==================== design 1
<file path="src/rtl/rep_mem_pkg.sv">
// Shared constants and types for the replicated-read memory write path.
package rep_mem_pkg;

    localparam int unsigned BLOCKSIZE = 10;
    localparam int unsigned AW        = BLOCKSIZE + 1;
    localparam int unsigned DEPTH     = 1 << AW;
    localparam int unsigned DW        = 32;

    typedef enum logic {
        StInit,
        StRun
    } state_e;

endpackage

</file>
<file path="src/rtl/rr_arbiter.sv">
// Combinational round-robin arbiter: search starts one past the last winner.
module rr_arbiter #(
    parameter int unsigned NREQ = 4,
    localparam int unsigned IW  = $clog2(NREQ)
) (
    input  logic [NREQ-1:0] req_i,
    input  logic [IW-1:0]   last_i,
    output logic [NREQ-1:0] gnt_o,
    output logic [IW-1:0]   gnt_idx_o
);

    logic          found;
    logic [IW-1:0] idx;

    always_comb begin
        gnt_o     = '0;
        gnt_idx_o = '0;
        found     = 1'b0;
        idx       = '0;
        for (int unsigned k = 1; k <= NREQ; k++) begin
            idx = IW'((32'(last_i) + k) % NREQ);
            if (!found && req_i[idx]) begin
                gnt_o[idx] = 1'b1;
                gnt_idx_o  = idx;
                found      = 1'b1;
            end
        end
    end

endmodule

</file>
<file path="src/rtl/rep_mem_wr_sched.sv">
// Write-port scheduler: zero sweep after reset or clr_start, then round-robin
// sharing of the single memory write port among NREQ requesters.
module rep_mem_wr_sched
    import rep_mem_pkg::*;
#(
    parameter int unsigned NREQ = 4,
    localparam int unsigned IW  = $clog2(NREQ)
) (
    input  logic                 clk,
    input  logic                 rst,
    input  logic [NREQ-1:0]      req_valid,
    input  logic [NREQ*AW-1:0]   req_addr,
    input  logic [NREQ*DW-1:0]   req_data,
    output logic [NREQ-1:0]      req_ready,
    input  logic                 clr_start,
    output logic                 init_busy,
    output logic [AW-1:0]        w1_addr,
    output logic [DW-1:0]        w1_din,
    output logic                 en_w1,
    output logic [IW-1:0]        grant_id
);

    state_e        state_q, state_d;
    logic [AW-1:0] cnt_q, cnt_d;
    logic [IW-1:0] last_q, last_d;
    logic [AW-1:0] w1_addr_q, w1_addr_d;
    logic [DW-1:0] w1_din_q, w1_din_d;
    logic          en_w1_q, en_w1_d;
    logic [IW-1:0] grant_id_q, grant_id_d;

    logic [NREQ-1:0] gnt;
    logic [IW-1:0]   gnt_idx;
    logic            run_open;
    logic            accept;
    logic [AW-1:0]   sel_addr;
    logic [DW-1:0]   sel_data;

    rr_arbiter #(
        .NREQ(NREQ)
    ) u_arb (
        .req_i     (req_valid),
        .last_i    (last_q),
        .gnt_o     (gnt),
        .gnt_idx_o (gnt_idx)
    );

    // clr_start blocks acceptance in the very cycle it is seen.
    assign run_open  = (state_q == StRun) && !clr_start;
    assign req_ready = run_open ? gnt : '0;
    assign accept    = |req_ready;
    assign init_busy = (state_q == StInit);

    always_comb begin
        sel_addr = '0;
        sel_data = '0;
        for (int i = 0; i < int'(NREQ); i++) begin
            if (gnt[i]) begin
                sel_addr = req_addr[i*AW +: AW];
                sel_data = req_data[i*DW +: DW];
            end
        end
    end

    always_comb begin
        state_d    = state_q;
        cnt_d      = cnt_q;
        last_d     = last_q;
        w1_addr_d  = w1_addr_q;
        w1_din_d   = w1_din_q;
        en_w1_d    = 1'b0;
        grant_id_d = grant_id_q;
        unique case (state_q)
            StInit: begin
                en_w1_d    = 1'b1;
                w1_addr_d  = cnt_q;
                w1_din_d   = '0;
                grant_id_d = '0;
                if (cnt_q == {AW{1'b1}}) begin
                    state_d = StRun;
                    cnt_d   = '0;
                end else begin
                    cnt_d = cnt_q + 1'b1;
                end
            end
            StRun: begin
                if (clr_start) begin
                    state_d = StInit;
                    cnt_d   = '0;
                end else if (accept) begin
                    en_w1_d    = 1'b1;
                    w1_addr_d  = sel_addr;
                    w1_din_d   = sel_data;
                    grant_id_d = gnt_idx;
                    last_d     = gnt_idx;
                end
            end
            default: state_d = StInit;
        endcase
    end

    always_ff @(posedge clk or negedge rst) begin
        if (!rst) begin
            state_q    <= StInit;
            cnt_q      <= '0;
            last_q     <= IW'(NREQ - 1);
            w1_addr_q  <= '0;
            w1_din_q   <= '0;
            en_w1_q    <= 1'b0;
            grant_id_q <= '0;
        end else begin
            state_q    <= state_d;
            cnt_q      <= cnt_d;
            last_q     <= last_d;
            w1_addr_q  <= w1_addr_d;
            w1_din_q   <= w1_din_d;
            en_w1_q    <= en_w1_d;
            grant_id_q <= grant_id_d;
        end
    end

    assign w1_addr  = w1_addr_q;
    assign w1_din   = w1_din_q;
    assign en_w1    = en_w1_q;
    assign grant_id = grant_id_q;

endmodule

</file>
<file path="config.mk">
export PLATFORM = sky130hd
export DESIGN_NAME = rep_mem_wr_sched
export DESIGN_NICKNAME = d
export VERILOG_FILES = /design/src/rtl/rep_mem_pkg.sv /design/src/rtl/rr_arbiter.sv /design/src/rtl/rep_mem_wr_sched.sv
export SDC_FILE = /design/constraint.sdc
export NUM_CORES = 1
export LEC_CHECK = 0
export ABC_AREA = 1
export ABC_CLOCK_PERIOD_IN_PS = 5400
export CORE_ASPECT_RATIO = 2
export CORE_UTILIZATION = 46
export CTS_BUF_LIST = sky130_fd_sc_hd__clkbuf_2 sky130_fd_sc_hd__clkbuf_4 sky130_fd_sc_hd__clkbuf_8
export DETAILED_ROUTE_END_ITERATION = 10
export PLACE_DENSITY = 0.89
export SYNTH_ARGS = -nofsm -noshare
export SYNTH_HDL_FRONTEND = slang
export SYNTH_SLANG_ARGS = --single-unit
</file>
<file path="constraint.sdc">
create_clock -name clk -period 5.4 [get_ports clk]
set_input_delay 1.62 -clock clk [delete_from_list [all_inputs] [get_ports clk]]
set_output_delay 1.62 -clock clk [all_outputs]
set_load 0.005 [all_outputs]
</file>
==================== design 2
==> src/rtl/sccb_pkg.sv <==
// Shared definitions for the SCCB responder: FSM states, device ID default
// and bit-counter sizing.
package sccb_pkg;

    typedef enum logic [3:0] {
        S_IDLE     = 4'd0,
        S_ID       = 4'd1,
        S_ID_ACK   = 4'd2,
        S_SUB      = 4'd3,
        S_SUB_ACK  = 4'd4,
        S_DATA     = 4'd5,
        S_DATA_ACK = 4'd6,
        S_RD       = 4'd7,
        S_RD_NA    = 4'd8,
        S_IGNORE   = 4'd9
    } state_t;

    localparam logic [6:0] DEV_ID_DEFAULT = 7'h21;
    localparam int         ACK_BIT        = 8;
    localparam int         CNT_W          = 4;

    // Counter value once all 8 data bits are in, and once the 9th bit is in.
    localparam logic [CNT_W-1:0] CNT_ACK = CNT_W'(ACK_BIT);
    localparam logic [CNT_W-1:0] CNT_END = CNT_W'(ACK_BIT + 1);

endpackage

==> src/rtl/sccb_sync_edge.sv <==
// Two-flop synchronizer for an asynchronous pad input with one-cycle
// rise/fall pulses derived from the synchronized value.
module sccb_sync_edge (
    input  logic clk,
    input  logic reset,
    input  logic din,
    output logic sync,
    output logic rise,
    output logic fall
);

    logic meta_r;
    logic sync_r;
    logic prev_r;

    // Synchronizer chain plus one delay stage for edge detection; idles high.
    always_ff @(posedge clk) begin
        if (reset) begin
            meta_r <= 1'b1;
            sync_r <= 1'b1;
            prev_r <= 1'b1;
        end else begin
            meta_r <= din;
            sync_r <= meta_r;
            prev_r <= sync_r;
        end
    end

    assign sync = sync_r;
    assign rise = sync_r & ~prev_r;
    assign fall = ~sync_r & prev_r;

endmodule

==> src/rtl/sccb_responder.sv <==
// SCCB slave with a 256x8 register file: 3-phase write, 2-phase address set
// and 2-phase read, single byte per transaction.
module sccb_responder
    import sccb_pkg::*;
#(
    parameter logic [6:0] DEV_ID = DEV_ID_DEFAULT
) (
    input  logic       sccb_clk,
    input  logic       sccb_reset,
    input  logic       sio_c_in,
    input  logic       sio_d_in,
    output logic       sio_d_oe,
    output logic       sio_d_out,
    output logic       wr_strobe,
    output logic [7:0] wr_addr,
    output logic [7:0] wr_data,
    output logic       busy
);

    logic scl_s, scl_rise_s, scl_fall_s;
    logic sda_s, sda_rise_s, sda_fall_s;
    logic start_s, stop_s;

    sccb_sync_edge u_sync_c (
        .clk   (sccb_clk),
        .reset (sccb_reset),
        .din   (sio_c_in),
        .sync  (scl_s),
        .rise  (scl_rise_s),
        .fall  (scl_fall_s)
    );

    sccb_sync_edge u_sync_d (
        .clk   (sccb_clk),
        .reset (sccb_reset),
        .din   (sio_d_in),
        .sync  (sda_s),
        .rise  (sda_rise_s),
        .fall  (sda_fall_s)
    );

    assign start_s = sda_fall_s & scl_s;
    assign stop_s  = sda_rise_s & scl_s;

    state_t           state_r, state_s;
    logic [CNT_W-1:0] cnt_r, cnt_s;
    logic [7:0]       sh_r, sh_s;
    logic [7:0]       sub_r, sub_s;
    logic             rw_r, rw_s;
    logic [6:0]       tx_r, tx_s;
    logic             oe_r, oe_s;
    logic             out_r, out_s;
    logic             busy_r, busy_s;
    logic             we_s;
    logic [7:0]       wdata_s;
    logic             wr_strobe_r;
    logic [7:0]       wr_addr_r, wr_data_r;
    logic [7:0]       rd_q_r;
    logic [7:0]       mem [256];

    assign wdata_s = {sh_r[6:0], sda_s};

    // Next-state, pad-drive and write-request logic.
    always_comb begin
        state_s = state_r;
        cnt_s   = cnt_r;
        sh_s    = sh_r;
        sub_s   = sub_r;
        rw_s    = rw_r;
        tx_s    = tx_r;
        oe_s    = oe_r;
        out_s   = out_r;
        busy_s  = busy_r;
        we_s    = 1'b0;
        if (stop_s) begin
            state_s = S_IDLE;
            cnt_s   = '0;
            oe_s    = 1'b0;
            out_s   = 1'b1;
            busy_s  = 1'b0;
        end else if (start_s) begin
            state_s = S_ID;
            cnt_s   = '0;
            oe_s    = 1'b0;
            out_s   = 1'b1;
        end else begin
            case (state_r)
                S_ID, S_SUB, S_DATA: begin
                    if (scl_rise_s && (cnt_r < CNT_ACK)) begin
                        sh_s  = wdata_s;
                        cnt_s = cnt_r + CNT_W'(1);
                        if ((state_r == S_SUB) && (cnt_r == CNT_ACK - CNT_W'(1))) begin
                            sub_s = wdata_s;
                        end else begin
                            sub_s = sub_r;
                        end
                        we_s = (state_r == S_DATA) && (cnt_r == CNT_ACK - CNT_W'(1));
                    end else if (scl_fall_s && (cnt_r == CNT_ACK)) begin
                        oe_s  = 1'b1;
                        out_s = 1'b0;
                        if (state_r == S_SUB) begin
                            state_s = S_SUB_ACK;
                        end else if (state_r == S_DATA) begin
                            state_s = S_DATA_ACK;
                        end else if (sh_r[7:1] == DEV_ID) begin
                            state_s = S_ID_ACK;
                            rw_s    = sh_r[0];
                            busy_s  = 1'b1;
                        end else begin
                            // Foreign device: stay off the bus until START/STOP.
                            state_s = S_IGNORE;
                            oe_s    = 1'b0;
                            out_s   = 1'b1;
                            busy_s  = 1'b0;
                        end
                    end else begin
                        cnt_s = cnt_r;
                    end
                end
                S_ID_ACK, S_SUB_ACK, S_DATA_ACK, S_RD_NA: begin
                    if (scl_rise_s && (cnt_r == CNT_ACK)) begin
                        cnt_s = CNT_END;
                    end else if (scl_fall_s && (cnt_r == CNT_END)) begin
                        cnt_s = '0;
                        oe_s  = 1'b0;
                        out_s = 1'b1;
                        case (state_r)
                            S_ID_ACK: begin
                                if (rw_r) begin
                                    state_s = S_RD;
                                    oe_s    = 1'b1;
                                    out_s   = rd_q_r[7];
                                    tx_s    = rd_q_r[6:0];
                                end else begin
                                    state_s = S_SUB;
                                end
                            end
                            S_SUB_ACK: state_s = S_DATA;
                            default:   state_s = S_IGNORE;
                        endcase
                    end else begin
                        cnt_s = cnt_r;
                    end
                end
                S_RD: begin
                    if (scl_rise_s && (cnt_r < CNT_ACK)) begin
                        cnt_s = cnt_r + CNT_W'(1);
                    end else if (scl_fall_s && (cnt_r == CNT_ACK)) begin
                        state_s = S_RD_NA;
                        oe_s    = 1'b0;
                        out_s   = 1'b1;
                    end else if (scl_fall_s && (cnt_r != '0)) begin
                        out_s = tx_r[6];
                        tx_s  = {tx_r[5:0], 1'b0};
                    end else begin
                        cnt_s = cnt_r;
                    end
                end
                S_IDLE, S_IGNORE: begin
                    oe_s = 1'b0;
                end
                default: begin
                    state_s = S_IDLE;
                    oe_s    = 1'b0;
                    out_s   = 1'b1;
                end
            endcase
        end
    end

    // Control and output registers.
    always_ff @(posedge sccb_clk) begin
        if (sccb_reset) begin
            state_r     <= S_IDLE;
            cnt_r       <= '0;
            sh_r        <= 8'h00;
            sub_r       <= 8'h00;
            rw_r        <= 1'b0;
            tx_r        <= 7'h00;
            oe_r        <= 1'b0;
            out_r       <= 1'b1;
            busy_r      <= 1'b0;
            wr_strobe_r <= 1'b0;
            wr_addr_r   <= 8'h00;
            wr_data_r   <= 8'h00;
        end else begin
            state_r     <= state_s;
            cnt_r       <= cnt_s;
            sh_r        <= sh_s;
            sub_r       <= sub_s;
            rw_r        <= rw_s;
            tx_r        <= tx_s;
            oe_r        <= oe_s;
            out_r       <= out_s;
            busy_r      <= busy_s;
            wr_strobe_r <= we_s;
            if (we_s) begin
                wr_addr_r <= sub_r;
                wr_data_r <= wdata_s;
            end else begin
                wr_addr_r <= wr_addr_r;
                wr_data_r <= wr_data_r;
            end
        end
    end

    // Register file: contents survive reset; a reset cycle blocks the write.
    always_ff @(posedge sccb_clk) begin
        if (we_s && !sccb_reset) begin
            mem[sub_r] <= wdata_s;
        end
        rd_q_r <= mem[sub_r];
    end

    assign sio_d_oe  = oe_r;
    assign sio_d_out = out_r;
    assign wr_strobe = wr_strobe_r;
    assign wr_addr   = wr_addr_r;
    assign wr_data   = wr_data_r;
    assign busy      = busy_r;

endmodule

==> config.mk <==
export PLATFORM = sky130hd
export DESIGN_NAME = sccb_responder
export DESIGN_NICKNAME = d
export VERILOG_FILES = /design/src/rtl/sccb_pkg.sv /design/src/rtl/sccb_sync_edge.sv /design/src/rtl/sccb_responder.sv
export SDC_FILE = /design/constraint.sdc
export NUM_CORES = 2
export LEC_CHECK = 0
export CORE_MARGIN = 3
export CORE_UTILIZATION = 45
export CTS_CLUSTER_DIAMETER = 150
export DETAILED_ROUTE_END_ITERATION = 8
export GPL_TIMING_DRIVEN = 0
export SLEW_MARGIN = 20
export SYNTH_ARGS = -nofsm -noshare
export SYNTH_HDL_FRONTEND = slang
export SYNTH_SLANG_ARGS = --single-unit
==> constraint.sdc <==
create_clock -name sccb_clk -period 8.4 [get_ports sccb_clk]
set_input_delay 1.68 -clock sccb_clk [delete_from_list [all_inputs] [get_ports sccb_clk]]
set_output_delay 1.68 -clock sccb_clk [all_outputs]
set_load 0.05 [all_outputs]
==================== design 3
==> config.mk <==
export PLATFORM = sky130hd
export DESIGN_NAME = rr_burst_arbiter
export DESIGN_NICKNAME = d
export VERILOG_FILES = /design/src/rtl/rr_burst_arbiter.sv
export SDC_FILE = /design/constraint.sdc
export NUM_CORES = 1
export LEC_CHECK = 0
export CAP_MARGIN = 20
export CORE_AREA = 8 8 58 60
export DETAILED_ROUTE_END_ITERATION = 6
export DIE_AREA = 0 0 66 68
export GPL_TIMING_DRIVEN = 0
export SYNTH_ARGS = -nofsm -noshare
export SYNTH_HDL_FRONTEND = slang
export SYNTH_SLANG_ARGS = --single-unit
==> constraint.sdc <==
create_clock -name clk -period 3.1 [get_ports clk]
set_clock_uncertainty 0.05 [all_clocks]
set_input_delay 0.62 -clock clk [delete_from_list [all_inputs] [get_ports clk]]
set_output_delay 0.62 -clock clk [all_outputs]
set_load 0.005 [all_outputs]
==> src/rtl/rr_burst_arbiter.sv <==
// N-input round-robin arbiter with a registered one-hot grant that stays locked to its
// owner until the transaction ends, the owner withdraws, or the burst cap is reached.
module rr_burst_arbiter #(
    parameter int N         = 4,
    parameter int MAX_BURST = 8,
    parameter int IDX_W     = (N > 1) ? $clog2(N) : 1
) (
    input  logic             clk,
    input  logic             rst,
    input  logic [N-1:0]     req,
    input  logic [N-1:0]     req_last,
    input  logic             advance,
    output logic [N-1:0]     grant,
    output logic             grant_valid,
    output logic [IDX_W-1:0] grant_idx,
    output logic             dbg_state_o,
    output logic [IDX_W-1:0] dbg_ptr_o
);
    localparam int BC_W     = (MAX_BURST > 0) ? $clog2(MAX_BURST + 1) : 1;
    localparam int CAP_LAST = (MAX_BURST > 0) ? MAX_BURST - 1 : 0;

    typedef enum logic {IDLE = 1'b0, OWNED = 1'b1} state_t;

    state_t           state_q, state_d;
    logic [N-1:0]     grant_q, grant_d;
    logic             valid_q, valid_d;
    logic [IDX_W-1:0] idx_q, idx_d;
    logic [IDX_W-1:0] ptr_q, ptr_d;
    logic [BC_W-1:0]  beat_q, beat_d;

    logic [IDX_W-1:0] base, win, nxt_ptr;
    logic [N-1:0]     win_oh;
    logic [2*N-1:0]   req_rot;
    logic             found, at_cap, owner_req, owner_last, release_now;

    // grant_q is one-hot on the owner, so masking avoids a variable index into req.
    assign owner_req   = |(req & grant_q);
    assign owner_last  = |(req_last & grant_q);
    assign at_cap      = (MAX_BURST != 0) && (beat_q == BC_W'(CAP_LAST));
    assign release_now = (state_q == OWNED) &&
                         (!owner_req || (advance && owner_last) || (advance && at_cap));
    assign nxt_ptr     = (idx_q == IDX_W'(N - 1)) ? '0 : idx_q + 1'b1;
    assign base        = release_now ? nxt_ptr : ptr_q;
    assign req_rot     = {req, req} >> base;

    // Rotate so that bit 0 is the highest-priority requester, then map back modulo N.
    always_comb begin
        int s;
        found = 1'b0;
        win   = '0;
        s     = 0;
        for (int i = 0; i < N; i++) begin
            if (!found && req_rot[i]) begin
                found = 1'b1;
                s     = int'(base) + i;
                if (s >= N) s = s - N;
                win   = IDX_W'(s);
            end
        end
        for (int i = 0; i < N; i++) begin
            win_oh[i] = (win == IDX_W'(i));
        end
    end

    always_comb begin
        state_d = state_q;
        grant_d = grant_q;
        idx_d   = idx_q;
        ptr_d   = ptr_q;
        beat_d  = beat_q;
        case (state_q)
            IDLE: begin
                if (found) begin
                    grant_d = win_oh;
                    idx_d   = win;
                    beat_d  = '0;
                    state_d = OWNED;
                end
            end
            OWNED: begin
                if (release_now) begin
                    ptr_d  = nxt_ptr;
                    beat_d = '0;
                    if (found) begin
                        grant_d = win_oh;
                        idx_d   = win;
                    end else begin
                        grant_d = '0;
                        state_d = IDLE;
                    end
                end else if (advance && (MAX_BURST != 0)) begin
                    beat_d = beat_q + 1'b1;
                end
            end
            default: state_d = IDLE;
        endcase
        valid_d = |grant_d;
    end

    always_ff @(posedge clk or posedge rst) begin
        if (rst) begin
            state_q <= IDLE;
            grant_q <= '0;
            valid_q <= 1'b0;
            idx_q   <= '0;
            ptr_q   <= '0;
            beat_q  <= '0;
        end else begin
            state_q <= state_d;
            grant_q <= grant_d;
            valid_q <= valid_d;
            idx_q   <= idx_d;
            ptr_q   <= ptr_d;
            beat_q  <= beat_d;
        end
    end

    assign grant       = grant_q;
    assign grant_valid = valid_q;
    assign grant_idx   = idx_q;
    assign dbg_state_o = state_q;
    assign dbg_ptr_o   = ptr_q;
endmodule

==================== design 4
## src/rtl/aes_uart_pkg.sv

```systemverilog
// Shared types and helpers for the UART-to-AES plaintext path.
// Byte 0 of a block always sits in bits [127:120].
package aes_uart_pkg;

    typedef enum logic [1:0] {
        FILL    = 2'd0,
        HOLD    = 2'd1,
        PAD_BLK = 2'd2
    } asm_state_t;

    localparam int AES_BLOCK_BYTES = 16;
    localparam logic [7:0] PKCS7_FULL_PAD = 8'h10;

    function automatic logic [127:0] setByte(input logic [127:0] blk,
                                             input logic [3:0]   idx,
                                             input logic [7:0]   val);
        logic [127:0] res;
        res = blk;
        for (int i = 0; i < AES_BLOCK_BYTES; i++) begin
            if (idx == 4'(i)) begin
                res[127-8*i -: 8] = val;
            end
        end
        return res;
    endfunction

    // Bytes at positions >= keep are overwritten with padVal.
    function automatic logic [127:0] padBlock(input logic [127:0] blk,
                                              input logic [4:0]   keep,
                                              input logic [7:0]   padVal);
        logic [127:0] res;
        res = blk;
        for (int i = 0; i < AES_BLOCK_BYTES; i++) begin
            if (5'(i) >= keep) begin
                res[127-8*i -: 8] = padVal;
            end
        end
        return res;
    endfunction

endpackage

```

## src/rtl/my_axis_if.sv

```systemverilog
// Minimal AXI-Stream bundle; DATA_W selects the byte or block width.
interface my_axis_if #(parameter int DATA_W = 8);

    logic [DATA_W-1:0]   tdata;
    logic [DATA_W/8-1:0] tkeep;
    logic                tvalid;
    logic                tready;
    logic                tlast;

    modport master (output tdata, tkeep, tvalid, tlast, input tready);
    modport slave  (input tdata, tkeep, tvalid, tlast, output tready);

endinterface

```

## src/rtl/aes_block_assembler_idle_timer.sv

```systemverilog
// Idle counter for partial-block flushing; Expired is a single-cycle pulse.
// With TIMEOUT_CYCLES == 0 the timer is tied off entirely.
module idle_timer #(
    parameter int TIMEOUT_CYCLES = 100000
) (
    input  logic Clk,
    input  logic Rst,
    input  logic Clear,
    input  logic Run,
    output logic Expired
);

    generate
        if (TIMEOUT_CYCLES > 0) begin : gTimer
            localparam int W = $clog2(TIMEOUT_CYCLES + 1);
            localparam logic [W-1:0] LAST = W'(TIMEOUT_CYCLES - 1);

            logic [W-1:0] idleCnt;

            // Wraps to zero on expiry so a stuck Run cannot overflow the counter.
            always_ff @(posedge Clk) begin
                if (Rst || Clear) begin
                    idleCnt <= '0;
                end else if (Run) begin
                    idleCnt <= (idleCnt == LAST) ? '0 : idleCnt + W'(1);
                end
            end

            assign Expired = Run && (idleCnt == LAST);
        end else begin : gNoTimer
            logic unusedInputs;
            assign unusedInputs = ^{Clk, Rst, Clear, Run};
            assign Expired = 1'b0;
        end
    endgenerate

endmodule

```

## src/rtl/aes_block_assembler.sv

```systemverilog
// Packs the UART plaintext byte stream into 128-bit blocks, first byte as MSB.
// Define AES_ASM_PKCS7_EN for PKCS#7 padding (otherwise zero padding).
module aes_block_assembler
    import aes_uart_pkg::*;
#(
    parameter int TIMEOUT_CYCLES = 100000
) (
    input  logic      Clk,
    input  logic      Rst,
    input  logic      En,
    my_axis_if.slave  s_axis,
    my_axis_if.master m_axis,
    output logic      TimeoutFlush
);

    asm_state_t   stateReg;
    logic [127:0] bufReg;
    logic [3:0]   byteCnt;
    logic         lastReg;
    logic         validReg;
    logic         flushReg;
`ifdef AES_ASM_PKCS7_EN
    logic         padPending;
`endif

    logic         clr;
    logic         accept;
    logic         timerRun;
    logic         expired;
    logic [127:0] withByte;
    logic [4:0]   cntNow;
    logic [4:0]   cntPlusOne;
    logic [7:0]   padOnLast;
    logic [7:0]   padOnTimeout;
    logic         unusedKeep;

    assign clr        = Rst || !En;
    assign accept     = s_axis.tvalid && s_axis.tready;
    assign cntNow     = {1'b0, byteCnt};
    assign cntPlusOne = {1'b0, byteCnt} + 5'd1;
    assign unusedKeep = ^s_axis.tkeep;

`ifdef AES_ASM_PKCS7_EN
    assign padOnLast    = {3'b000, 5'd16 - cntPlusOne};
    assign padOnTimeout = {3'b000, 5'd16 - cntNow};
`else
    assign padOnLast    = 8'h00;
    assign padOnTimeout = 8'h00;
`endif

    always_comb begin
        withByte = setByte(bufReg, byteCnt, s_axis.tdata);
    end

    // An accept on the would-be expiry cycle drops Run, so the byte wins.
    assign timerRun = (stateReg == FILL) && !accept && (byteCnt != 4'd0);

    idle_timer #(
        .TIMEOUT_CYCLES(TIMEOUT_CYCLES)
    ) uIdleTimer (
        .Clk     (Clk),
        .Rst     (clr),
        .Clear   (!timerRun),
        .Run     (timerRun),
        .Expired (expired)
    );

    assign s_axis.tready = En && !Rst && (stateReg == FILL);
    assign m_axis.tdata  = bufReg;
    assign m_axis.tvalid = validReg;
    assign m_axis.tlast  = lastReg;
    assign m_axis.tkeep  = '1;
    assign TimeoutFlush  = flushReg;

    always_ff @(posedge Clk) begin
        if (clr) begin
            stateReg   <= FILL;
            bufReg     <= '0;
            byteCnt    <= '0;
            lastReg    <= 1'b0;
            validReg   <= 1'b0;
            flushReg   <= 1'b0;
`ifdef AES_ASM_PKCS7_EN
            padPending <= 1'b0;
`endif
        end else begin
            flushReg <= 1'b0;
            case (stateReg)
                FILL: begin
                    if (accept) begin
                        byteCnt <= byteCnt + 4'd1;
                        if (byteCnt == 4'd15) begin
                            // A full block never gets padded, even when it ends the message.
                            bufReg   <= withByte;
                            validReg <= 1'b1;
                            stateReg <= HOLD;
`ifdef AES_ASM_PKCS7_EN
                            lastReg    <= 1'b0;
                            padPending <= s_axis.tlast;
`else
                            lastReg    <= s_axis.tlast;
`endif
                        end else if (s_axis.tlast) begin
                            bufReg   <= padBlock(withByte, cntPlusOne, padOnLast);
                            lastReg  <= 1'b1;
                            validReg <= 1'b1;
                            stateReg <= HOLD;
                        end else begin
                            bufReg <= withByte;
                        end
                    end else if (expired) begin
                        bufReg   <= padBlock(bufReg, cntNow, padOnTimeout);
                        lastReg  <= 1'b1;
                        flushReg <= 1'b1;
                        validReg <= 1'b1;
                        stateReg <= HOLD;
                    end
                end
                HOLD: begin
                    if (m_axis.tready) begin
                        bufReg   <= '0;
                        byteCnt  <= '0;
                        lastReg  <= 1'b0;
                        validReg <= 1'b0;
`ifdef AES_ASM_PKCS7_EN
                        stateReg <= padPending ? PAD_BLK : FILL;
`else
                        stateReg <= FILL;
`endif
                    end
                end
`ifdef AES_ASM_PKCS7_EN
                PAD_BLK: begin
                    bufReg     <= {AES_BLOCK_BYTES{PKCS7_FULL_PAD}};
                    lastReg    <= 1'b1;
                    padPending <= 1'b0;
                    validReg   <= 1'b1;
                    stateReg   <= HOLD;
                end
`endif
                default: begin
                    stateReg <= FILL;
                end
            endcase
        end
    end

endmodule

```

## src/flat_wrapper.sv

```systemverilog
// flat-port wrapper written by rule: the top's interface ports become plain ports
module aes_block_assembler_flat import aes_uart_pkg::*;
#(
    parameter int TIMEOUT_CYCLES = 100000
)
  (Clk, Rst, En, TimeoutFlush, s_axis_tdata, s_axis_tkeep, s_axis_tvalid, s_axis_tlast, s_axis_tready, m_axis_tdata, m_axis_tkeep, m_axis_tvalid, m_axis_tlast, m_axis_tready);
  my_axis_if s_axis_i ();
  my_axis_if m_axis_i ();
  input  logic Clk;
  input  logic Rst;
  input  logic En;
  output logic TimeoutFlush;
  input wire logic [$bits(s_axis_i.tdata)-1:0] s_axis_tdata;
  input wire logic [$bits(s_axis_i.tkeep)-1:0] s_axis_tkeep;
  input wire logic [$bits(s_axis_i.tvalid)-1:0] s_axis_tvalid;
  input wire logic [$bits(s_axis_i.tlast)-1:0] s_axis_tlast;
  output wire logic [$bits(s_axis_i.tready)-1:0] s_axis_tready;
  output wire logic [$bits(m_axis_i.tdata)-1:0] m_axis_tdata;
  output wire logic [$bits(m_axis_i.tkeep)-1:0] m_axis_tkeep;
  output wire logic [$bits(m_axis_i.tvalid)-1:0] m_axis_tvalid;
  output wire logic [$bits(m_axis_i.tlast)-1:0] m_axis_tlast;
  input wire logic [$bits(m_axis_i.tready)-1:0] m_axis_tready;
  assign s_axis_i.tdata = s_axis_tdata;
  assign s_axis_i.tkeep = s_axis_tkeep;
  assign s_axis_i.tvalid = s_axis_tvalid;
  assign s_axis_i.tlast = s_axis_tlast;
  assign s_axis_tready = s_axis_i.tready;
  assign m_axis_tdata = m_axis_i.tdata;
  assign m_axis_tkeep = m_axis_i.tkeep;
  assign m_axis_tvalid = m_axis_i.tvalid;
  assign m_axis_tlast = m_axis_i.tlast;
  assign m_axis_i.tready = m_axis_tready;
  aes_block_assembler #(.TIMEOUT_CYCLES(TIMEOUT_CYCLES)) u_core (.Clk(Clk), .Rst(Rst), .En(En), .s_axis(s_axis_i), .m_axis(m_axis_i), .TimeoutFlush(TimeoutFlush));
endmodule
```

## config.mk

```make
export PLATFORM = sky130hd
export DESIGN_NAME = aes_block_assembler_flat
export DESIGN_NICKNAME = d
export VERILOG_FILES = /design/src/rtl/aes_uart_pkg.sv /design/src/rtl/my_axis_if.sv /design/src/rtl/aes_block_assembler_idle_timer.sv /design/src/rtl/aes_block_assembler.sv /design/src/flat_wrapper.sv
export SDC_FILE = /design/constraint.sdc
export NUM_CORES = 1
export LEC_CHECK = 0
export ABC_AREA = 1
export CORE_MARGIN = 1
export CORE_UTILIZATION = 40
export DETAILED_ROUTE_END_ITERATION = 7
export PLACE_DENSITY = 0.67
export SYNTH_ARGS = -nofsm -noshare
export SYNTH_HDL_FRONTEND = slang
export SYNTH_SLANG_ARGS = --single-unit
```

## constraint.sdc

```tcl
create_clock -name Clk -period 1.4 [get_ports Clk]
set_input_delay 0.28 -clock Clk [delete_from_list [all_inputs] [get_ports Clk]]
set_output_delay 0.28 -clock Clk [all_outputs]
set_load 0.1 [all_outputs]
```


==> gallery <==
Placement by cell class.
picture 1
Scale: 3 px per µm.
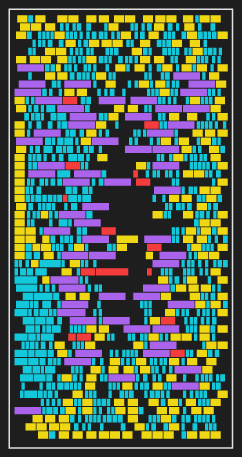
picture 2
Scale: 6 px per µm.
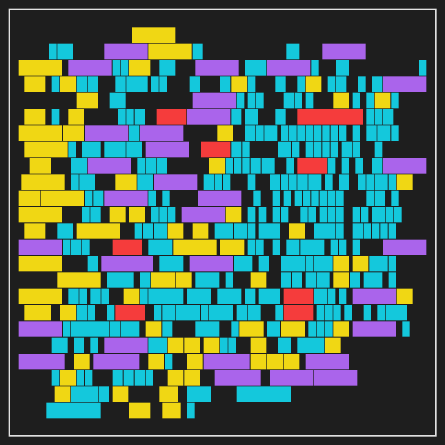
picture 3
Scale: 1 px per µm.
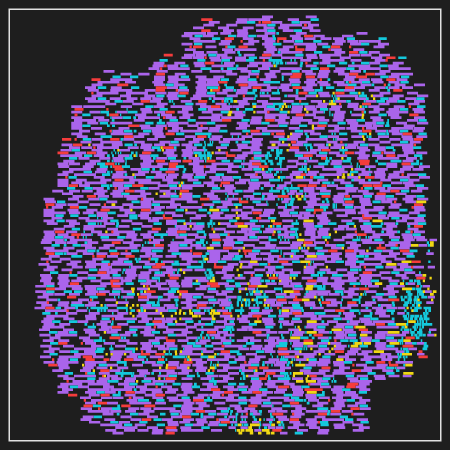
picture 4
Scale: 6 px per µm.
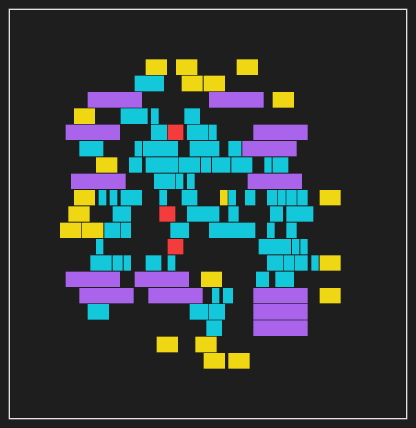
- fewest sequential cells: picture 4
- design 1 = picture 1
- design 3 = picture 4
- design 4 = picture 2
- design 2 = picture 3

Key to picture 3:
clock drivers and dummy loads: shown in red, cells 393, share of their area 7.7%. remaining buffers and delay cells: shown in yellow, cells 319, share of their area 2.7%. registers: shown in purple, cells 2114, share of their area 70%. remaining logic cells: shown in cyan, cells 1495, share of their area 19%.

Design 1, met1 routing:
Scale: 4 px per µm.
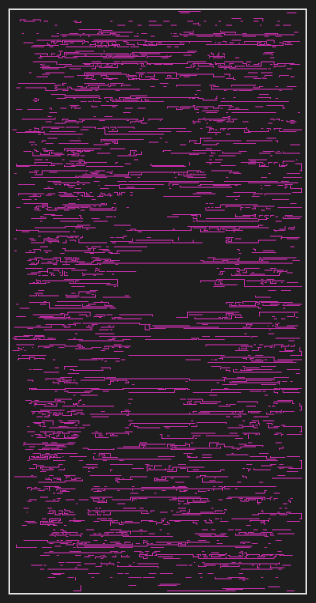
The layer carries 5860 µm of wire. 1024 nets have wire on it.
WL final: 16.1 mm
via count: 5642

==> results_dict.tcl, design 1 <==
# metrics dict for downstream scripts
set metrics [dict create \
    fp.dieH_um 146 \
    finalPower_uw 3850 \
    required_ns 3.78 \
    routed_via_density 5.07 \
    seqCellArea_um2 1500 \
    ios 230 \
    clk_pin_slew_worst_paths_ns 0.06 \
    lay_top_count "nand2_1" \
    rows 52 \
    min_to "grant_id[1]$_DFFE_PN0P_" \
    edf_count 0 \
    netlist_logic_family_top "simple AND/OR/NAND/NOR gates" \
    status "completed" \
    power_top_consumer "combinational cells" \
    p_per_area_nw_per_um2 533 \
    slew_headroom_pct 40.2 \
    portBuffers 229 \
    max-cap-violations 0 \
]
==> design 1: cells in the mapped netlist (3+ instances only) <==
master	number	area [µm²]
o22ai_1	7	43.8
inv_2	5	18.8
buf_2	19	95.1
buf_6	8	90.1
o21ai_0	5	25.0
a21oi_1	58	290
dfrtp_1	58	1450
nand2_1	316	1190
xor2_1	6	52.6
a21boi_0	3	22.5
ha_1	9	113
inv_1	61	229
nor2_1	87	327
nor4_1	3	18.8
nand4_1	4	25.0
clkbuf_1	11	41.3
nand2_2	10	62.6
nand3_2	4	40.0
nand3_1	68	340
a21oi_2	3	26.3
==> design 1: worst max-delay path, stage by stage <==
cell,delay (ns)
clkdlybuf4s50_1,0.52
inv_1,0.05
nand2_1,0.08
nand3_2,0.13
nand2_2,0.15
nand2_1,0.06
a21boi_2,0.15
nand3_2,0.09
nand2_2,0.09
inv_1,0.09
clkdlybuf4s50_1,0.50
==> design 1: routing by layer <==
metal | wire [µm] | share of wire [%]
met1 | 5860 | 36
met2 | 8360 | 52
met3 | 1030 | 6.4
met4 | 864 | 5.4
met5 | 0 | 0
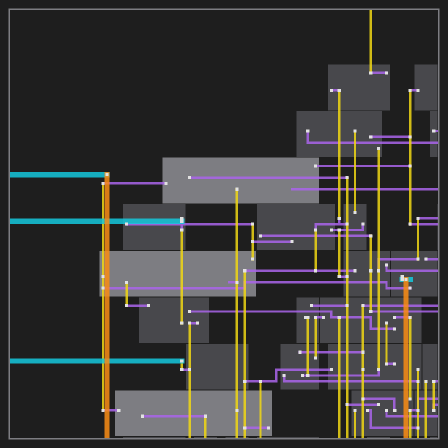
Design 3: layout detail
Window x 4 to 29, y 38 to 63 µm. Cells in grey, sequential cells in the stronger grey; small squares are vias.
M1: shown in purple. M4: shown in orange. M2: shown in yellow. M3: shown in cyan.
18 logic cells have their middle in the window. Netlist names of flops here include grant_idx (2), dbg_ptr_o (1). Sequential cells in the window: 3. Most frequent: dfrtp_1 (3), clkdlybuf4s50_1 (3), nor2_1 (2).

==> results_dict.tcl, design 3 <==
# metrics dict for downstream scripts
set metrics [dict create \
    status "completed" \
    ios 21 \
    switching_share_pct 40.0 \
    yosysWarnings 0 \
    synthTopCellsByCount "dfrtp_1 (14), nand2_1 (8), inv_1 (7)" \
    maxUsedRoutingLayer "met4" \
    rows 19 \
    drc_errors 0 \
    place_area_um2 1080 \
    mux_share_pct 8.20 \
    p_sw_uw 383 \
    async_flop_share_pct 100 \
    numSynthFlops 14 \
    required_ns 3.25 \
    max-cap-violations 0 \
    final_layout_size_suffix_gt1_share_pct 11.5 \
]
==> design 3: layout make-up <==
cell class,count,area (µm²),area share (%)
buffer,1,3.75,0.341
clock buffer,3,22.5,2.05
inverter,7,26.3,2.39
multi-input combinational,59,459,41.7
sequential,14,350,31.8
tap,31,38.8,3.52
timing repair buffer,20,200,18.2
==> design 3: worst paths after layout <==
kind | from | to | slack, ns | cells after the start
setup / recovery | req[0] | grant[3]$_DFF_PP0_ | 0.23 | 9
setup reg to reg | grant[2]$_DFF_PP0_ | grant[3]$_DFF_PP0_ | 0.62 | 8
min in group asynchronous | rst | grant_idx[0]$_DFFE_PP0P_ | 0.64 | 2
hold / removal | beat_q[0]$_DFFE_PP0P_ | beat_q[0]$_DFFE_PP0P_ | 0.49 | 1
hold reg to reg | beat_q[0]$_DFFE_PP0P_ | beat_q[0]$_DFFE_PP0P_ | 0.49 | 1
max in group asynchronous | rst | grant[2]$_DFF_PP0_ | 2.00 | 2
==> design 3: state kept, by name, indices dropped and copies added (netlist names) <==
name,cells
grant_idx,2
dbg_ptr_o,2
dbg_state_o,1
grant,4
beat_q,4
grant_valid,1
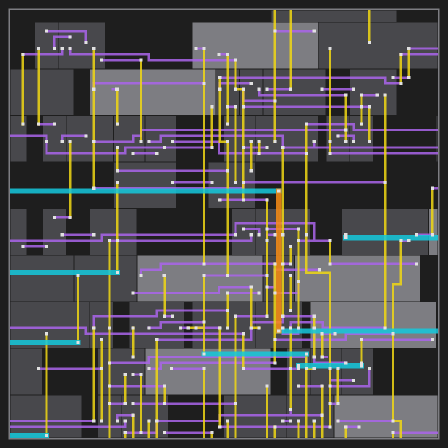
Design 4: layout detail
Window x 5 to 30, y 41 to 66 µm. Cells in grey, sequential cells in the stronger grey; small squares are vias.
M2: shown in yellow. M4: shown in orange. M3: shown in cyan. M1: shown in purple.
Most frequent: nand2_1 (11), o211ai_1 (7), dfxtp_1 (7). Sequential cells in the window: 7. Netlist names of flops here include u_core.bufReg (6), u_core.m_axis.tlast (1). 49 logic cells have their middle in the window.

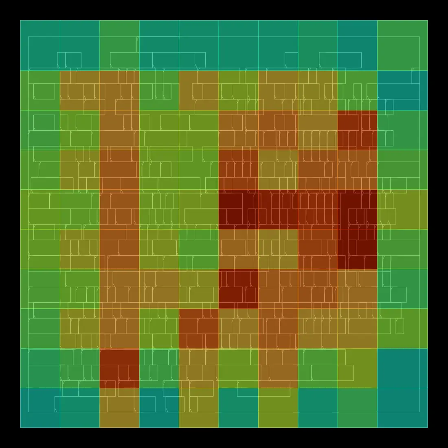
Design 4: congestion heat map
Top Usage Layer GRT: met2
WL/cell: 12.5 µm

==> results_dict.tcl, design 4 <==
# metrics dict for downstream scripts
set metrics [dict create \
    path_max_fanout 9 \
    taps 52 \
    r2r_start "u_core.byteCnt[0]$_SDFFE_PP0P_" \
    failed_checks "negative setup slack" \
    insertedDiodeCount 0 \
    portBuffers 25 \
    setup_slack_ns -0.0151 \
    largestClassByArea "combinational gates" \
    slowest_stage "dfxtp_2" \
    synth_cells 296 \
    path_common_cell "nand2_4" \
    setup_viol 8 \
    crit_path_start_kind "register" \
    ios 28 \
    setup-tns-final_ns -0.0636 \
    fin_nets 385 \
    status "complete, but fails checks" \
]
[design 4: placed cells by master (no fill, tap or decap), types with 5 or more instances in the layout]
cell | synthesis | routed
o21ai_0 | 5 | 5
a21oi_1 | 22 | 19
nor2_2 | 3 | 5
buf_4 | 2 | 41
nand2_1 | 76 | 70
inv_1 | 38 | 36
o211ai_1 | 8 | 8
nor2_4 | 2 | 5
nand3_1 | 31 | 24
dfxtp_1 | 32 | 27
nor2_1 | 32 | 27
clkbuf_8 | 0 | 7
nand2_4 | 1 | 6
nand2_2 | 5 | 6
inv_2 | 7 | 9
nand4_1 | 7 | 7
nand3_2 | 0 | 6
clkdlybuf4s50_1 | 0 | 10
buf_12 | 0 | 13
[design 4: routing by layer]
layer / vias up / routed length, µm
met5: - / 0
met4: 0 / 70
met3: 8 / 261
met2: 57 / 2560
met1: 943 / 2360
li1: 1087 / -
[design 4: cell families after synthesis]
kind of cell	Yosys count	share of synthesized area, %
other	1	0.198
buffers and inverters	53	11.4
flip-flops	32	33.8
AND/OR/NAND/NOR	166	39.8
XOR/XNOR	1	0.462
AND-OR/OR-AND	40	12.3
adder cells (fa/ha/maj)	3	1.98
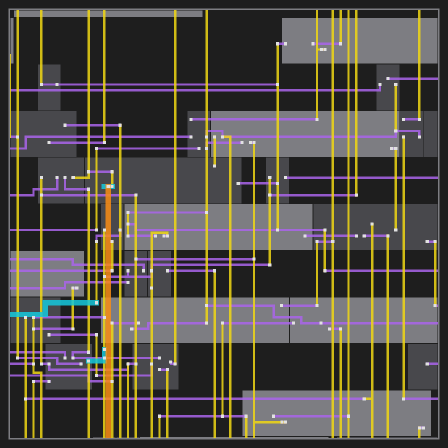
Design 2: layout detail
Window x 95 to 120, y 310 to 335 µm. Cells in grey, sequential cells in the stronger grey; small squares are vias.
M2: shown in yellow. M1: shown in purple. M4: shown in orange. M3: shown in cyan.
Most frequent: nor2_1 (7), edfxtp_1 (6), a22oi_1 (3). Netlist names of flops here include mem (6). Sequential cells in the window: 6. 19 logic cells have their middle in the window.

==> results_dict.tcl, design 2 <==
# metrics dict for downstream scripts
set metrics [dict create \
    p_int_uw 16700 \
    maxUsedRoutingLayer "met5" \
    fill_cells 13825 \
    vdd_drop_max_mv 0.216 \
    critPathTopFamily "buffers and inverters" \
    p_comb_share_pct 0.3 \
    wl_met1_mm 89.9 \
    status "completed" \
    max_freq_mhz 165 \
    yosysWarnings 0 \
    lay_top_cells "edfxtp_1 (2048), mux4_2 (512), nor2_1 (294)" \
    top_register "mem" \
    wl_per_cell_um 33.8 \
    crit_start "sub_r[1]$_SDFFE_PP0P_" \
    ys_chip_area_um2 80900 \
    hold_viol 0 \
    crit_path_start_kind "register" \
    p_per_area_nw_per_um2 225 \
    slowest_stage "clkbuf_1" \
    vias 41434 \
    routed_via_density 6.21 \
    end_kind "register" \
    ys_seq_share_pct 77.7 \
    portBuffers 22 \
    netlist.top_cell.by_area "edfxtp_1" \
]
-- design 2: final cells by class --
class                   instances  area [µm²]  share of cell area (%)
repair buffers                 72        1420                    1.54
clock inverters               128        1170                    1.27
well taps                    2340        2930                    3.18
plain buffers                 247        1020                    1.11
multi-input cells            1491       17100                    18.5
clock buffers                 265        5670                    6.15
flip-flops and latches       2114       62900                    68.2
inverters                       4        15.0                  0.0163
diodes                          9        22.5                  0.0244
-- design 2: kinds of logic after synthesis --
kind of cell	share of synthesized area [%]
compound gates	3.96
xor+xnor	0.0217
fa+ha+maj	0.0464
buf+inv	1.24
flops	77.7
mux	14.5
simple gates	2.58
-- design 2: routing by layer --
metal	global-route usage, %	vias up
met5	0	-
li1	-	16754
met3	6.21	409
met2	37.3	2022
met4	8.84	10
met1	34.3	22239
-- design 2: worst reg2reg max path, delay by kind of cell (launching register included) --
family,cells,cell delay [ns]
flops,1,0.30
simple gates,3,1.66
buf+inv,6,3.69
-- design 2: power by group through the flow --
stage	registers (µW)	logic [µW]	clock network, µW
finish	11400	55.7	9320
global route	11400	59.7	9860
CTS	11400	55.9	9430
global placement	11700	31.9	0
detailed placement	11600	55.6	0
floorplan	11600	19.3	0

==================== design 5
[src/rtl/wts_pkg.sv]
// Shared definitions for the wave-table synth envelope path.
//   env_state_t : ADSR phase encoding used by the envelope generator
//   ENV_BITS    : envelope width
//   ENV_MAX     : envelope full scale (2**ENV_BITS-1)
//   RATE_BITS   : width of rate registers and rate prescalers
package wts_pkg;

    localparam int ENV_BITS  = 7;
    localparam int ENV_MAX   = (1 << ENV_BITS) - 1;
    localparam int RATE_BITS = 8;

    typedef enum logic [2:0] {
        IDLE,
        ATTACK,
        DECAY,
        SUSTAIN,
        RELEASE
    } env_state_t;

endpackage

[src/rtl/wts_rate_counter.sv]
// Rate prescaler: emits one step per `load` enabled cycles.
//   clk    : system clock
//   nreset : asynchronous active-low reset, clears the count
//   load   : reload value (rate); 0 freezes the counter and suppresses steps
//   clear  : force count to 0 so the next enabled cycle steps (wins over enable)
//   enable : advance this cycle (an update slot)
//   step   : combinational, high on an enabled cycle whose count is 0
// The reload value is only sampled when the count wraps, so a rate change
// never truncates a running interval.
module wts_rate_counter
    import wts_pkg::*;
#(
    parameter int WIDTH = RATE_BITS
) (
    input  logic             clk,
    input  logic             nreset,
    input  logic [WIDTH-1:0] load,
    input  logic             clear,
    input  logic             enable,
    output logic             step
);

    logic [WIDTH-1:0] count;
    logic             run;

    assign run  = enable && (load != '0);
    assign step = run && (count == '0);

    always_ff @(posedge clk or negedge nreset) begin
        if (!nreset) begin
            count <= '0;
        end else if (clear) begin
            count <= '0;
        end else if (run) begin
            if (count == '0) count <= load - WIDTH'(1);
            else             count <= count - WIDTH'(1);
        end
    end

endmodule

[src/rtl/wts_envelope_generator.sv]
// Per-channel ADSR envelope generator feeding the channel volume stage.
//   clk      : system clock (21.477 MHz), all state on rising edge
//   nreset   : asynchronous active-low reset
//   active   : one-cycle pulse per envelope update slot
//   key_on   : 1 = note held, 0 = released
//   reg_ar   : attack rate  (one step per reg_ar slots, 0 = frozen)
//   reg_dr   : decay rate
//   reg_sl   : sustain level, decay target = {reg_sl,3'b000}
//   reg_sr   : sustain-phase decay rate
//   reg_rr   : release rate
//   envelope : current level, registered
//   env_busy : high whenever the phase is not IDLE
module wts_envelope_generator
    import wts_pkg::*;
#(
    parameter int ENV_BITS  = 7,
    parameter int RATE_BITS = 8
) (
    input  logic                 clk,
    input  logic                 nreset,
    input  logic                 active,
    input  logic                 key_on,
    input  logic [RATE_BITS-1:0] reg_ar,
    input  logic [RATE_BITS-1:0] reg_dr,
    input  logic [3:0]           reg_sl,
    input  logic [RATE_BITS-1:0] reg_sr,
    input  logic [RATE_BITS-1:0] reg_rr,
    output logic [ENV_BITS-1:0]  envelope,
    output logic                 env_busy
);

    localparam logic [ENV_BITS-1:0] ENV_TOP = ENV_BITS'((1 << ENV_BITS) - 1);

    env_state_t           state, state_next;
    logic [ENV_BITS-1:0]  env_next;
    logic [ENV_BITS-1:0]  target;
    logic [RATE_BITS-1:0] rate;
    logic                 key_on_d;
    logic                 rise, fall, fall_eff;
    logic                 step, phase_done, clear, enable;

    assign rise     = key_on && !key_on_d;
    assign fall     = !key_on && key_on_d;
    // A release only means something while the note is sounding.
    assign fall_eff = fall && (state inside {ATTACK, DECAY, SUSTAIN});
    assign target   = ENV_BITS'({reg_sl, 3'b000});

    // Key edges pre-empt any step due in the same cycle.
    assign enable = active && !rise && !fall_eff;
    assign clear  = rise || fall_eff || phase_done;

    always_comb begin
        rate = '0;
        case (state)
            ATTACK:  rate = reg_ar;
            DECAY:   rate = reg_dr;
            SUSTAIN: rate = reg_sr;
            RELEASE: rate = reg_rr;
            default: rate = '0;
        endcase
    end

    wts_rate_counter #(
        .WIDTH (RATE_BITS)
    ) u_rate (
        .clk    (clk),
        .nreset (nreset),
        .load   (rate),
        .clear  (clear),
        .enable (enable),
        .step   (step)
    );

    always_ff @(posedge clk or negedge nreset) begin
        if (!nreset) begin
            state    <= IDLE;
            key_on_d <= 1'b0;
        end else begin
            state    <= state_next;
            key_on_d <= key_on;
        end
    end

    always_comb begin
        state_next = state;
        env_next   = envelope;
        phase_done = 1'b0;
        if (rise) begin
            // Attack restarts from wherever the level currently is.
            state_next = ATTACK;
        end else if (fall_eff) begin
            state_next = RELEASE;
        end else if (step) begin
            case (state)
                ATTACK: begin
                    env_next = (envelope == ENV_TOP) ? ENV_TOP : envelope + ENV_BITS'(1);
                    if (env_next == ENV_TOP) begin
                        state_next = DECAY;
                        phase_done = 1'b1;
                    end
                end
                DECAY: begin
                    // Reaching the target costs one step with no level change.
                    if (envelope <= target) begin
                        state_next = SUSTAIN;
                        phase_done = 1'b1;
                    end else begin
                        env_next = envelope - ENV_BITS'(1);
                    end
                end
                SUSTAIN, RELEASE: begin
                    env_next = (envelope == '0) ? '0 : envelope - ENV_BITS'(1);
                    if (env_next == '0) state_next = IDLE;
                end
                default: ;
            endcase
        end
    end

    always_ff @(posedge clk or negedge nreset) begin
        if (!nreset) envelope <= '0;
        else         envelope <= env_next;
    end

    always_comb begin
        env_busy = (state != IDLE);
    end

endmodule

[config.mk]
export PLATFORM = sky130hd
export DESIGN_NAME = wts_envelope_generator
export DESIGN_NICKNAME = d
export VERILOG_FILES = /design/src/rtl/wts_pkg.sv /design/src/rtl/wts_rate_counter.sv /design/src/rtl/wts_envelope_generator.sv
export SDC_FILE = /design/constraint.sdc
export NUM_CORES = 1
export LEC_CHECK = 0
export CAP_MARGIN = 25
export CORE_MARGIN = 8
export CORE_UTILIZATION = 54
export CTS_CLUSTER_SIZE = 25
export DETAILED_ROUTE_END_ITERATION = 12
export PLACE_DENSITY = 0.85
export SETUP_SLACK_MARGIN = 0.05
export SLEW_MARGIN = 20
export SYNTH_ARGS = -nofsm -noshare
export SYNTH_HDL_FRONTEND = slang
export SYNTH_SLANG_ARGS = --single-unit
[constraint.sdc]
create_clock -name clk -period 4.83 [get_ports clk]
set_input_delay 0.966 -clock clk [delete_from_list [all_inputs] [get_ports clk]]
set_output_delay 0.966 -clock clk [all_outputs]
set_load 0.01 [all_outputs]
==================== design 6
**src/rtl/seq_detector_pkg.sv**
```systemverilog
// Shared types and helpers for the programmable serial pattern detector.
package seq_detector_pkg;

    localparam int unsigned DEF_CNT_W   = 8;
    localparam int unsigned MAX_PAT_W   = 32;

    typedef enum logic {
        MODE_NONOVL = 1'b0,
        MODE_OVL    = 1'b1
    } mode_e;

    // Low-ones mask of len bits. The result is MAX_PAT_W wide and callers truncate it.
    function automatic logic [MAX_PAT_W-1:0] mask_of(input int unsigned len);
        logic [MAX_PAT_W-1:0] m;
        if (len >= MAX_PAT_W) begin
            m = '1;
        end else begin
            m = (MAX_PAT_W'(1) << len) - MAX_PAT_W'(1);
        end
        return m;
    endfunction

    function automatic int unsigned clamp_len(input int unsigned len, input int unsigned max_len);
        return (len > max_len) ? max_len : len;
    endfunction

endpackage

```
**src/rtl/seq_detector_sat_counter.sv**
```systemverilog
// Saturating up-counter with synchronous clear. When clear and increment coincide,
// the count is set to 1.
module sat_counter #(
    parameter int unsigned CNT_W = 8
) (
    input  logic             clk,
    input  logic             rst_ni,
    input  logic             inc_i,
    input  logic             clr_i,
    output logic [CNT_W-1:0] cnt_o
);

    logic [CNT_W-1:0] cnt_q;
    logic [CNT_W-1:0] cnt_d;

    always_comb begin
        cnt_d = cnt_q;
        if (clr_i) begin
            cnt_d = inc_i ? CNT_W'(1) : '0;
        end else if (inc_i && (cnt_q != '1)) begin
            cnt_d = cnt_q + CNT_W'(1);
        end
    end

    always_ff @(posedge clk or negedge rst_ni) begin
        if (!rst_ni) begin
            cnt_q <= '0;
        end else begin
            cnt_q <= cnt_d;
        end
    end

    assign cnt_o = cnt_q;

endmodule

```
**src/rtl/seq_detector_prog.sv**
```systemverilog
// Runtime-programmable serial bit-pattern detector. It has a registered match flag,
// an overlapping or non-overlapping mode, and a saturating match counter.
module seq_detector_prog
    import seq_detector_pkg::*;
#(
    parameter int unsigned             MAX_LEN     = 6,
    parameter logic [MAX_LEN-1:0]      DEF_PATTERN = MAX_LEN'(6'b110110),
    parameter int unsigned             DEF_LEN     = 6,
    parameter int unsigned             CNT_W       = DEF_CNT_W
) (
    input  logic                             clk,
    input  logic                             reset,
    input  logic                             in,
    input  logic                             in_valid,
    input  logic                             overlap,
    input  logic                             cfg_load,
    input  logic [MAX_LEN-1:0]               cfg_pattern,
    input  logic [$clog2(MAX_LEN+1)-1:0]     cfg_len,
    input  logic                             cnt_clr,
    output logic                             out,
    output logic [CNT_W-1:0]                 match_cnt
);

    localparam int unsigned LEN_W = $clog2(MAX_LEN + 1);

    logic [MAX_LEN-1:0] hist_q, hist_d;
    logic [LEN_W-1:0]   fill_q, fill_d;
    logic [MAX_LEN-1:0] pat_q, pat_d;
    logic [LEN_W-1:0]   len_q, len_d;
    logic               out_q, out_d;

    logic [MAX_LEN-1:0] hist_shift;
    logic [LEN_W-1:0]   fill_inc;
    logic [MAX_LEN-1:0] mask;
    logic               match;
    mode_e              mode;

    assign mode       = mode_e'(overlap);
    assign hist_shift = {hist_q[MAX_LEN-2:0], in};
    assign fill_inc   = (fill_q == LEN_W'(MAX_LEN)) ? fill_q : fill_q + LEN_W'(1);
    assign mask       = MAX_LEN'(mask_of(32'(len_q)));

    always_comb begin
        hist_d = hist_q;
        fill_d = fill_q;
        pat_d  = pat_q;
        len_d  = len_q;
        out_d  = 1'b0;
        match  = 1'b0;
        if (cfg_load) begin
            pat_d  = cfg_pattern;
            len_d  = LEN_W'(clamp_len(32'(cfg_len), MAX_LEN));
            hist_d = '0;
            fill_d = '0;
        end else if (in_valid) begin
            // The match test uses the post-shift history and fill, so the flag
            // registers on the same edge that consumes the final pattern bit.
            match  = (len_q != '0) && (((hist_shift ^ pat_q) & mask) == '0)
                     && (fill_inc >= len_q);
            hist_d = hist_shift;
            fill_d = (match && (mode == MODE_NONOVL)) ? '0 : fill_inc;
            out_d  = match;
        end
    end

    always_ff @(posedge clk or negedge reset) begin
        if (!reset) begin
            hist_q <= '0;
            fill_q <= '0;
            pat_q  <= DEF_PATTERN;
            len_q  <= LEN_W'(DEF_LEN);
            out_q  <= 1'b0;
        end else begin
            hist_q <= hist_d;
            fill_q <= fill_d;
            pat_q  <= pat_d;
            len_q  <= len_d;
            out_q  <= out_d;
        end
    end

    assign out = out_q;

    sat_counter #(
        .CNT_W(CNT_W)
    ) u_match_cnt (
        .clk    (clk),
        .rst_ni (reset),
        .inc_i  (match),
        .clr_i  (cnt_clr),
        .cnt_o  (match_cnt)
    );

endmodule

```
**config.mk**
```make
export PLATFORM = sky130hd
export DESIGN_NAME = seq_detector_prog
export DESIGN_NICKNAME = d
export VERILOG_FILES = /design/src/rtl/seq_detector_pkg.sv /design/src/rtl/seq_detector_sat_counter.sv /design/src/rtl/seq_detector_prog.sv
export SDC_FILE = /design/constraint.sdc
export NUM_CORES = 1
export LEC_CHECK = 0
export ABC_AREA = 1
export CAP_MARGIN = 25
export CORE_ASPECT_RATIO = 0.8
export CORE_MARGIN = 5
export CORE_UTILIZATION = 40
export CTS_CLUSTER_DIAMETER = 150
export CTS_CLUSTER_SIZE = 40
export DETAILED_ROUTE_END_ITERATION = 6
export PLACE_DENSITY_LB_ADDON = 0.05
export SLEW_MARGIN = 20
export SYNTH_ARGS = -nofsm -noshare
export SYNTH_HDL_FRONTEND = slang
export SYNTH_SLANG_ARGS = --single-unit
```
**constraint.sdc**
```tcl
create_clock -name clk -period 3.2 [get_ports clk]
set_input_delay 0.48 -clock clk [delete_from_list [all_inputs] [get_ports clk]]
set_output_delay 0.48 -clock clk [all_outputs]
set_load 0.02 [all_outputs]
```
Design 5, placement by cell class:
Scale: 4 px per µm.
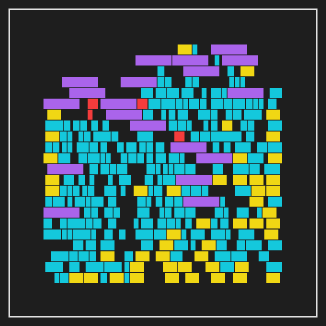
clock drivers and dummy loads: shown in red, cells 4, share of their area 1.1%. remaining buffers and delay cells: shown in yellow, cells 48, share of their area 20%. remaining logic cells: shown in cyan, cells 216, share of their area 59%. registers: shown in purple, cells 19, share of their area 20%.
Post-Route Utilization: 69.0%
core area: 3580 µm²
fraction of area in registers: 19.3%
FP Rows: 22
design area: 2470 µm²

==> results_dict.tcl, design 5 <==
# metrics dict for downstream scripts
set metrics [dict create \
    grt_start_max_net_pins 33 \
    yosysWarnings 0 \
    die_x_um 76.5 \
    path_cells "mux2i_1 > o211ai_1 > or4_4 > o31ai_4 > nor2_2 > and3_1 > or3_1" \
    seqCellArea_um2 475 \
    portBuffers 47 \
    drv_slew 0 \
    log.warning_count 28 \
    dr.first_iter.drc_count 119 \
    logic_area_um2 1390 \
    yosysCellCount 248 \
    p_per_area_nw_per_um2 519 \
    clk_share_pct 1.06 \
    end_kind "register" \
    vias 2096 \
    flop-count 19 \
    critPathTopFamily "simple AND/OR/NAND/NOR gates" \
    track_usage_pct 18.5 \
    hold_start "u_rate.count[5]$_DFFE_PN0P_" \
    buffers 48 \
    fin_nets 336 \
    taps 48 \
    setup-tns-final_ns 0 \
    grt_pass1_wl_mm 9.34 \
    vdd_drop_max_mv 0.357 \
    clk_pin_slew_worst_paths_ns 0.11 \
    ys_sh_simple_pct 28.0 \
    max-cap-violations 0 \
    fin_crit_ns 3.41 \
    mux_share_pct 5.19 \
    hpwlAfterDp_mm 4.25 \
    async_flop_share_pct 100 \
    routed_via_density 6.26 \
    hold_buffers 0 \
    hold_class "reg -> reg" \
    aoi_share_pct 29.2 \
    numSynthFlops 19 \
    max_freq_mhz 294 \
    wirelength_mm 5.60 \
    status "completed" \
    cp.arrival_ns 3.60 \
    synth_nets 296 \
]
-- design 5: where the power goes --
part / total (µW) / leakage, µW / internal, µW / switching, µW
logic: 851 / 0.000741 / 403 / 447
clock network: 81.0 / 0.0000150 / 32.2 / 48.8
registers: 349 / 0.000247 / 213 / 136
total: 1280 / 0.00100 / 649 / 632
-- design 5: flip-flops by register name, summed over array words and instances (netlist names) --
name and count:
key_on_d 1, state 3, u_rate.count 8, envelope 7
-- design 5: per-layer routing --
layer  vias to the layer above  part of all wire, %  wire, µm  GRT usage, %
met1                       998                   45      2540          21.8
li1                       1012                    -         -             -
met2                        78                   49      2750          33.3
met3                         8                  4.3       240          3.54
met5                         -                    0         0             0
met4                         0                  1.2        66          4.62
-- design 5: cells in the final DEF, fill, tap and decap left out, types with 7 or more instances in the layout --
| cell type | synthesis | final |
|---|---|---|
| a21oi_1 | 22 | 22 |
| mux2i_1 | 8 | 8 |
| inv_1 | 11 | 11 |
| or4bb_1 | 7 | 7 |
| ha_1 | 8 | 8 |
| nand2_1 | 15 | 15 |
| nor2_1 | 22 | 22 |
| o21ai_0 | 17 | 17 |
| dfrtp_1 | 19 | 19 |
| clkdlybuf4s50_1 | 0 | 47 |
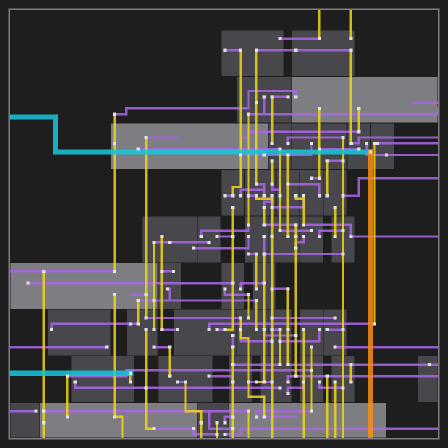
Design 6: layout detail
Window x 7 to 32, y 36 to 61 µm. Cells in grey, sequential cells in the stronger grey; small squares are vias.
M2: shown in yellow. M1: shown in purple. M4: shown in orange. M3: shown in cyan.
Most frequent: nand2_1 (12), nand3_1 (6). Netlist names of flops here include u_match_cnt.cnt_o (5). 40 logic cells have their middle in the window. Sequential cells in the window: 5.

==> results_dict.tcl, design 6 <==
# metrics dict for downstream scripts
set metrics [dict create \
    powerSeq_uw 375 \
    coreArea_um2 3730 \
    grtUsageMet1_pct 17.9 \
    crit_end "u_match_cnt.cnt_o[6]$_DFFE_PN0P_" \
    track_usage_pct 13.6 \
    drc_errors 0 \
    status "completed" \
    netlist_area_um2 1510 \
    setup-tns-final_ns 0 \
    route.met2.wl_mm 1.39 \
    n_clock_buffer 3 \
    dp_slack_ns 0.971 \
    clk_pin_slew_worst_paths_ns 0.09 \
    inverters 23 \
    seqCellArea_um2 658 \
    reg2reg_to "u_match_cnt.cnt_o[6]$_DFFE_PN0P_" \
    cts_post_setup_buffers_inserted 0 \
]
[design 6: stage by stage]
stage | total power, µW | cell area, µm² | hold WS, ns | instances
3_3_place_gp | 543 | 1800 | 0.464 | 253
5_1_grt | 768 | 1850 | 0.496 | 256
4_1_cts | 734 | 1850 | 0.476 | 256
2_1_floorplan | 483 | 1510 | 0.184 | 186
3_5_place_dp | 548 | 1800 | 0.464 | 253
6_report | 722 | 1850 | 0.474 | 256
[design 6: state kept, by name, summed over array words and instances, names as in the netlist]
register and cells:
fill_q 3, hist_q 5, len_q 3, out 1
pat_q 6, u_match_cnt.cnt_o 8
[design 6: cells in the mapped netlist, drive strengths merged]
library cell	n
xor2	8
xnor2	3
nand4	4
nor2	12
nor4	1
a21oi	3
nand2	59
or2	1
buf	1
nand3	21
dfrtp	20
clkbuf	1
ha	7
nand3b	1
o21ai	7
o22ai	4
inv	22
clkinv	1
nor3	3
dfstp	6
o211ai	1
[design 6: tightest hold or removal path, stage by stage (launching register included)]
cell and delay [ns]:
dfstp_2 0.38, nand2_1 0.06, nand2_1 0.04

==> screenshots <==
Congestion heat map.
image #1
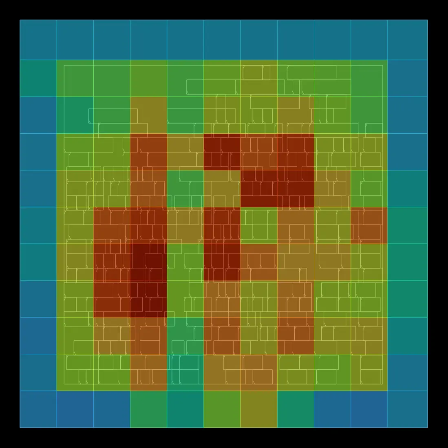
image #2
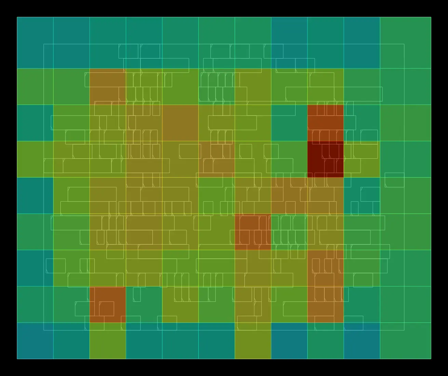
Of these, highest track usage: image #1
| from | picture |
|---|---|
| design 5 | image #1 |
| design 6 | image #2 |


==================== design 7
Design 7, cells by drive strength:
Scale: 2 px per µm.
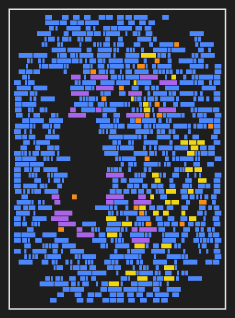

File: src/rtl/imm_decode_pipe_if.sv
// imm_decode_pipe_if
//   Bundles the two handshake channels of the immediate decode stage.
//   Instruction channel: in_valid/in_ready, in_inst, in_tag, in_sel_ovr, in_immsel.
//   Result channel: out_valid/out_ready, out_imm, out_sel, out_illegal, out_tag.
//   master = upstream fetch and downstream consumer side; slave = the decode block.
interface imm_decode_pipe_if #(
  parameter int DATA_WIDTH = 32,
  parameter int TAG_WIDTH  = 32
);
  logic                  in_valid;
  logic                  in_ready;
  logic [31:0]           in_inst;
  logic [TAG_WIDTH-1:0]  in_tag;
  logic                  in_sel_ovr;
  logic [2:0]            in_immsel;

  logic                  out_valid;
  logic                  out_ready;
  logic [DATA_WIDTH-1:0] out_imm;
  logic [2:0]            out_sel;
  logic                  out_illegal;
  logic [TAG_WIDTH-1:0]  out_tag;

  modport master (
    output in_valid, in_inst, in_tag, in_sel_ovr, in_immsel, out_ready,
    input  in_ready, out_valid, out_imm, out_sel, out_illegal, out_tag
  );

  modport slave (
    input  in_valid, in_inst, in_tag, in_sel_ovr, in_immsel, out_ready,
    output in_ready, out_valid, out_imm, out_sel, out_illegal, out_tag
  );
endinterface

File: src/rtl/imm_decode_pipe.sv
// imm_decode_pipe
//   Registered, handshaked immediate generator for the decode stage. The format is
//   auto-decoded from the opcode or forced by an explicit format code, and the
//   extended immediate is emitted with the format code, an illegal flag and the
//   beat's tag. A one-entry output register plus a one-entry skid register keeps
//   in_ready a pure flop output, cutting the combinational ready path from decode
//   back to fetch.
// Ports
//   clk   : rising-edge clock
//   rst_n : synchronous reset, active low
//   bus   : imm_decode_pipe_if.slave (instruction channel in, result channel out)
// Parameters
//   DATA_WIDTH : 32 or 64 (64 widens shamt to 6 bits)
//   TAG_WIDTH  : sideband width carried with each instruction
//   BJ_SCALED  : 1 keeps B/J immediates in halfword units, 0 shifts them left by one
module imm_decode_pipe #(
  parameter int DATA_WIDTH = 32,
  parameter int TAG_WIDTH  = 32,
  parameter int BJ_SCALED  = 1
) (
  input  logic              clk,
  input  logic              rst_n,
  imm_decode_pipe_if.slave  bus
);

  localparam logic [2:0] SEL_NONE  = 3'b000;
  localparam logic [2:0] SEL_SHAMT = 3'b001;
  localparam logic [2:0] SEL_I     = 3'b010;
  localparam logic [2:0] SEL_S     = 3'b011;
  localparam logic [2:0] SEL_B     = 3'b100;
  localparam logic [2:0] SEL_J     = 3'b101;
  localparam logic [2:0] SEL_U     = 3'b110;
  localparam logic [2:0] SEL_SRA   = 3'b111;

  logic [31:0]           inst;
  logic [6:0]            opcode;
  logic [2:0]            funct3;
  logic [2:0]            dec_sel;
  logic                  dec_illegal;
  logic [DATA_WIDTH-1:0] dec_imm;
  logic [DATA_WIDTH-1:0] b_imm;
  logic [DATA_WIDTH-1:0] j_imm;

  logic                  out_valid_r;
  logic [DATA_WIDTH-1:0] out_imm_r;
  logic [2:0]            out_sel_r;
  logic                  out_illegal_r;
  logic [TAG_WIDTH-1:0]  out_tag_r;

  logic                  skid_valid;
  logic [DATA_WIDTH-1:0] skid_imm;
  logic [2:0]            skid_sel;
  logic                  skid_illegal;
  logic [TAG_WIDTH-1:0]  skid_tag;

  logic                  in_fire;
  logic                  out_free;

  assign inst   = bus.in_inst;
  assign opcode = inst[6:0];
  assign funct3 = inst[14:12];

  // Format selection; i[30] splits srai from srli in the OP-IMM shift group.
  always_comb begin
    dec_sel     = SEL_NONE;
    dec_illegal = 1'b0;
    if (bus.in_sel_ovr) begin
      dec_sel = bus.in_immsel;
    end else begin
      case (opcode)
        7'b0010011: begin
          case (funct3)
            3'b001:  dec_sel = SEL_SHAMT;
            3'b101:  dec_sel = inst[30] ? SEL_SRA : SEL_SHAMT;
            default: dec_sel = SEL_I;
          endcase
        end
        7'b0000011, 7'b1100111, 7'b1110011, 7'b0001111: dec_sel = SEL_I;
        7'b0100011: dec_sel = SEL_S;
        7'b1100011: dec_sel = SEL_B;
        7'b1101111: dec_sel = SEL_J;
        7'b0110111, 7'b0010111: dec_sel = SEL_U;
        7'b0110011: dec_sel = SEL_NONE;
        default: begin
          dec_sel     = SEL_NONE;
          dec_illegal = 1'b1;
        end
      endcase
    end
  end

  // Size casts of signed operands sign-extend to DATA_WIDTH.
  always_comb begin
    b_imm = DATA_WIDTH'($signed({inst[31], inst[7], inst[30:25], inst[11:8]}));
    j_imm = DATA_WIDTH'($signed({inst[31], inst[19:12], inst[20], inst[30:21]}));
    if (BJ_SCALED == 0) begin
      b_imm = b_imm << 1;
      j_imm = j_imm << 1;
    end
    case (dec_sel)
      SEL_SHAMT, SEL_SRA: dec_imm = (DATA_WIDTH == 64) ? DATA_WIDTH'(inst[25:20])
                                                        : DATA_WIDTH'(inst[24:20]);
      SEL_I:   dec_imm = DATA_WIDTH'($signed(inst[31:20]));
      SEL_S:   dec_imm = DATA_WIDTH'($signed({inst[31:25], inst[11:7]}));
      SEL_B:   dec_imm = b_imm;
      SEL_J:   dec_imm = j_imm;
      SEL_U:   dec_imm = DATA_WIDTH'($signed({inst[31:12], 12'b0}));
      default: dec_imm = '0;
    endcase
  end

  assign in_fire  = bus.in_valid & ~skid_valid;
  assign out_free = ~out_valid_r | bus.out_ready;

  // Output register refills from the skid entry first so ordering stays FIFO;
  // a skid entry can only exist while the output is stalled, so in_ready is low
  // whenever the skid drains and no new beat can race it.
  always_ff @(posedge clk) begin
    if (!rst_n) begin
      out_valid_r   <= 1'b0;
      out_imm_r     <= '0;
      out_sel_r     <= '0;
      out_illegal_r <= 1'b0;
      out_tag_r     <= '0;
      skid_valid    <= 1'b0;
      skid_imm      <= '0;
      skid_sel      <= '0;
      skid_illegal  <= 1'b0;
      skid_tag      <= '0;
    end else if (out_free) begin
      if (skid_valid) begin
        out_valid_r   <= 1'b1;
        out_imm_r     <= skid_imm;
        out_sel_r     <= skid_sel;
        out_illegal_r <= skid_illegal;
        out_tag_r     <= skid_tag;
        skid_valid    <= 1'b0;
      end else if (in_fire) begin
        out_valid_r   <= 1'b1;
        out_imm_r     <= dec_imm;
        out_sel_r     <= dec_sel;
        out_illegal_r <= dec_illegal;
        out_tag_r     <= bus.in_tag;
      end else begin
        out_valid_r   <= 1'b0;
      end
    end else if (in_fire) begin
      skid_valid   <= 1'b1;
      skid_imm     <= dec_imm;
      skid_sel     <= dec_sel;
      skid_illegal <= dec_illegal;
      skid_tag     <= bus.in_tag;
    end
  end

  assign bus.in_ready    = ~skid_valid;
  assign bus.out_valid   = out_valid_r;
  assign bus.out_imm     = out_imm_r;
  assign bus.out_sel     = out_sel_r;
  assign bus.out_illegal = out_illegal_r;
  assign bus.out_tag     = out_tag_r;

endmodule

File: src/flat_wrapper.sv
// flat-port wrapper written by rule: the top's interface ports become plain ports
module imm_decode_pipe_flat 
#(
  parameter int DATA_WIDTH = 32,
  parameter int TAG_WIDTH  = 32,
  parameter int BJ_SCALED  = 1
)
  (clk, rst_n, bus_in_valid, bus_in_inst, bus_in_tag, bus_in_sel_ovr, bus_in_immsel, bus_out_ready, bus_in_ready, bus_out_valid, bus_out_imm, bus_out_sel, bus_out_illegal, bus_out_tag);
  imm_decode_pipe_if #(.DATA_WIDTH(DATA_WIDTH), .TAG_WIDTH(TAG_WIDTH)) bus_i ();
  input  logic clk;
  input  logic rst_n;
  input wire logic [$bits(bus_i.in_valid)-1:0] bus_in_valid;
  input wire logic [$bits(bus_i.in_inst)-1:0] bus_in_inst;
  input wire logic [$bits(bus_i.in_tag)-1:0] bus_in_tag;
  input wire logic [$bits(bus_i.in_sel_ovr)-1:0] bus_in_sel_ovr;
  input wire logic [$bits(bus_i.in_immsel)-1:0] bus_in_immsel;
  input wire logic [$bits(bus_i.out_ready)-1:0] bus_out_ready;
  output wire logic [$bits(bus_i.in_ready)-1:0] bus_in_ready;
  output wire logic [$bits(bus_i.out_valid)-1:0] bus_out_valid;
  output wire logic [$bits(bus_i.out_imm)-1:0] bus_out_imm;
  output wire logic [$bits(bus_i.out_sel)-1:0] bus_out_sel;
  output wire logic [$bits(bus_i.out_illegal)-1:0] bus_out_illegal;
  output wire logic [$bits(bus_i.out_tag)-1:0] bus_out_tag;
  assign bus_i.in_valid = bus_in_valid;
  assign bus_i.in_inst = bus_in_inst;
  assign bus_i.in_tag = bus_in_tag;
  assign bus_i.in_sel_ovr = bus_in_sel_ovr;
  assign bus_i.in_immsel = bus_in_immsel;
  assign bus_i.out_ready = bus_out_ready;
  assign bus_in_ready = bus_i.in_ready;
  assign bus_out_valid = bus_i.out_valid;
  assign bus_out_imm = bus_i.out_imm;
  assign bus_out_sel = bus_i.out_sel;
  assign bus_out_illegal = bus_i.out_illegal;
  assign bus_out_tag = bus_i.out_tag;
  imm_decode_pipe #(.DATA_WIDTH(DATA_WIDTH), .TAG_WIDTH(TAG_WIDTH), .BJ_SCALED(BJ_SCALED)) u_core (.clk(clk), .rst_n(rst_n), .bus(bus_i));
endmodule
File: config.mk
export PLATFORM = sky130hd
export DESIGN_NAME = imm_decode_pipe_flat
export DESIGN_NICKNAME = d
export VERILOG_FILES = /design/src/rtl/imm_decode_pipe_if.sv /design/src/rtl/imm_decode_pipe.sv /design/src/flat_wrapper.sv
export SDC_FILE = /design/constraint.sdc
export NUM_CORES = 1
export LEC_CHECK = 0
export CAP_MARGIN = 20
export CORE_ASPECT_RATIO = 1.4
export CORE_MARGIN = 1.5
export CORE_UTILIZATION = 40
export DETAILED_ROUTE_END_ITERATION = 8
export PLACE_DENSITY = 0.7
export SKIP_LAST_GASP = 1
export SLEW_MARGIN = 20
export SYNTH_ARGS = -nofsm -noshare
export SYNTH_HDL_FRONTEND = slang
export SYNTH_SLANG_ARGS = --single-unit
File: constraint.sdc
create_clock -name clk -period 6.75 [get_ports clk]
set_input_delay 1.35 -clock clk [delete_from_list [all_inputs] [get_ports clk]]
set_output_delay 1.35 -clock clk [all_outputs]
set_load 0.01 [all_outputs]
==================== design 8
**config.mk**
```make
export PLATFORM = sky130hd
export DESIGN_NAME = mult_seq_ctrl
export DESIGN_NICKNAME = d
export VERILOG_FILES = /design/src/rtl/mult_seq_ctrl.sv
export SDC_FILE = /design/constraint.sdc
export NUM_CORES = 1
export LEC_CHECK = 0
export ABC_CLOCK_PERIOD_IN_PS = 2200
export CAP_MARGIN = 0
export CORE_AREA = 5 5 45 47
export CTS_BUF_LIST = sky130_fd_sc_hd__clkbuf_2 sky130_fd_sc_hd__clkbuf_4 sky130_fd_sc_hd__clkbuf_8
export CTS_CLUSTER_SIZE = 16
export DETAILED_ROUTE_END_ITERATION = 7
export DIE_AREA = 0 0 50 52
export PLACE_DENSITY = 0.85
export REMOVE_ABC_BUFFERS = 1
export SKIP_CTS_REPAIR_TIMING = 1
export SLEW_MARGIN = 20
export SYNTH_ARGS = -nofsm -noshare
export SYNTH_HDL_FRONTEND = slang
export SYNTH_SLANG_ARGS = --single-unit
```
**constraint.sdc**
```tcl
create_clock -name clk -period 2.2 [get_ports clk]
set_clock_uncertainty 0.15 [all_clocks]
set_input_delay 0.66 -clock clk [delete_from_list [all_inputs] [get_ports clk]]
set_output_delay 0.66 -clock clk [all_outputs]
set_load 0.1 [all_outputs]
```
**src/rtl/mult_seq_ctrl.sv**
```systemverilog
// mult_seq_ctrl: sequencing controller for a shift/add style multiplier
// datapath. Loads the operand registers, runs accumulate cycles until the
// datapath count reaches zero, then presents the product until the
// consumer acknowledges it.
//
// Optional feature macro: MULT_SEQ_CTRL_WATCHDOG_EN
//   When defined, an accumulate run that reaches MAX_ITER cycles without
//   the count reaching zero is aborted into WAIT_ACK with err=1.
//   When undefined, err is tied low and ACCUM only exits on zero_n=0.
//
// Ports
//   clk          system clock, all flops on its rising edge
//   rst          synchronous active-high reset
//   start        request a multiplication (sampled in IDLE only)
//   ack          consumer has taken the result (sampled in WAIT_ACK only)
//   zero_n       datapath count-reached-zero flag, active low
//   loadbr       load multiplicand register
//   loadar       load count register
//   loadpr       load product accumulator
//   sel          count mux select (0 = multiplier, 1 = decremented count)
//   done         freeze the datapath
//   busy         operation in progress
//   result_valid product stable and readable
//   err          watchdog abort flag, qualified by result_valid
//   iter_count   number of ACCUM cycles executed, saturating
//
// State      | meaning
// -----------+-------------------------------------------------------
// IDLE       | datapath frozen, waiting for start
// LOAD       | one cycle: load multiplicand and multiplier count
// ACCUM      | accumulate and decrement count each cycle until zero
// WAIT_ACK   | product held stable, waiting for consumer ack

module mult_seq_ctrl #(
  parameter int unsigned MAX_ITER = 255,
  parameter int unsigned CNT_W    = 8
) (
  input  logic             clk,
  input  logic             rst,
  input  logic             start,
  input  logic             ack,
  input  logic             zero_n,
  output logic             loadbr,
  output logic             loadar,
  output logic             loadpr,
  output logic             sel,
  output logic             done,
  output logic             busy,
  output logic             result_valid,
  output logic             err,
  output logic [CNT_W-1:0] iter_count
);

  typedef enum logic [1:0] {
    IDLE     = 2'd0,
    LOAD     = 2'd1,
    ACCUM    = 2'd2,
    WAIT_ACK = 2'd3
  } state_t;

`ifdef MULT_SEQ_CTRL_WATCHDOG_EN
  localparam bit WD_EN = 1'b1;
`else
  localparam bit WD_EN = 1'b0;
`endif

  localparam logic [CNT_W-1:0] CNT_ONE = CNT_W'(1);

  state_t           r_state;
  state_t           w_next;
  logic [CNT_W-1:0] r_iter;
  logic [CNT_W-1:0] w_iter_inc;
  logic             w_at_max;
  logic             w_wd_hit;
  logic             w_launch;

  // Saturating increment: the counter sticks at all-ones instead of wrapping.
  assign w_iter_inc = (r_iter == '1) ? r_iter : (r_iter + CNT_ONE);

  // Compare against the post-increment value so the abort edge lands with
  // iter_count exactly equal to MAX_ITER.
  assign w_at_max = (32'(w_iter_inc) >= MAX_ITER);

  // A real zero on the same edge wins over the watchdog (err stays 0).
  assign w_wd_hit = WD_EN & w_at_max & zero_n;

  assign w_launch = (r_state == IDLE) & start;

  always_ff @(posedge clk) begin
    if (rst) begin
      r_state <= IDLE;
      r_iter  <= '0;
    end else begin
      r_state <= w_next;
      if (w_launch) begin
        r_iter <= '0;
      end else if (r_state == ACCUM) begin
        r_iter <= w_iter_inc;
      end
    end
  end

`ifdef MULT_SEQ_CTRL_WATCHDOG_EN
  logic r_err;

  always_ff @(posedge clk) begin
    if (rst) begin
      r_err <= 1'b0;
    end else if (w_launch) begin
      r_err <= 1'b0;
    end else if ((r_state == ACCUM) && w_wd_hit) begin
      r_err <= 1'b1;
    end
  end

  assign err = r_err;
`else
  assign err = 1'b0;
`endif

  assign iter_count = r_iter;

  always_comb begin
    w_next = r_state;
    case (r_state)
      IDLE: begin
        if (start) begin
          w_next = LOAD;
        end
      end
      LOAD: begin
        w_next = ACCUM;
      end
      ACCUM: begin
        if (!zero_n || w_wd_hit) begin
          w_next = WAIT_ACK;
        end
      end
      WAIT_ACK: begin
        if (ack) begin
          w_next = IDLE;
        end
      end
      default: begin
        w_next = IDLE;
      end
    endcase
  end

  // Moore outputs decoded from the state register only.
  always_comb begin
    done         = 1'b1;
    loadbr       = 1'b0;
    loadar       = 1'b0;
    loadpr       = 1'b0;
    sel          = 1'b0;
    busy         = 1'b0;
    result_valid = 1'b0;
    case (r_state)
      LOAD: begin
        done   = 1'b0;
        loadbr = 1'b1;
        loadar = 1'b1;
        busy   = 1'b1;
      end
      ACCUM: begin
        done   = 1'b0;
        sel    = 1'b1;
        loadar = 1'b1;
        loadpr = 1'b1;
        busy   = 1'b1;
      end
      WAIT_ACK: begin
        result_valid = 1'b1;
      end
      default: begin
      end
    endcase
  end

endmodule

```
==================== design 9
$ cat src/rtl/control_puertas_pkg.sv
// control_puertas_pkg: state, motor and button codes shared by the elevator door controller.
package control_puertas_pkg;

  typedef enum logic [1:0] {
    CERRADA  = 2'b00,
    ABIERTA  = 2'b01,
    CERRANDO = 2'b10,
    ABRIENDO = 2'b11
  } estado_puertas_t;

  localparam logic [1:0] MOTOR_PARADO = 2'b00;
  localparam logic [1:0] MOTOR_ABRIR  = 2'b01;
  localparam logic [1:0] MOTOR_CERRAR = 2'b10;

  localparam logic [1:0] BOTON_NADA   = 2'b00;
  localparam logic [1:0] BOTON_CERRAR = 2'b01;
  localparam logic [1:0] BOTON_ABRIR  = 2'b10;

  // Code 11 is treated as open, so only the upper bit matters for open.
  function automatic logic boton_abrir(input logic [1:0] b);
    return (b & BOTON_ABRIR) != BOTON_NADA;
  endfunction

  function automatic logic boton_cerrar(input logic [1:0] b);
    return b == BOTON_CERRAR;
  endfunction

  function automatic logic [1:0] motor_de(input estado_puertas_t e);
    case (e)
      ABRIENDO: return MOTOR_ABRIR;
      CERRANDO: return MOTOR_CERRAR;
      default:  return MOTOR_PARADO;
    endcase
  endfunction

endpackage

$ cat src/rtl/control_puertas_n_temporizador.sv
// temporizador_puertas: loadable down-counter shared by door travel and dwell timing.
module temporizador_puertas #(
  parameter int unsigned W = 7
) (
  input  logic         clk,
  input  logic         rst,
  input  logic         carga,
  input  logic [W-1:0] valor,
  output logic [W-1:0] cuenta,
  output logic         cero,
  output logic         ultimo
);

  logic [W-1:0] cuenta_d;
  logic [W-1:0] cuenta_q;

  // next count: load wins, otherwise decrement and hold at zero
  always_comb begin
    cuenta_d = cuenta_q;
    if (carga) begin
      cuenta_d = valor;
    end else if (cuenta_q != {W{1'b0}}) begin
      cuenta_d = cuenta_q - W'(1'b1);
    end else begin
      cuenta_d = cuenta_q;
    end
  end

  // count register
  always_ff @(posedge clk) begin
    if (rst) begin
      cuenta_q <= {W{1'b0}};
    end else begin
      cuenta_q <= cuenta_d;
    end
  end

  assign cuenta = cuenta_q;
  assign cero   = (cuenta_q == {W{1'b0}});
  assign ultimo = (cuenta_q == W'(1'b1));

endmodule

$ cat src/rtl/control_puertas_n.sv
// control_puertas_n: elevator car door controller (state machine, timing, chime, fault).
// Define CONTROL_PUERTAS_NUDGE_EN to enable the sensor-retry limit with nudge buzzer.
module control_puertas_n
  import control_puertas_pkg::*;
#(
  parameter int unsigned N_PISOS      = 4,
  parameter int unsigned T_MOV        = 20,
  parameter int unsigned T_ABIERTA    = 100,
  parameter int unsigned N_REINTENTOS = 3,
  localparam int unsigned PW          = $clog2(N_PISOS)
) (
  input  logic               clk,
  input  logic               rst,
  input  logic [PW-1:0]      piso,
  input  logic               moviendo,
  input  logic               subiendo,
  input  logic [N_PISOS-1:0] sol_cabina,
  input  logic [N_PISOS-1:0] sol_subir,
  input  logic [N_PISOS-1:0] sol_bajar,
  input  logic [1:0]         boton,
  input  logic               sensor,
  output logic [1:0]         estado_puertas,
  output logic [1:0]         motor_puertas,
  output logic [N_PISOS-1:0] aviso,
  output logic [N_PISOS-1:0] atendido,
  output logic               trabajando,
  output logic               fallo,
  output logic               zumbador
);

  localparam int unsigned T_MAX = (T_MOV > T_ABIERTA) ? T_MOV : T_ABIERTA;
  localparam int unsigned TW    = $clog2(T_MAX + 1);
  localparam int unsigned RW    = $clog2(N_REINTENTOS + 1);

  localparam logic [TW-1:0] T_MOV_L     = TW'(T_MOV);
  localparam logic [TW-1:0] T_ABIERTA_L = TW'(T_ABIERTA);
  localparam logic [RW-1:0] LIMITE      = RW'(N_REINTENTOS);
  localparam logic [PW:0]   N_PISOS_L   = (PW + 1)'(N_PISOS);

`ifdef CONTROL_PUERTAS_NUDGE_EN
  localparam logic NUDGE_EN = 1'b1;
`else
  localparam logic NUDGE_EN = 1'b0;
`endif

  estado_puertas_t    estado_d, estado_q;
  logic [1:0]         motor_d, motor_q;
  logic [N_PISOS-1:0] aviso_d, aviso_q;
  logic [N_PISOS-1:0] atendido_d, atendido_q;
  logic               trabajando_d, trabajando_q;
  logic               fallo_d, fallo_q;
  logic               zumbador_d, zumbador_q;
  logic [RW-1:0]      reint_d, reint_q;

  logic [N_PISOS-1:0] piso_oh_s;
  logic               piso_valido_s;
  logic               solicitado_s;
  logic               limite_s;
  logic               sensor_ef_s;
  logic               abrir_s;
  logic               carga_s;
  logic [TW-1:0]      valor_s;
  logic [TW-1:0]      cuenta_s;
  logic [TW-1:0]      transcurrido_s;
  logic               cero_s;
  logic               ultimo_s;
  logic               expira_s;

  temporizador_puertas #(
    .W (TW)
  ) u_temporizador (
    .clk    (clk),
    .rst    (rst),
    .carga  (carga_s),
    .valor  (valor_s),
    .cuenta (cuenta_s),
    .cero   (cero_s),
    .ultimo (ultimo_s)
  );

  // floor decode, request evaluation and effective open command
  always_comb begin
    piso_oh_s     = {{(N_PISOS - 1){1'b0}}, 1'b1} << piso;
    piso_valido_s = ({1'b0, piso} < N_PISOS_L);
    if (piso_valido_s) begin
      solicitado_s = (|(sol_cabina & piso_oh_s))
                   | (subiendo & (|(sol_subir & piso_oh_s)))
                   | (!subiendo & (|(sol_bajar & piso_oh_s)))
                   | ((piso == {PW{1'b0}}) & (|(sol_subir & piso_oh_s)))
                   | ((piso == PW'(N_PISOS - 1)) & (|(sol_bajar & piso_oh_s)));
    end else begin
      solicitado_s = 1'b0;
    end
    limite_s    = NUDGE_EN & (reint_q >= LIMITE);
    sensor_ef_s = sensor & ~limite_s;
    abrir_s     = boton_abrir(boton) | sensor_ef_s;
    expira_s    = cero_s | ultimo_s;
    // reopening takes as long as the doors have already been closing
    transcurrido_s = T_MOV_L - cuenta_s;
    if (transcurrido_s == {TW{1'b0}}) begin
      transcurrido_s = TW'(1'b1);
    end else begin
      transcurrido_s = T_MOV_L - cuenta_s;
    end
  end

  // door state machine and next values of the registered outputs
  always_comb begin
    estado_d   = estado_q;
    carga_s    = 1'b0;
    valor_s    = T_MOV_L;
    aviso_d    = {N_PISOS{1'b0}};
    atendido_d = {N_PISOS{1'b0}};
    reint_d    = reint_q;
    case (estado_q)
      CERRADA: begin
        if (!moviendo && solicitado_s) begin
          estado_d = ABRIENDO;
          carga_s  = 1'b1;
          valor_s  = T_MOV_L;
          aviso_d  = piso_oh_s;
        end else begin
          estado_d = CERRADA;
        end
      end
      ABRIENDO: begin
        if (expira_s) begin
          estado_d   = ABIERTA;
          carga_s    = 1'b1;
          valor_s    = T_ABIERTA_L;
          atendido_d = piso_oh_s;
        end else begin
          estado_d = ABRIENDO;
        end
      end
      ABIERTA: begin
        if (abrir_s) begin
          carga_s = 1'b1;
          valor_s = T_ABIERTA_L;
        end else if (boton_cerrar(boton) || expira_s) begin
          estado_d = CERRANDO;
          carga_s  = 1'b1;
          valor_s  = T_MOV_L;
        end else begin
          estado_d = ABIERTA;
        end
      end
      CERRANDO: begin
        if (abrir_s) begin
          estado_d = ABRIENDO;
          carga_s  = 1'b1;
          valor_s  = transcurrido_s;
          // only reversals caused by the sensor alone count toward the limit
          if (sensor_ef_s && !boton_abrir(boton) && (reint_q < LIMITE)) begin
            reint_d = reint_q + RW'(1'b1);
          end else begin
            reint_d = reint_q;
          end
        end else if (expira_s) begin
          estado_d = CERRADA;
        end else begin
          estado_d = CERRANDO;
        end
      end
      default: begin
        estado_d = CERRADA;
      end
    endcase
    if (estado_d == CERRADA) begin
      reint_d = {RW{1'b0}};
    end else begin
      reint_d = reint_d;
    end
    motor_d      = motor_de(estado_d);
    trabajando_d = (estado_d != CERRADA);
    fallo_d      = fallo_q | (moviendo & (estado_q != CERRADA)) | ~piso_valido_s;
    zumbador_d   = NUDGE_EN & (reint_d >= LIMITE) & (estado_d != CERRADA);
  end

  // state and output registers
  always_ff @(posedge clk) begin
    if (rst) begin
      estado_q     <= CERRADA;
      motor_q      <= MOTOR_PARADO;
      aviso_q      <= {N_PISOS{1'b0}};
      atendido_q   <= {N_PISOS{1'b0}};
      trabajando_q <= 1'b0;
      fallo_q      <= 1'b0;
      zumbador_q   <= 1'b0;
      reint_q      <= {RW{1'b0}};
    end else begin
      estado_q     <= estado_d;
      motor_q      <= motor_d;
      aviso_q      <= aviso_d;
      atendido_q   <= atendido_d;
      trabajando_q <= trabajando_d;
      fallo_q      <= fallo_d;
      zumbador_q   <= zumbador_d;
      reint_q      <= reint_d;
    end
  end

  assign estado_puertas = estado_q;
  assign motor_puertas  = motor_q;
  assign aviso          = aviso_q;
  assign atendido       = atendido_q;
  assign trabajando     = trabajando_q;
  assign fallo          = fallo_q;
  assign zumbador       = zumbador_q;

endmodule

$ cat config.mk
export PLATFORM = sky130hd
export DESIGN_NAME = control_puertas_n
export DESIGN_NICKNAME = d
export VERILOG_FILES = /design/src/rtl/control_puertas_pkg.sv /design/src/rtl/control_puertas_n_temporizador.sv /design/src/rtl/control_puertas_n.sv
export SDC_FILE = /design/constraint.sdc
export NUM_CORES = 1
export LEC_CHECK = 0
export CORE_MARGIN = 3
export CORE_UTILIZATION = 30
export DETAILED_ROUTE_END_ITERATION = 6
export SLEW_MARGIN = 20
export SYNTH_ARGS = -nofsm -noshare
export SYNTH_HDL_FRONTEND = slang
export SYNTH_HIERARCHICAL = 1
export SYNTH_SLANG_ARGS = --single-unit
$ cat constraint.sdc
create_clock -name clk -period 4.3 [get_ports clk]
set_input_delay 1.075 -clock clk [delete_from_list [all_inputs] [get_ports clk]]
set_output_delay 1.075 -clock clk [all_outputs]
set_load 0.1 [all_outputs]
==================== design 10
File: src/rtl/magnetron_logic_if.sv
// magnetron_logic_if: operator/door/timer inputs and latch command outputs of the magnetron control core
//   start_, stop_, clear_  active-low operator buttons (asynchronous to clk)
//   door_closed            1 = door closed
//   timer_done             1 = cook timer expired
//   S, R                   registered set/reset commands to the magnetron latch
//   mag_on                 internal copy of the magnetron latch state
//   master drives the buttons/door/timer; slave (the control core) drives S/R/mag_on
interface magnetron_logic_if;
   logic start_;
   logic stop_;
   logic clear_;
   logic door_closed;
   logic timer_done;
   logic S;
   logic R;
   logic mag_on;
   modport master (output start_, stop_, clear_, door_closed, timer_done, input S, R, mag_on);
   modport slave (input start_, stop_, clear_, door_closed, timer_done, output S, R, mag_on);
endinterface

File: src/rtl/magnetron_logic.sv
// magnetron_logic: turns buttons, door switch and timer expiry into S/R commands for the magnetron latch
//   clk    system clock, rising edge
//   reset  asynchronous, active-high
//   bus    magnetron_logic_if.slave: start_/stop_/clear_/door_closed/timer_done in, S/R/mag_on out
module magnetron_logic #(
   parameter int SYNC_STAGES = 2
) (
   input logic clk,
   input logic reset,
   magnetron_logic_if.slave bus
);
   // Bit order {timer_done, door_closed, clear_, stop_, start_}; idle levels keep the magnetron off
   localparam logic [4:0] SAFE = 5'b00111;
   logic [SYNC_STAGES-1:0][4:0] sync_q, sync_d;
   logic [4:0] sync_s;
   logic start_s, stop_s, clear_s, door_closed_s, timer_done_s;
   logic r_req, s_req;
   logic s_q, s_d, r_q, r_d, mag_on_q, mag_on_d;
   always_comb begin
      sync_d = {sync_q[SYNC_STAGES-2:0], {bus.timer_done, bus.door_closed, bus.clear_, bus.stop_, bus.start_}};
      sync_s = sync_q[SYNC_STAGES-1];
      {timer_done_s, door_closed_s, clear_s, stop_s, start_s} = sync_s;
      // Any reset condition masks start, so S and R can never be high together
      r_req = ~stop_s | ~clear_s | ~door_closed_s | timer_done_s;
      s_req = ~start_s & door_closed_s & ~timer_done_s & ~r_req;
      s_d = s_req;
      r_d = r_req;
      mag_on_d = r_q ? 1'b0 : s_q ? 1'b1 : mag_on_q;
   end
   always_ff @(posedge clk or posedge reset) begin
      if (reset) begin
         sync_q <= {SYNC_STAGES{SAFE}};
         s_q <= 1'b0;
         r_q <= 1'b1;
         mag_on_q <= 1'b0;
      end else begin
         sync_q <= sync_d;
         s_q <= s_d;
         r_q <= r_d;
         mag_on_q <= mag_on_d;
      end
   end
   assign bus.S = s_q;
   assign bus.R = r_q;
   assign bus.mag_on = mag_on_q;
endmodule

File: src/flat_wrapper.sv
// flat-port wrapper written by rule: the top's interface ports become plain ports
module magnetron_logic_flat 
#(
   parameter int SYNC_STAGES = 2
)
  (clk, reset, bus_start_, bus_stop_, bus_clear_, bus_door_closed, bus_timer_done, bus_S, bus_R, bus_mag_on);
  magnetron_logic_if bus_i ();
  input logic clk;
  input logic reset;
  input wire logic [$bits(bus_i.start_)-1:0] bus_start_;
  input wire logic [$bits(bus_i.stop_)-1:0] bus_stop_;
  input wire logic [$bits(bus_i.clear_)-1:0] bus_clear_;
  input wire logic [$bits(bus_i.door_closed)-1:0] bus_door_closed;
  input wire logic [$bits(bus_i.timer_done)-1:0] bus_timer_done;
  output wire logic [$bits(bus_i.S)-1:0] bus_S;
  output wire logic [$bits(bus_i.R)-1:0] bus_R;
  output wire logic [$bits(bus_i.mag_on)-1:0] bus_mag_on;
  assign bus_i.start_ = bus_start_;
  assign bus_i.stop_ = bus_stop_;
  assign bus_i.clear_ = bus_clear_;
  assign bus_i.door_closed = bus_door_closed;
  assign bus_i.timer_done = bus_timer_done;
  assign bus_S = bus_i.S;
  assign bus_R = bus_i.R;
  assign bus_mag_on = bus_i.mag_on;
  magnetron_logic #(.SYNC_STAGES(SYNC_STAGES)) u_core (.clk(clk), .reset(reset), .bus(bus_i));
endmodule
File: config.mk
export PLATFORM = sky130hd
export DESIGN_NAME = magnetron_logic_flat
export DESIGN_NICKNAME = d
export VERILOG_FILES = /design/src/rtl/magnetron_logic_if.sv /design/src/rtl/magnetron_logic.sv /design/src/flat_wrapper.sv
export SDC_FILE = /design/constraint.sdc
export NUM_CORES = 1
export LEC_CHECK = 0
export CAP_MARGIN = 10
export CORE_AREA = 2 2 39 41
export CTS_CLUSTER_SIZE = 16
export DETAILED_ROUTE_END_ITERATION = 8
export DIE_AREA = 0 0 41 43
export GPL_TIMING_DRIVEN = 0
export PLACE_DENSITY = 0.54
export SYNTH_ARGS = -nofsm -noshare
export SYNTH_HDL_FRONTEND = slang
export SYNTH_SLANG_ARGS = --single-unit
File: constraint.sdc
create_clock -name clk -period 1.4 [get_ports clk]
set_input_delay 0.35 -clock clk [delete_from_list [all_inputs] [get_ports clk]]
set_output_delay 0.35 -clock clk [all_outputs]
set_load 0.01 [all_outputs]
Design 9, met1 routing:
Scale: 6 px per µm.
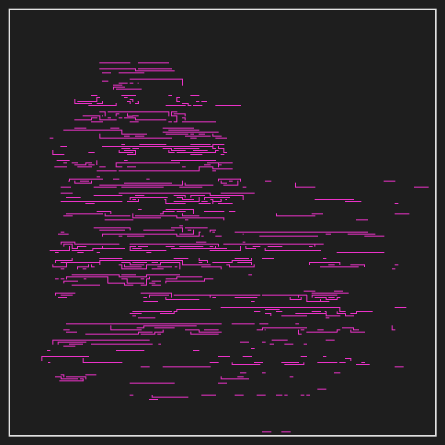
The longest straight run is 25.8 µm. The wires run mostly horizontal. The layer carries 1380 µm of wire. The layer holds 41% of the routed length.
via count: 1238
WL final: 3.34 mm
M1 GR Usage: 16.1%

==> results_dict.tcl, design 9 <==
# metrics dict for downstream scripts
set metrics [dict create \
    rows 22 \
    ios 36 \
    rsz0062_at_grt "false" \
    status "completed" \
    firstDrtPassIters 4 \
    max-cap-violations 0 \
    lay_top_count "clkdlybuf4s50_1" \
    r2r_start "u_temporizador/cuenta[2]$_SDFFE_PP0P_" \
    setup-tns-final_ns 0 \
    numSynthFlops 21 \
    cts_made_buffers 3 \
    r2r_cells 8 \
    hold_viol 0 \
    synth.distinct_cells 46 \
    ff2ff_setup_slack_ns 1.67 \
    seqCellArea_um2 420 \
    reg2reg_to "u_temporizador/cuenta[4]$_SDFFE_PP0P_" \
    place.gp.congestion 0.830 \
    min_to "fallo$_SDFF_PP0_" \
    cts_post_setup_buffers_inserted 0 \
    grt_pass1_wl_mm 5.63 \
    clock.latency.late_pin_ns 0.26 \
    drv_slew 0 \
    synth_nets 180 \
    slew_headroom_pct 34.5 \
]
==> design 9: metrics by stage <==
step	util (%)	cell area [µm²]	std cells
6_report	43.3	1670	235
5_1_grt	43.3	1670	235
4_1_cts	43.3	1670	235
3_5_place_dp	42.1	1620	231
3_3_place_gp	42.1	1620	231
2_1_floorplan	-	1260	155
==> design 9: Yosys cell counts, types with 3 or more instances <==
library cell / number
inv_1: 9
a21oi_1: 7
nand3_1: 3
nor3_1: 6
nor2_1: 12
nor2_2: 3
or3_1: 3
nand2_1: 10
o221ai_1: 3
nor3b_1: 6
ha_1: 4
clkbuf_1: 4
dfxtp_1: 21
nand2b_1: 7
xor2_1: 3
o22ai_1: 4
o21ai_0: 12
xnor2_1: 4
==> design 9: routing by layer <==
metal,up-vias,wire length (µm),global-route usage (%)
met5,-,0,0
met4,0,30,3.76
met3,4,187,4.12
met2,34,1740,24.3
met1,583,1380,16.1
li1,617,-,-
==> design 9: state kept, by name, summed over array words and instances (netlist names) <==
name	cells
u_temporizador/cuenta	7
aviso	4
motor_puertas	2
estado_puertas	2
fallo	1
trabajando	1
atendido	4
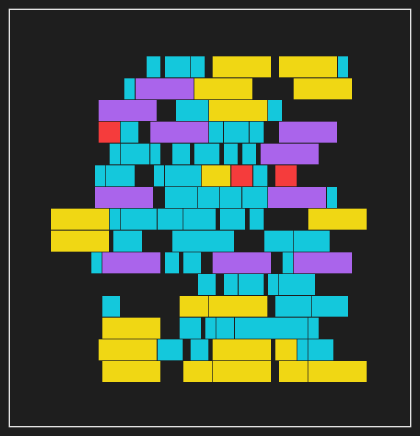
Design 8: placement by cell class
Scale: 8 px per µm.
remaining buffers and delay cells: shown in yellow, cells 20, share of their area 34%. remaining logic cells: shown in cyan, cells 59, share of their area 44%. registers: shown in purple, cells 10, share of their area 20%. clock-net drivers: shown in red, cells 3, share of their area 2.2%.
core area: 1610 µm²
Post-Route Utilization: 64.4%
fraction of area in registers: 19.3%

==> results_dict.tcl, design 8 <==
# metrics dict for downstream scripts
set metrics [dict create \
    crit_start "r_state[0]$_SDFFE_PP0P_" \
    fin_nets 105 \
    fill_cells 120 \
    ys_seq_share_pct 29.1 \
    drv_slew 0 \
    clk_pin_slew_worst_paths_ns 0.06 \
    die_x_um 50 \
    path_max_fanout 4 \
    setup_viol 0 \
    hold_class "reg -> reg" \
    lay_top_cells "buf_12 (15), dfxtp_1 (10), nand2_1 (9)" \
    htree_levels 1 \
    grtUsageMet1_pct 16.9 \
    crit_path_start_kind "register" \
    grt_start_max_net_pins 10 \
    edf_count 0 \
    synthFlopType "dfxtp_1" \
    grt_pass1_vias 607 \
    rows 15 \
    fp-utilization_pct 42.6 \
    required_ns 1.39 \
    netlist_area_um2 688 \
    status "completed" \
    route.met2.wl_um 887 \
]
## design 8: registers in the layout, indices dropped and copies added (netlist names)
signal,cells
iter_count,8
r_state,2
## design 8: final cells by class
type	count	area [µm²]	area share, %
multi-input combinational	55	433	41.6
timing repair buffer	20	348	33.5
sequential	10	200	19.3
clock buffer	3	22.5	2.17
tap	17	21.3	2.05
inverter	4	15.0	1.44
## design 8: stage by stage
step	utilization, %	hold WS [ns]	setup TNS, ns	std cells
after detailed placement	62.2	0.402	0	106
after global routing	64.4	0.459	0	109
after floorplan	-	0.449	-10.48	69
final	64.4	0.406	0	109
after CTS	63.6	0.409	-0.0718	109
after global placement	62.2	0.390	0	106
## design 8: worst min-delay path, cell delays in order, from the launching register on
cell	delay (ns)
dfxtp_1	0.37
nand2_1	0.08
mux2i_1	0.06
## design 8: kinds of logic after synthesis
family,synth area share (%)
buffers and inverters,9.82
other,0.545
flip-flops,29.1
multiplexers,4.36
adder cells (fa/ha/maj),10.9
AND/OR/NAND/NOR,23.8
AND-OR/OR-AND,21.5
## design 8: cell usage after synthesis (all sizes together), types with 3 or more instances
cell type / n
a21oi: 7
inv: 4
nand2b: 4
mux2i: 3
ha: 6
buf: 6
dfxtp: 10
nand4: 3
nand2: 9
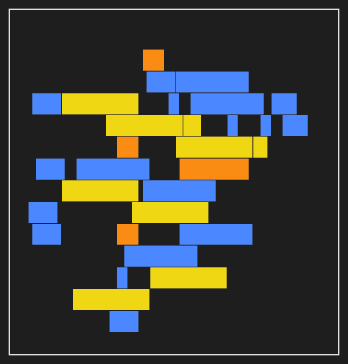
Design 10: cells by drive strength
Scale: 8 px per µm.
x1 and smaller: shown in blue, cells 18, share 58%. x3 and x4: shown in orange, cells 4, share 13%, most used clkbuf_4. x2: shown in yellow, cells 9, share 29%, most used dfstp_2.
Non-CTS buffers: 9
area delta synth->final: 34.3%
design area: 504 µm²

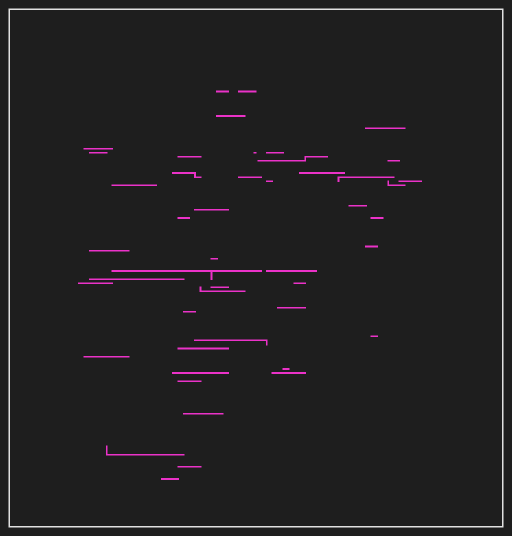
Design 10: met1 routing
Scale: 12 px per µm.
The layer holds 32% of the routed length. The longest straight run is 12.4 µm.
via count: 175
WL final: 395 µm

==> results_dict.tcl, design 10 <==
# metrics dict for downstream scripts
set metrics [dict create \
    required_ns 1.05 \
    lay_top_count "dfstp_2" \
    ff2ff_setup_slack_ns 0.61 \
    rows 14 \
    max_freq_mhz 786 \
    track_usage_pct 6.45 \
    logic_gates 4 \
    crit_buf_inv 1 \
    grt_pass1_vias 184 \
    flop-count 13 \
    netlist_logic_family_top "simple AND/OR/NAND/NOR gates" \
    path_max_fanout 2 \
    drv_slew 0 \
    syn_area_per_cell_um2 20.9 \
    taps 16 \
    grt_pass1_wl_um 690 \
    grt_start_max_net_pins 14 \
    hold_depth 0 \
    status "completed" \
    dpl.cell_count 43 \
    fill_cells 136 \
    fin_nets 39 \
    fp-utilization_pct 27.1 \
    slew_headroom_pct 70.5 \
    wl_per_cell_um 8.40 \
    htree_levels 1 \
    largestClassByArea "sequential cells" \
    tightestPinTransition_ns 0.442 \
    synth_nets 25 \
    hold_buffers 0 \
    path_cells "dlygate4sd2_1" \
    path_depth 1 \
    ctsLongestPathBuffers 2 \
    root_buffer "clkbuf_4" \
    setup-tns-final_ns 0 \
    drc_errors 0 \
    xor_share_pct 0 \
    lay_top_cells "dfstp_2 (7), clkdlybuf4s50_1 (6), dfrtp_1 (6)" \
]
## design 10: routing by layer
metal,vias to the layer above,routed length (µm),global-route usage [%]
met2,8,225,8.75
li1,82,-,-
met5,-,0,0
met4,0,0,6.00
met3,0,41,3.14
met1,85,128,6.87
## design 10: cells in the mapped netlist (all sizes together)
| cell type | count |
|---|---|
| nand4b | 1 |
| dfrtp | 6 |
| nor2 | 3 |
| inv | 1 |
| dfstp | 7 |
## design 10: per-stage QoR
| stage | utilization [%] | worst slack (ns) |
|---|---|---|
| 4_1_cts | 36.8 | 0.0131 |
| 5_1_grt | 36.4 | 0.0812 |
| 3_3_place_gp | 35.1 | 0.0206 |
| 3_5_place_dp | 35.1 | 0.0186 |
| 2_1_floorplan | - | 0.521 |
| 6_report | 36.4 | 0.128 |
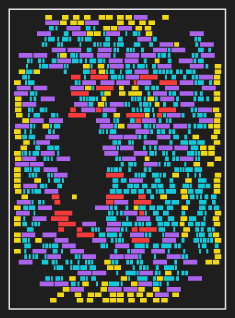
Design 7: placement by cell class
Scale: 2 px per µm.
remaining buffers and delay cells: shown in yellow, cells 153, share of their area 19%. remaining logic cells: shown in cyan, cells 512, share of their area 39%. registers: shown in purple, cells 138, share of their area 35%. clock drivers and dummy loads: shown in red, cells 32, share of their area 7.1%.
fraction of area in registers: 33.8%
FP Rows: 53

Notes on 'cells by drive strength' of design 7 above:
x1 and smaller: shown in blue, cells 753, share 90%, most used clkdlybuf4s50_1. x6 and larger: shown in purple, cells 27, share 3.2%, most used clkbuf_16. x2: shown in yellow, cells 36, share 4.3%, most used a221oi_2. x3 and x4: shown in orange, cells 19, share 2.3%, most used buf_4.
area delta synth->final: 33.7%
Non-CTS buffers: 153
design area: 8170 µm²
min setup slack post-route: 2.45 ns

==> results_dict.tcl, design 7 <==
# metrics dict for downstream scripts
set metrics [dict create \
    maxUsedRoutingLayer "met4" \
    cts_made_buffers 17 \
    grtUsageMet1_pct 24.7 \
    synthTopCellsByCount "dfxtp_1 (138), nand2_1 (121), a21oi_1 (70)" \
    hpwlAfterDp_mm 11.3 \
    grt_pass1_vias 5433 \
    grt-busiest-layer "met2" \
    critPathTopFamily "simple AND/OR/NAND/NOR gates" \
    grt_pass1_wl_mm 27.3 \
    vias 5753 \
    flop-count 138 \
    routed_via_density 5.60 \
    netlist_logic_family_top "AND-OR/OR-AND gates" \
    clk_share_pct 6.91 \
    met2_usage_pct 38.8 \
    r2r_start "u_core.skid_valid$_SDFFE_PP0P_" \
    postCtsResizedCells 0 \
    synth_cells 714 \
    taps 192 \
    cts.sinks 138 \
    slowest_stage "nor2_1" \
    n_clock_buffer 18 \
    crit_start "bus_in_inst[2]" \
    rsz0062_at_grt "false" \
    dr.first_iter.drc_count 354 \
    fin_cells 1027 \
    end_kind "register" \
    insertedDiodeCount 0 \
    post-route-util_pct 54.5 \
    yosysCellCount 714 \
    top_cells_by_area "dfxtp_1 (45%), nand2_1 (7.4%), mux2i_1 (6.2%), a21oi_1 (5.7%), a211oi_1 (4.3%)" \
    drtAntennaViolNets 0 \
    r2r_cells 6 \
    status "completed" \
]
==> design 7: layout by cell type, fill, tap and decap left out, types with 15 or more instances in the layout <==
master	count
dfxtp_1	137
o21ai_0	41
nor2_1	51
a221oi_1	15
a21oi_1	70
clkbuf_16	17
nand2_1	121
clkdlybuf4s50_1	141
a211oi_1	35
mux2i_1	38
nand3_1	29
==> design 7: registers in the layout (all words and copies together), names as in the netlist <==
signal / cells
u_core.bus.out_illegal: 1
u_core.bus.out_imm: 32
u_core.bus.out_sel: 3
u_core.bus.out_tag: 32
u_core.bus.out_valid: 1
u_core.skid_illegal: 1
u_core.skid_imm: 32
u_core.skid_sel: 3
u_core.skid_tag: 32
u_core.skid_valid: 1
==> design 7: worst reg2reg max path, stage by stage, from the launching register on <==
cell and delay (ns):
dfxtp_2 0.36, buf_4 0.67, nor2_1 0.24, nor2_4 0.48, buf_4 0.45, nand3_1 0.36
o221ai_1 0.31

==> layout pictures side by side <==
Layout detail.
(a)
Window x 5 to 30, y 41 to 66 µm. Cells in grey, sequential cells in the stronger grey; small squares are vias.
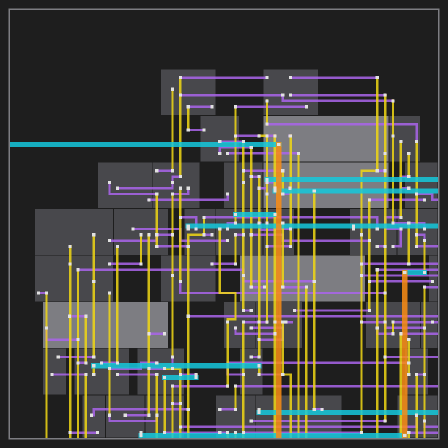
(b)
Window x 0 to 25, y 18 to 43 µm. Cells in grey, sequential cells in the stronger grey; small squares are vias.
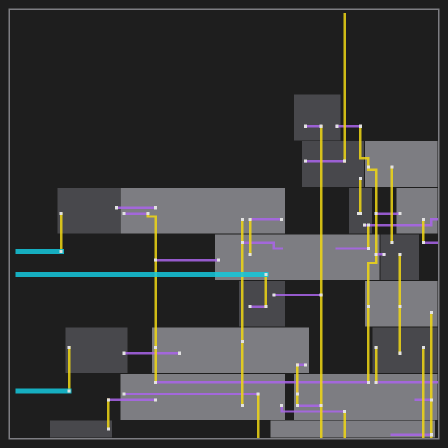
(c)
Window x 14 to 39, y 99 to 124 µm. Cells in grey, sequential cells in the stronger grey; small squares are vias.
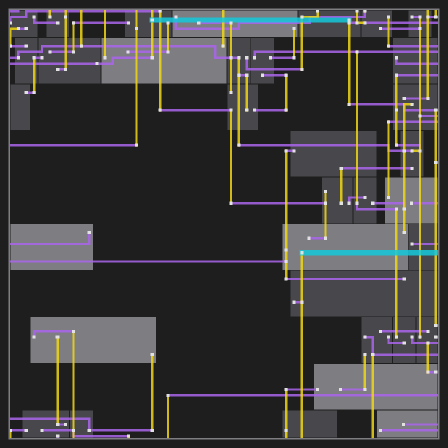
(d)
Window x 0 to 25, y 26 to 51 µm. Cells in grey, sequential cells in the stronger grey; small squares are vias.
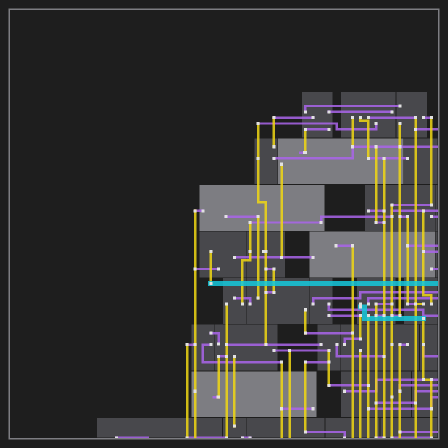
(a) is design 9.
(d) is design 8.
(b) is design 10.
(c) is design 7.


==================== design 11
Design 11, met1 routing:
Scale: 1 px per µm.
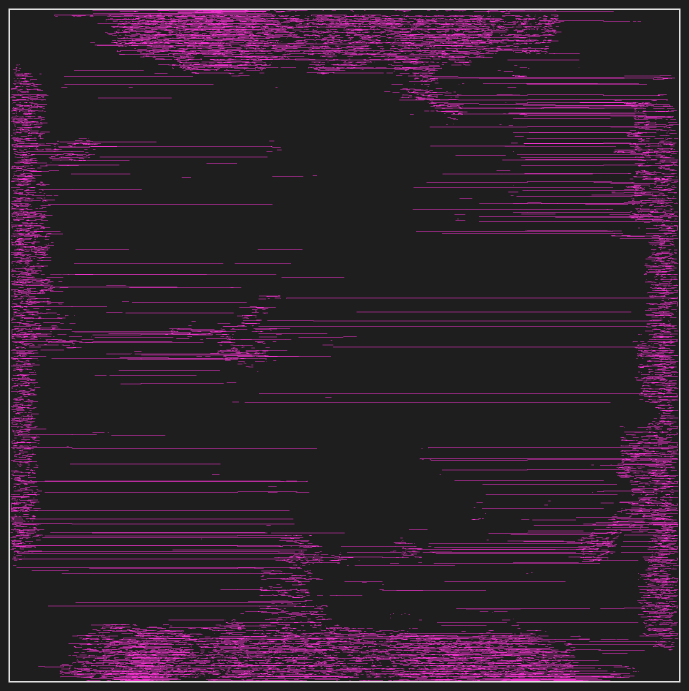

## src/rtl/diagv2_pipe_regs_pkg.sv

```systemverilog
// Shared widths and control-bus field offsets for the diag-v2 front/middle pipeline registers.
// Control buses are packed MSB-first exactly as the decoder emits them; regWrite is always bit 0.
package diagv2_pipe_regs_pkg;

  localparam int XLEN   = 64;
  localparam int ILEN   = 32;
  localparam int ALUC_W = 4;
  localparam int MEMT_W = 3;
  localparam int RSLT_W = 3;
  localparam int REG_W  = 5;

  localparam int CE_W = 12 + ALUC_W + MEMT_W + RSLT_W;
  localparam int CM_W = 2 + MEMT_W + RSLT_W;

  // ID/EX control field positions, built up from regWrite at bit 0
  localparam int CE_REGWRITE       = 0;
  localparam int CE_RESULTSRC_LSB  = CE_REGWRITE + 1;
  localparam int CE_MEMTYPE_LSB    = CE_RESULTSRC_LSB + RSLT_W;
  localparam int CE_MEMWRITE       = CE_MEMTYPE_LSB + MEMT_W;
  localparam int CE_BRANCH         = CE_MEMWRITE + 1;
  localparam int CE_JALR           = CE_BRANCH + 1;
  localparam int CE_JAL            = CE_JALR + 1;
  localparam int CE_ALU32          = CE_JAL + 1;
  localparam int CE_ALUCONTROL_LSB = CE_ALU32 + 1;
  localparam int CE_ALUSRC         = CE_ALUCONTROL_LSB + ALUC_W;
  localparam int CE_FUNCT3_LSB     = CE_ALUSRC + 1;

  localparam int CM_REGWRITE      = 0;
  localparam int CM_RESULTSRC_LSB = CM_REGWRITE + 1;
  localparam int CM_MEMTYPE_LSB   = CM_RESULTSRC_LSB + RSLT_W;
  localparam int CM_MEMWRITE      = CM_MEMTYPE_LSB + MEMT_W;

  localparam int IFID_W  = ILEN + 2 * XLEN;
  localparam int IDEX_W  = CE_W + 5 * XLEN + 3 * REG_W;
  localparam int EXMEM_W = CM_W + 5 * XLEN + REG_W;

  typedef struct packed {
    logic              memWrite;
    logic [MEMT_W-1:0] memType;
    logic [RSLT_W-1:0] resultSrc;
    logic              regWrite;
  } memCtrl_t;

  // Narrows an ID/EX control word to the EX/MEM control word the execute stage forwards.
  function automatic logic [CM_W-1:0] toMemCtrl(input logic [CE_W-1:0] ctrlE);
    memCtrl_t m;
    m.memWrite  = ctrlE[CE_MEMWRITE];
    m.memType   = ctrlE[CE_MEMTYPE_LSB +: MEMT_W];
    m.resultSrc = ctrlE[CE_RESULTSRC_LSB +: RSLT_W];
    m.regWrite  = ctrlE[CE_REGWRITE];
    return m;
  endfunction

  function automatic logic isBubble(input logic [CM_W-1:0] ctrlM);
    return !ctrlM[CM_REGWRITE] && !ctrlM[CM_MEMWRITE];
  endfunction

endpackage

```

## src/rtl/diagv2_pipe_regs_if.sv

```systemverilog
// Stage-boundary bus between the diag-v2 core datapath (master) and its pipeline register bank (slave).
interface diagv2_pipe_regs_if;
  import diagv2_pipe_regs_pkg::*;

  logic stallD;
  logic flushD;
  logic flushE;

  logic [ILEN-1:0]  instrF;
  logic [XLEN-1:0]  PCF;
  logic [XLEN-1:0]  PCPlus4F;
  logic [ILEN-1:0]  instrD;
  logic [XLEN-1:0]  PCD;
  logic [XLEN-1:0]  PCPlus4D;

  logic [CE_W-1:0]  ctrlD;
  logic [XLEN-1:0]  readData1D;
  logic [XLEN-1:0]  readData2D;
  logic [XLEN-1:0]  PCD_x;
  logic [REG_W-1:0] rs1D;
  logic [REG_W-1:0] rs2D;
  logic [REG_W-1:0] rdD;
  logic [XLEN-1:0]  immExtD;
  logic [XLEN-1:0]  PCPlus4D_x;
  logic [CE_W-1:0]  ctrlE;
  logic [XLEN-1:0]  readData1E;
  logic [XLEN-1:0]  readData2E;
  logic [XLEN-1:0]  PCE;
  logic [REG_W-1:0] rs1E;
  logic [REG_W-1:0] rs2E;
  logic [REG_W-1:0] rdE;
  logic [XLEN-1:0]  immExtE;
  logic [XLEN-1:0]  PCPlus4E;

  logic [CM_W-1:0]  ctrlE_x;
  logic [XLEN-1:0]  ALUResultE;
  logic [XLEN-1:0]  writeDataE;
  logic [XLEN-1:0]  PCTargetE;
  logic [REG_W-1:0] rdE_x;
  logic [XLEN-1:0]  immExtE_x;
  logic [XLEN-1:0]  PCPlus4E_x;
  logic [CM_W-1:0]  ctrlM;
  logic [XLEN-1:0]  ALUResultM;
  logic [XLEN-1:0]  writeDataM;
  logic [XLEN-1:0]  PCTargetM;
  logic [REG_W-1:0] rdM;
  logic [XLEN-1:0]  immExtM;
  logic [XLEN-1:0]  PCPlus4M;

  modport master (
    output stallD, flushD, flushE,
    output instrF, PCF, PCPlus4F,
    output ctrlD, readData1D, readData2D, PCD_x, rs1D, rs2D, rdD, immExtD, PCPlus4D_x,
    output ctrlE_x, ALUResultE, writeDataE, PCTargetE, rdE_x, immExtE_x, PCPlus4E_x,
    input  instrD, PCD, PCPlus4D,
    input  ctrlE, readData1E, readData2E, PCE, rs1E, rs2E, rdE, immExtE, PCPlus4E,
    input  ctrlM, ALUResultM, writeDataM, PCTargetM, rdM, immExtM, PCPlus4M
  );

  modport slave (
    input  stallD, flushD, flushE,
    input  instrF, PCF, PCPlus4F,
    input  ctrlD, readData1D, readData2D, PCD_x, rs1D, rs2D, rdD, immExtD, PCPlus4D_x,
    input  ctrlE_x, ALUResultE, writeDataE, PCTargetE, rdE_x, immExtE_x, PCPlus4E_x,
    output instrD, PCD, PCPlus4D,
    output ctrlE, readData1E, readData2E, PCE, rs1E, rs2E, rdE, immExtE, PCPlus4E,
    output ctrlM, ALUResultM, writeDataM, PCTargetM, rdM, immExtM, PCPlus4M
  );

endinterface

```

## src/rtl/diagv2_pipe_regs_pipe_reg.sv

```systemverilog
// Generic pipeline flop: async active-low reset, then synchronous clear, then load enable.
// Clear outranks enable so a flush always wins over a stall on the same edge.
module pipe_reg #(
  parameter int WIDTH = 8
) (
  input  logic             clk,
  input  logic             reset,
  input  logic             clear,
  input  logic             enable,
  input  logic [WIDTH-1:0] d,
  output logic [WIDTH-1:0] q
);

  always_ff @(posedge clk or negedge reset) begin
    if (!reset) begin
      q <= '0;
    end else if (clear) begin
      q <= '0;
    end else if (enable) begin
      q <= d;
    end
  end

endmodule

```

## src/rtl/diagv2_pipe_regs.sv

```systemverilog
// IF/ID, ID/EX and EX/MEM stage registers of the diag-v2 RV64 core; all-zero contents are a bubble.
module diagv2_pipe_regs
  import diagv2_pipe_regs_pkg::*;
(
  input  logic               clk,
  input  logic               reset,
  diagv2_pipe_regs_if.slave  bus
);

  logic [IFID_W-1:0]  ifIdD;
  logic [IFID_W-1:0]  ifIdQ;
  logic [IDEX_W-1:0]  idExD;
  logic [IDEX_W-1:0]  idExQ;
  logic [EXMEM_W-1:0] exMemD;
  logic [EXMEM_W-1:0] exMemQ;

  assign ifIdD = {bus.instrF, bus.PCF, bus.PCPlus4F};
  assign {bus.instrD, bus.PCD, bus.PCPlus4D} = ifIdQ;

  pipe_reg #(.WIDTH(IFID_W)) ifIdReg (
    .clk    (clk),
    .reset  (reset),
    .clear  (bus.flushD),
    .enable (!bus.stallD),
    .d      (ifIdD),
    .q      (ifIdQ)
  );

  assign idExD = {bus.ctrlD, bus.readData1D, bus.readData2D, bus.PCD_x,
                  bus.rs1D, bus.rs2D, bus.rdD, bus.immExtD, bus.PCPlus4D_x};
  assign {bus.ctrlE, bus.readData1E, bus.readData2E, bus.PCE,
          bus.rs1E, bus.rs2E, bus.rdE, bus.immExtE, bus.PCPlus4E} = idExQ;

  // A flushed ID/EX clears data and register indices too, so no stale rd can match in forwarding.
  pipe_reg #(.WIDTH(IDEX_W)) idExReg (
    .clk    (clk),
    .reset  (reset),
    .clear  (bus.flushE),
    .enable (1'b1),
    .d      (idExD),
    .q      (idExQ)
  );

  assign exMemD = {bus.ctrlE_x, bus.ALUResultE, bus.writeDataE, bus.PCTargetE,
                   bus.rdE_x, bus.immExtE_x, bus.PCPlus4E_x};
  assign {bus.ctrlM, bus.ALUResultM, bus.writeDataM, bus.PCTargetM,
          bus.rdM, bus.immExtM, bus.PCPlus4M} = exMemQ;

  pipe_reg #(.WIDTH(EXMEM_W)) exMemReg (
    .clk    (clk),
    .reset  (reset),
    .clear  (1'b0),
    .enable (1'b1),
    .d      (exMemD),
    .q      (exMemQ)
  );

endmodule

```

## src/flat_wrapper.sv

```systemverilog
// flat-port wrapper written by rule: the top's interface ports become plain ports
module diagv2_pipe_regs_flat import diagv2_pipe_regs_pkg::*;
  (clk, reset, bus_stallD, bus_flushD, bus_flushE, bus_instrF, bus_PCF, bus_PCPlus4F, bus_ctrlD, bus_readData1D, bus_readData2D, bus_PCD_x, bus_rs1D, bus_rs2D, bus_rdD, bus_immExtD, bus_PCPlus4D_x, bus_ctrlE_x, bus_ALUResultE, bus_writeDataE, bus_PCTargetE, bus_rdE_x, bus_immExtE_x, bus_PCPlus4E_x, bus_instrD, bus_PCD, bus_PCPlus4D, bus_ctrlE, bus_readData1E, bus_readData2E, bus_PCE, bus_rs1E, bus_rs2E, bus_rdE, bus_immExtE, bus_PCPlus4E, bus_ctrlM, bus_ALUResultM, bus_writeDataM, bus_PCTargetM, bus_rdM, bus_immExtM, bus_PCPlus4M);
  diagv2_pipe_regs_if bus_i ();
  input  logic clk;
  input  logic reset;
  input wire logic [$bits(bus_i.stallD)-1:0] bus_stallD;
  input wire logic [$bits(bus_i.flushD)-1:0] bus_flushD;
  input wire logic [$bits(bus_i.flushE)-1:0] bus_flushE;
  input wire logic [$bits(bus_i.instrF)-1:0] bus_instrF;
  input wire logic [$bits(bus_i.PCF)-1:0] bus_PCF;
  input wire logic [$bits(bus_i.PCPlus4F)-1:0] bus_PCPlus4F;
  input wire logic [$bits(bus_i.ctrlD)-1:0] bus_ctrlD;
  input wire logic [$bits(bus_i.readData1D)-1:0] bus_readData1D;
  input wire logic [$bits(bus_i.readData2D)-1:0] bus_readData2D;
  input wire logic [$bits(bus_i.PCD_x)-1:0] bus_PCD_x;
  input wire logic [$bits(bus_i.rs1D)-1:0] bus_rs1D;
  input wire logic [$bits(bus_i.rs2D)-1:0] bus_rs2D;
  input wire logic [$bits(bus_i.rdD)-1:0] bus_rdD;
  input wire logic [$bits(bus_i.immExtD)-1:0] bus_immExtD;
  input wire logic [$bits(bus_i.PCPlus4D_x)-1:0] bus_PCPlus4D_x;
  input wire logic [$bits(bus_i.ctrlE_x)-1:0] bus_ctrlE_x;
  input wire logic [$bits(bus_i.ALUResultE)-1:0] bus_ALUResultE;
  input wire logic [$bits(bus_i.writeDataE)-1:0] bus_writeDataE;
  input wire logic [$bits(bus_i.PCTargetE)-1:0] bus_PCTargetE;
  input wire logic [$bits(bus_i.rdE_x)-1:0] bus_rdE_x;
  input wire logic [$bits(bus_i.immExtE_x)-1:0] bus_immExtE_x;
  input wire logic [$bits(bus_i.PCPlus4E_x)-1:0] bus_PCPlus4E_x;
  output wire logic [$bits(bus_i.instrD)-1:0] bus_instrD;
  output wire logic [$bits(bus_i.PCD)-1:0] bus_PCD;
  output wire logic [$bits(bus_i.PCPlus4D)-1:0] bus_PCPlus4D;
  output wire logic [$bits(bus_i.ctrlE)-1:0] bus_ctrlE;
  output wire logic [$bits(bus_i.readData1E)-1:0] bus_readData1E;
  output wire logic [$bits(bus_i.readData2E)-1:0] bus_readData2E;
  output wire logic [$bits(bus_i.PCE)-1:0] bus_PCE;
  output wire logic [$bits(bus_i.rs1E)-1:0] bus_rs1E;
  output wire logic [$bits(bus_i.rs2E)-1:0] bus_rs2E;
  output wire logic [$bits(bus_i.rdE)-1:0] bus_rdE;
  output wire logic [$bits(bus_i.immExtE)-1:0] bus_immExtE;
  output wire logic [$bits(bus_i.PCPlus4E)-1:0] bus_PCPlus4E;
  output wire logic [$bits(bus_i.ctrlM)-1:0] bus_ctrlM;
  output wire logic [$bits(bus_i.ALUResultM)-1:0] bus_ALUResultM;
  output wire logic [$bits(bus_i.writeDataM)-1:0] bus_writeDataM;
  output wire logic [$bits(bus_i.PCTargetM)-1:0] bus_PCTargetM;
  output wire logic [$bits(bus_i.rdM)-1:0] bus_rdM;
  output wire logic [$bits(bus_i.immExtM)-1:0] bus_immExtM;
  output wire logic [$bits(bus_i.PCPlus4M)-1:0] bus_PCPlus4M;
  assign bus_i.stallD = bus_stallD;
  assign bus_i.flushD = bus_flushD;
  assign bus_i.flushE = bus_flushE;
  assign bus_i.instrF = bus_instrF;
  assign bus_i.PCF = bus_PCF;
  assign bus_i.PCPlus4F = bus_PCPlus4F;
  assign bus_i.ctrlD = bus_ctrlD;
  assign bus_i.readData1D = bus_readData1D;
  assign bus_i.readData2D = bus_readData2D;
  assign bus_i.PCD_x = bus_PCD_x;
  assign bus_i.rs1D = bus_rs1D;
  assign bus_i.rs2D = bus_rs2D;
  assign bus_i.rdD = bus_rdD;
  assign bus_i.immExtD = bus_immExtD;
  assign bus_i.PCPlus4D_x = bus_PCPlus4D_x;
  assign bus_i.ctrlE_x = bus_ctrlE_x;
  assign bus_i.ALUResultE = bus_ALUResultE;
  assign bus_i.writeDataE = bus_writeDataE;
  assign bus_i.PCTargetE = bus_PCTargetE;
  assign bus_i.rdE_x = bus_rdE_x;
  assign bus_i.immExtE_x = bus_immExtE_x;
  assign bus_i.PCPlus4E_x = bus_PCPlus4E_x;
  assign bus_instrD = bus_i.instrD;
  assign bus_PCD = bus_i.PCD;
  assign bus_PCPlus4D = bus_i.PCPlus4D;
  assign bus_ctrlE = bus_i.ctrlE;
  assign bus_readData1E = bus_i.readData1E;
  assign bus_readData2E = bus_i.readData2E;
  assign bus_PCE = bus_i.PCE;
  assign bus_rs1E = bus_i.rs1E;
  assign bus_rs2E = bus_i.rs2E;
  assign bus_rdE = bus_i.rdE;
  assign bus_immExtE = bus_i.immExtE;
  assign bus_PCPlus4E = bus_i.PCPlus4E;
  assign bus_ctrlM = bus_i.ctrlM;
  assign bus_ALUResultM = bus_i.ALUResultM;
  assign bus_writeDataM = bus_i.writeDataM;
  assign bus_PCTargetM = bus_i.PCTargetM;
  assign bus_rdM = bus_i.rdM;
  assign bus_immExtM = bus_i.immExtM;
  assign bus_PCPlus4M = bus_i.PCPlus4M;
  diagv2_pipe_regs u_core (.clk(clk), .reset(reset), .bus(bus_i));
endmodule
```

## config.mk

```make
export PLATFORM = sky130hd
export DESIGN_NAME = diagv2_pipe_regs_flat
export DESIGN_NICKNAME = d
export VERILOG_FILES = /design/src/rtl/diagv2_pipe_regs_pkg.sv /design/src/rtl/diagv2_pipe_regs_if.sv /design/src/rtl/diagv2_pipe_regs_pipe_reg.sv /design/src/rtl/diagv2_pipe_regs.sv /design/src/flat_wrapper.sv
export SDC_FILE = /design/constraint.sdc
export NUM_CORES = 1
export LEC_CHECK = 0
export CAP_MARGIN = 10
export CORE_AREA = 2 2 667 669
export CTS_CLUSTER_SIZE = 40
export DETAILED_ROUTE_END_ITERATION = 16
export DIE_AREA = 0 0 669 671
export SKIP_CTS_REPAIR_TIMING = 1
export SLEW_MARGIN = 30
export SYNTH_ARGS = -nofsm -noshare
export SYNTH_HDL_FRONTEND = slang
export SYNTH_HIERARCHICAL = 1
export SYNTH_SLANG_ARGS = --single-unit
```

## constraint.sdc

```tcl
create_clock -name clk -period 0.9 [get_ports clk]
set_input_delay 0.18 -clock clk [delete_from_list [all_inputs] [get_ports clk]]
set_output_delay 0.18 -clock clk [all_outputs]
set_load 0.01 [all_outputs]
```

==================== design 12
$ cat src/rtl/systolic_controller.sv
// Sequencer for an NxN systolic array: fetches operands, skews them onto the array edges, captures results, streams rows out.
// Optional feature: define SYSCTRL_PERF_EN to add the saturating busy-cycle counter on perf_cycles.
module systolic_controller #(
    parameter int N     = 4,
    parameter int WIDTH = 16,
    parameter int KMAX  = 16
) (
    input  logic                        clock,
    input  logic                        reset,
    input  logic                        start,
    input  logic [$clog2(KMAX+1)-1:0]   k_len,
    output logic                        busy,
    output logic                        err,
    output logic                        done,
    output logic                        mem_rd,
    output logic [$clog2(KMAX)-1:0]     mem_addr,
    input  logic [N*WIDTH-1:0]          mem_a_col,
    input  logic [N*WIDTH-1:0]          mem_b_row,
    output logic                        arr_ena,
    output logic [N*WIDTH-1:0]          arr_a_west,
    output logic [N*WIDTH-1:0]          arr_b_north,
    input  logic [N*N*WIDTH-1:0]        arr_z,
    output logic                        res_valid,
    input  logic                        res_ready,
    output logic [$clog2(N)-1:0]        res_row,
    output logic [N*WIDTH-1:0]          res_data
`ifdef SYSCTRL_PERF_EN
    ,
    output logic [15:0]                 perf_cycles
`endif
);

    // state   | meaning
    // IDLE    | waiting for a legal start
    // FETCH   | K operand reads, one A column and one B row per cycle
    // DRAIN   | 2N cycles of zeros while in-flight operands finish
    // CAPTURE | register arr_z into the result buffer, enable still high
    // OUTPUT  | stream buffer rows under valid/ready
    // DONE    | one-cycle done pulse, then back to IDLE
    localparam logic [2:0] S_IDLE    = 3'd0;
    localparam logic [2:0] S_FETCH   = 3'd1;
    localparam logic [2:0] S_DRAIN   = 3'd2;
    localparam logic [2:0] S_CAPTURE = 3'd3;
    localparam logic [2:0] S_OUTPUT  = 3'd4;
    localparam logic [2:0] S_DONE    = 3'd5;

    localparam int KW = $clog2(KMAX+1);
    localparam int AW = $clog2(KMAX);
    localparam int RW = $clog2(N);
    localparam int CW = $clog2(KMAX + 2*N);

    logic [2:0]          state_q, state_d;
    logic [CW-1:0]       cnt_q, cnt_d;
    logic [AW-1:0]       addr_q, addr_d;
    logic [RW-1:0]       row_q, row_d;
    logic                rd_q, rd_d;
    logic                ena_q, ena_d;
    logic                err_q, err_d;
    logic [N*WIDTH-1:0]  buf_q [N];
    logic [N*WIDTH-1:0]  buf_d [N];
    logic                k_ok;

    always_comb begin
        k_ok    = (k_len != '0) && (k_len <= KW'(KMAX));
        state_d = state_q;
        cnt_d   = cnt_q;
        addr_d  = addr_q;
        row_d   = row_q;
        buf_d   = buf_q;
        err_d   = 1'b0;
        case (state_q)
            S_IDLE: begin
                addr_d = '0;
                row_d  = '0;
                if (start) begin
                    if (k_ok) begin
                        state_d = S_FETCH;
                        cnt_d   = CW'(k_len - 1'b1);
                    end else begin
                        err_d = 1'b1;
                    end
                end
            end
            S_FETCH: begin
                addr_d = addr_q + 1'b1;
                if (cnt_q == '0) begin
                    state_d = S_DRAIN;
                    cnt_d   = CW'(2*N - 1);
                end else begin
                    cnt_d = cnt_q - 1'b1;
                end
            end
            S_DRAIN: begin
                if (cnt_q == '0) state_d = S_CAPTURE;
                else             cnt_d   = cnt_q - 1'b1;
            end
            S_CAPTURE: begin
                for (int r = 0; r < N; r++) buf_d[r] = arr_z[r*N*WIDTH +: N*WIDTH];
                state_d = S_OUTPUT;
            end
            S_OUTPUT: begin
                if (res_ready) begin
                    if (row_q == RW'(N-1)) state_d = S_DONE;
                    else                   row_d   = row_q + 1'b1;
                end
            end
            S_DONE:  state_d = S_IDLE;
            default: state_d = S_IDLE;
        endcase
    end

    // Enable rises the cycle the first operand reaches the edge and falls right after capture.
    always_comb begin
        rd_d  = (state_q == S_FETCH);
        ena_d = (ena_q | rd_q) & (state_q != S_CAPTURE);
    end

    always_ff @(posedge clock) begin
        if (reset) begin
            state_q <= S_IDLE;
            cnt_q   <= '0;
            addr_q  <= '0;
            row_q   <= '0;
            rd_q    <= 1'b0;
            ena_q   <= 1'b0;
            err_q   <= 1'b0;
            buf_q   <= '{default: '0};
        end else begin
            state_q <= state_d;
            cnt_q   <= cnt_d;
            addr_q  <= addr_d;
            row_q   <= row_d;
            rd_q    <= rd_d;
            ena_q   <= ena_d;
            err_q   <= err_d;
            buf_q   <= buf_d;
        end
    end

    // Row/column i sees i extra delay stages; slots without a returned operand load zero.
    for (genvar i = 0; i < N; i++) begin : g_skew
        logic [WIDTH-1:0] a_q [0:i];
        logic [WIDTH-1:0] a_d [0:i];
        logic [WIDTH-1:0] b_q [0:i];
        logic [WIDTH-1:0] b_d [0:i];

        always_comb begin
            a_d[0] = rd_q ? mem_a_col[i*WIDTH +: WIDTH] : '0;
            b_d[0] = rd_q ? mem_b_row[i*WIDTH +: WIDTH] : '0;
            for (int s = 1; s <= i; s++) begin
                a_d[s] = a_q[s-1];
                b_d[s] = b_q[s-1];
            end
        end

        always_ff @(posedge clock) begin
            if (reset) begin
                a_q <= '{default: '0};
                b_q <= '{default: '0};
            end else begin
                a_q <= a_d;
                b_q <= b_d;
            end
        end

        assign arr_a_west[i*WIDTH +: WIDTH]  = a_q[i];
        assign arr_b_north[i*WIDTH +: WIDTH] = b_q[i];
    end

    assign busy      = (state_q != S_IDLE);
    assign done      = (state_q == S_DONE);
    assign err       = err_q;
    assign mem_rd    = (state_q == S_FETCH);
    assign mem_addr  = mem_rd ? addr_q : '0;
    assign arr_ena   = ena_q;
    assign res_valid = (state_q == S_OUTPUT);
    assign res_row   = res_valid ? row_q : '0;
    assign res_data  = res_valid ? buf_q[row_q] : '0;

`ifdef SYSCTRL_PERF_EN
    logic [15:0] perf_q, perf_d;

    always_comb begin
        perf_d = perf_q;
        if ((state_q == S_IDLE) && start && k_ok)  perf_d = '0;
        else if (busy && (perf_q != 16'hFFFF))     perf_d = perf_q + 16'd1;
    end

    always_ff @(posedge clock) begin
        if (reset) perf_q <= '0;
        else       perf_q <= perf_d;
    end

    assign perf_cycles = perf_q;
`endif

endmodule

$ cat config.mk
export PLATFORM = sky130hd
export DESIGN_NAME = systolic_controller
export DESIGN_NICKNAME = d
export VERILOG_FILES = /design/src/rtl/systolic_controller.sv
export SDC_FILE = /design/constraint.sdc
export NUM_CORES = 1
export LEC_CHECK = 0
export CORE_MARGIN = 1
export CORE_UTILIZATION = 25
export DETAILED_ROUTE_END_ITERATION = 16
export GPL_TIMING_DRIVEN = 0
export HOLD_SLACK_MARGIN = 0.06
export PLACE_DENSITY = 0.58
export SLEW_MARGIN = 40
export SYNTH_ARGS = -nofsm -noshare
export SYNTH_HDL_FRONTEND = slang
export SYNTH_SLANG_ARGS = --single-unit
$ cat constraint.sdc
create_clock -name clock -period 2.1 [get_ports clock]
set_input_delay 0.315 -clock clock [delete_from_list [all_inputs] [get_ports clock]]
set_output_delay 0.315 -clock clock [all_outputs]
set_load 0.1 [all_outputs]
==================== design 13
## src/rtl/shift_sequencer.sv

```systemverilog
// Multi-cycle shift sequencer driving an external single-step shifter (IDLE/SHIFT/FIN).
// Optional macro SHIFT_SEQ_ARITH_EN enables sign-filling arithmetic right shifts.
module shift_sequencer #(
  parameter int WIDTH = 32,
  parameter int CNT_W = 5
) (
  input  logic             i_clk,
  input  logic             i_rst_n,
  input  logic             i_start,
  input  logic             i_dir,
  input  logic             i_arith,
  input  logic [WIDTH-1:0] i_d_in,
  input  logic [CNT_W-1:0] i_shamt,
  output logic             o_busy,
  output logic             o_done,
  output logic [WIDTH-1:0] o_d_out,
  output logic [WIDTH-1:0] o_sh_d,
  output logic             o_sh_sli,
  output logic             o_sh_sri,
  input  logic [WIDTH-1:0] i_sh_dout,
  output logic [1:0]       o_state
);

  typedef enum logic [1:0] {
    IDLE  = 2'd0,
    SHIFT = 2'd1,
    FIN   = 2'd2
  } state_t;

  // Handshake: i_start is sampled only while o_busy is low; o_done pulses one
  // cycle with o_d_out valid, and o_d_out holds until the next result lands.
  state_t           r_state;
  logic [WIDTH-1:0] r_work;
  logic [WIDTH-1:0] r_d_out;
  logic [CNT_W-1:0] r_cnt;
  logic             r_dir;
  logic             r_done;
  logic [WIDTH-1:0] w_step;

`ifdef SHIFT_SEQ_ARITH_EN
  logic r_arith;
  // The shifter fills with zero; keep our own MSB for a sign-filling right shift.
  assign w_step = (r_dir && r_arith) ? {r_work[WIDTH-1], i_sh_dout[WIDTH-2:0]} : i_sh_dout;
`else
  logic w_unused_arith;
  assign w_unused_arith = i_arith;
  assign w_step         = i_sh_dout;
`endif

  always_ff @(posedge i_clk or negedge i_rst_n) begin
    if (!i_rst_n) begin
      r_state <= IDLE;
      r_work  <= '0;
      r_d_out <= '0;
      r_cnt   <= '0;
      r_dir   <= 1'b0;
      r_done  <= 1'b0;
`ifdef SHIFT_SEQ_ARITH_EN
      r_arith <= 1'b0;
`endif
    end else begin
      r_done <= 1'b0;
      case (r_state)
        IDLE: begin
          if (i_start) begin
            r_work <= i_d_in;
            r_dir  <= i_dir;
            r_cnt  <= i_shamt;
`ifdef SHIFT_SEQ_ARITH_EN
            r_arith <= i_arith;
`endif
            if (i_shamt == '0) begin
              r_state <= FIN;
              r_done  <= 1'b1;
              r_d_out <= i_d_in;
            end else begin
              r_state <= SHIFT;
            end
          end
        end
        SHIFT: begin
          r_work <= w_step;
          r_cnt  <= r_cnt - CNT_W'(1);
          if (r_cnt == CNT_W'(1)) begin
            r_state <= FIN;
            r_done  <= 1'b1;
            r_d_out <= w_step;
          end
        end
        FIN:     r_state <= IDLE;
        default: r_state <= IDLE;
      endcase
    end
  end

  assign o_busy   = (r_state != IDLE);
  assign o_done   = r_done;
  assign o_d_out  = r_d_out;
  assign o_sh_d   = (r_state == SHIFT) ? r_work : '0;
  assign o_sh_sli = (r_state == SHIFT) && !r_dir;
  assign o_sh_sri = (r_state == SHIFT) && r_dir;
  assign o_state  = r_state;

endmodule

```

## config.mk

```make
export PLATFORM = sky130hd
export DESIGN_NAME = shift_sequencer
export DESIGN_NICKNAME = d
export VERILOG_FILES = /design/src/rtl/shift_sequencer.sv
export SDC_FILE = /design/constraint.sdc
export NUM_CORES = 1
export LEC_CHECK = 0
export CORE_MARGIN = 8
export CORE_UTILIZATION = 48
export CTS_BUF_LIST = sky130_fd_sc_hd__clkbuf_4
export DETAILED_ROUTE_END_ITERATION = 8
export PLACE_DENSITY = 0.9
export SETUP_SLACK_MARGIN = 0.3
export SLEW_MARGIN = 10
export SYNTH_ARGS = -nofsm -noshare
export SYNTH_HDL_FRONTEND = slang
export SYNTH_SLANG_ARGS = --single-unit
```

## constraint.sdc

```tcl
create_clock -name i_clk -period 3.71 [get_ports i_clk]
set_clock_uncertainty 0.05 [all_clocks]
set_input_delay 0.742 -clock i_clk [delete_from_list [all_inputs] [get_ports i_clk]]
set_output_delay 0.742 -clock i_clk [all_outputs]
set_load 0.1 [all_outputs]
```

==================== design 14
===== src/rtl/shift_right_unit.sv =====
// Iterative right shifter: one bit per cycle, logical or arithmetic fill.
// Result register updates only when the operation completes.
module shift_right_unit #(
  parameter int WIDTH   = 8,
  parameter int SHAMT_W = 3
) (
  input  logic               clk,
  input  logic               rst_n,
  input  logic               start,
  input  logic [WIDTH-1:0]   ReadData,
  input  logic [SHAMT_W-1:0] Shamt,
  input  logic               Arith,
  output logic               busy,
  output logic               done,
  output logic [WIDTH-1:0]   ShiftRight
);

  typedef enum logic [1:0] {
    S_IDLE,
    S_SHIFT,
    S_DONE
  } state_t;

  state_t             r_state;
  state_t             w_nxt;
  logic [SHAMT_W-1:0] r_cnt;
  logic [WIDTH-1:0]   r_work;
  logic               r_arith;
  logic [WIDTH-1:0]   r_result;

  logic               w_accept;
  logic               w_zero;
  logic               w_last;
  logic               w_fill;
  logic [WIDTH-1:0]   w_shifted;

  assign w_accept  = start && (r_state != S_SHIFT);
  assign w_zero    = (Shamt == '0);
  assign w_last    = (r_cnt <= SHAMT_W'(1));
  assign w_fill    = r_arith & r_work[WIDTH-1];
  assign w_shifted = {w_fill, r_work[WIDTH-1:1]};

  always_comb begin
    w_nxt = r_state;
    unique case (r_state)
      S_IDLE: begin
        if (start)
          w_nxt = w_zero ? S_DONE : S_SHIFT;
      end
      S_SHIFT: begin
        if (w_last)
          w_nxt = S_DONE;
      end
      S_DONE: begin
        if (start)
          w_nxt = w_zero ? S_DONE : S_SHIFT;
        else
          w_nxt = S_IDLE;
      end
      default: w_nxt = S_IDLE;
    endcase
  end

  // A zero shift bypasses SHIFT, so the operand is the result directly.
  always_ff @(posedge clk or negedge rst_n) begin
    if (!rst_n) begin
      r_state  <= S_IDLE;
      r_cnt    <= '0;
      r_work   <= '0;
      r_arith  <= 1'b0;
      r_result <= '0;
    end else begin
      r_state <= w_nxt;
      if (w_accept) begin
        r_work  <= ReadData;
        r_cnt   <= Shamt;
        r_arith <= Arith;
        if (w_zero)
          r_result <= ReadData;
      end else if (r_state == S_SHIFT) begin
        r_work <= w_shifted;
        r_cnt  <= r_cnt - SHAMT_W'(1);
        if (w_last)
          r_result <= w_shifted;
      end
    end
  end

  assign busy       = (r_state == S_SHIFT);
  assign done       = (r_state == S_DONE);
  assign ShiftRight = r_result;

endmodule


===== config.mk =====
export PLATFORM = sky130hd
export DESIGN_NAME = shift_right_unit
export DESIGN_NICKNAME = d
export VERILOG_FILES = /design/src/rtl/shift_right_unit.sv
export SDC_FILE = /design/constraint.sdc
export NUM_CORES = 1
export LEC_CHECK = 0
export ABC_AREA = 1
export ABC_CLOCK_PERIOD_IN_PS = 1100
export CAP_MARGIN = 20
export CELL_PAD_IN_SITES_DETAIL_PLACEMENT = 1
export CELL_PAD_IN_SITES_GLOBAL_PLACEMENT = 2
export CORE_ASPECT_RATIO = 1.25
export CORE_MARGIN = 8
export CORE_UTILIZATION = 25
export CTS_CLUSTER_DIAMETER = 30
export DETAILED_ROUTE_END_ITERATION = 10
export MAX_ROUTING_LAYER = met4
export PLACE_DENSITY_LB_ADDON = 0.1
export SYNTH_ARGS = -nofsm -noshare
export SYNTH_HDL_FRONTEND = slang
export SYNTH_SLANG_ARGS = --single-unit

===== constraint.sdc =====
create_clock -name clk -period 1.1 [get_ports clk]
set_clock_uncertainty 0.1 [all_clocks]
set_input_delay 0.22 -clock clk [delete_from_list [all_inputs] [get_ports clk]]
set_output_delay 0.22 -clock clk [all_outputs]
set_load 0.03 [all_outputs]

Design 14, congestion heat map:
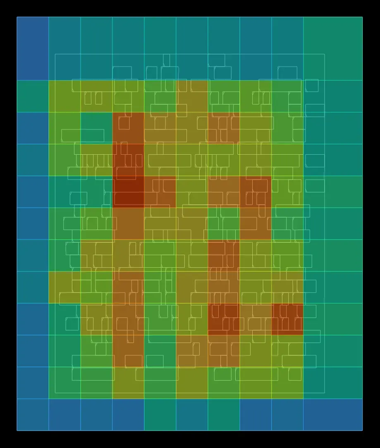
GR Layer Usage met2: 22.3%
Top Usage Layer GRT: met2
Post-Route Utilization: 47.5%
M1 GR Usage: 13.7%
gr usage total: 12.6%

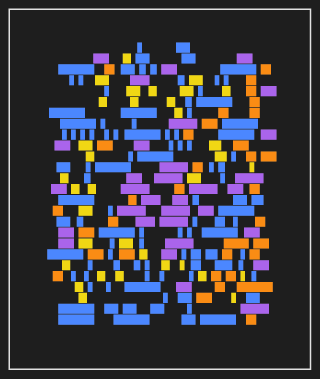
Design 14: cells by drive strength
Scale: 4 px per µm.
x1 and smaller: shown in blue, cells 100, share 50%, most used nand2_1. x6 and larger: shown in purple, cells 32, share 16%, most used buf_6. x2: shown in yellow, cells 34, share 17%, most used nand2_2. x3 and x4: shown in orange, cells 34, share 17%, most used buf_4.
Non-CTS buffers: 58
design area: 2040 µm²
area delta synth->final: 88.0%
min setup slack post-route: -0.296 ns

==> results_dict.tcl, design 14 <==
# metrics dict for downstream scripts
set metrics [dict create \
    setup_viol 31 \
    failed_checks "negative setup slack" \
    clk_share_pct 2.21 \
    coreArea_um2 4290 \
    drc_errors 0 \
    top_cells_by_area "dfrtp_1 (48%), nand2_1 (23%), nand3_1 (7.8%), nand2_2 (2.9%), inv_1 (2.8%)" \
    lay_top_cells "nand2_1 (42), buf_4 (22), dfrtp_1 (21)" \
    sh_comb_area_pct 35.8 \
    ys_seq_share_pct 48.4 \
    status "complete, but fails checks" \
    hpwlAfterDp_mm 2.61 \
    setup_slack_ns -0.296 \
    fill_cells 504 \
    syn_area_per_cell_um2 7.80 \
    netlist.top_cell.by_area "dfrtp_1" \
    flop-count 21 \
    xor_share_pct 0.807 \
    slew_headroom_pct 63.2 \
    fin_crit_ns 1.40 \
    synth_top_cell_by_count "nand2_1" \
    clock.latency.late_pin_ns 0.26 \
    required_ns 0.78 \
    fp.dieH_um 89.6 \
    synthFlopType "dfrtp_1" \
    lay_top_count "nand2_1" \
    dp_slack_ns -0.468 \
    rsz0062_at_grt "true" \
    yosysCellCount 139 \
    crit_buf_inv 4 \
]
design 14: worst max path at each step:
stage / from / end / slack (ns) / depth (start not counted)
floorplan: r_cnt[1]$_DFFE_PN0P_ / ShiftRight[0]$_DFFE_PN0P_ / -0.06 / 7
global placement: start / ShiftRight[1]$_DFFE_PN0P_ / -0.43 / 6
detailed placement: start / ShiftRight[7]$_DFFE_PN0P_ / -0.47 / 6
CTS: r_state[1]$_DFFE_PN0P_ / busy / -0.32 / 5
global route: r_state[1]$_DFFE_PN0P_ / r_cnt[2]$_DFFE_PN0P_ / -0.34 / 8
finish: r_state[1]$_DFFE_PN0P_ / busy / -0.30 / 5
design 14: flip-flops by register name, indices dropped and copies added, names as in the netlist:
signal / count
ShiftRight: 8
r_work: 7
r_arith: 1
r_cnt: 3
r_state: 2
design 14: per-layer routing:
metal,wire (µm),up-vias,share of wire [%],track usage [%]
met5,0,-,0,-
met4,47,0,1.3,4.82
met3,97,4,2.6,1.78
met2,1990,17,54,22.3
met1,1580,548,43,13.7
li1,-,560,-,-
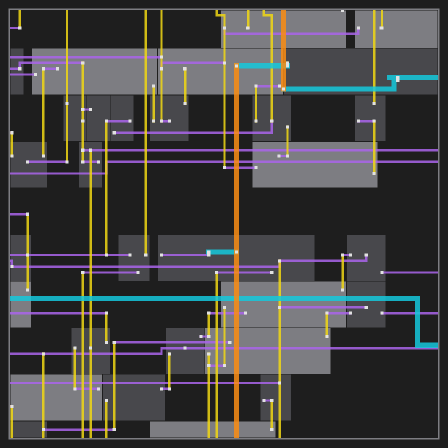
Design 12: layout detail
Window x 59 to 84, y 203 to 228 µm. Cells in grey, sequential cells in the stronger grey; small squares are vias.
M3: shown in cyan. M2: shown in yellow. M4: shown in orange. M1: shown in purple.
Netlist names of flops here include g_skew.b_d (6). Sequential cells in the window: 8. 27 logic cells have their middle in the window. Most frequent: dfxtp_1 (8), clkbuf_1 (6), nor2b_1 (6).

==> results_dict.tcl, design 12 <==
# metrics dict for downstream scripts
set metrics [dict create \
    status "complete, but fails checks" \
    failed_checks "negative setup slack" \
    insertedDiodeCount 4 \
    min_to "buf_q[253]$_SDFFE_PP0N_" \
    ys_sh_simple_pct 22.9 \
    grt_start_max_net_pins 15 \
    synthTopCellsByCount "dfxtp_1 (593), nand2_1 (527), a21oi_1 (265)" \
    path_max_fanout 5 \
    setup_viol 71 \
    ios 597 \
    skew_ns 0.0213 \
    setup_slack_ns -0.455 \
    yosysTopAreaCellShare_pct 58.5 \
    taps 1060 \
]
==> design 12: worst max-delay path: stages, from the launching register on <==
cell and delay (ns):
dfxtp_4 0.41, buf_4 0.18, buf_12 0.13, mux4_2 0.50
and3_2 0.25, buf_8 0.18
==> design 12: layer usage <==
metal	up-vias	global-route usage, %	wire length (µm)
li1	8213	-	-
met1	7841	20.7	30100
met2	603	30.8	36900
met3	129	7.19	7720
met4	34	5.40	1770
met5	-	0	236
==> design 12: through the flow <==
step	setup WS (ns)	utilization, %
after detailed placement	-0.941	33.2
after CTS	-0.535	38.1
after global routing	-0.522	38.6
after global placement	-1.93	34.4
after floorplan	-0.0325	-
final	-0.455	38.6
==> design 12: flip-flops by register name (all words and copies together), names as in the netlist <==
signal / count
addr_q: 4
arr_a_west: 48
arr_b_north: 48
arr_ena: 1
buf_q: 256
cnt_q: 5
err: 1
g_skew.a_d: 96
g_skew.a_q: 16
g_skew.b_d: 96
g_skew.b_q: 16
rd_q: 1
row_q: 2
state_q: 3
==> design 12: what timing repair did <==
action / in CTS / in global routing
setup buffers: 20 / 16
resized: 397 / 58
pin swaps: 16 / 13
gates cloned: 2 / 4
endpoints found under the setup margin: 317 / 319
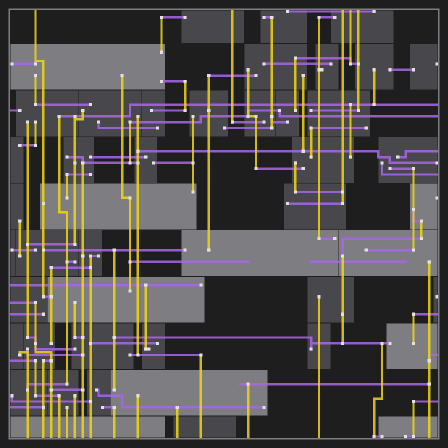
Design 13: layout detail
Window x 13 to 38, y 64 to 89 µm. Cells in grey, sequential cells in the stronger grey; small squares are vias.
M2: shown in yellow. M1: shown in purple.
Sequential cells in the window: 6. 36 logic cells have their middle in the window. Netlist names of flops here include o_d_out (5), r_work (1). Most frequent: mux2i_1 (7), dfrtp_1 (6), clkdlybuf4s50_1 (5).

==> results_dict.tcl, design 13 <==
# metrics dict for downstream scripts
set metrics [dict create \
    portBuffers 142 \
    async_flop_share_pct 100 \
    setup_slack_ns 0.888 \
    htree_levels 3 \
    area_growth_pct 45.1 \
    synth.distinct_cells 28 \
    yosysWarnings 0 \
    cts.sinks 73 \
    crit_start "o_state[0]$_DFFE_PN0P_" \
    grt_start_max_net_pins 74 \
    root_buffer "clkbuf_4" \
    slowest_stage "dfrtp_1" \
    synth_nets 403 \
    yosysCellCount 327 \
    logic_area_um2 1580 \
    post-route-util_pct 71.5 \
    fa_ha_area_share_pct 0.708 \
    dp_slack_ns 0.654 \
    die_x_um 102 \
    fp-utilization_pct 49.3 \
    postCtsResizedCells 0 \
    period_used_pct 76.1 \
    log.warning_count 28 \
    setup_viol 0 \
    status "completed" \
    crit_path_start_kind "register" \
    netlist.top_cell.by_area "dfrtp_1" \
    ff2ff_setup_slack_ns 1.12 \
    fin_crit_ns 2.82 \
    final_layout_size_suffix_gt1_share_pct 23.2 \
    max_freq_mhz 354 \
    fin_cells 569 \
]
==> design 13: metal layers <==
metal / vias to the layer above / part of all wire [%]
met1: 1343 / 40
met2: 107 / 48
met3: 18 / 9.4
li1: 1341 / -
met4: 0 / 2.4
met5: - / 0
==> design 13: area by class of cell <==
type / instances / share of cell area [%]
Clock buffer: 9 / 1.32
Clock inverter: 6 / 2.10
Inverter: 13 / 0.952
Multi-Input combinational cell: 223 / 30.9
Sequential cell: 73 / 35.6
Tap cell: 99 / 2.42
Timing Repair Buffer: 146 / 26.7
==> design 13: layout by cell type (no fill, tap or decap), types with 2 or more instances in the layout <==
master           Yosys  layout
o22a_1               3       2
mux2i_1             20      20
o21ai_0              9       9
a21oi_1              2       2
nor2_1               3       2
clkdlybuf4s50_1      0     104
mux2_4              19      19
nand3_1              2       2
nand2_1             89      89
inv_1               13      13
ha_1                 2       2
nand2b_1             2       2
and2_1              33      33
o211ai_1             2       2
buf_4                0      41
bufinv_16            0       3
mux2_2              27      27
dfrtp_1             73      73
nor3_1               2       2
clkbuf_4             0       9
==> design 13: state kept, by name, summed over array words and instances (netlist names) <==
register / flops
o_d_out: 32
r_work: 32
r_cnt: 5
o_done: 1
r_dir: 1
o_state: 2
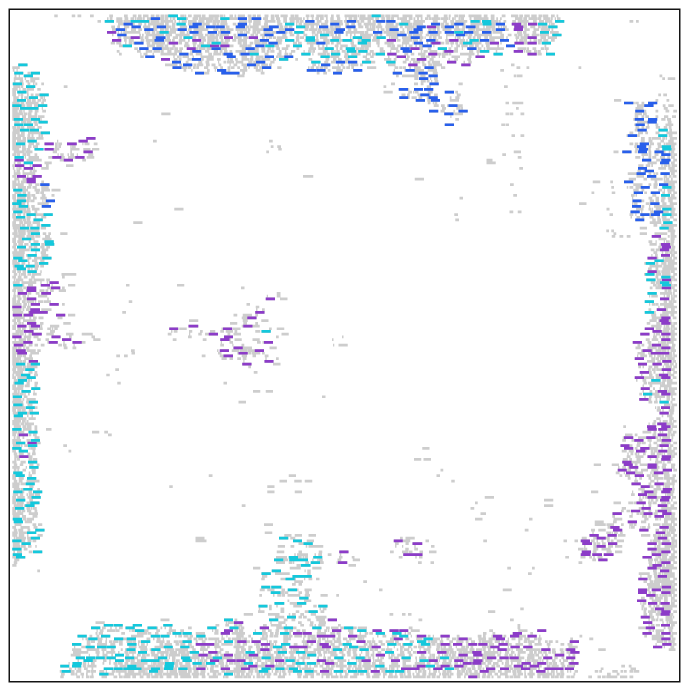
Design 11: sequential cells grouped by signal name
Scale: 1 px per µm. Other cells in grey.
u_core/ifIdReg/q: shown in blue, flops 160, where a horizontal strip, top. u_core/idExReg/q: shown in purple, flops 357, where spread over the die. u_core/exMemReg/q: shown in cyan, flops 333, where spread over the die.
Post-Route Utilization: 16.6%
fraction of area in registers: 29.2%
FF/Latch Area: 21300 µm²

About 'met1 routing' of design 11:
The wires run mostly horizontal. The longest straight run is 418 µm. The layer carries 89.0 mm of wire. 5847 nets have wire on it.
M1 GR Usage: 10.6%
WL final: 214 mm
via count: 33122

==> results_dict.tcl, design 11 <==
# metrics dict for downstream scripts
set metrics [dict create \
    min_to "u_core/idExReg/q[197]$_DFFE_PN0P_" \
    hold_class "in -> reg" \
    setup_slack_ns -0.750 \
    failed_checks "max-slew violations, negative setup slack" \
    clock.latency.late_pin_ns 0.81 \
    log.warning_count 37 \
    numSynthFlops 850 \
    grt.overflow.total 0 \
    wl_per_cell_um 18.3 \
    ios 1705 \
    drv_slew 186 \
    crit_buf_inv 1 \
    fill_cells 48845 \
    status "complete, but fails checks" \
    critPathTopFamily "flip-flops" \
    crit_start "u_core/exMemReg/q[137]$_DFFE_PN0P_" \
    setup_viol 949 \
    hold_viol 0 \
]
## design 11: flip-flops by register name, indices dropped and copies added (netlist names)
register / flops
u_core/exMemReg/q: 333
u_core/idExReg/q: 357
u_core/ifIdReg/q: 160
## design 11: layout by cell type, fill, tap and decap left out
cell             synthesis  layout
buf_16                   0       1
clkinv_8                 0       1
mux2i_1                850     850
buf_4                   16     618
bufinv_16                0       9
clkinv_2                 0      21
diode_2                  0      17
buf_8                   42       2
buf_2                   26      18
clkinvlp_4               0       1
dlygate4sd3_1            0     672
dfrtp_1                850     817
inv_6                    0       2
clkdlybuf4s50_1          0     851
buf_12                  36     128
nor2_1                 850     850
clkbuf_16                0     111
clkbuf_2                 0     342
clkinv_4                 0       1
conb_1                   2       3
clkinv_16                0       1
buf_6                    1     405
dfrtp_2                  0      33
clkbuf_8                 0      31
clkbuf_1                51      22
## design 11: area by class of cell
cell class                 instances  area (µm²)  area share [%]
multi-input combinational       1703       11700            16.0
inverter                           1        30.0          0.0411
clock buffer                     164        3290            4.50
tap                             5904        7390            10.1
sequential                       850       21300            29.2
timing repair buffer            3037       28900            39.5
antenna                           17        42.5          0.0582
clock inverter                    35         425           0.582


## Gallery

Layout detail.
shot_01.png
Window x 6 to 31, y 55 to 80 µm. Cells in grey, sequential cells in the stronger grey; small squares are vias.
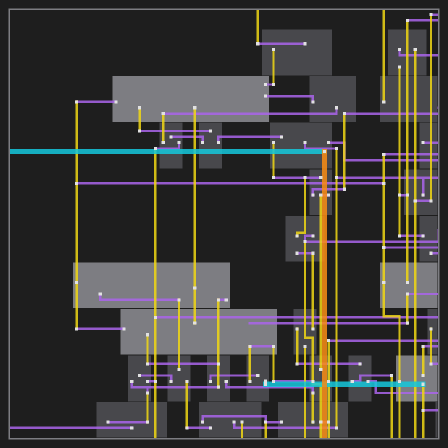
shot_02.png
Window x 6 to 31, y 97 to 122 µm. Cells in grey, sequential cells in the stronger grey; small squares are vias.
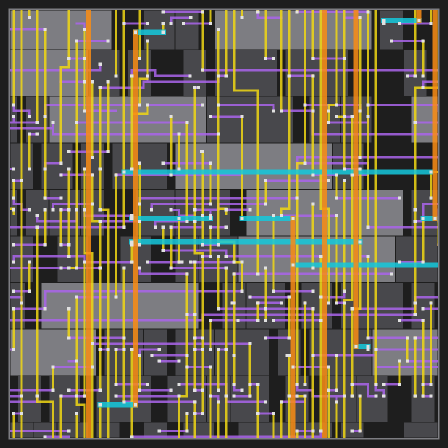
shot_03.png
Window x 7 to 32, y 45 to 70 µm. Cells in grey, sequential cells in the stronger grey; small squares are vias.
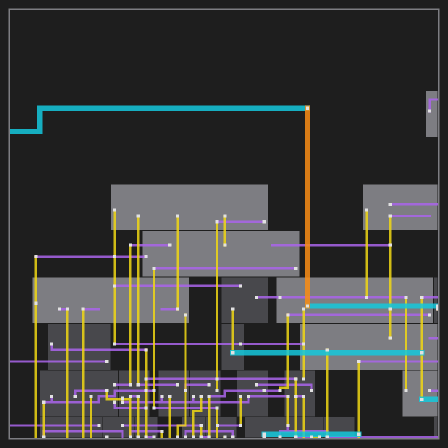
shot_03.png is design 5.
shot_02.png is design 1.
shot_01.png is design 14.

Key to shot_03.png:
M3: shown in cyan. M2: shown in yellow. M4: shown in orange. M1: shown in purple.
14 logic cells have their middle in the window. Sequential cells in the window: 5. Most frequent: dfrtp_1 (5), o21ai_0 (3), o21ai_1 (2). Netlist names of flops here include envelope (5).


==> gallery <==
Placement by cell class.
Plate I
Scale: 4 px per µm.
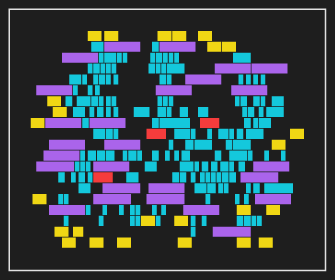
Plate II
Scale: 8 px per µm.
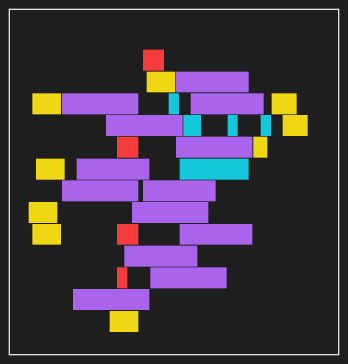
Plate III
Scale: 6 px per µm.
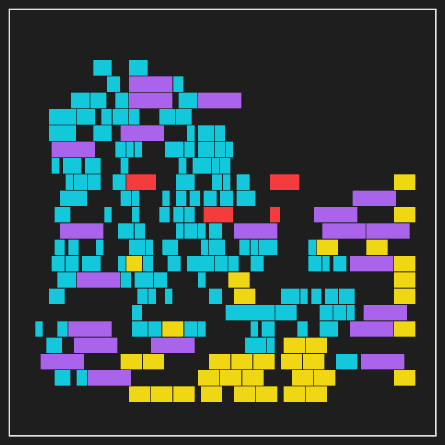
Plate IV
Scale: 1 px per µm.
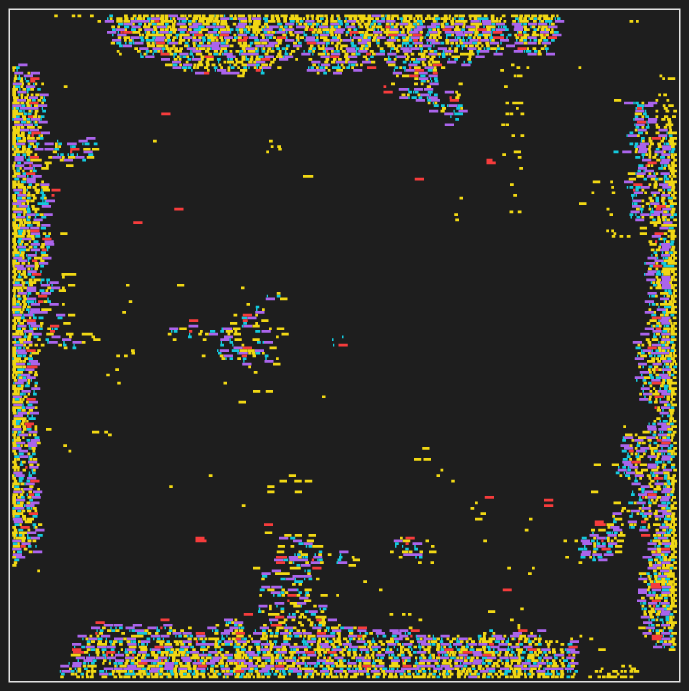
Plate V
Scale: 4 px per µm.
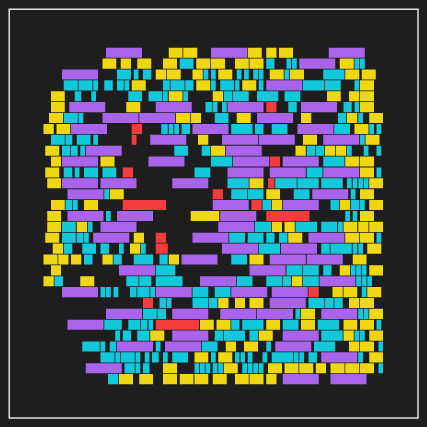
Plate VI
Scale: 4 px per µm.
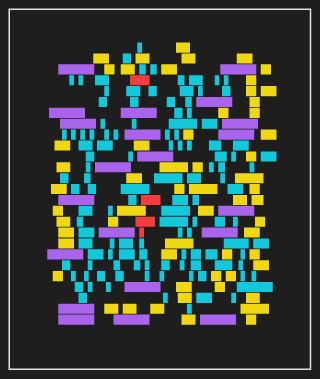
Plate V is design 13.
Plate IV is design 11.
Plate VI is design 14.
Plate II is design 10.
Plate III is design 9.
Plate I is design 6.
- lowest utilization: Plate IV

Power and IR drop assume default switching activity.
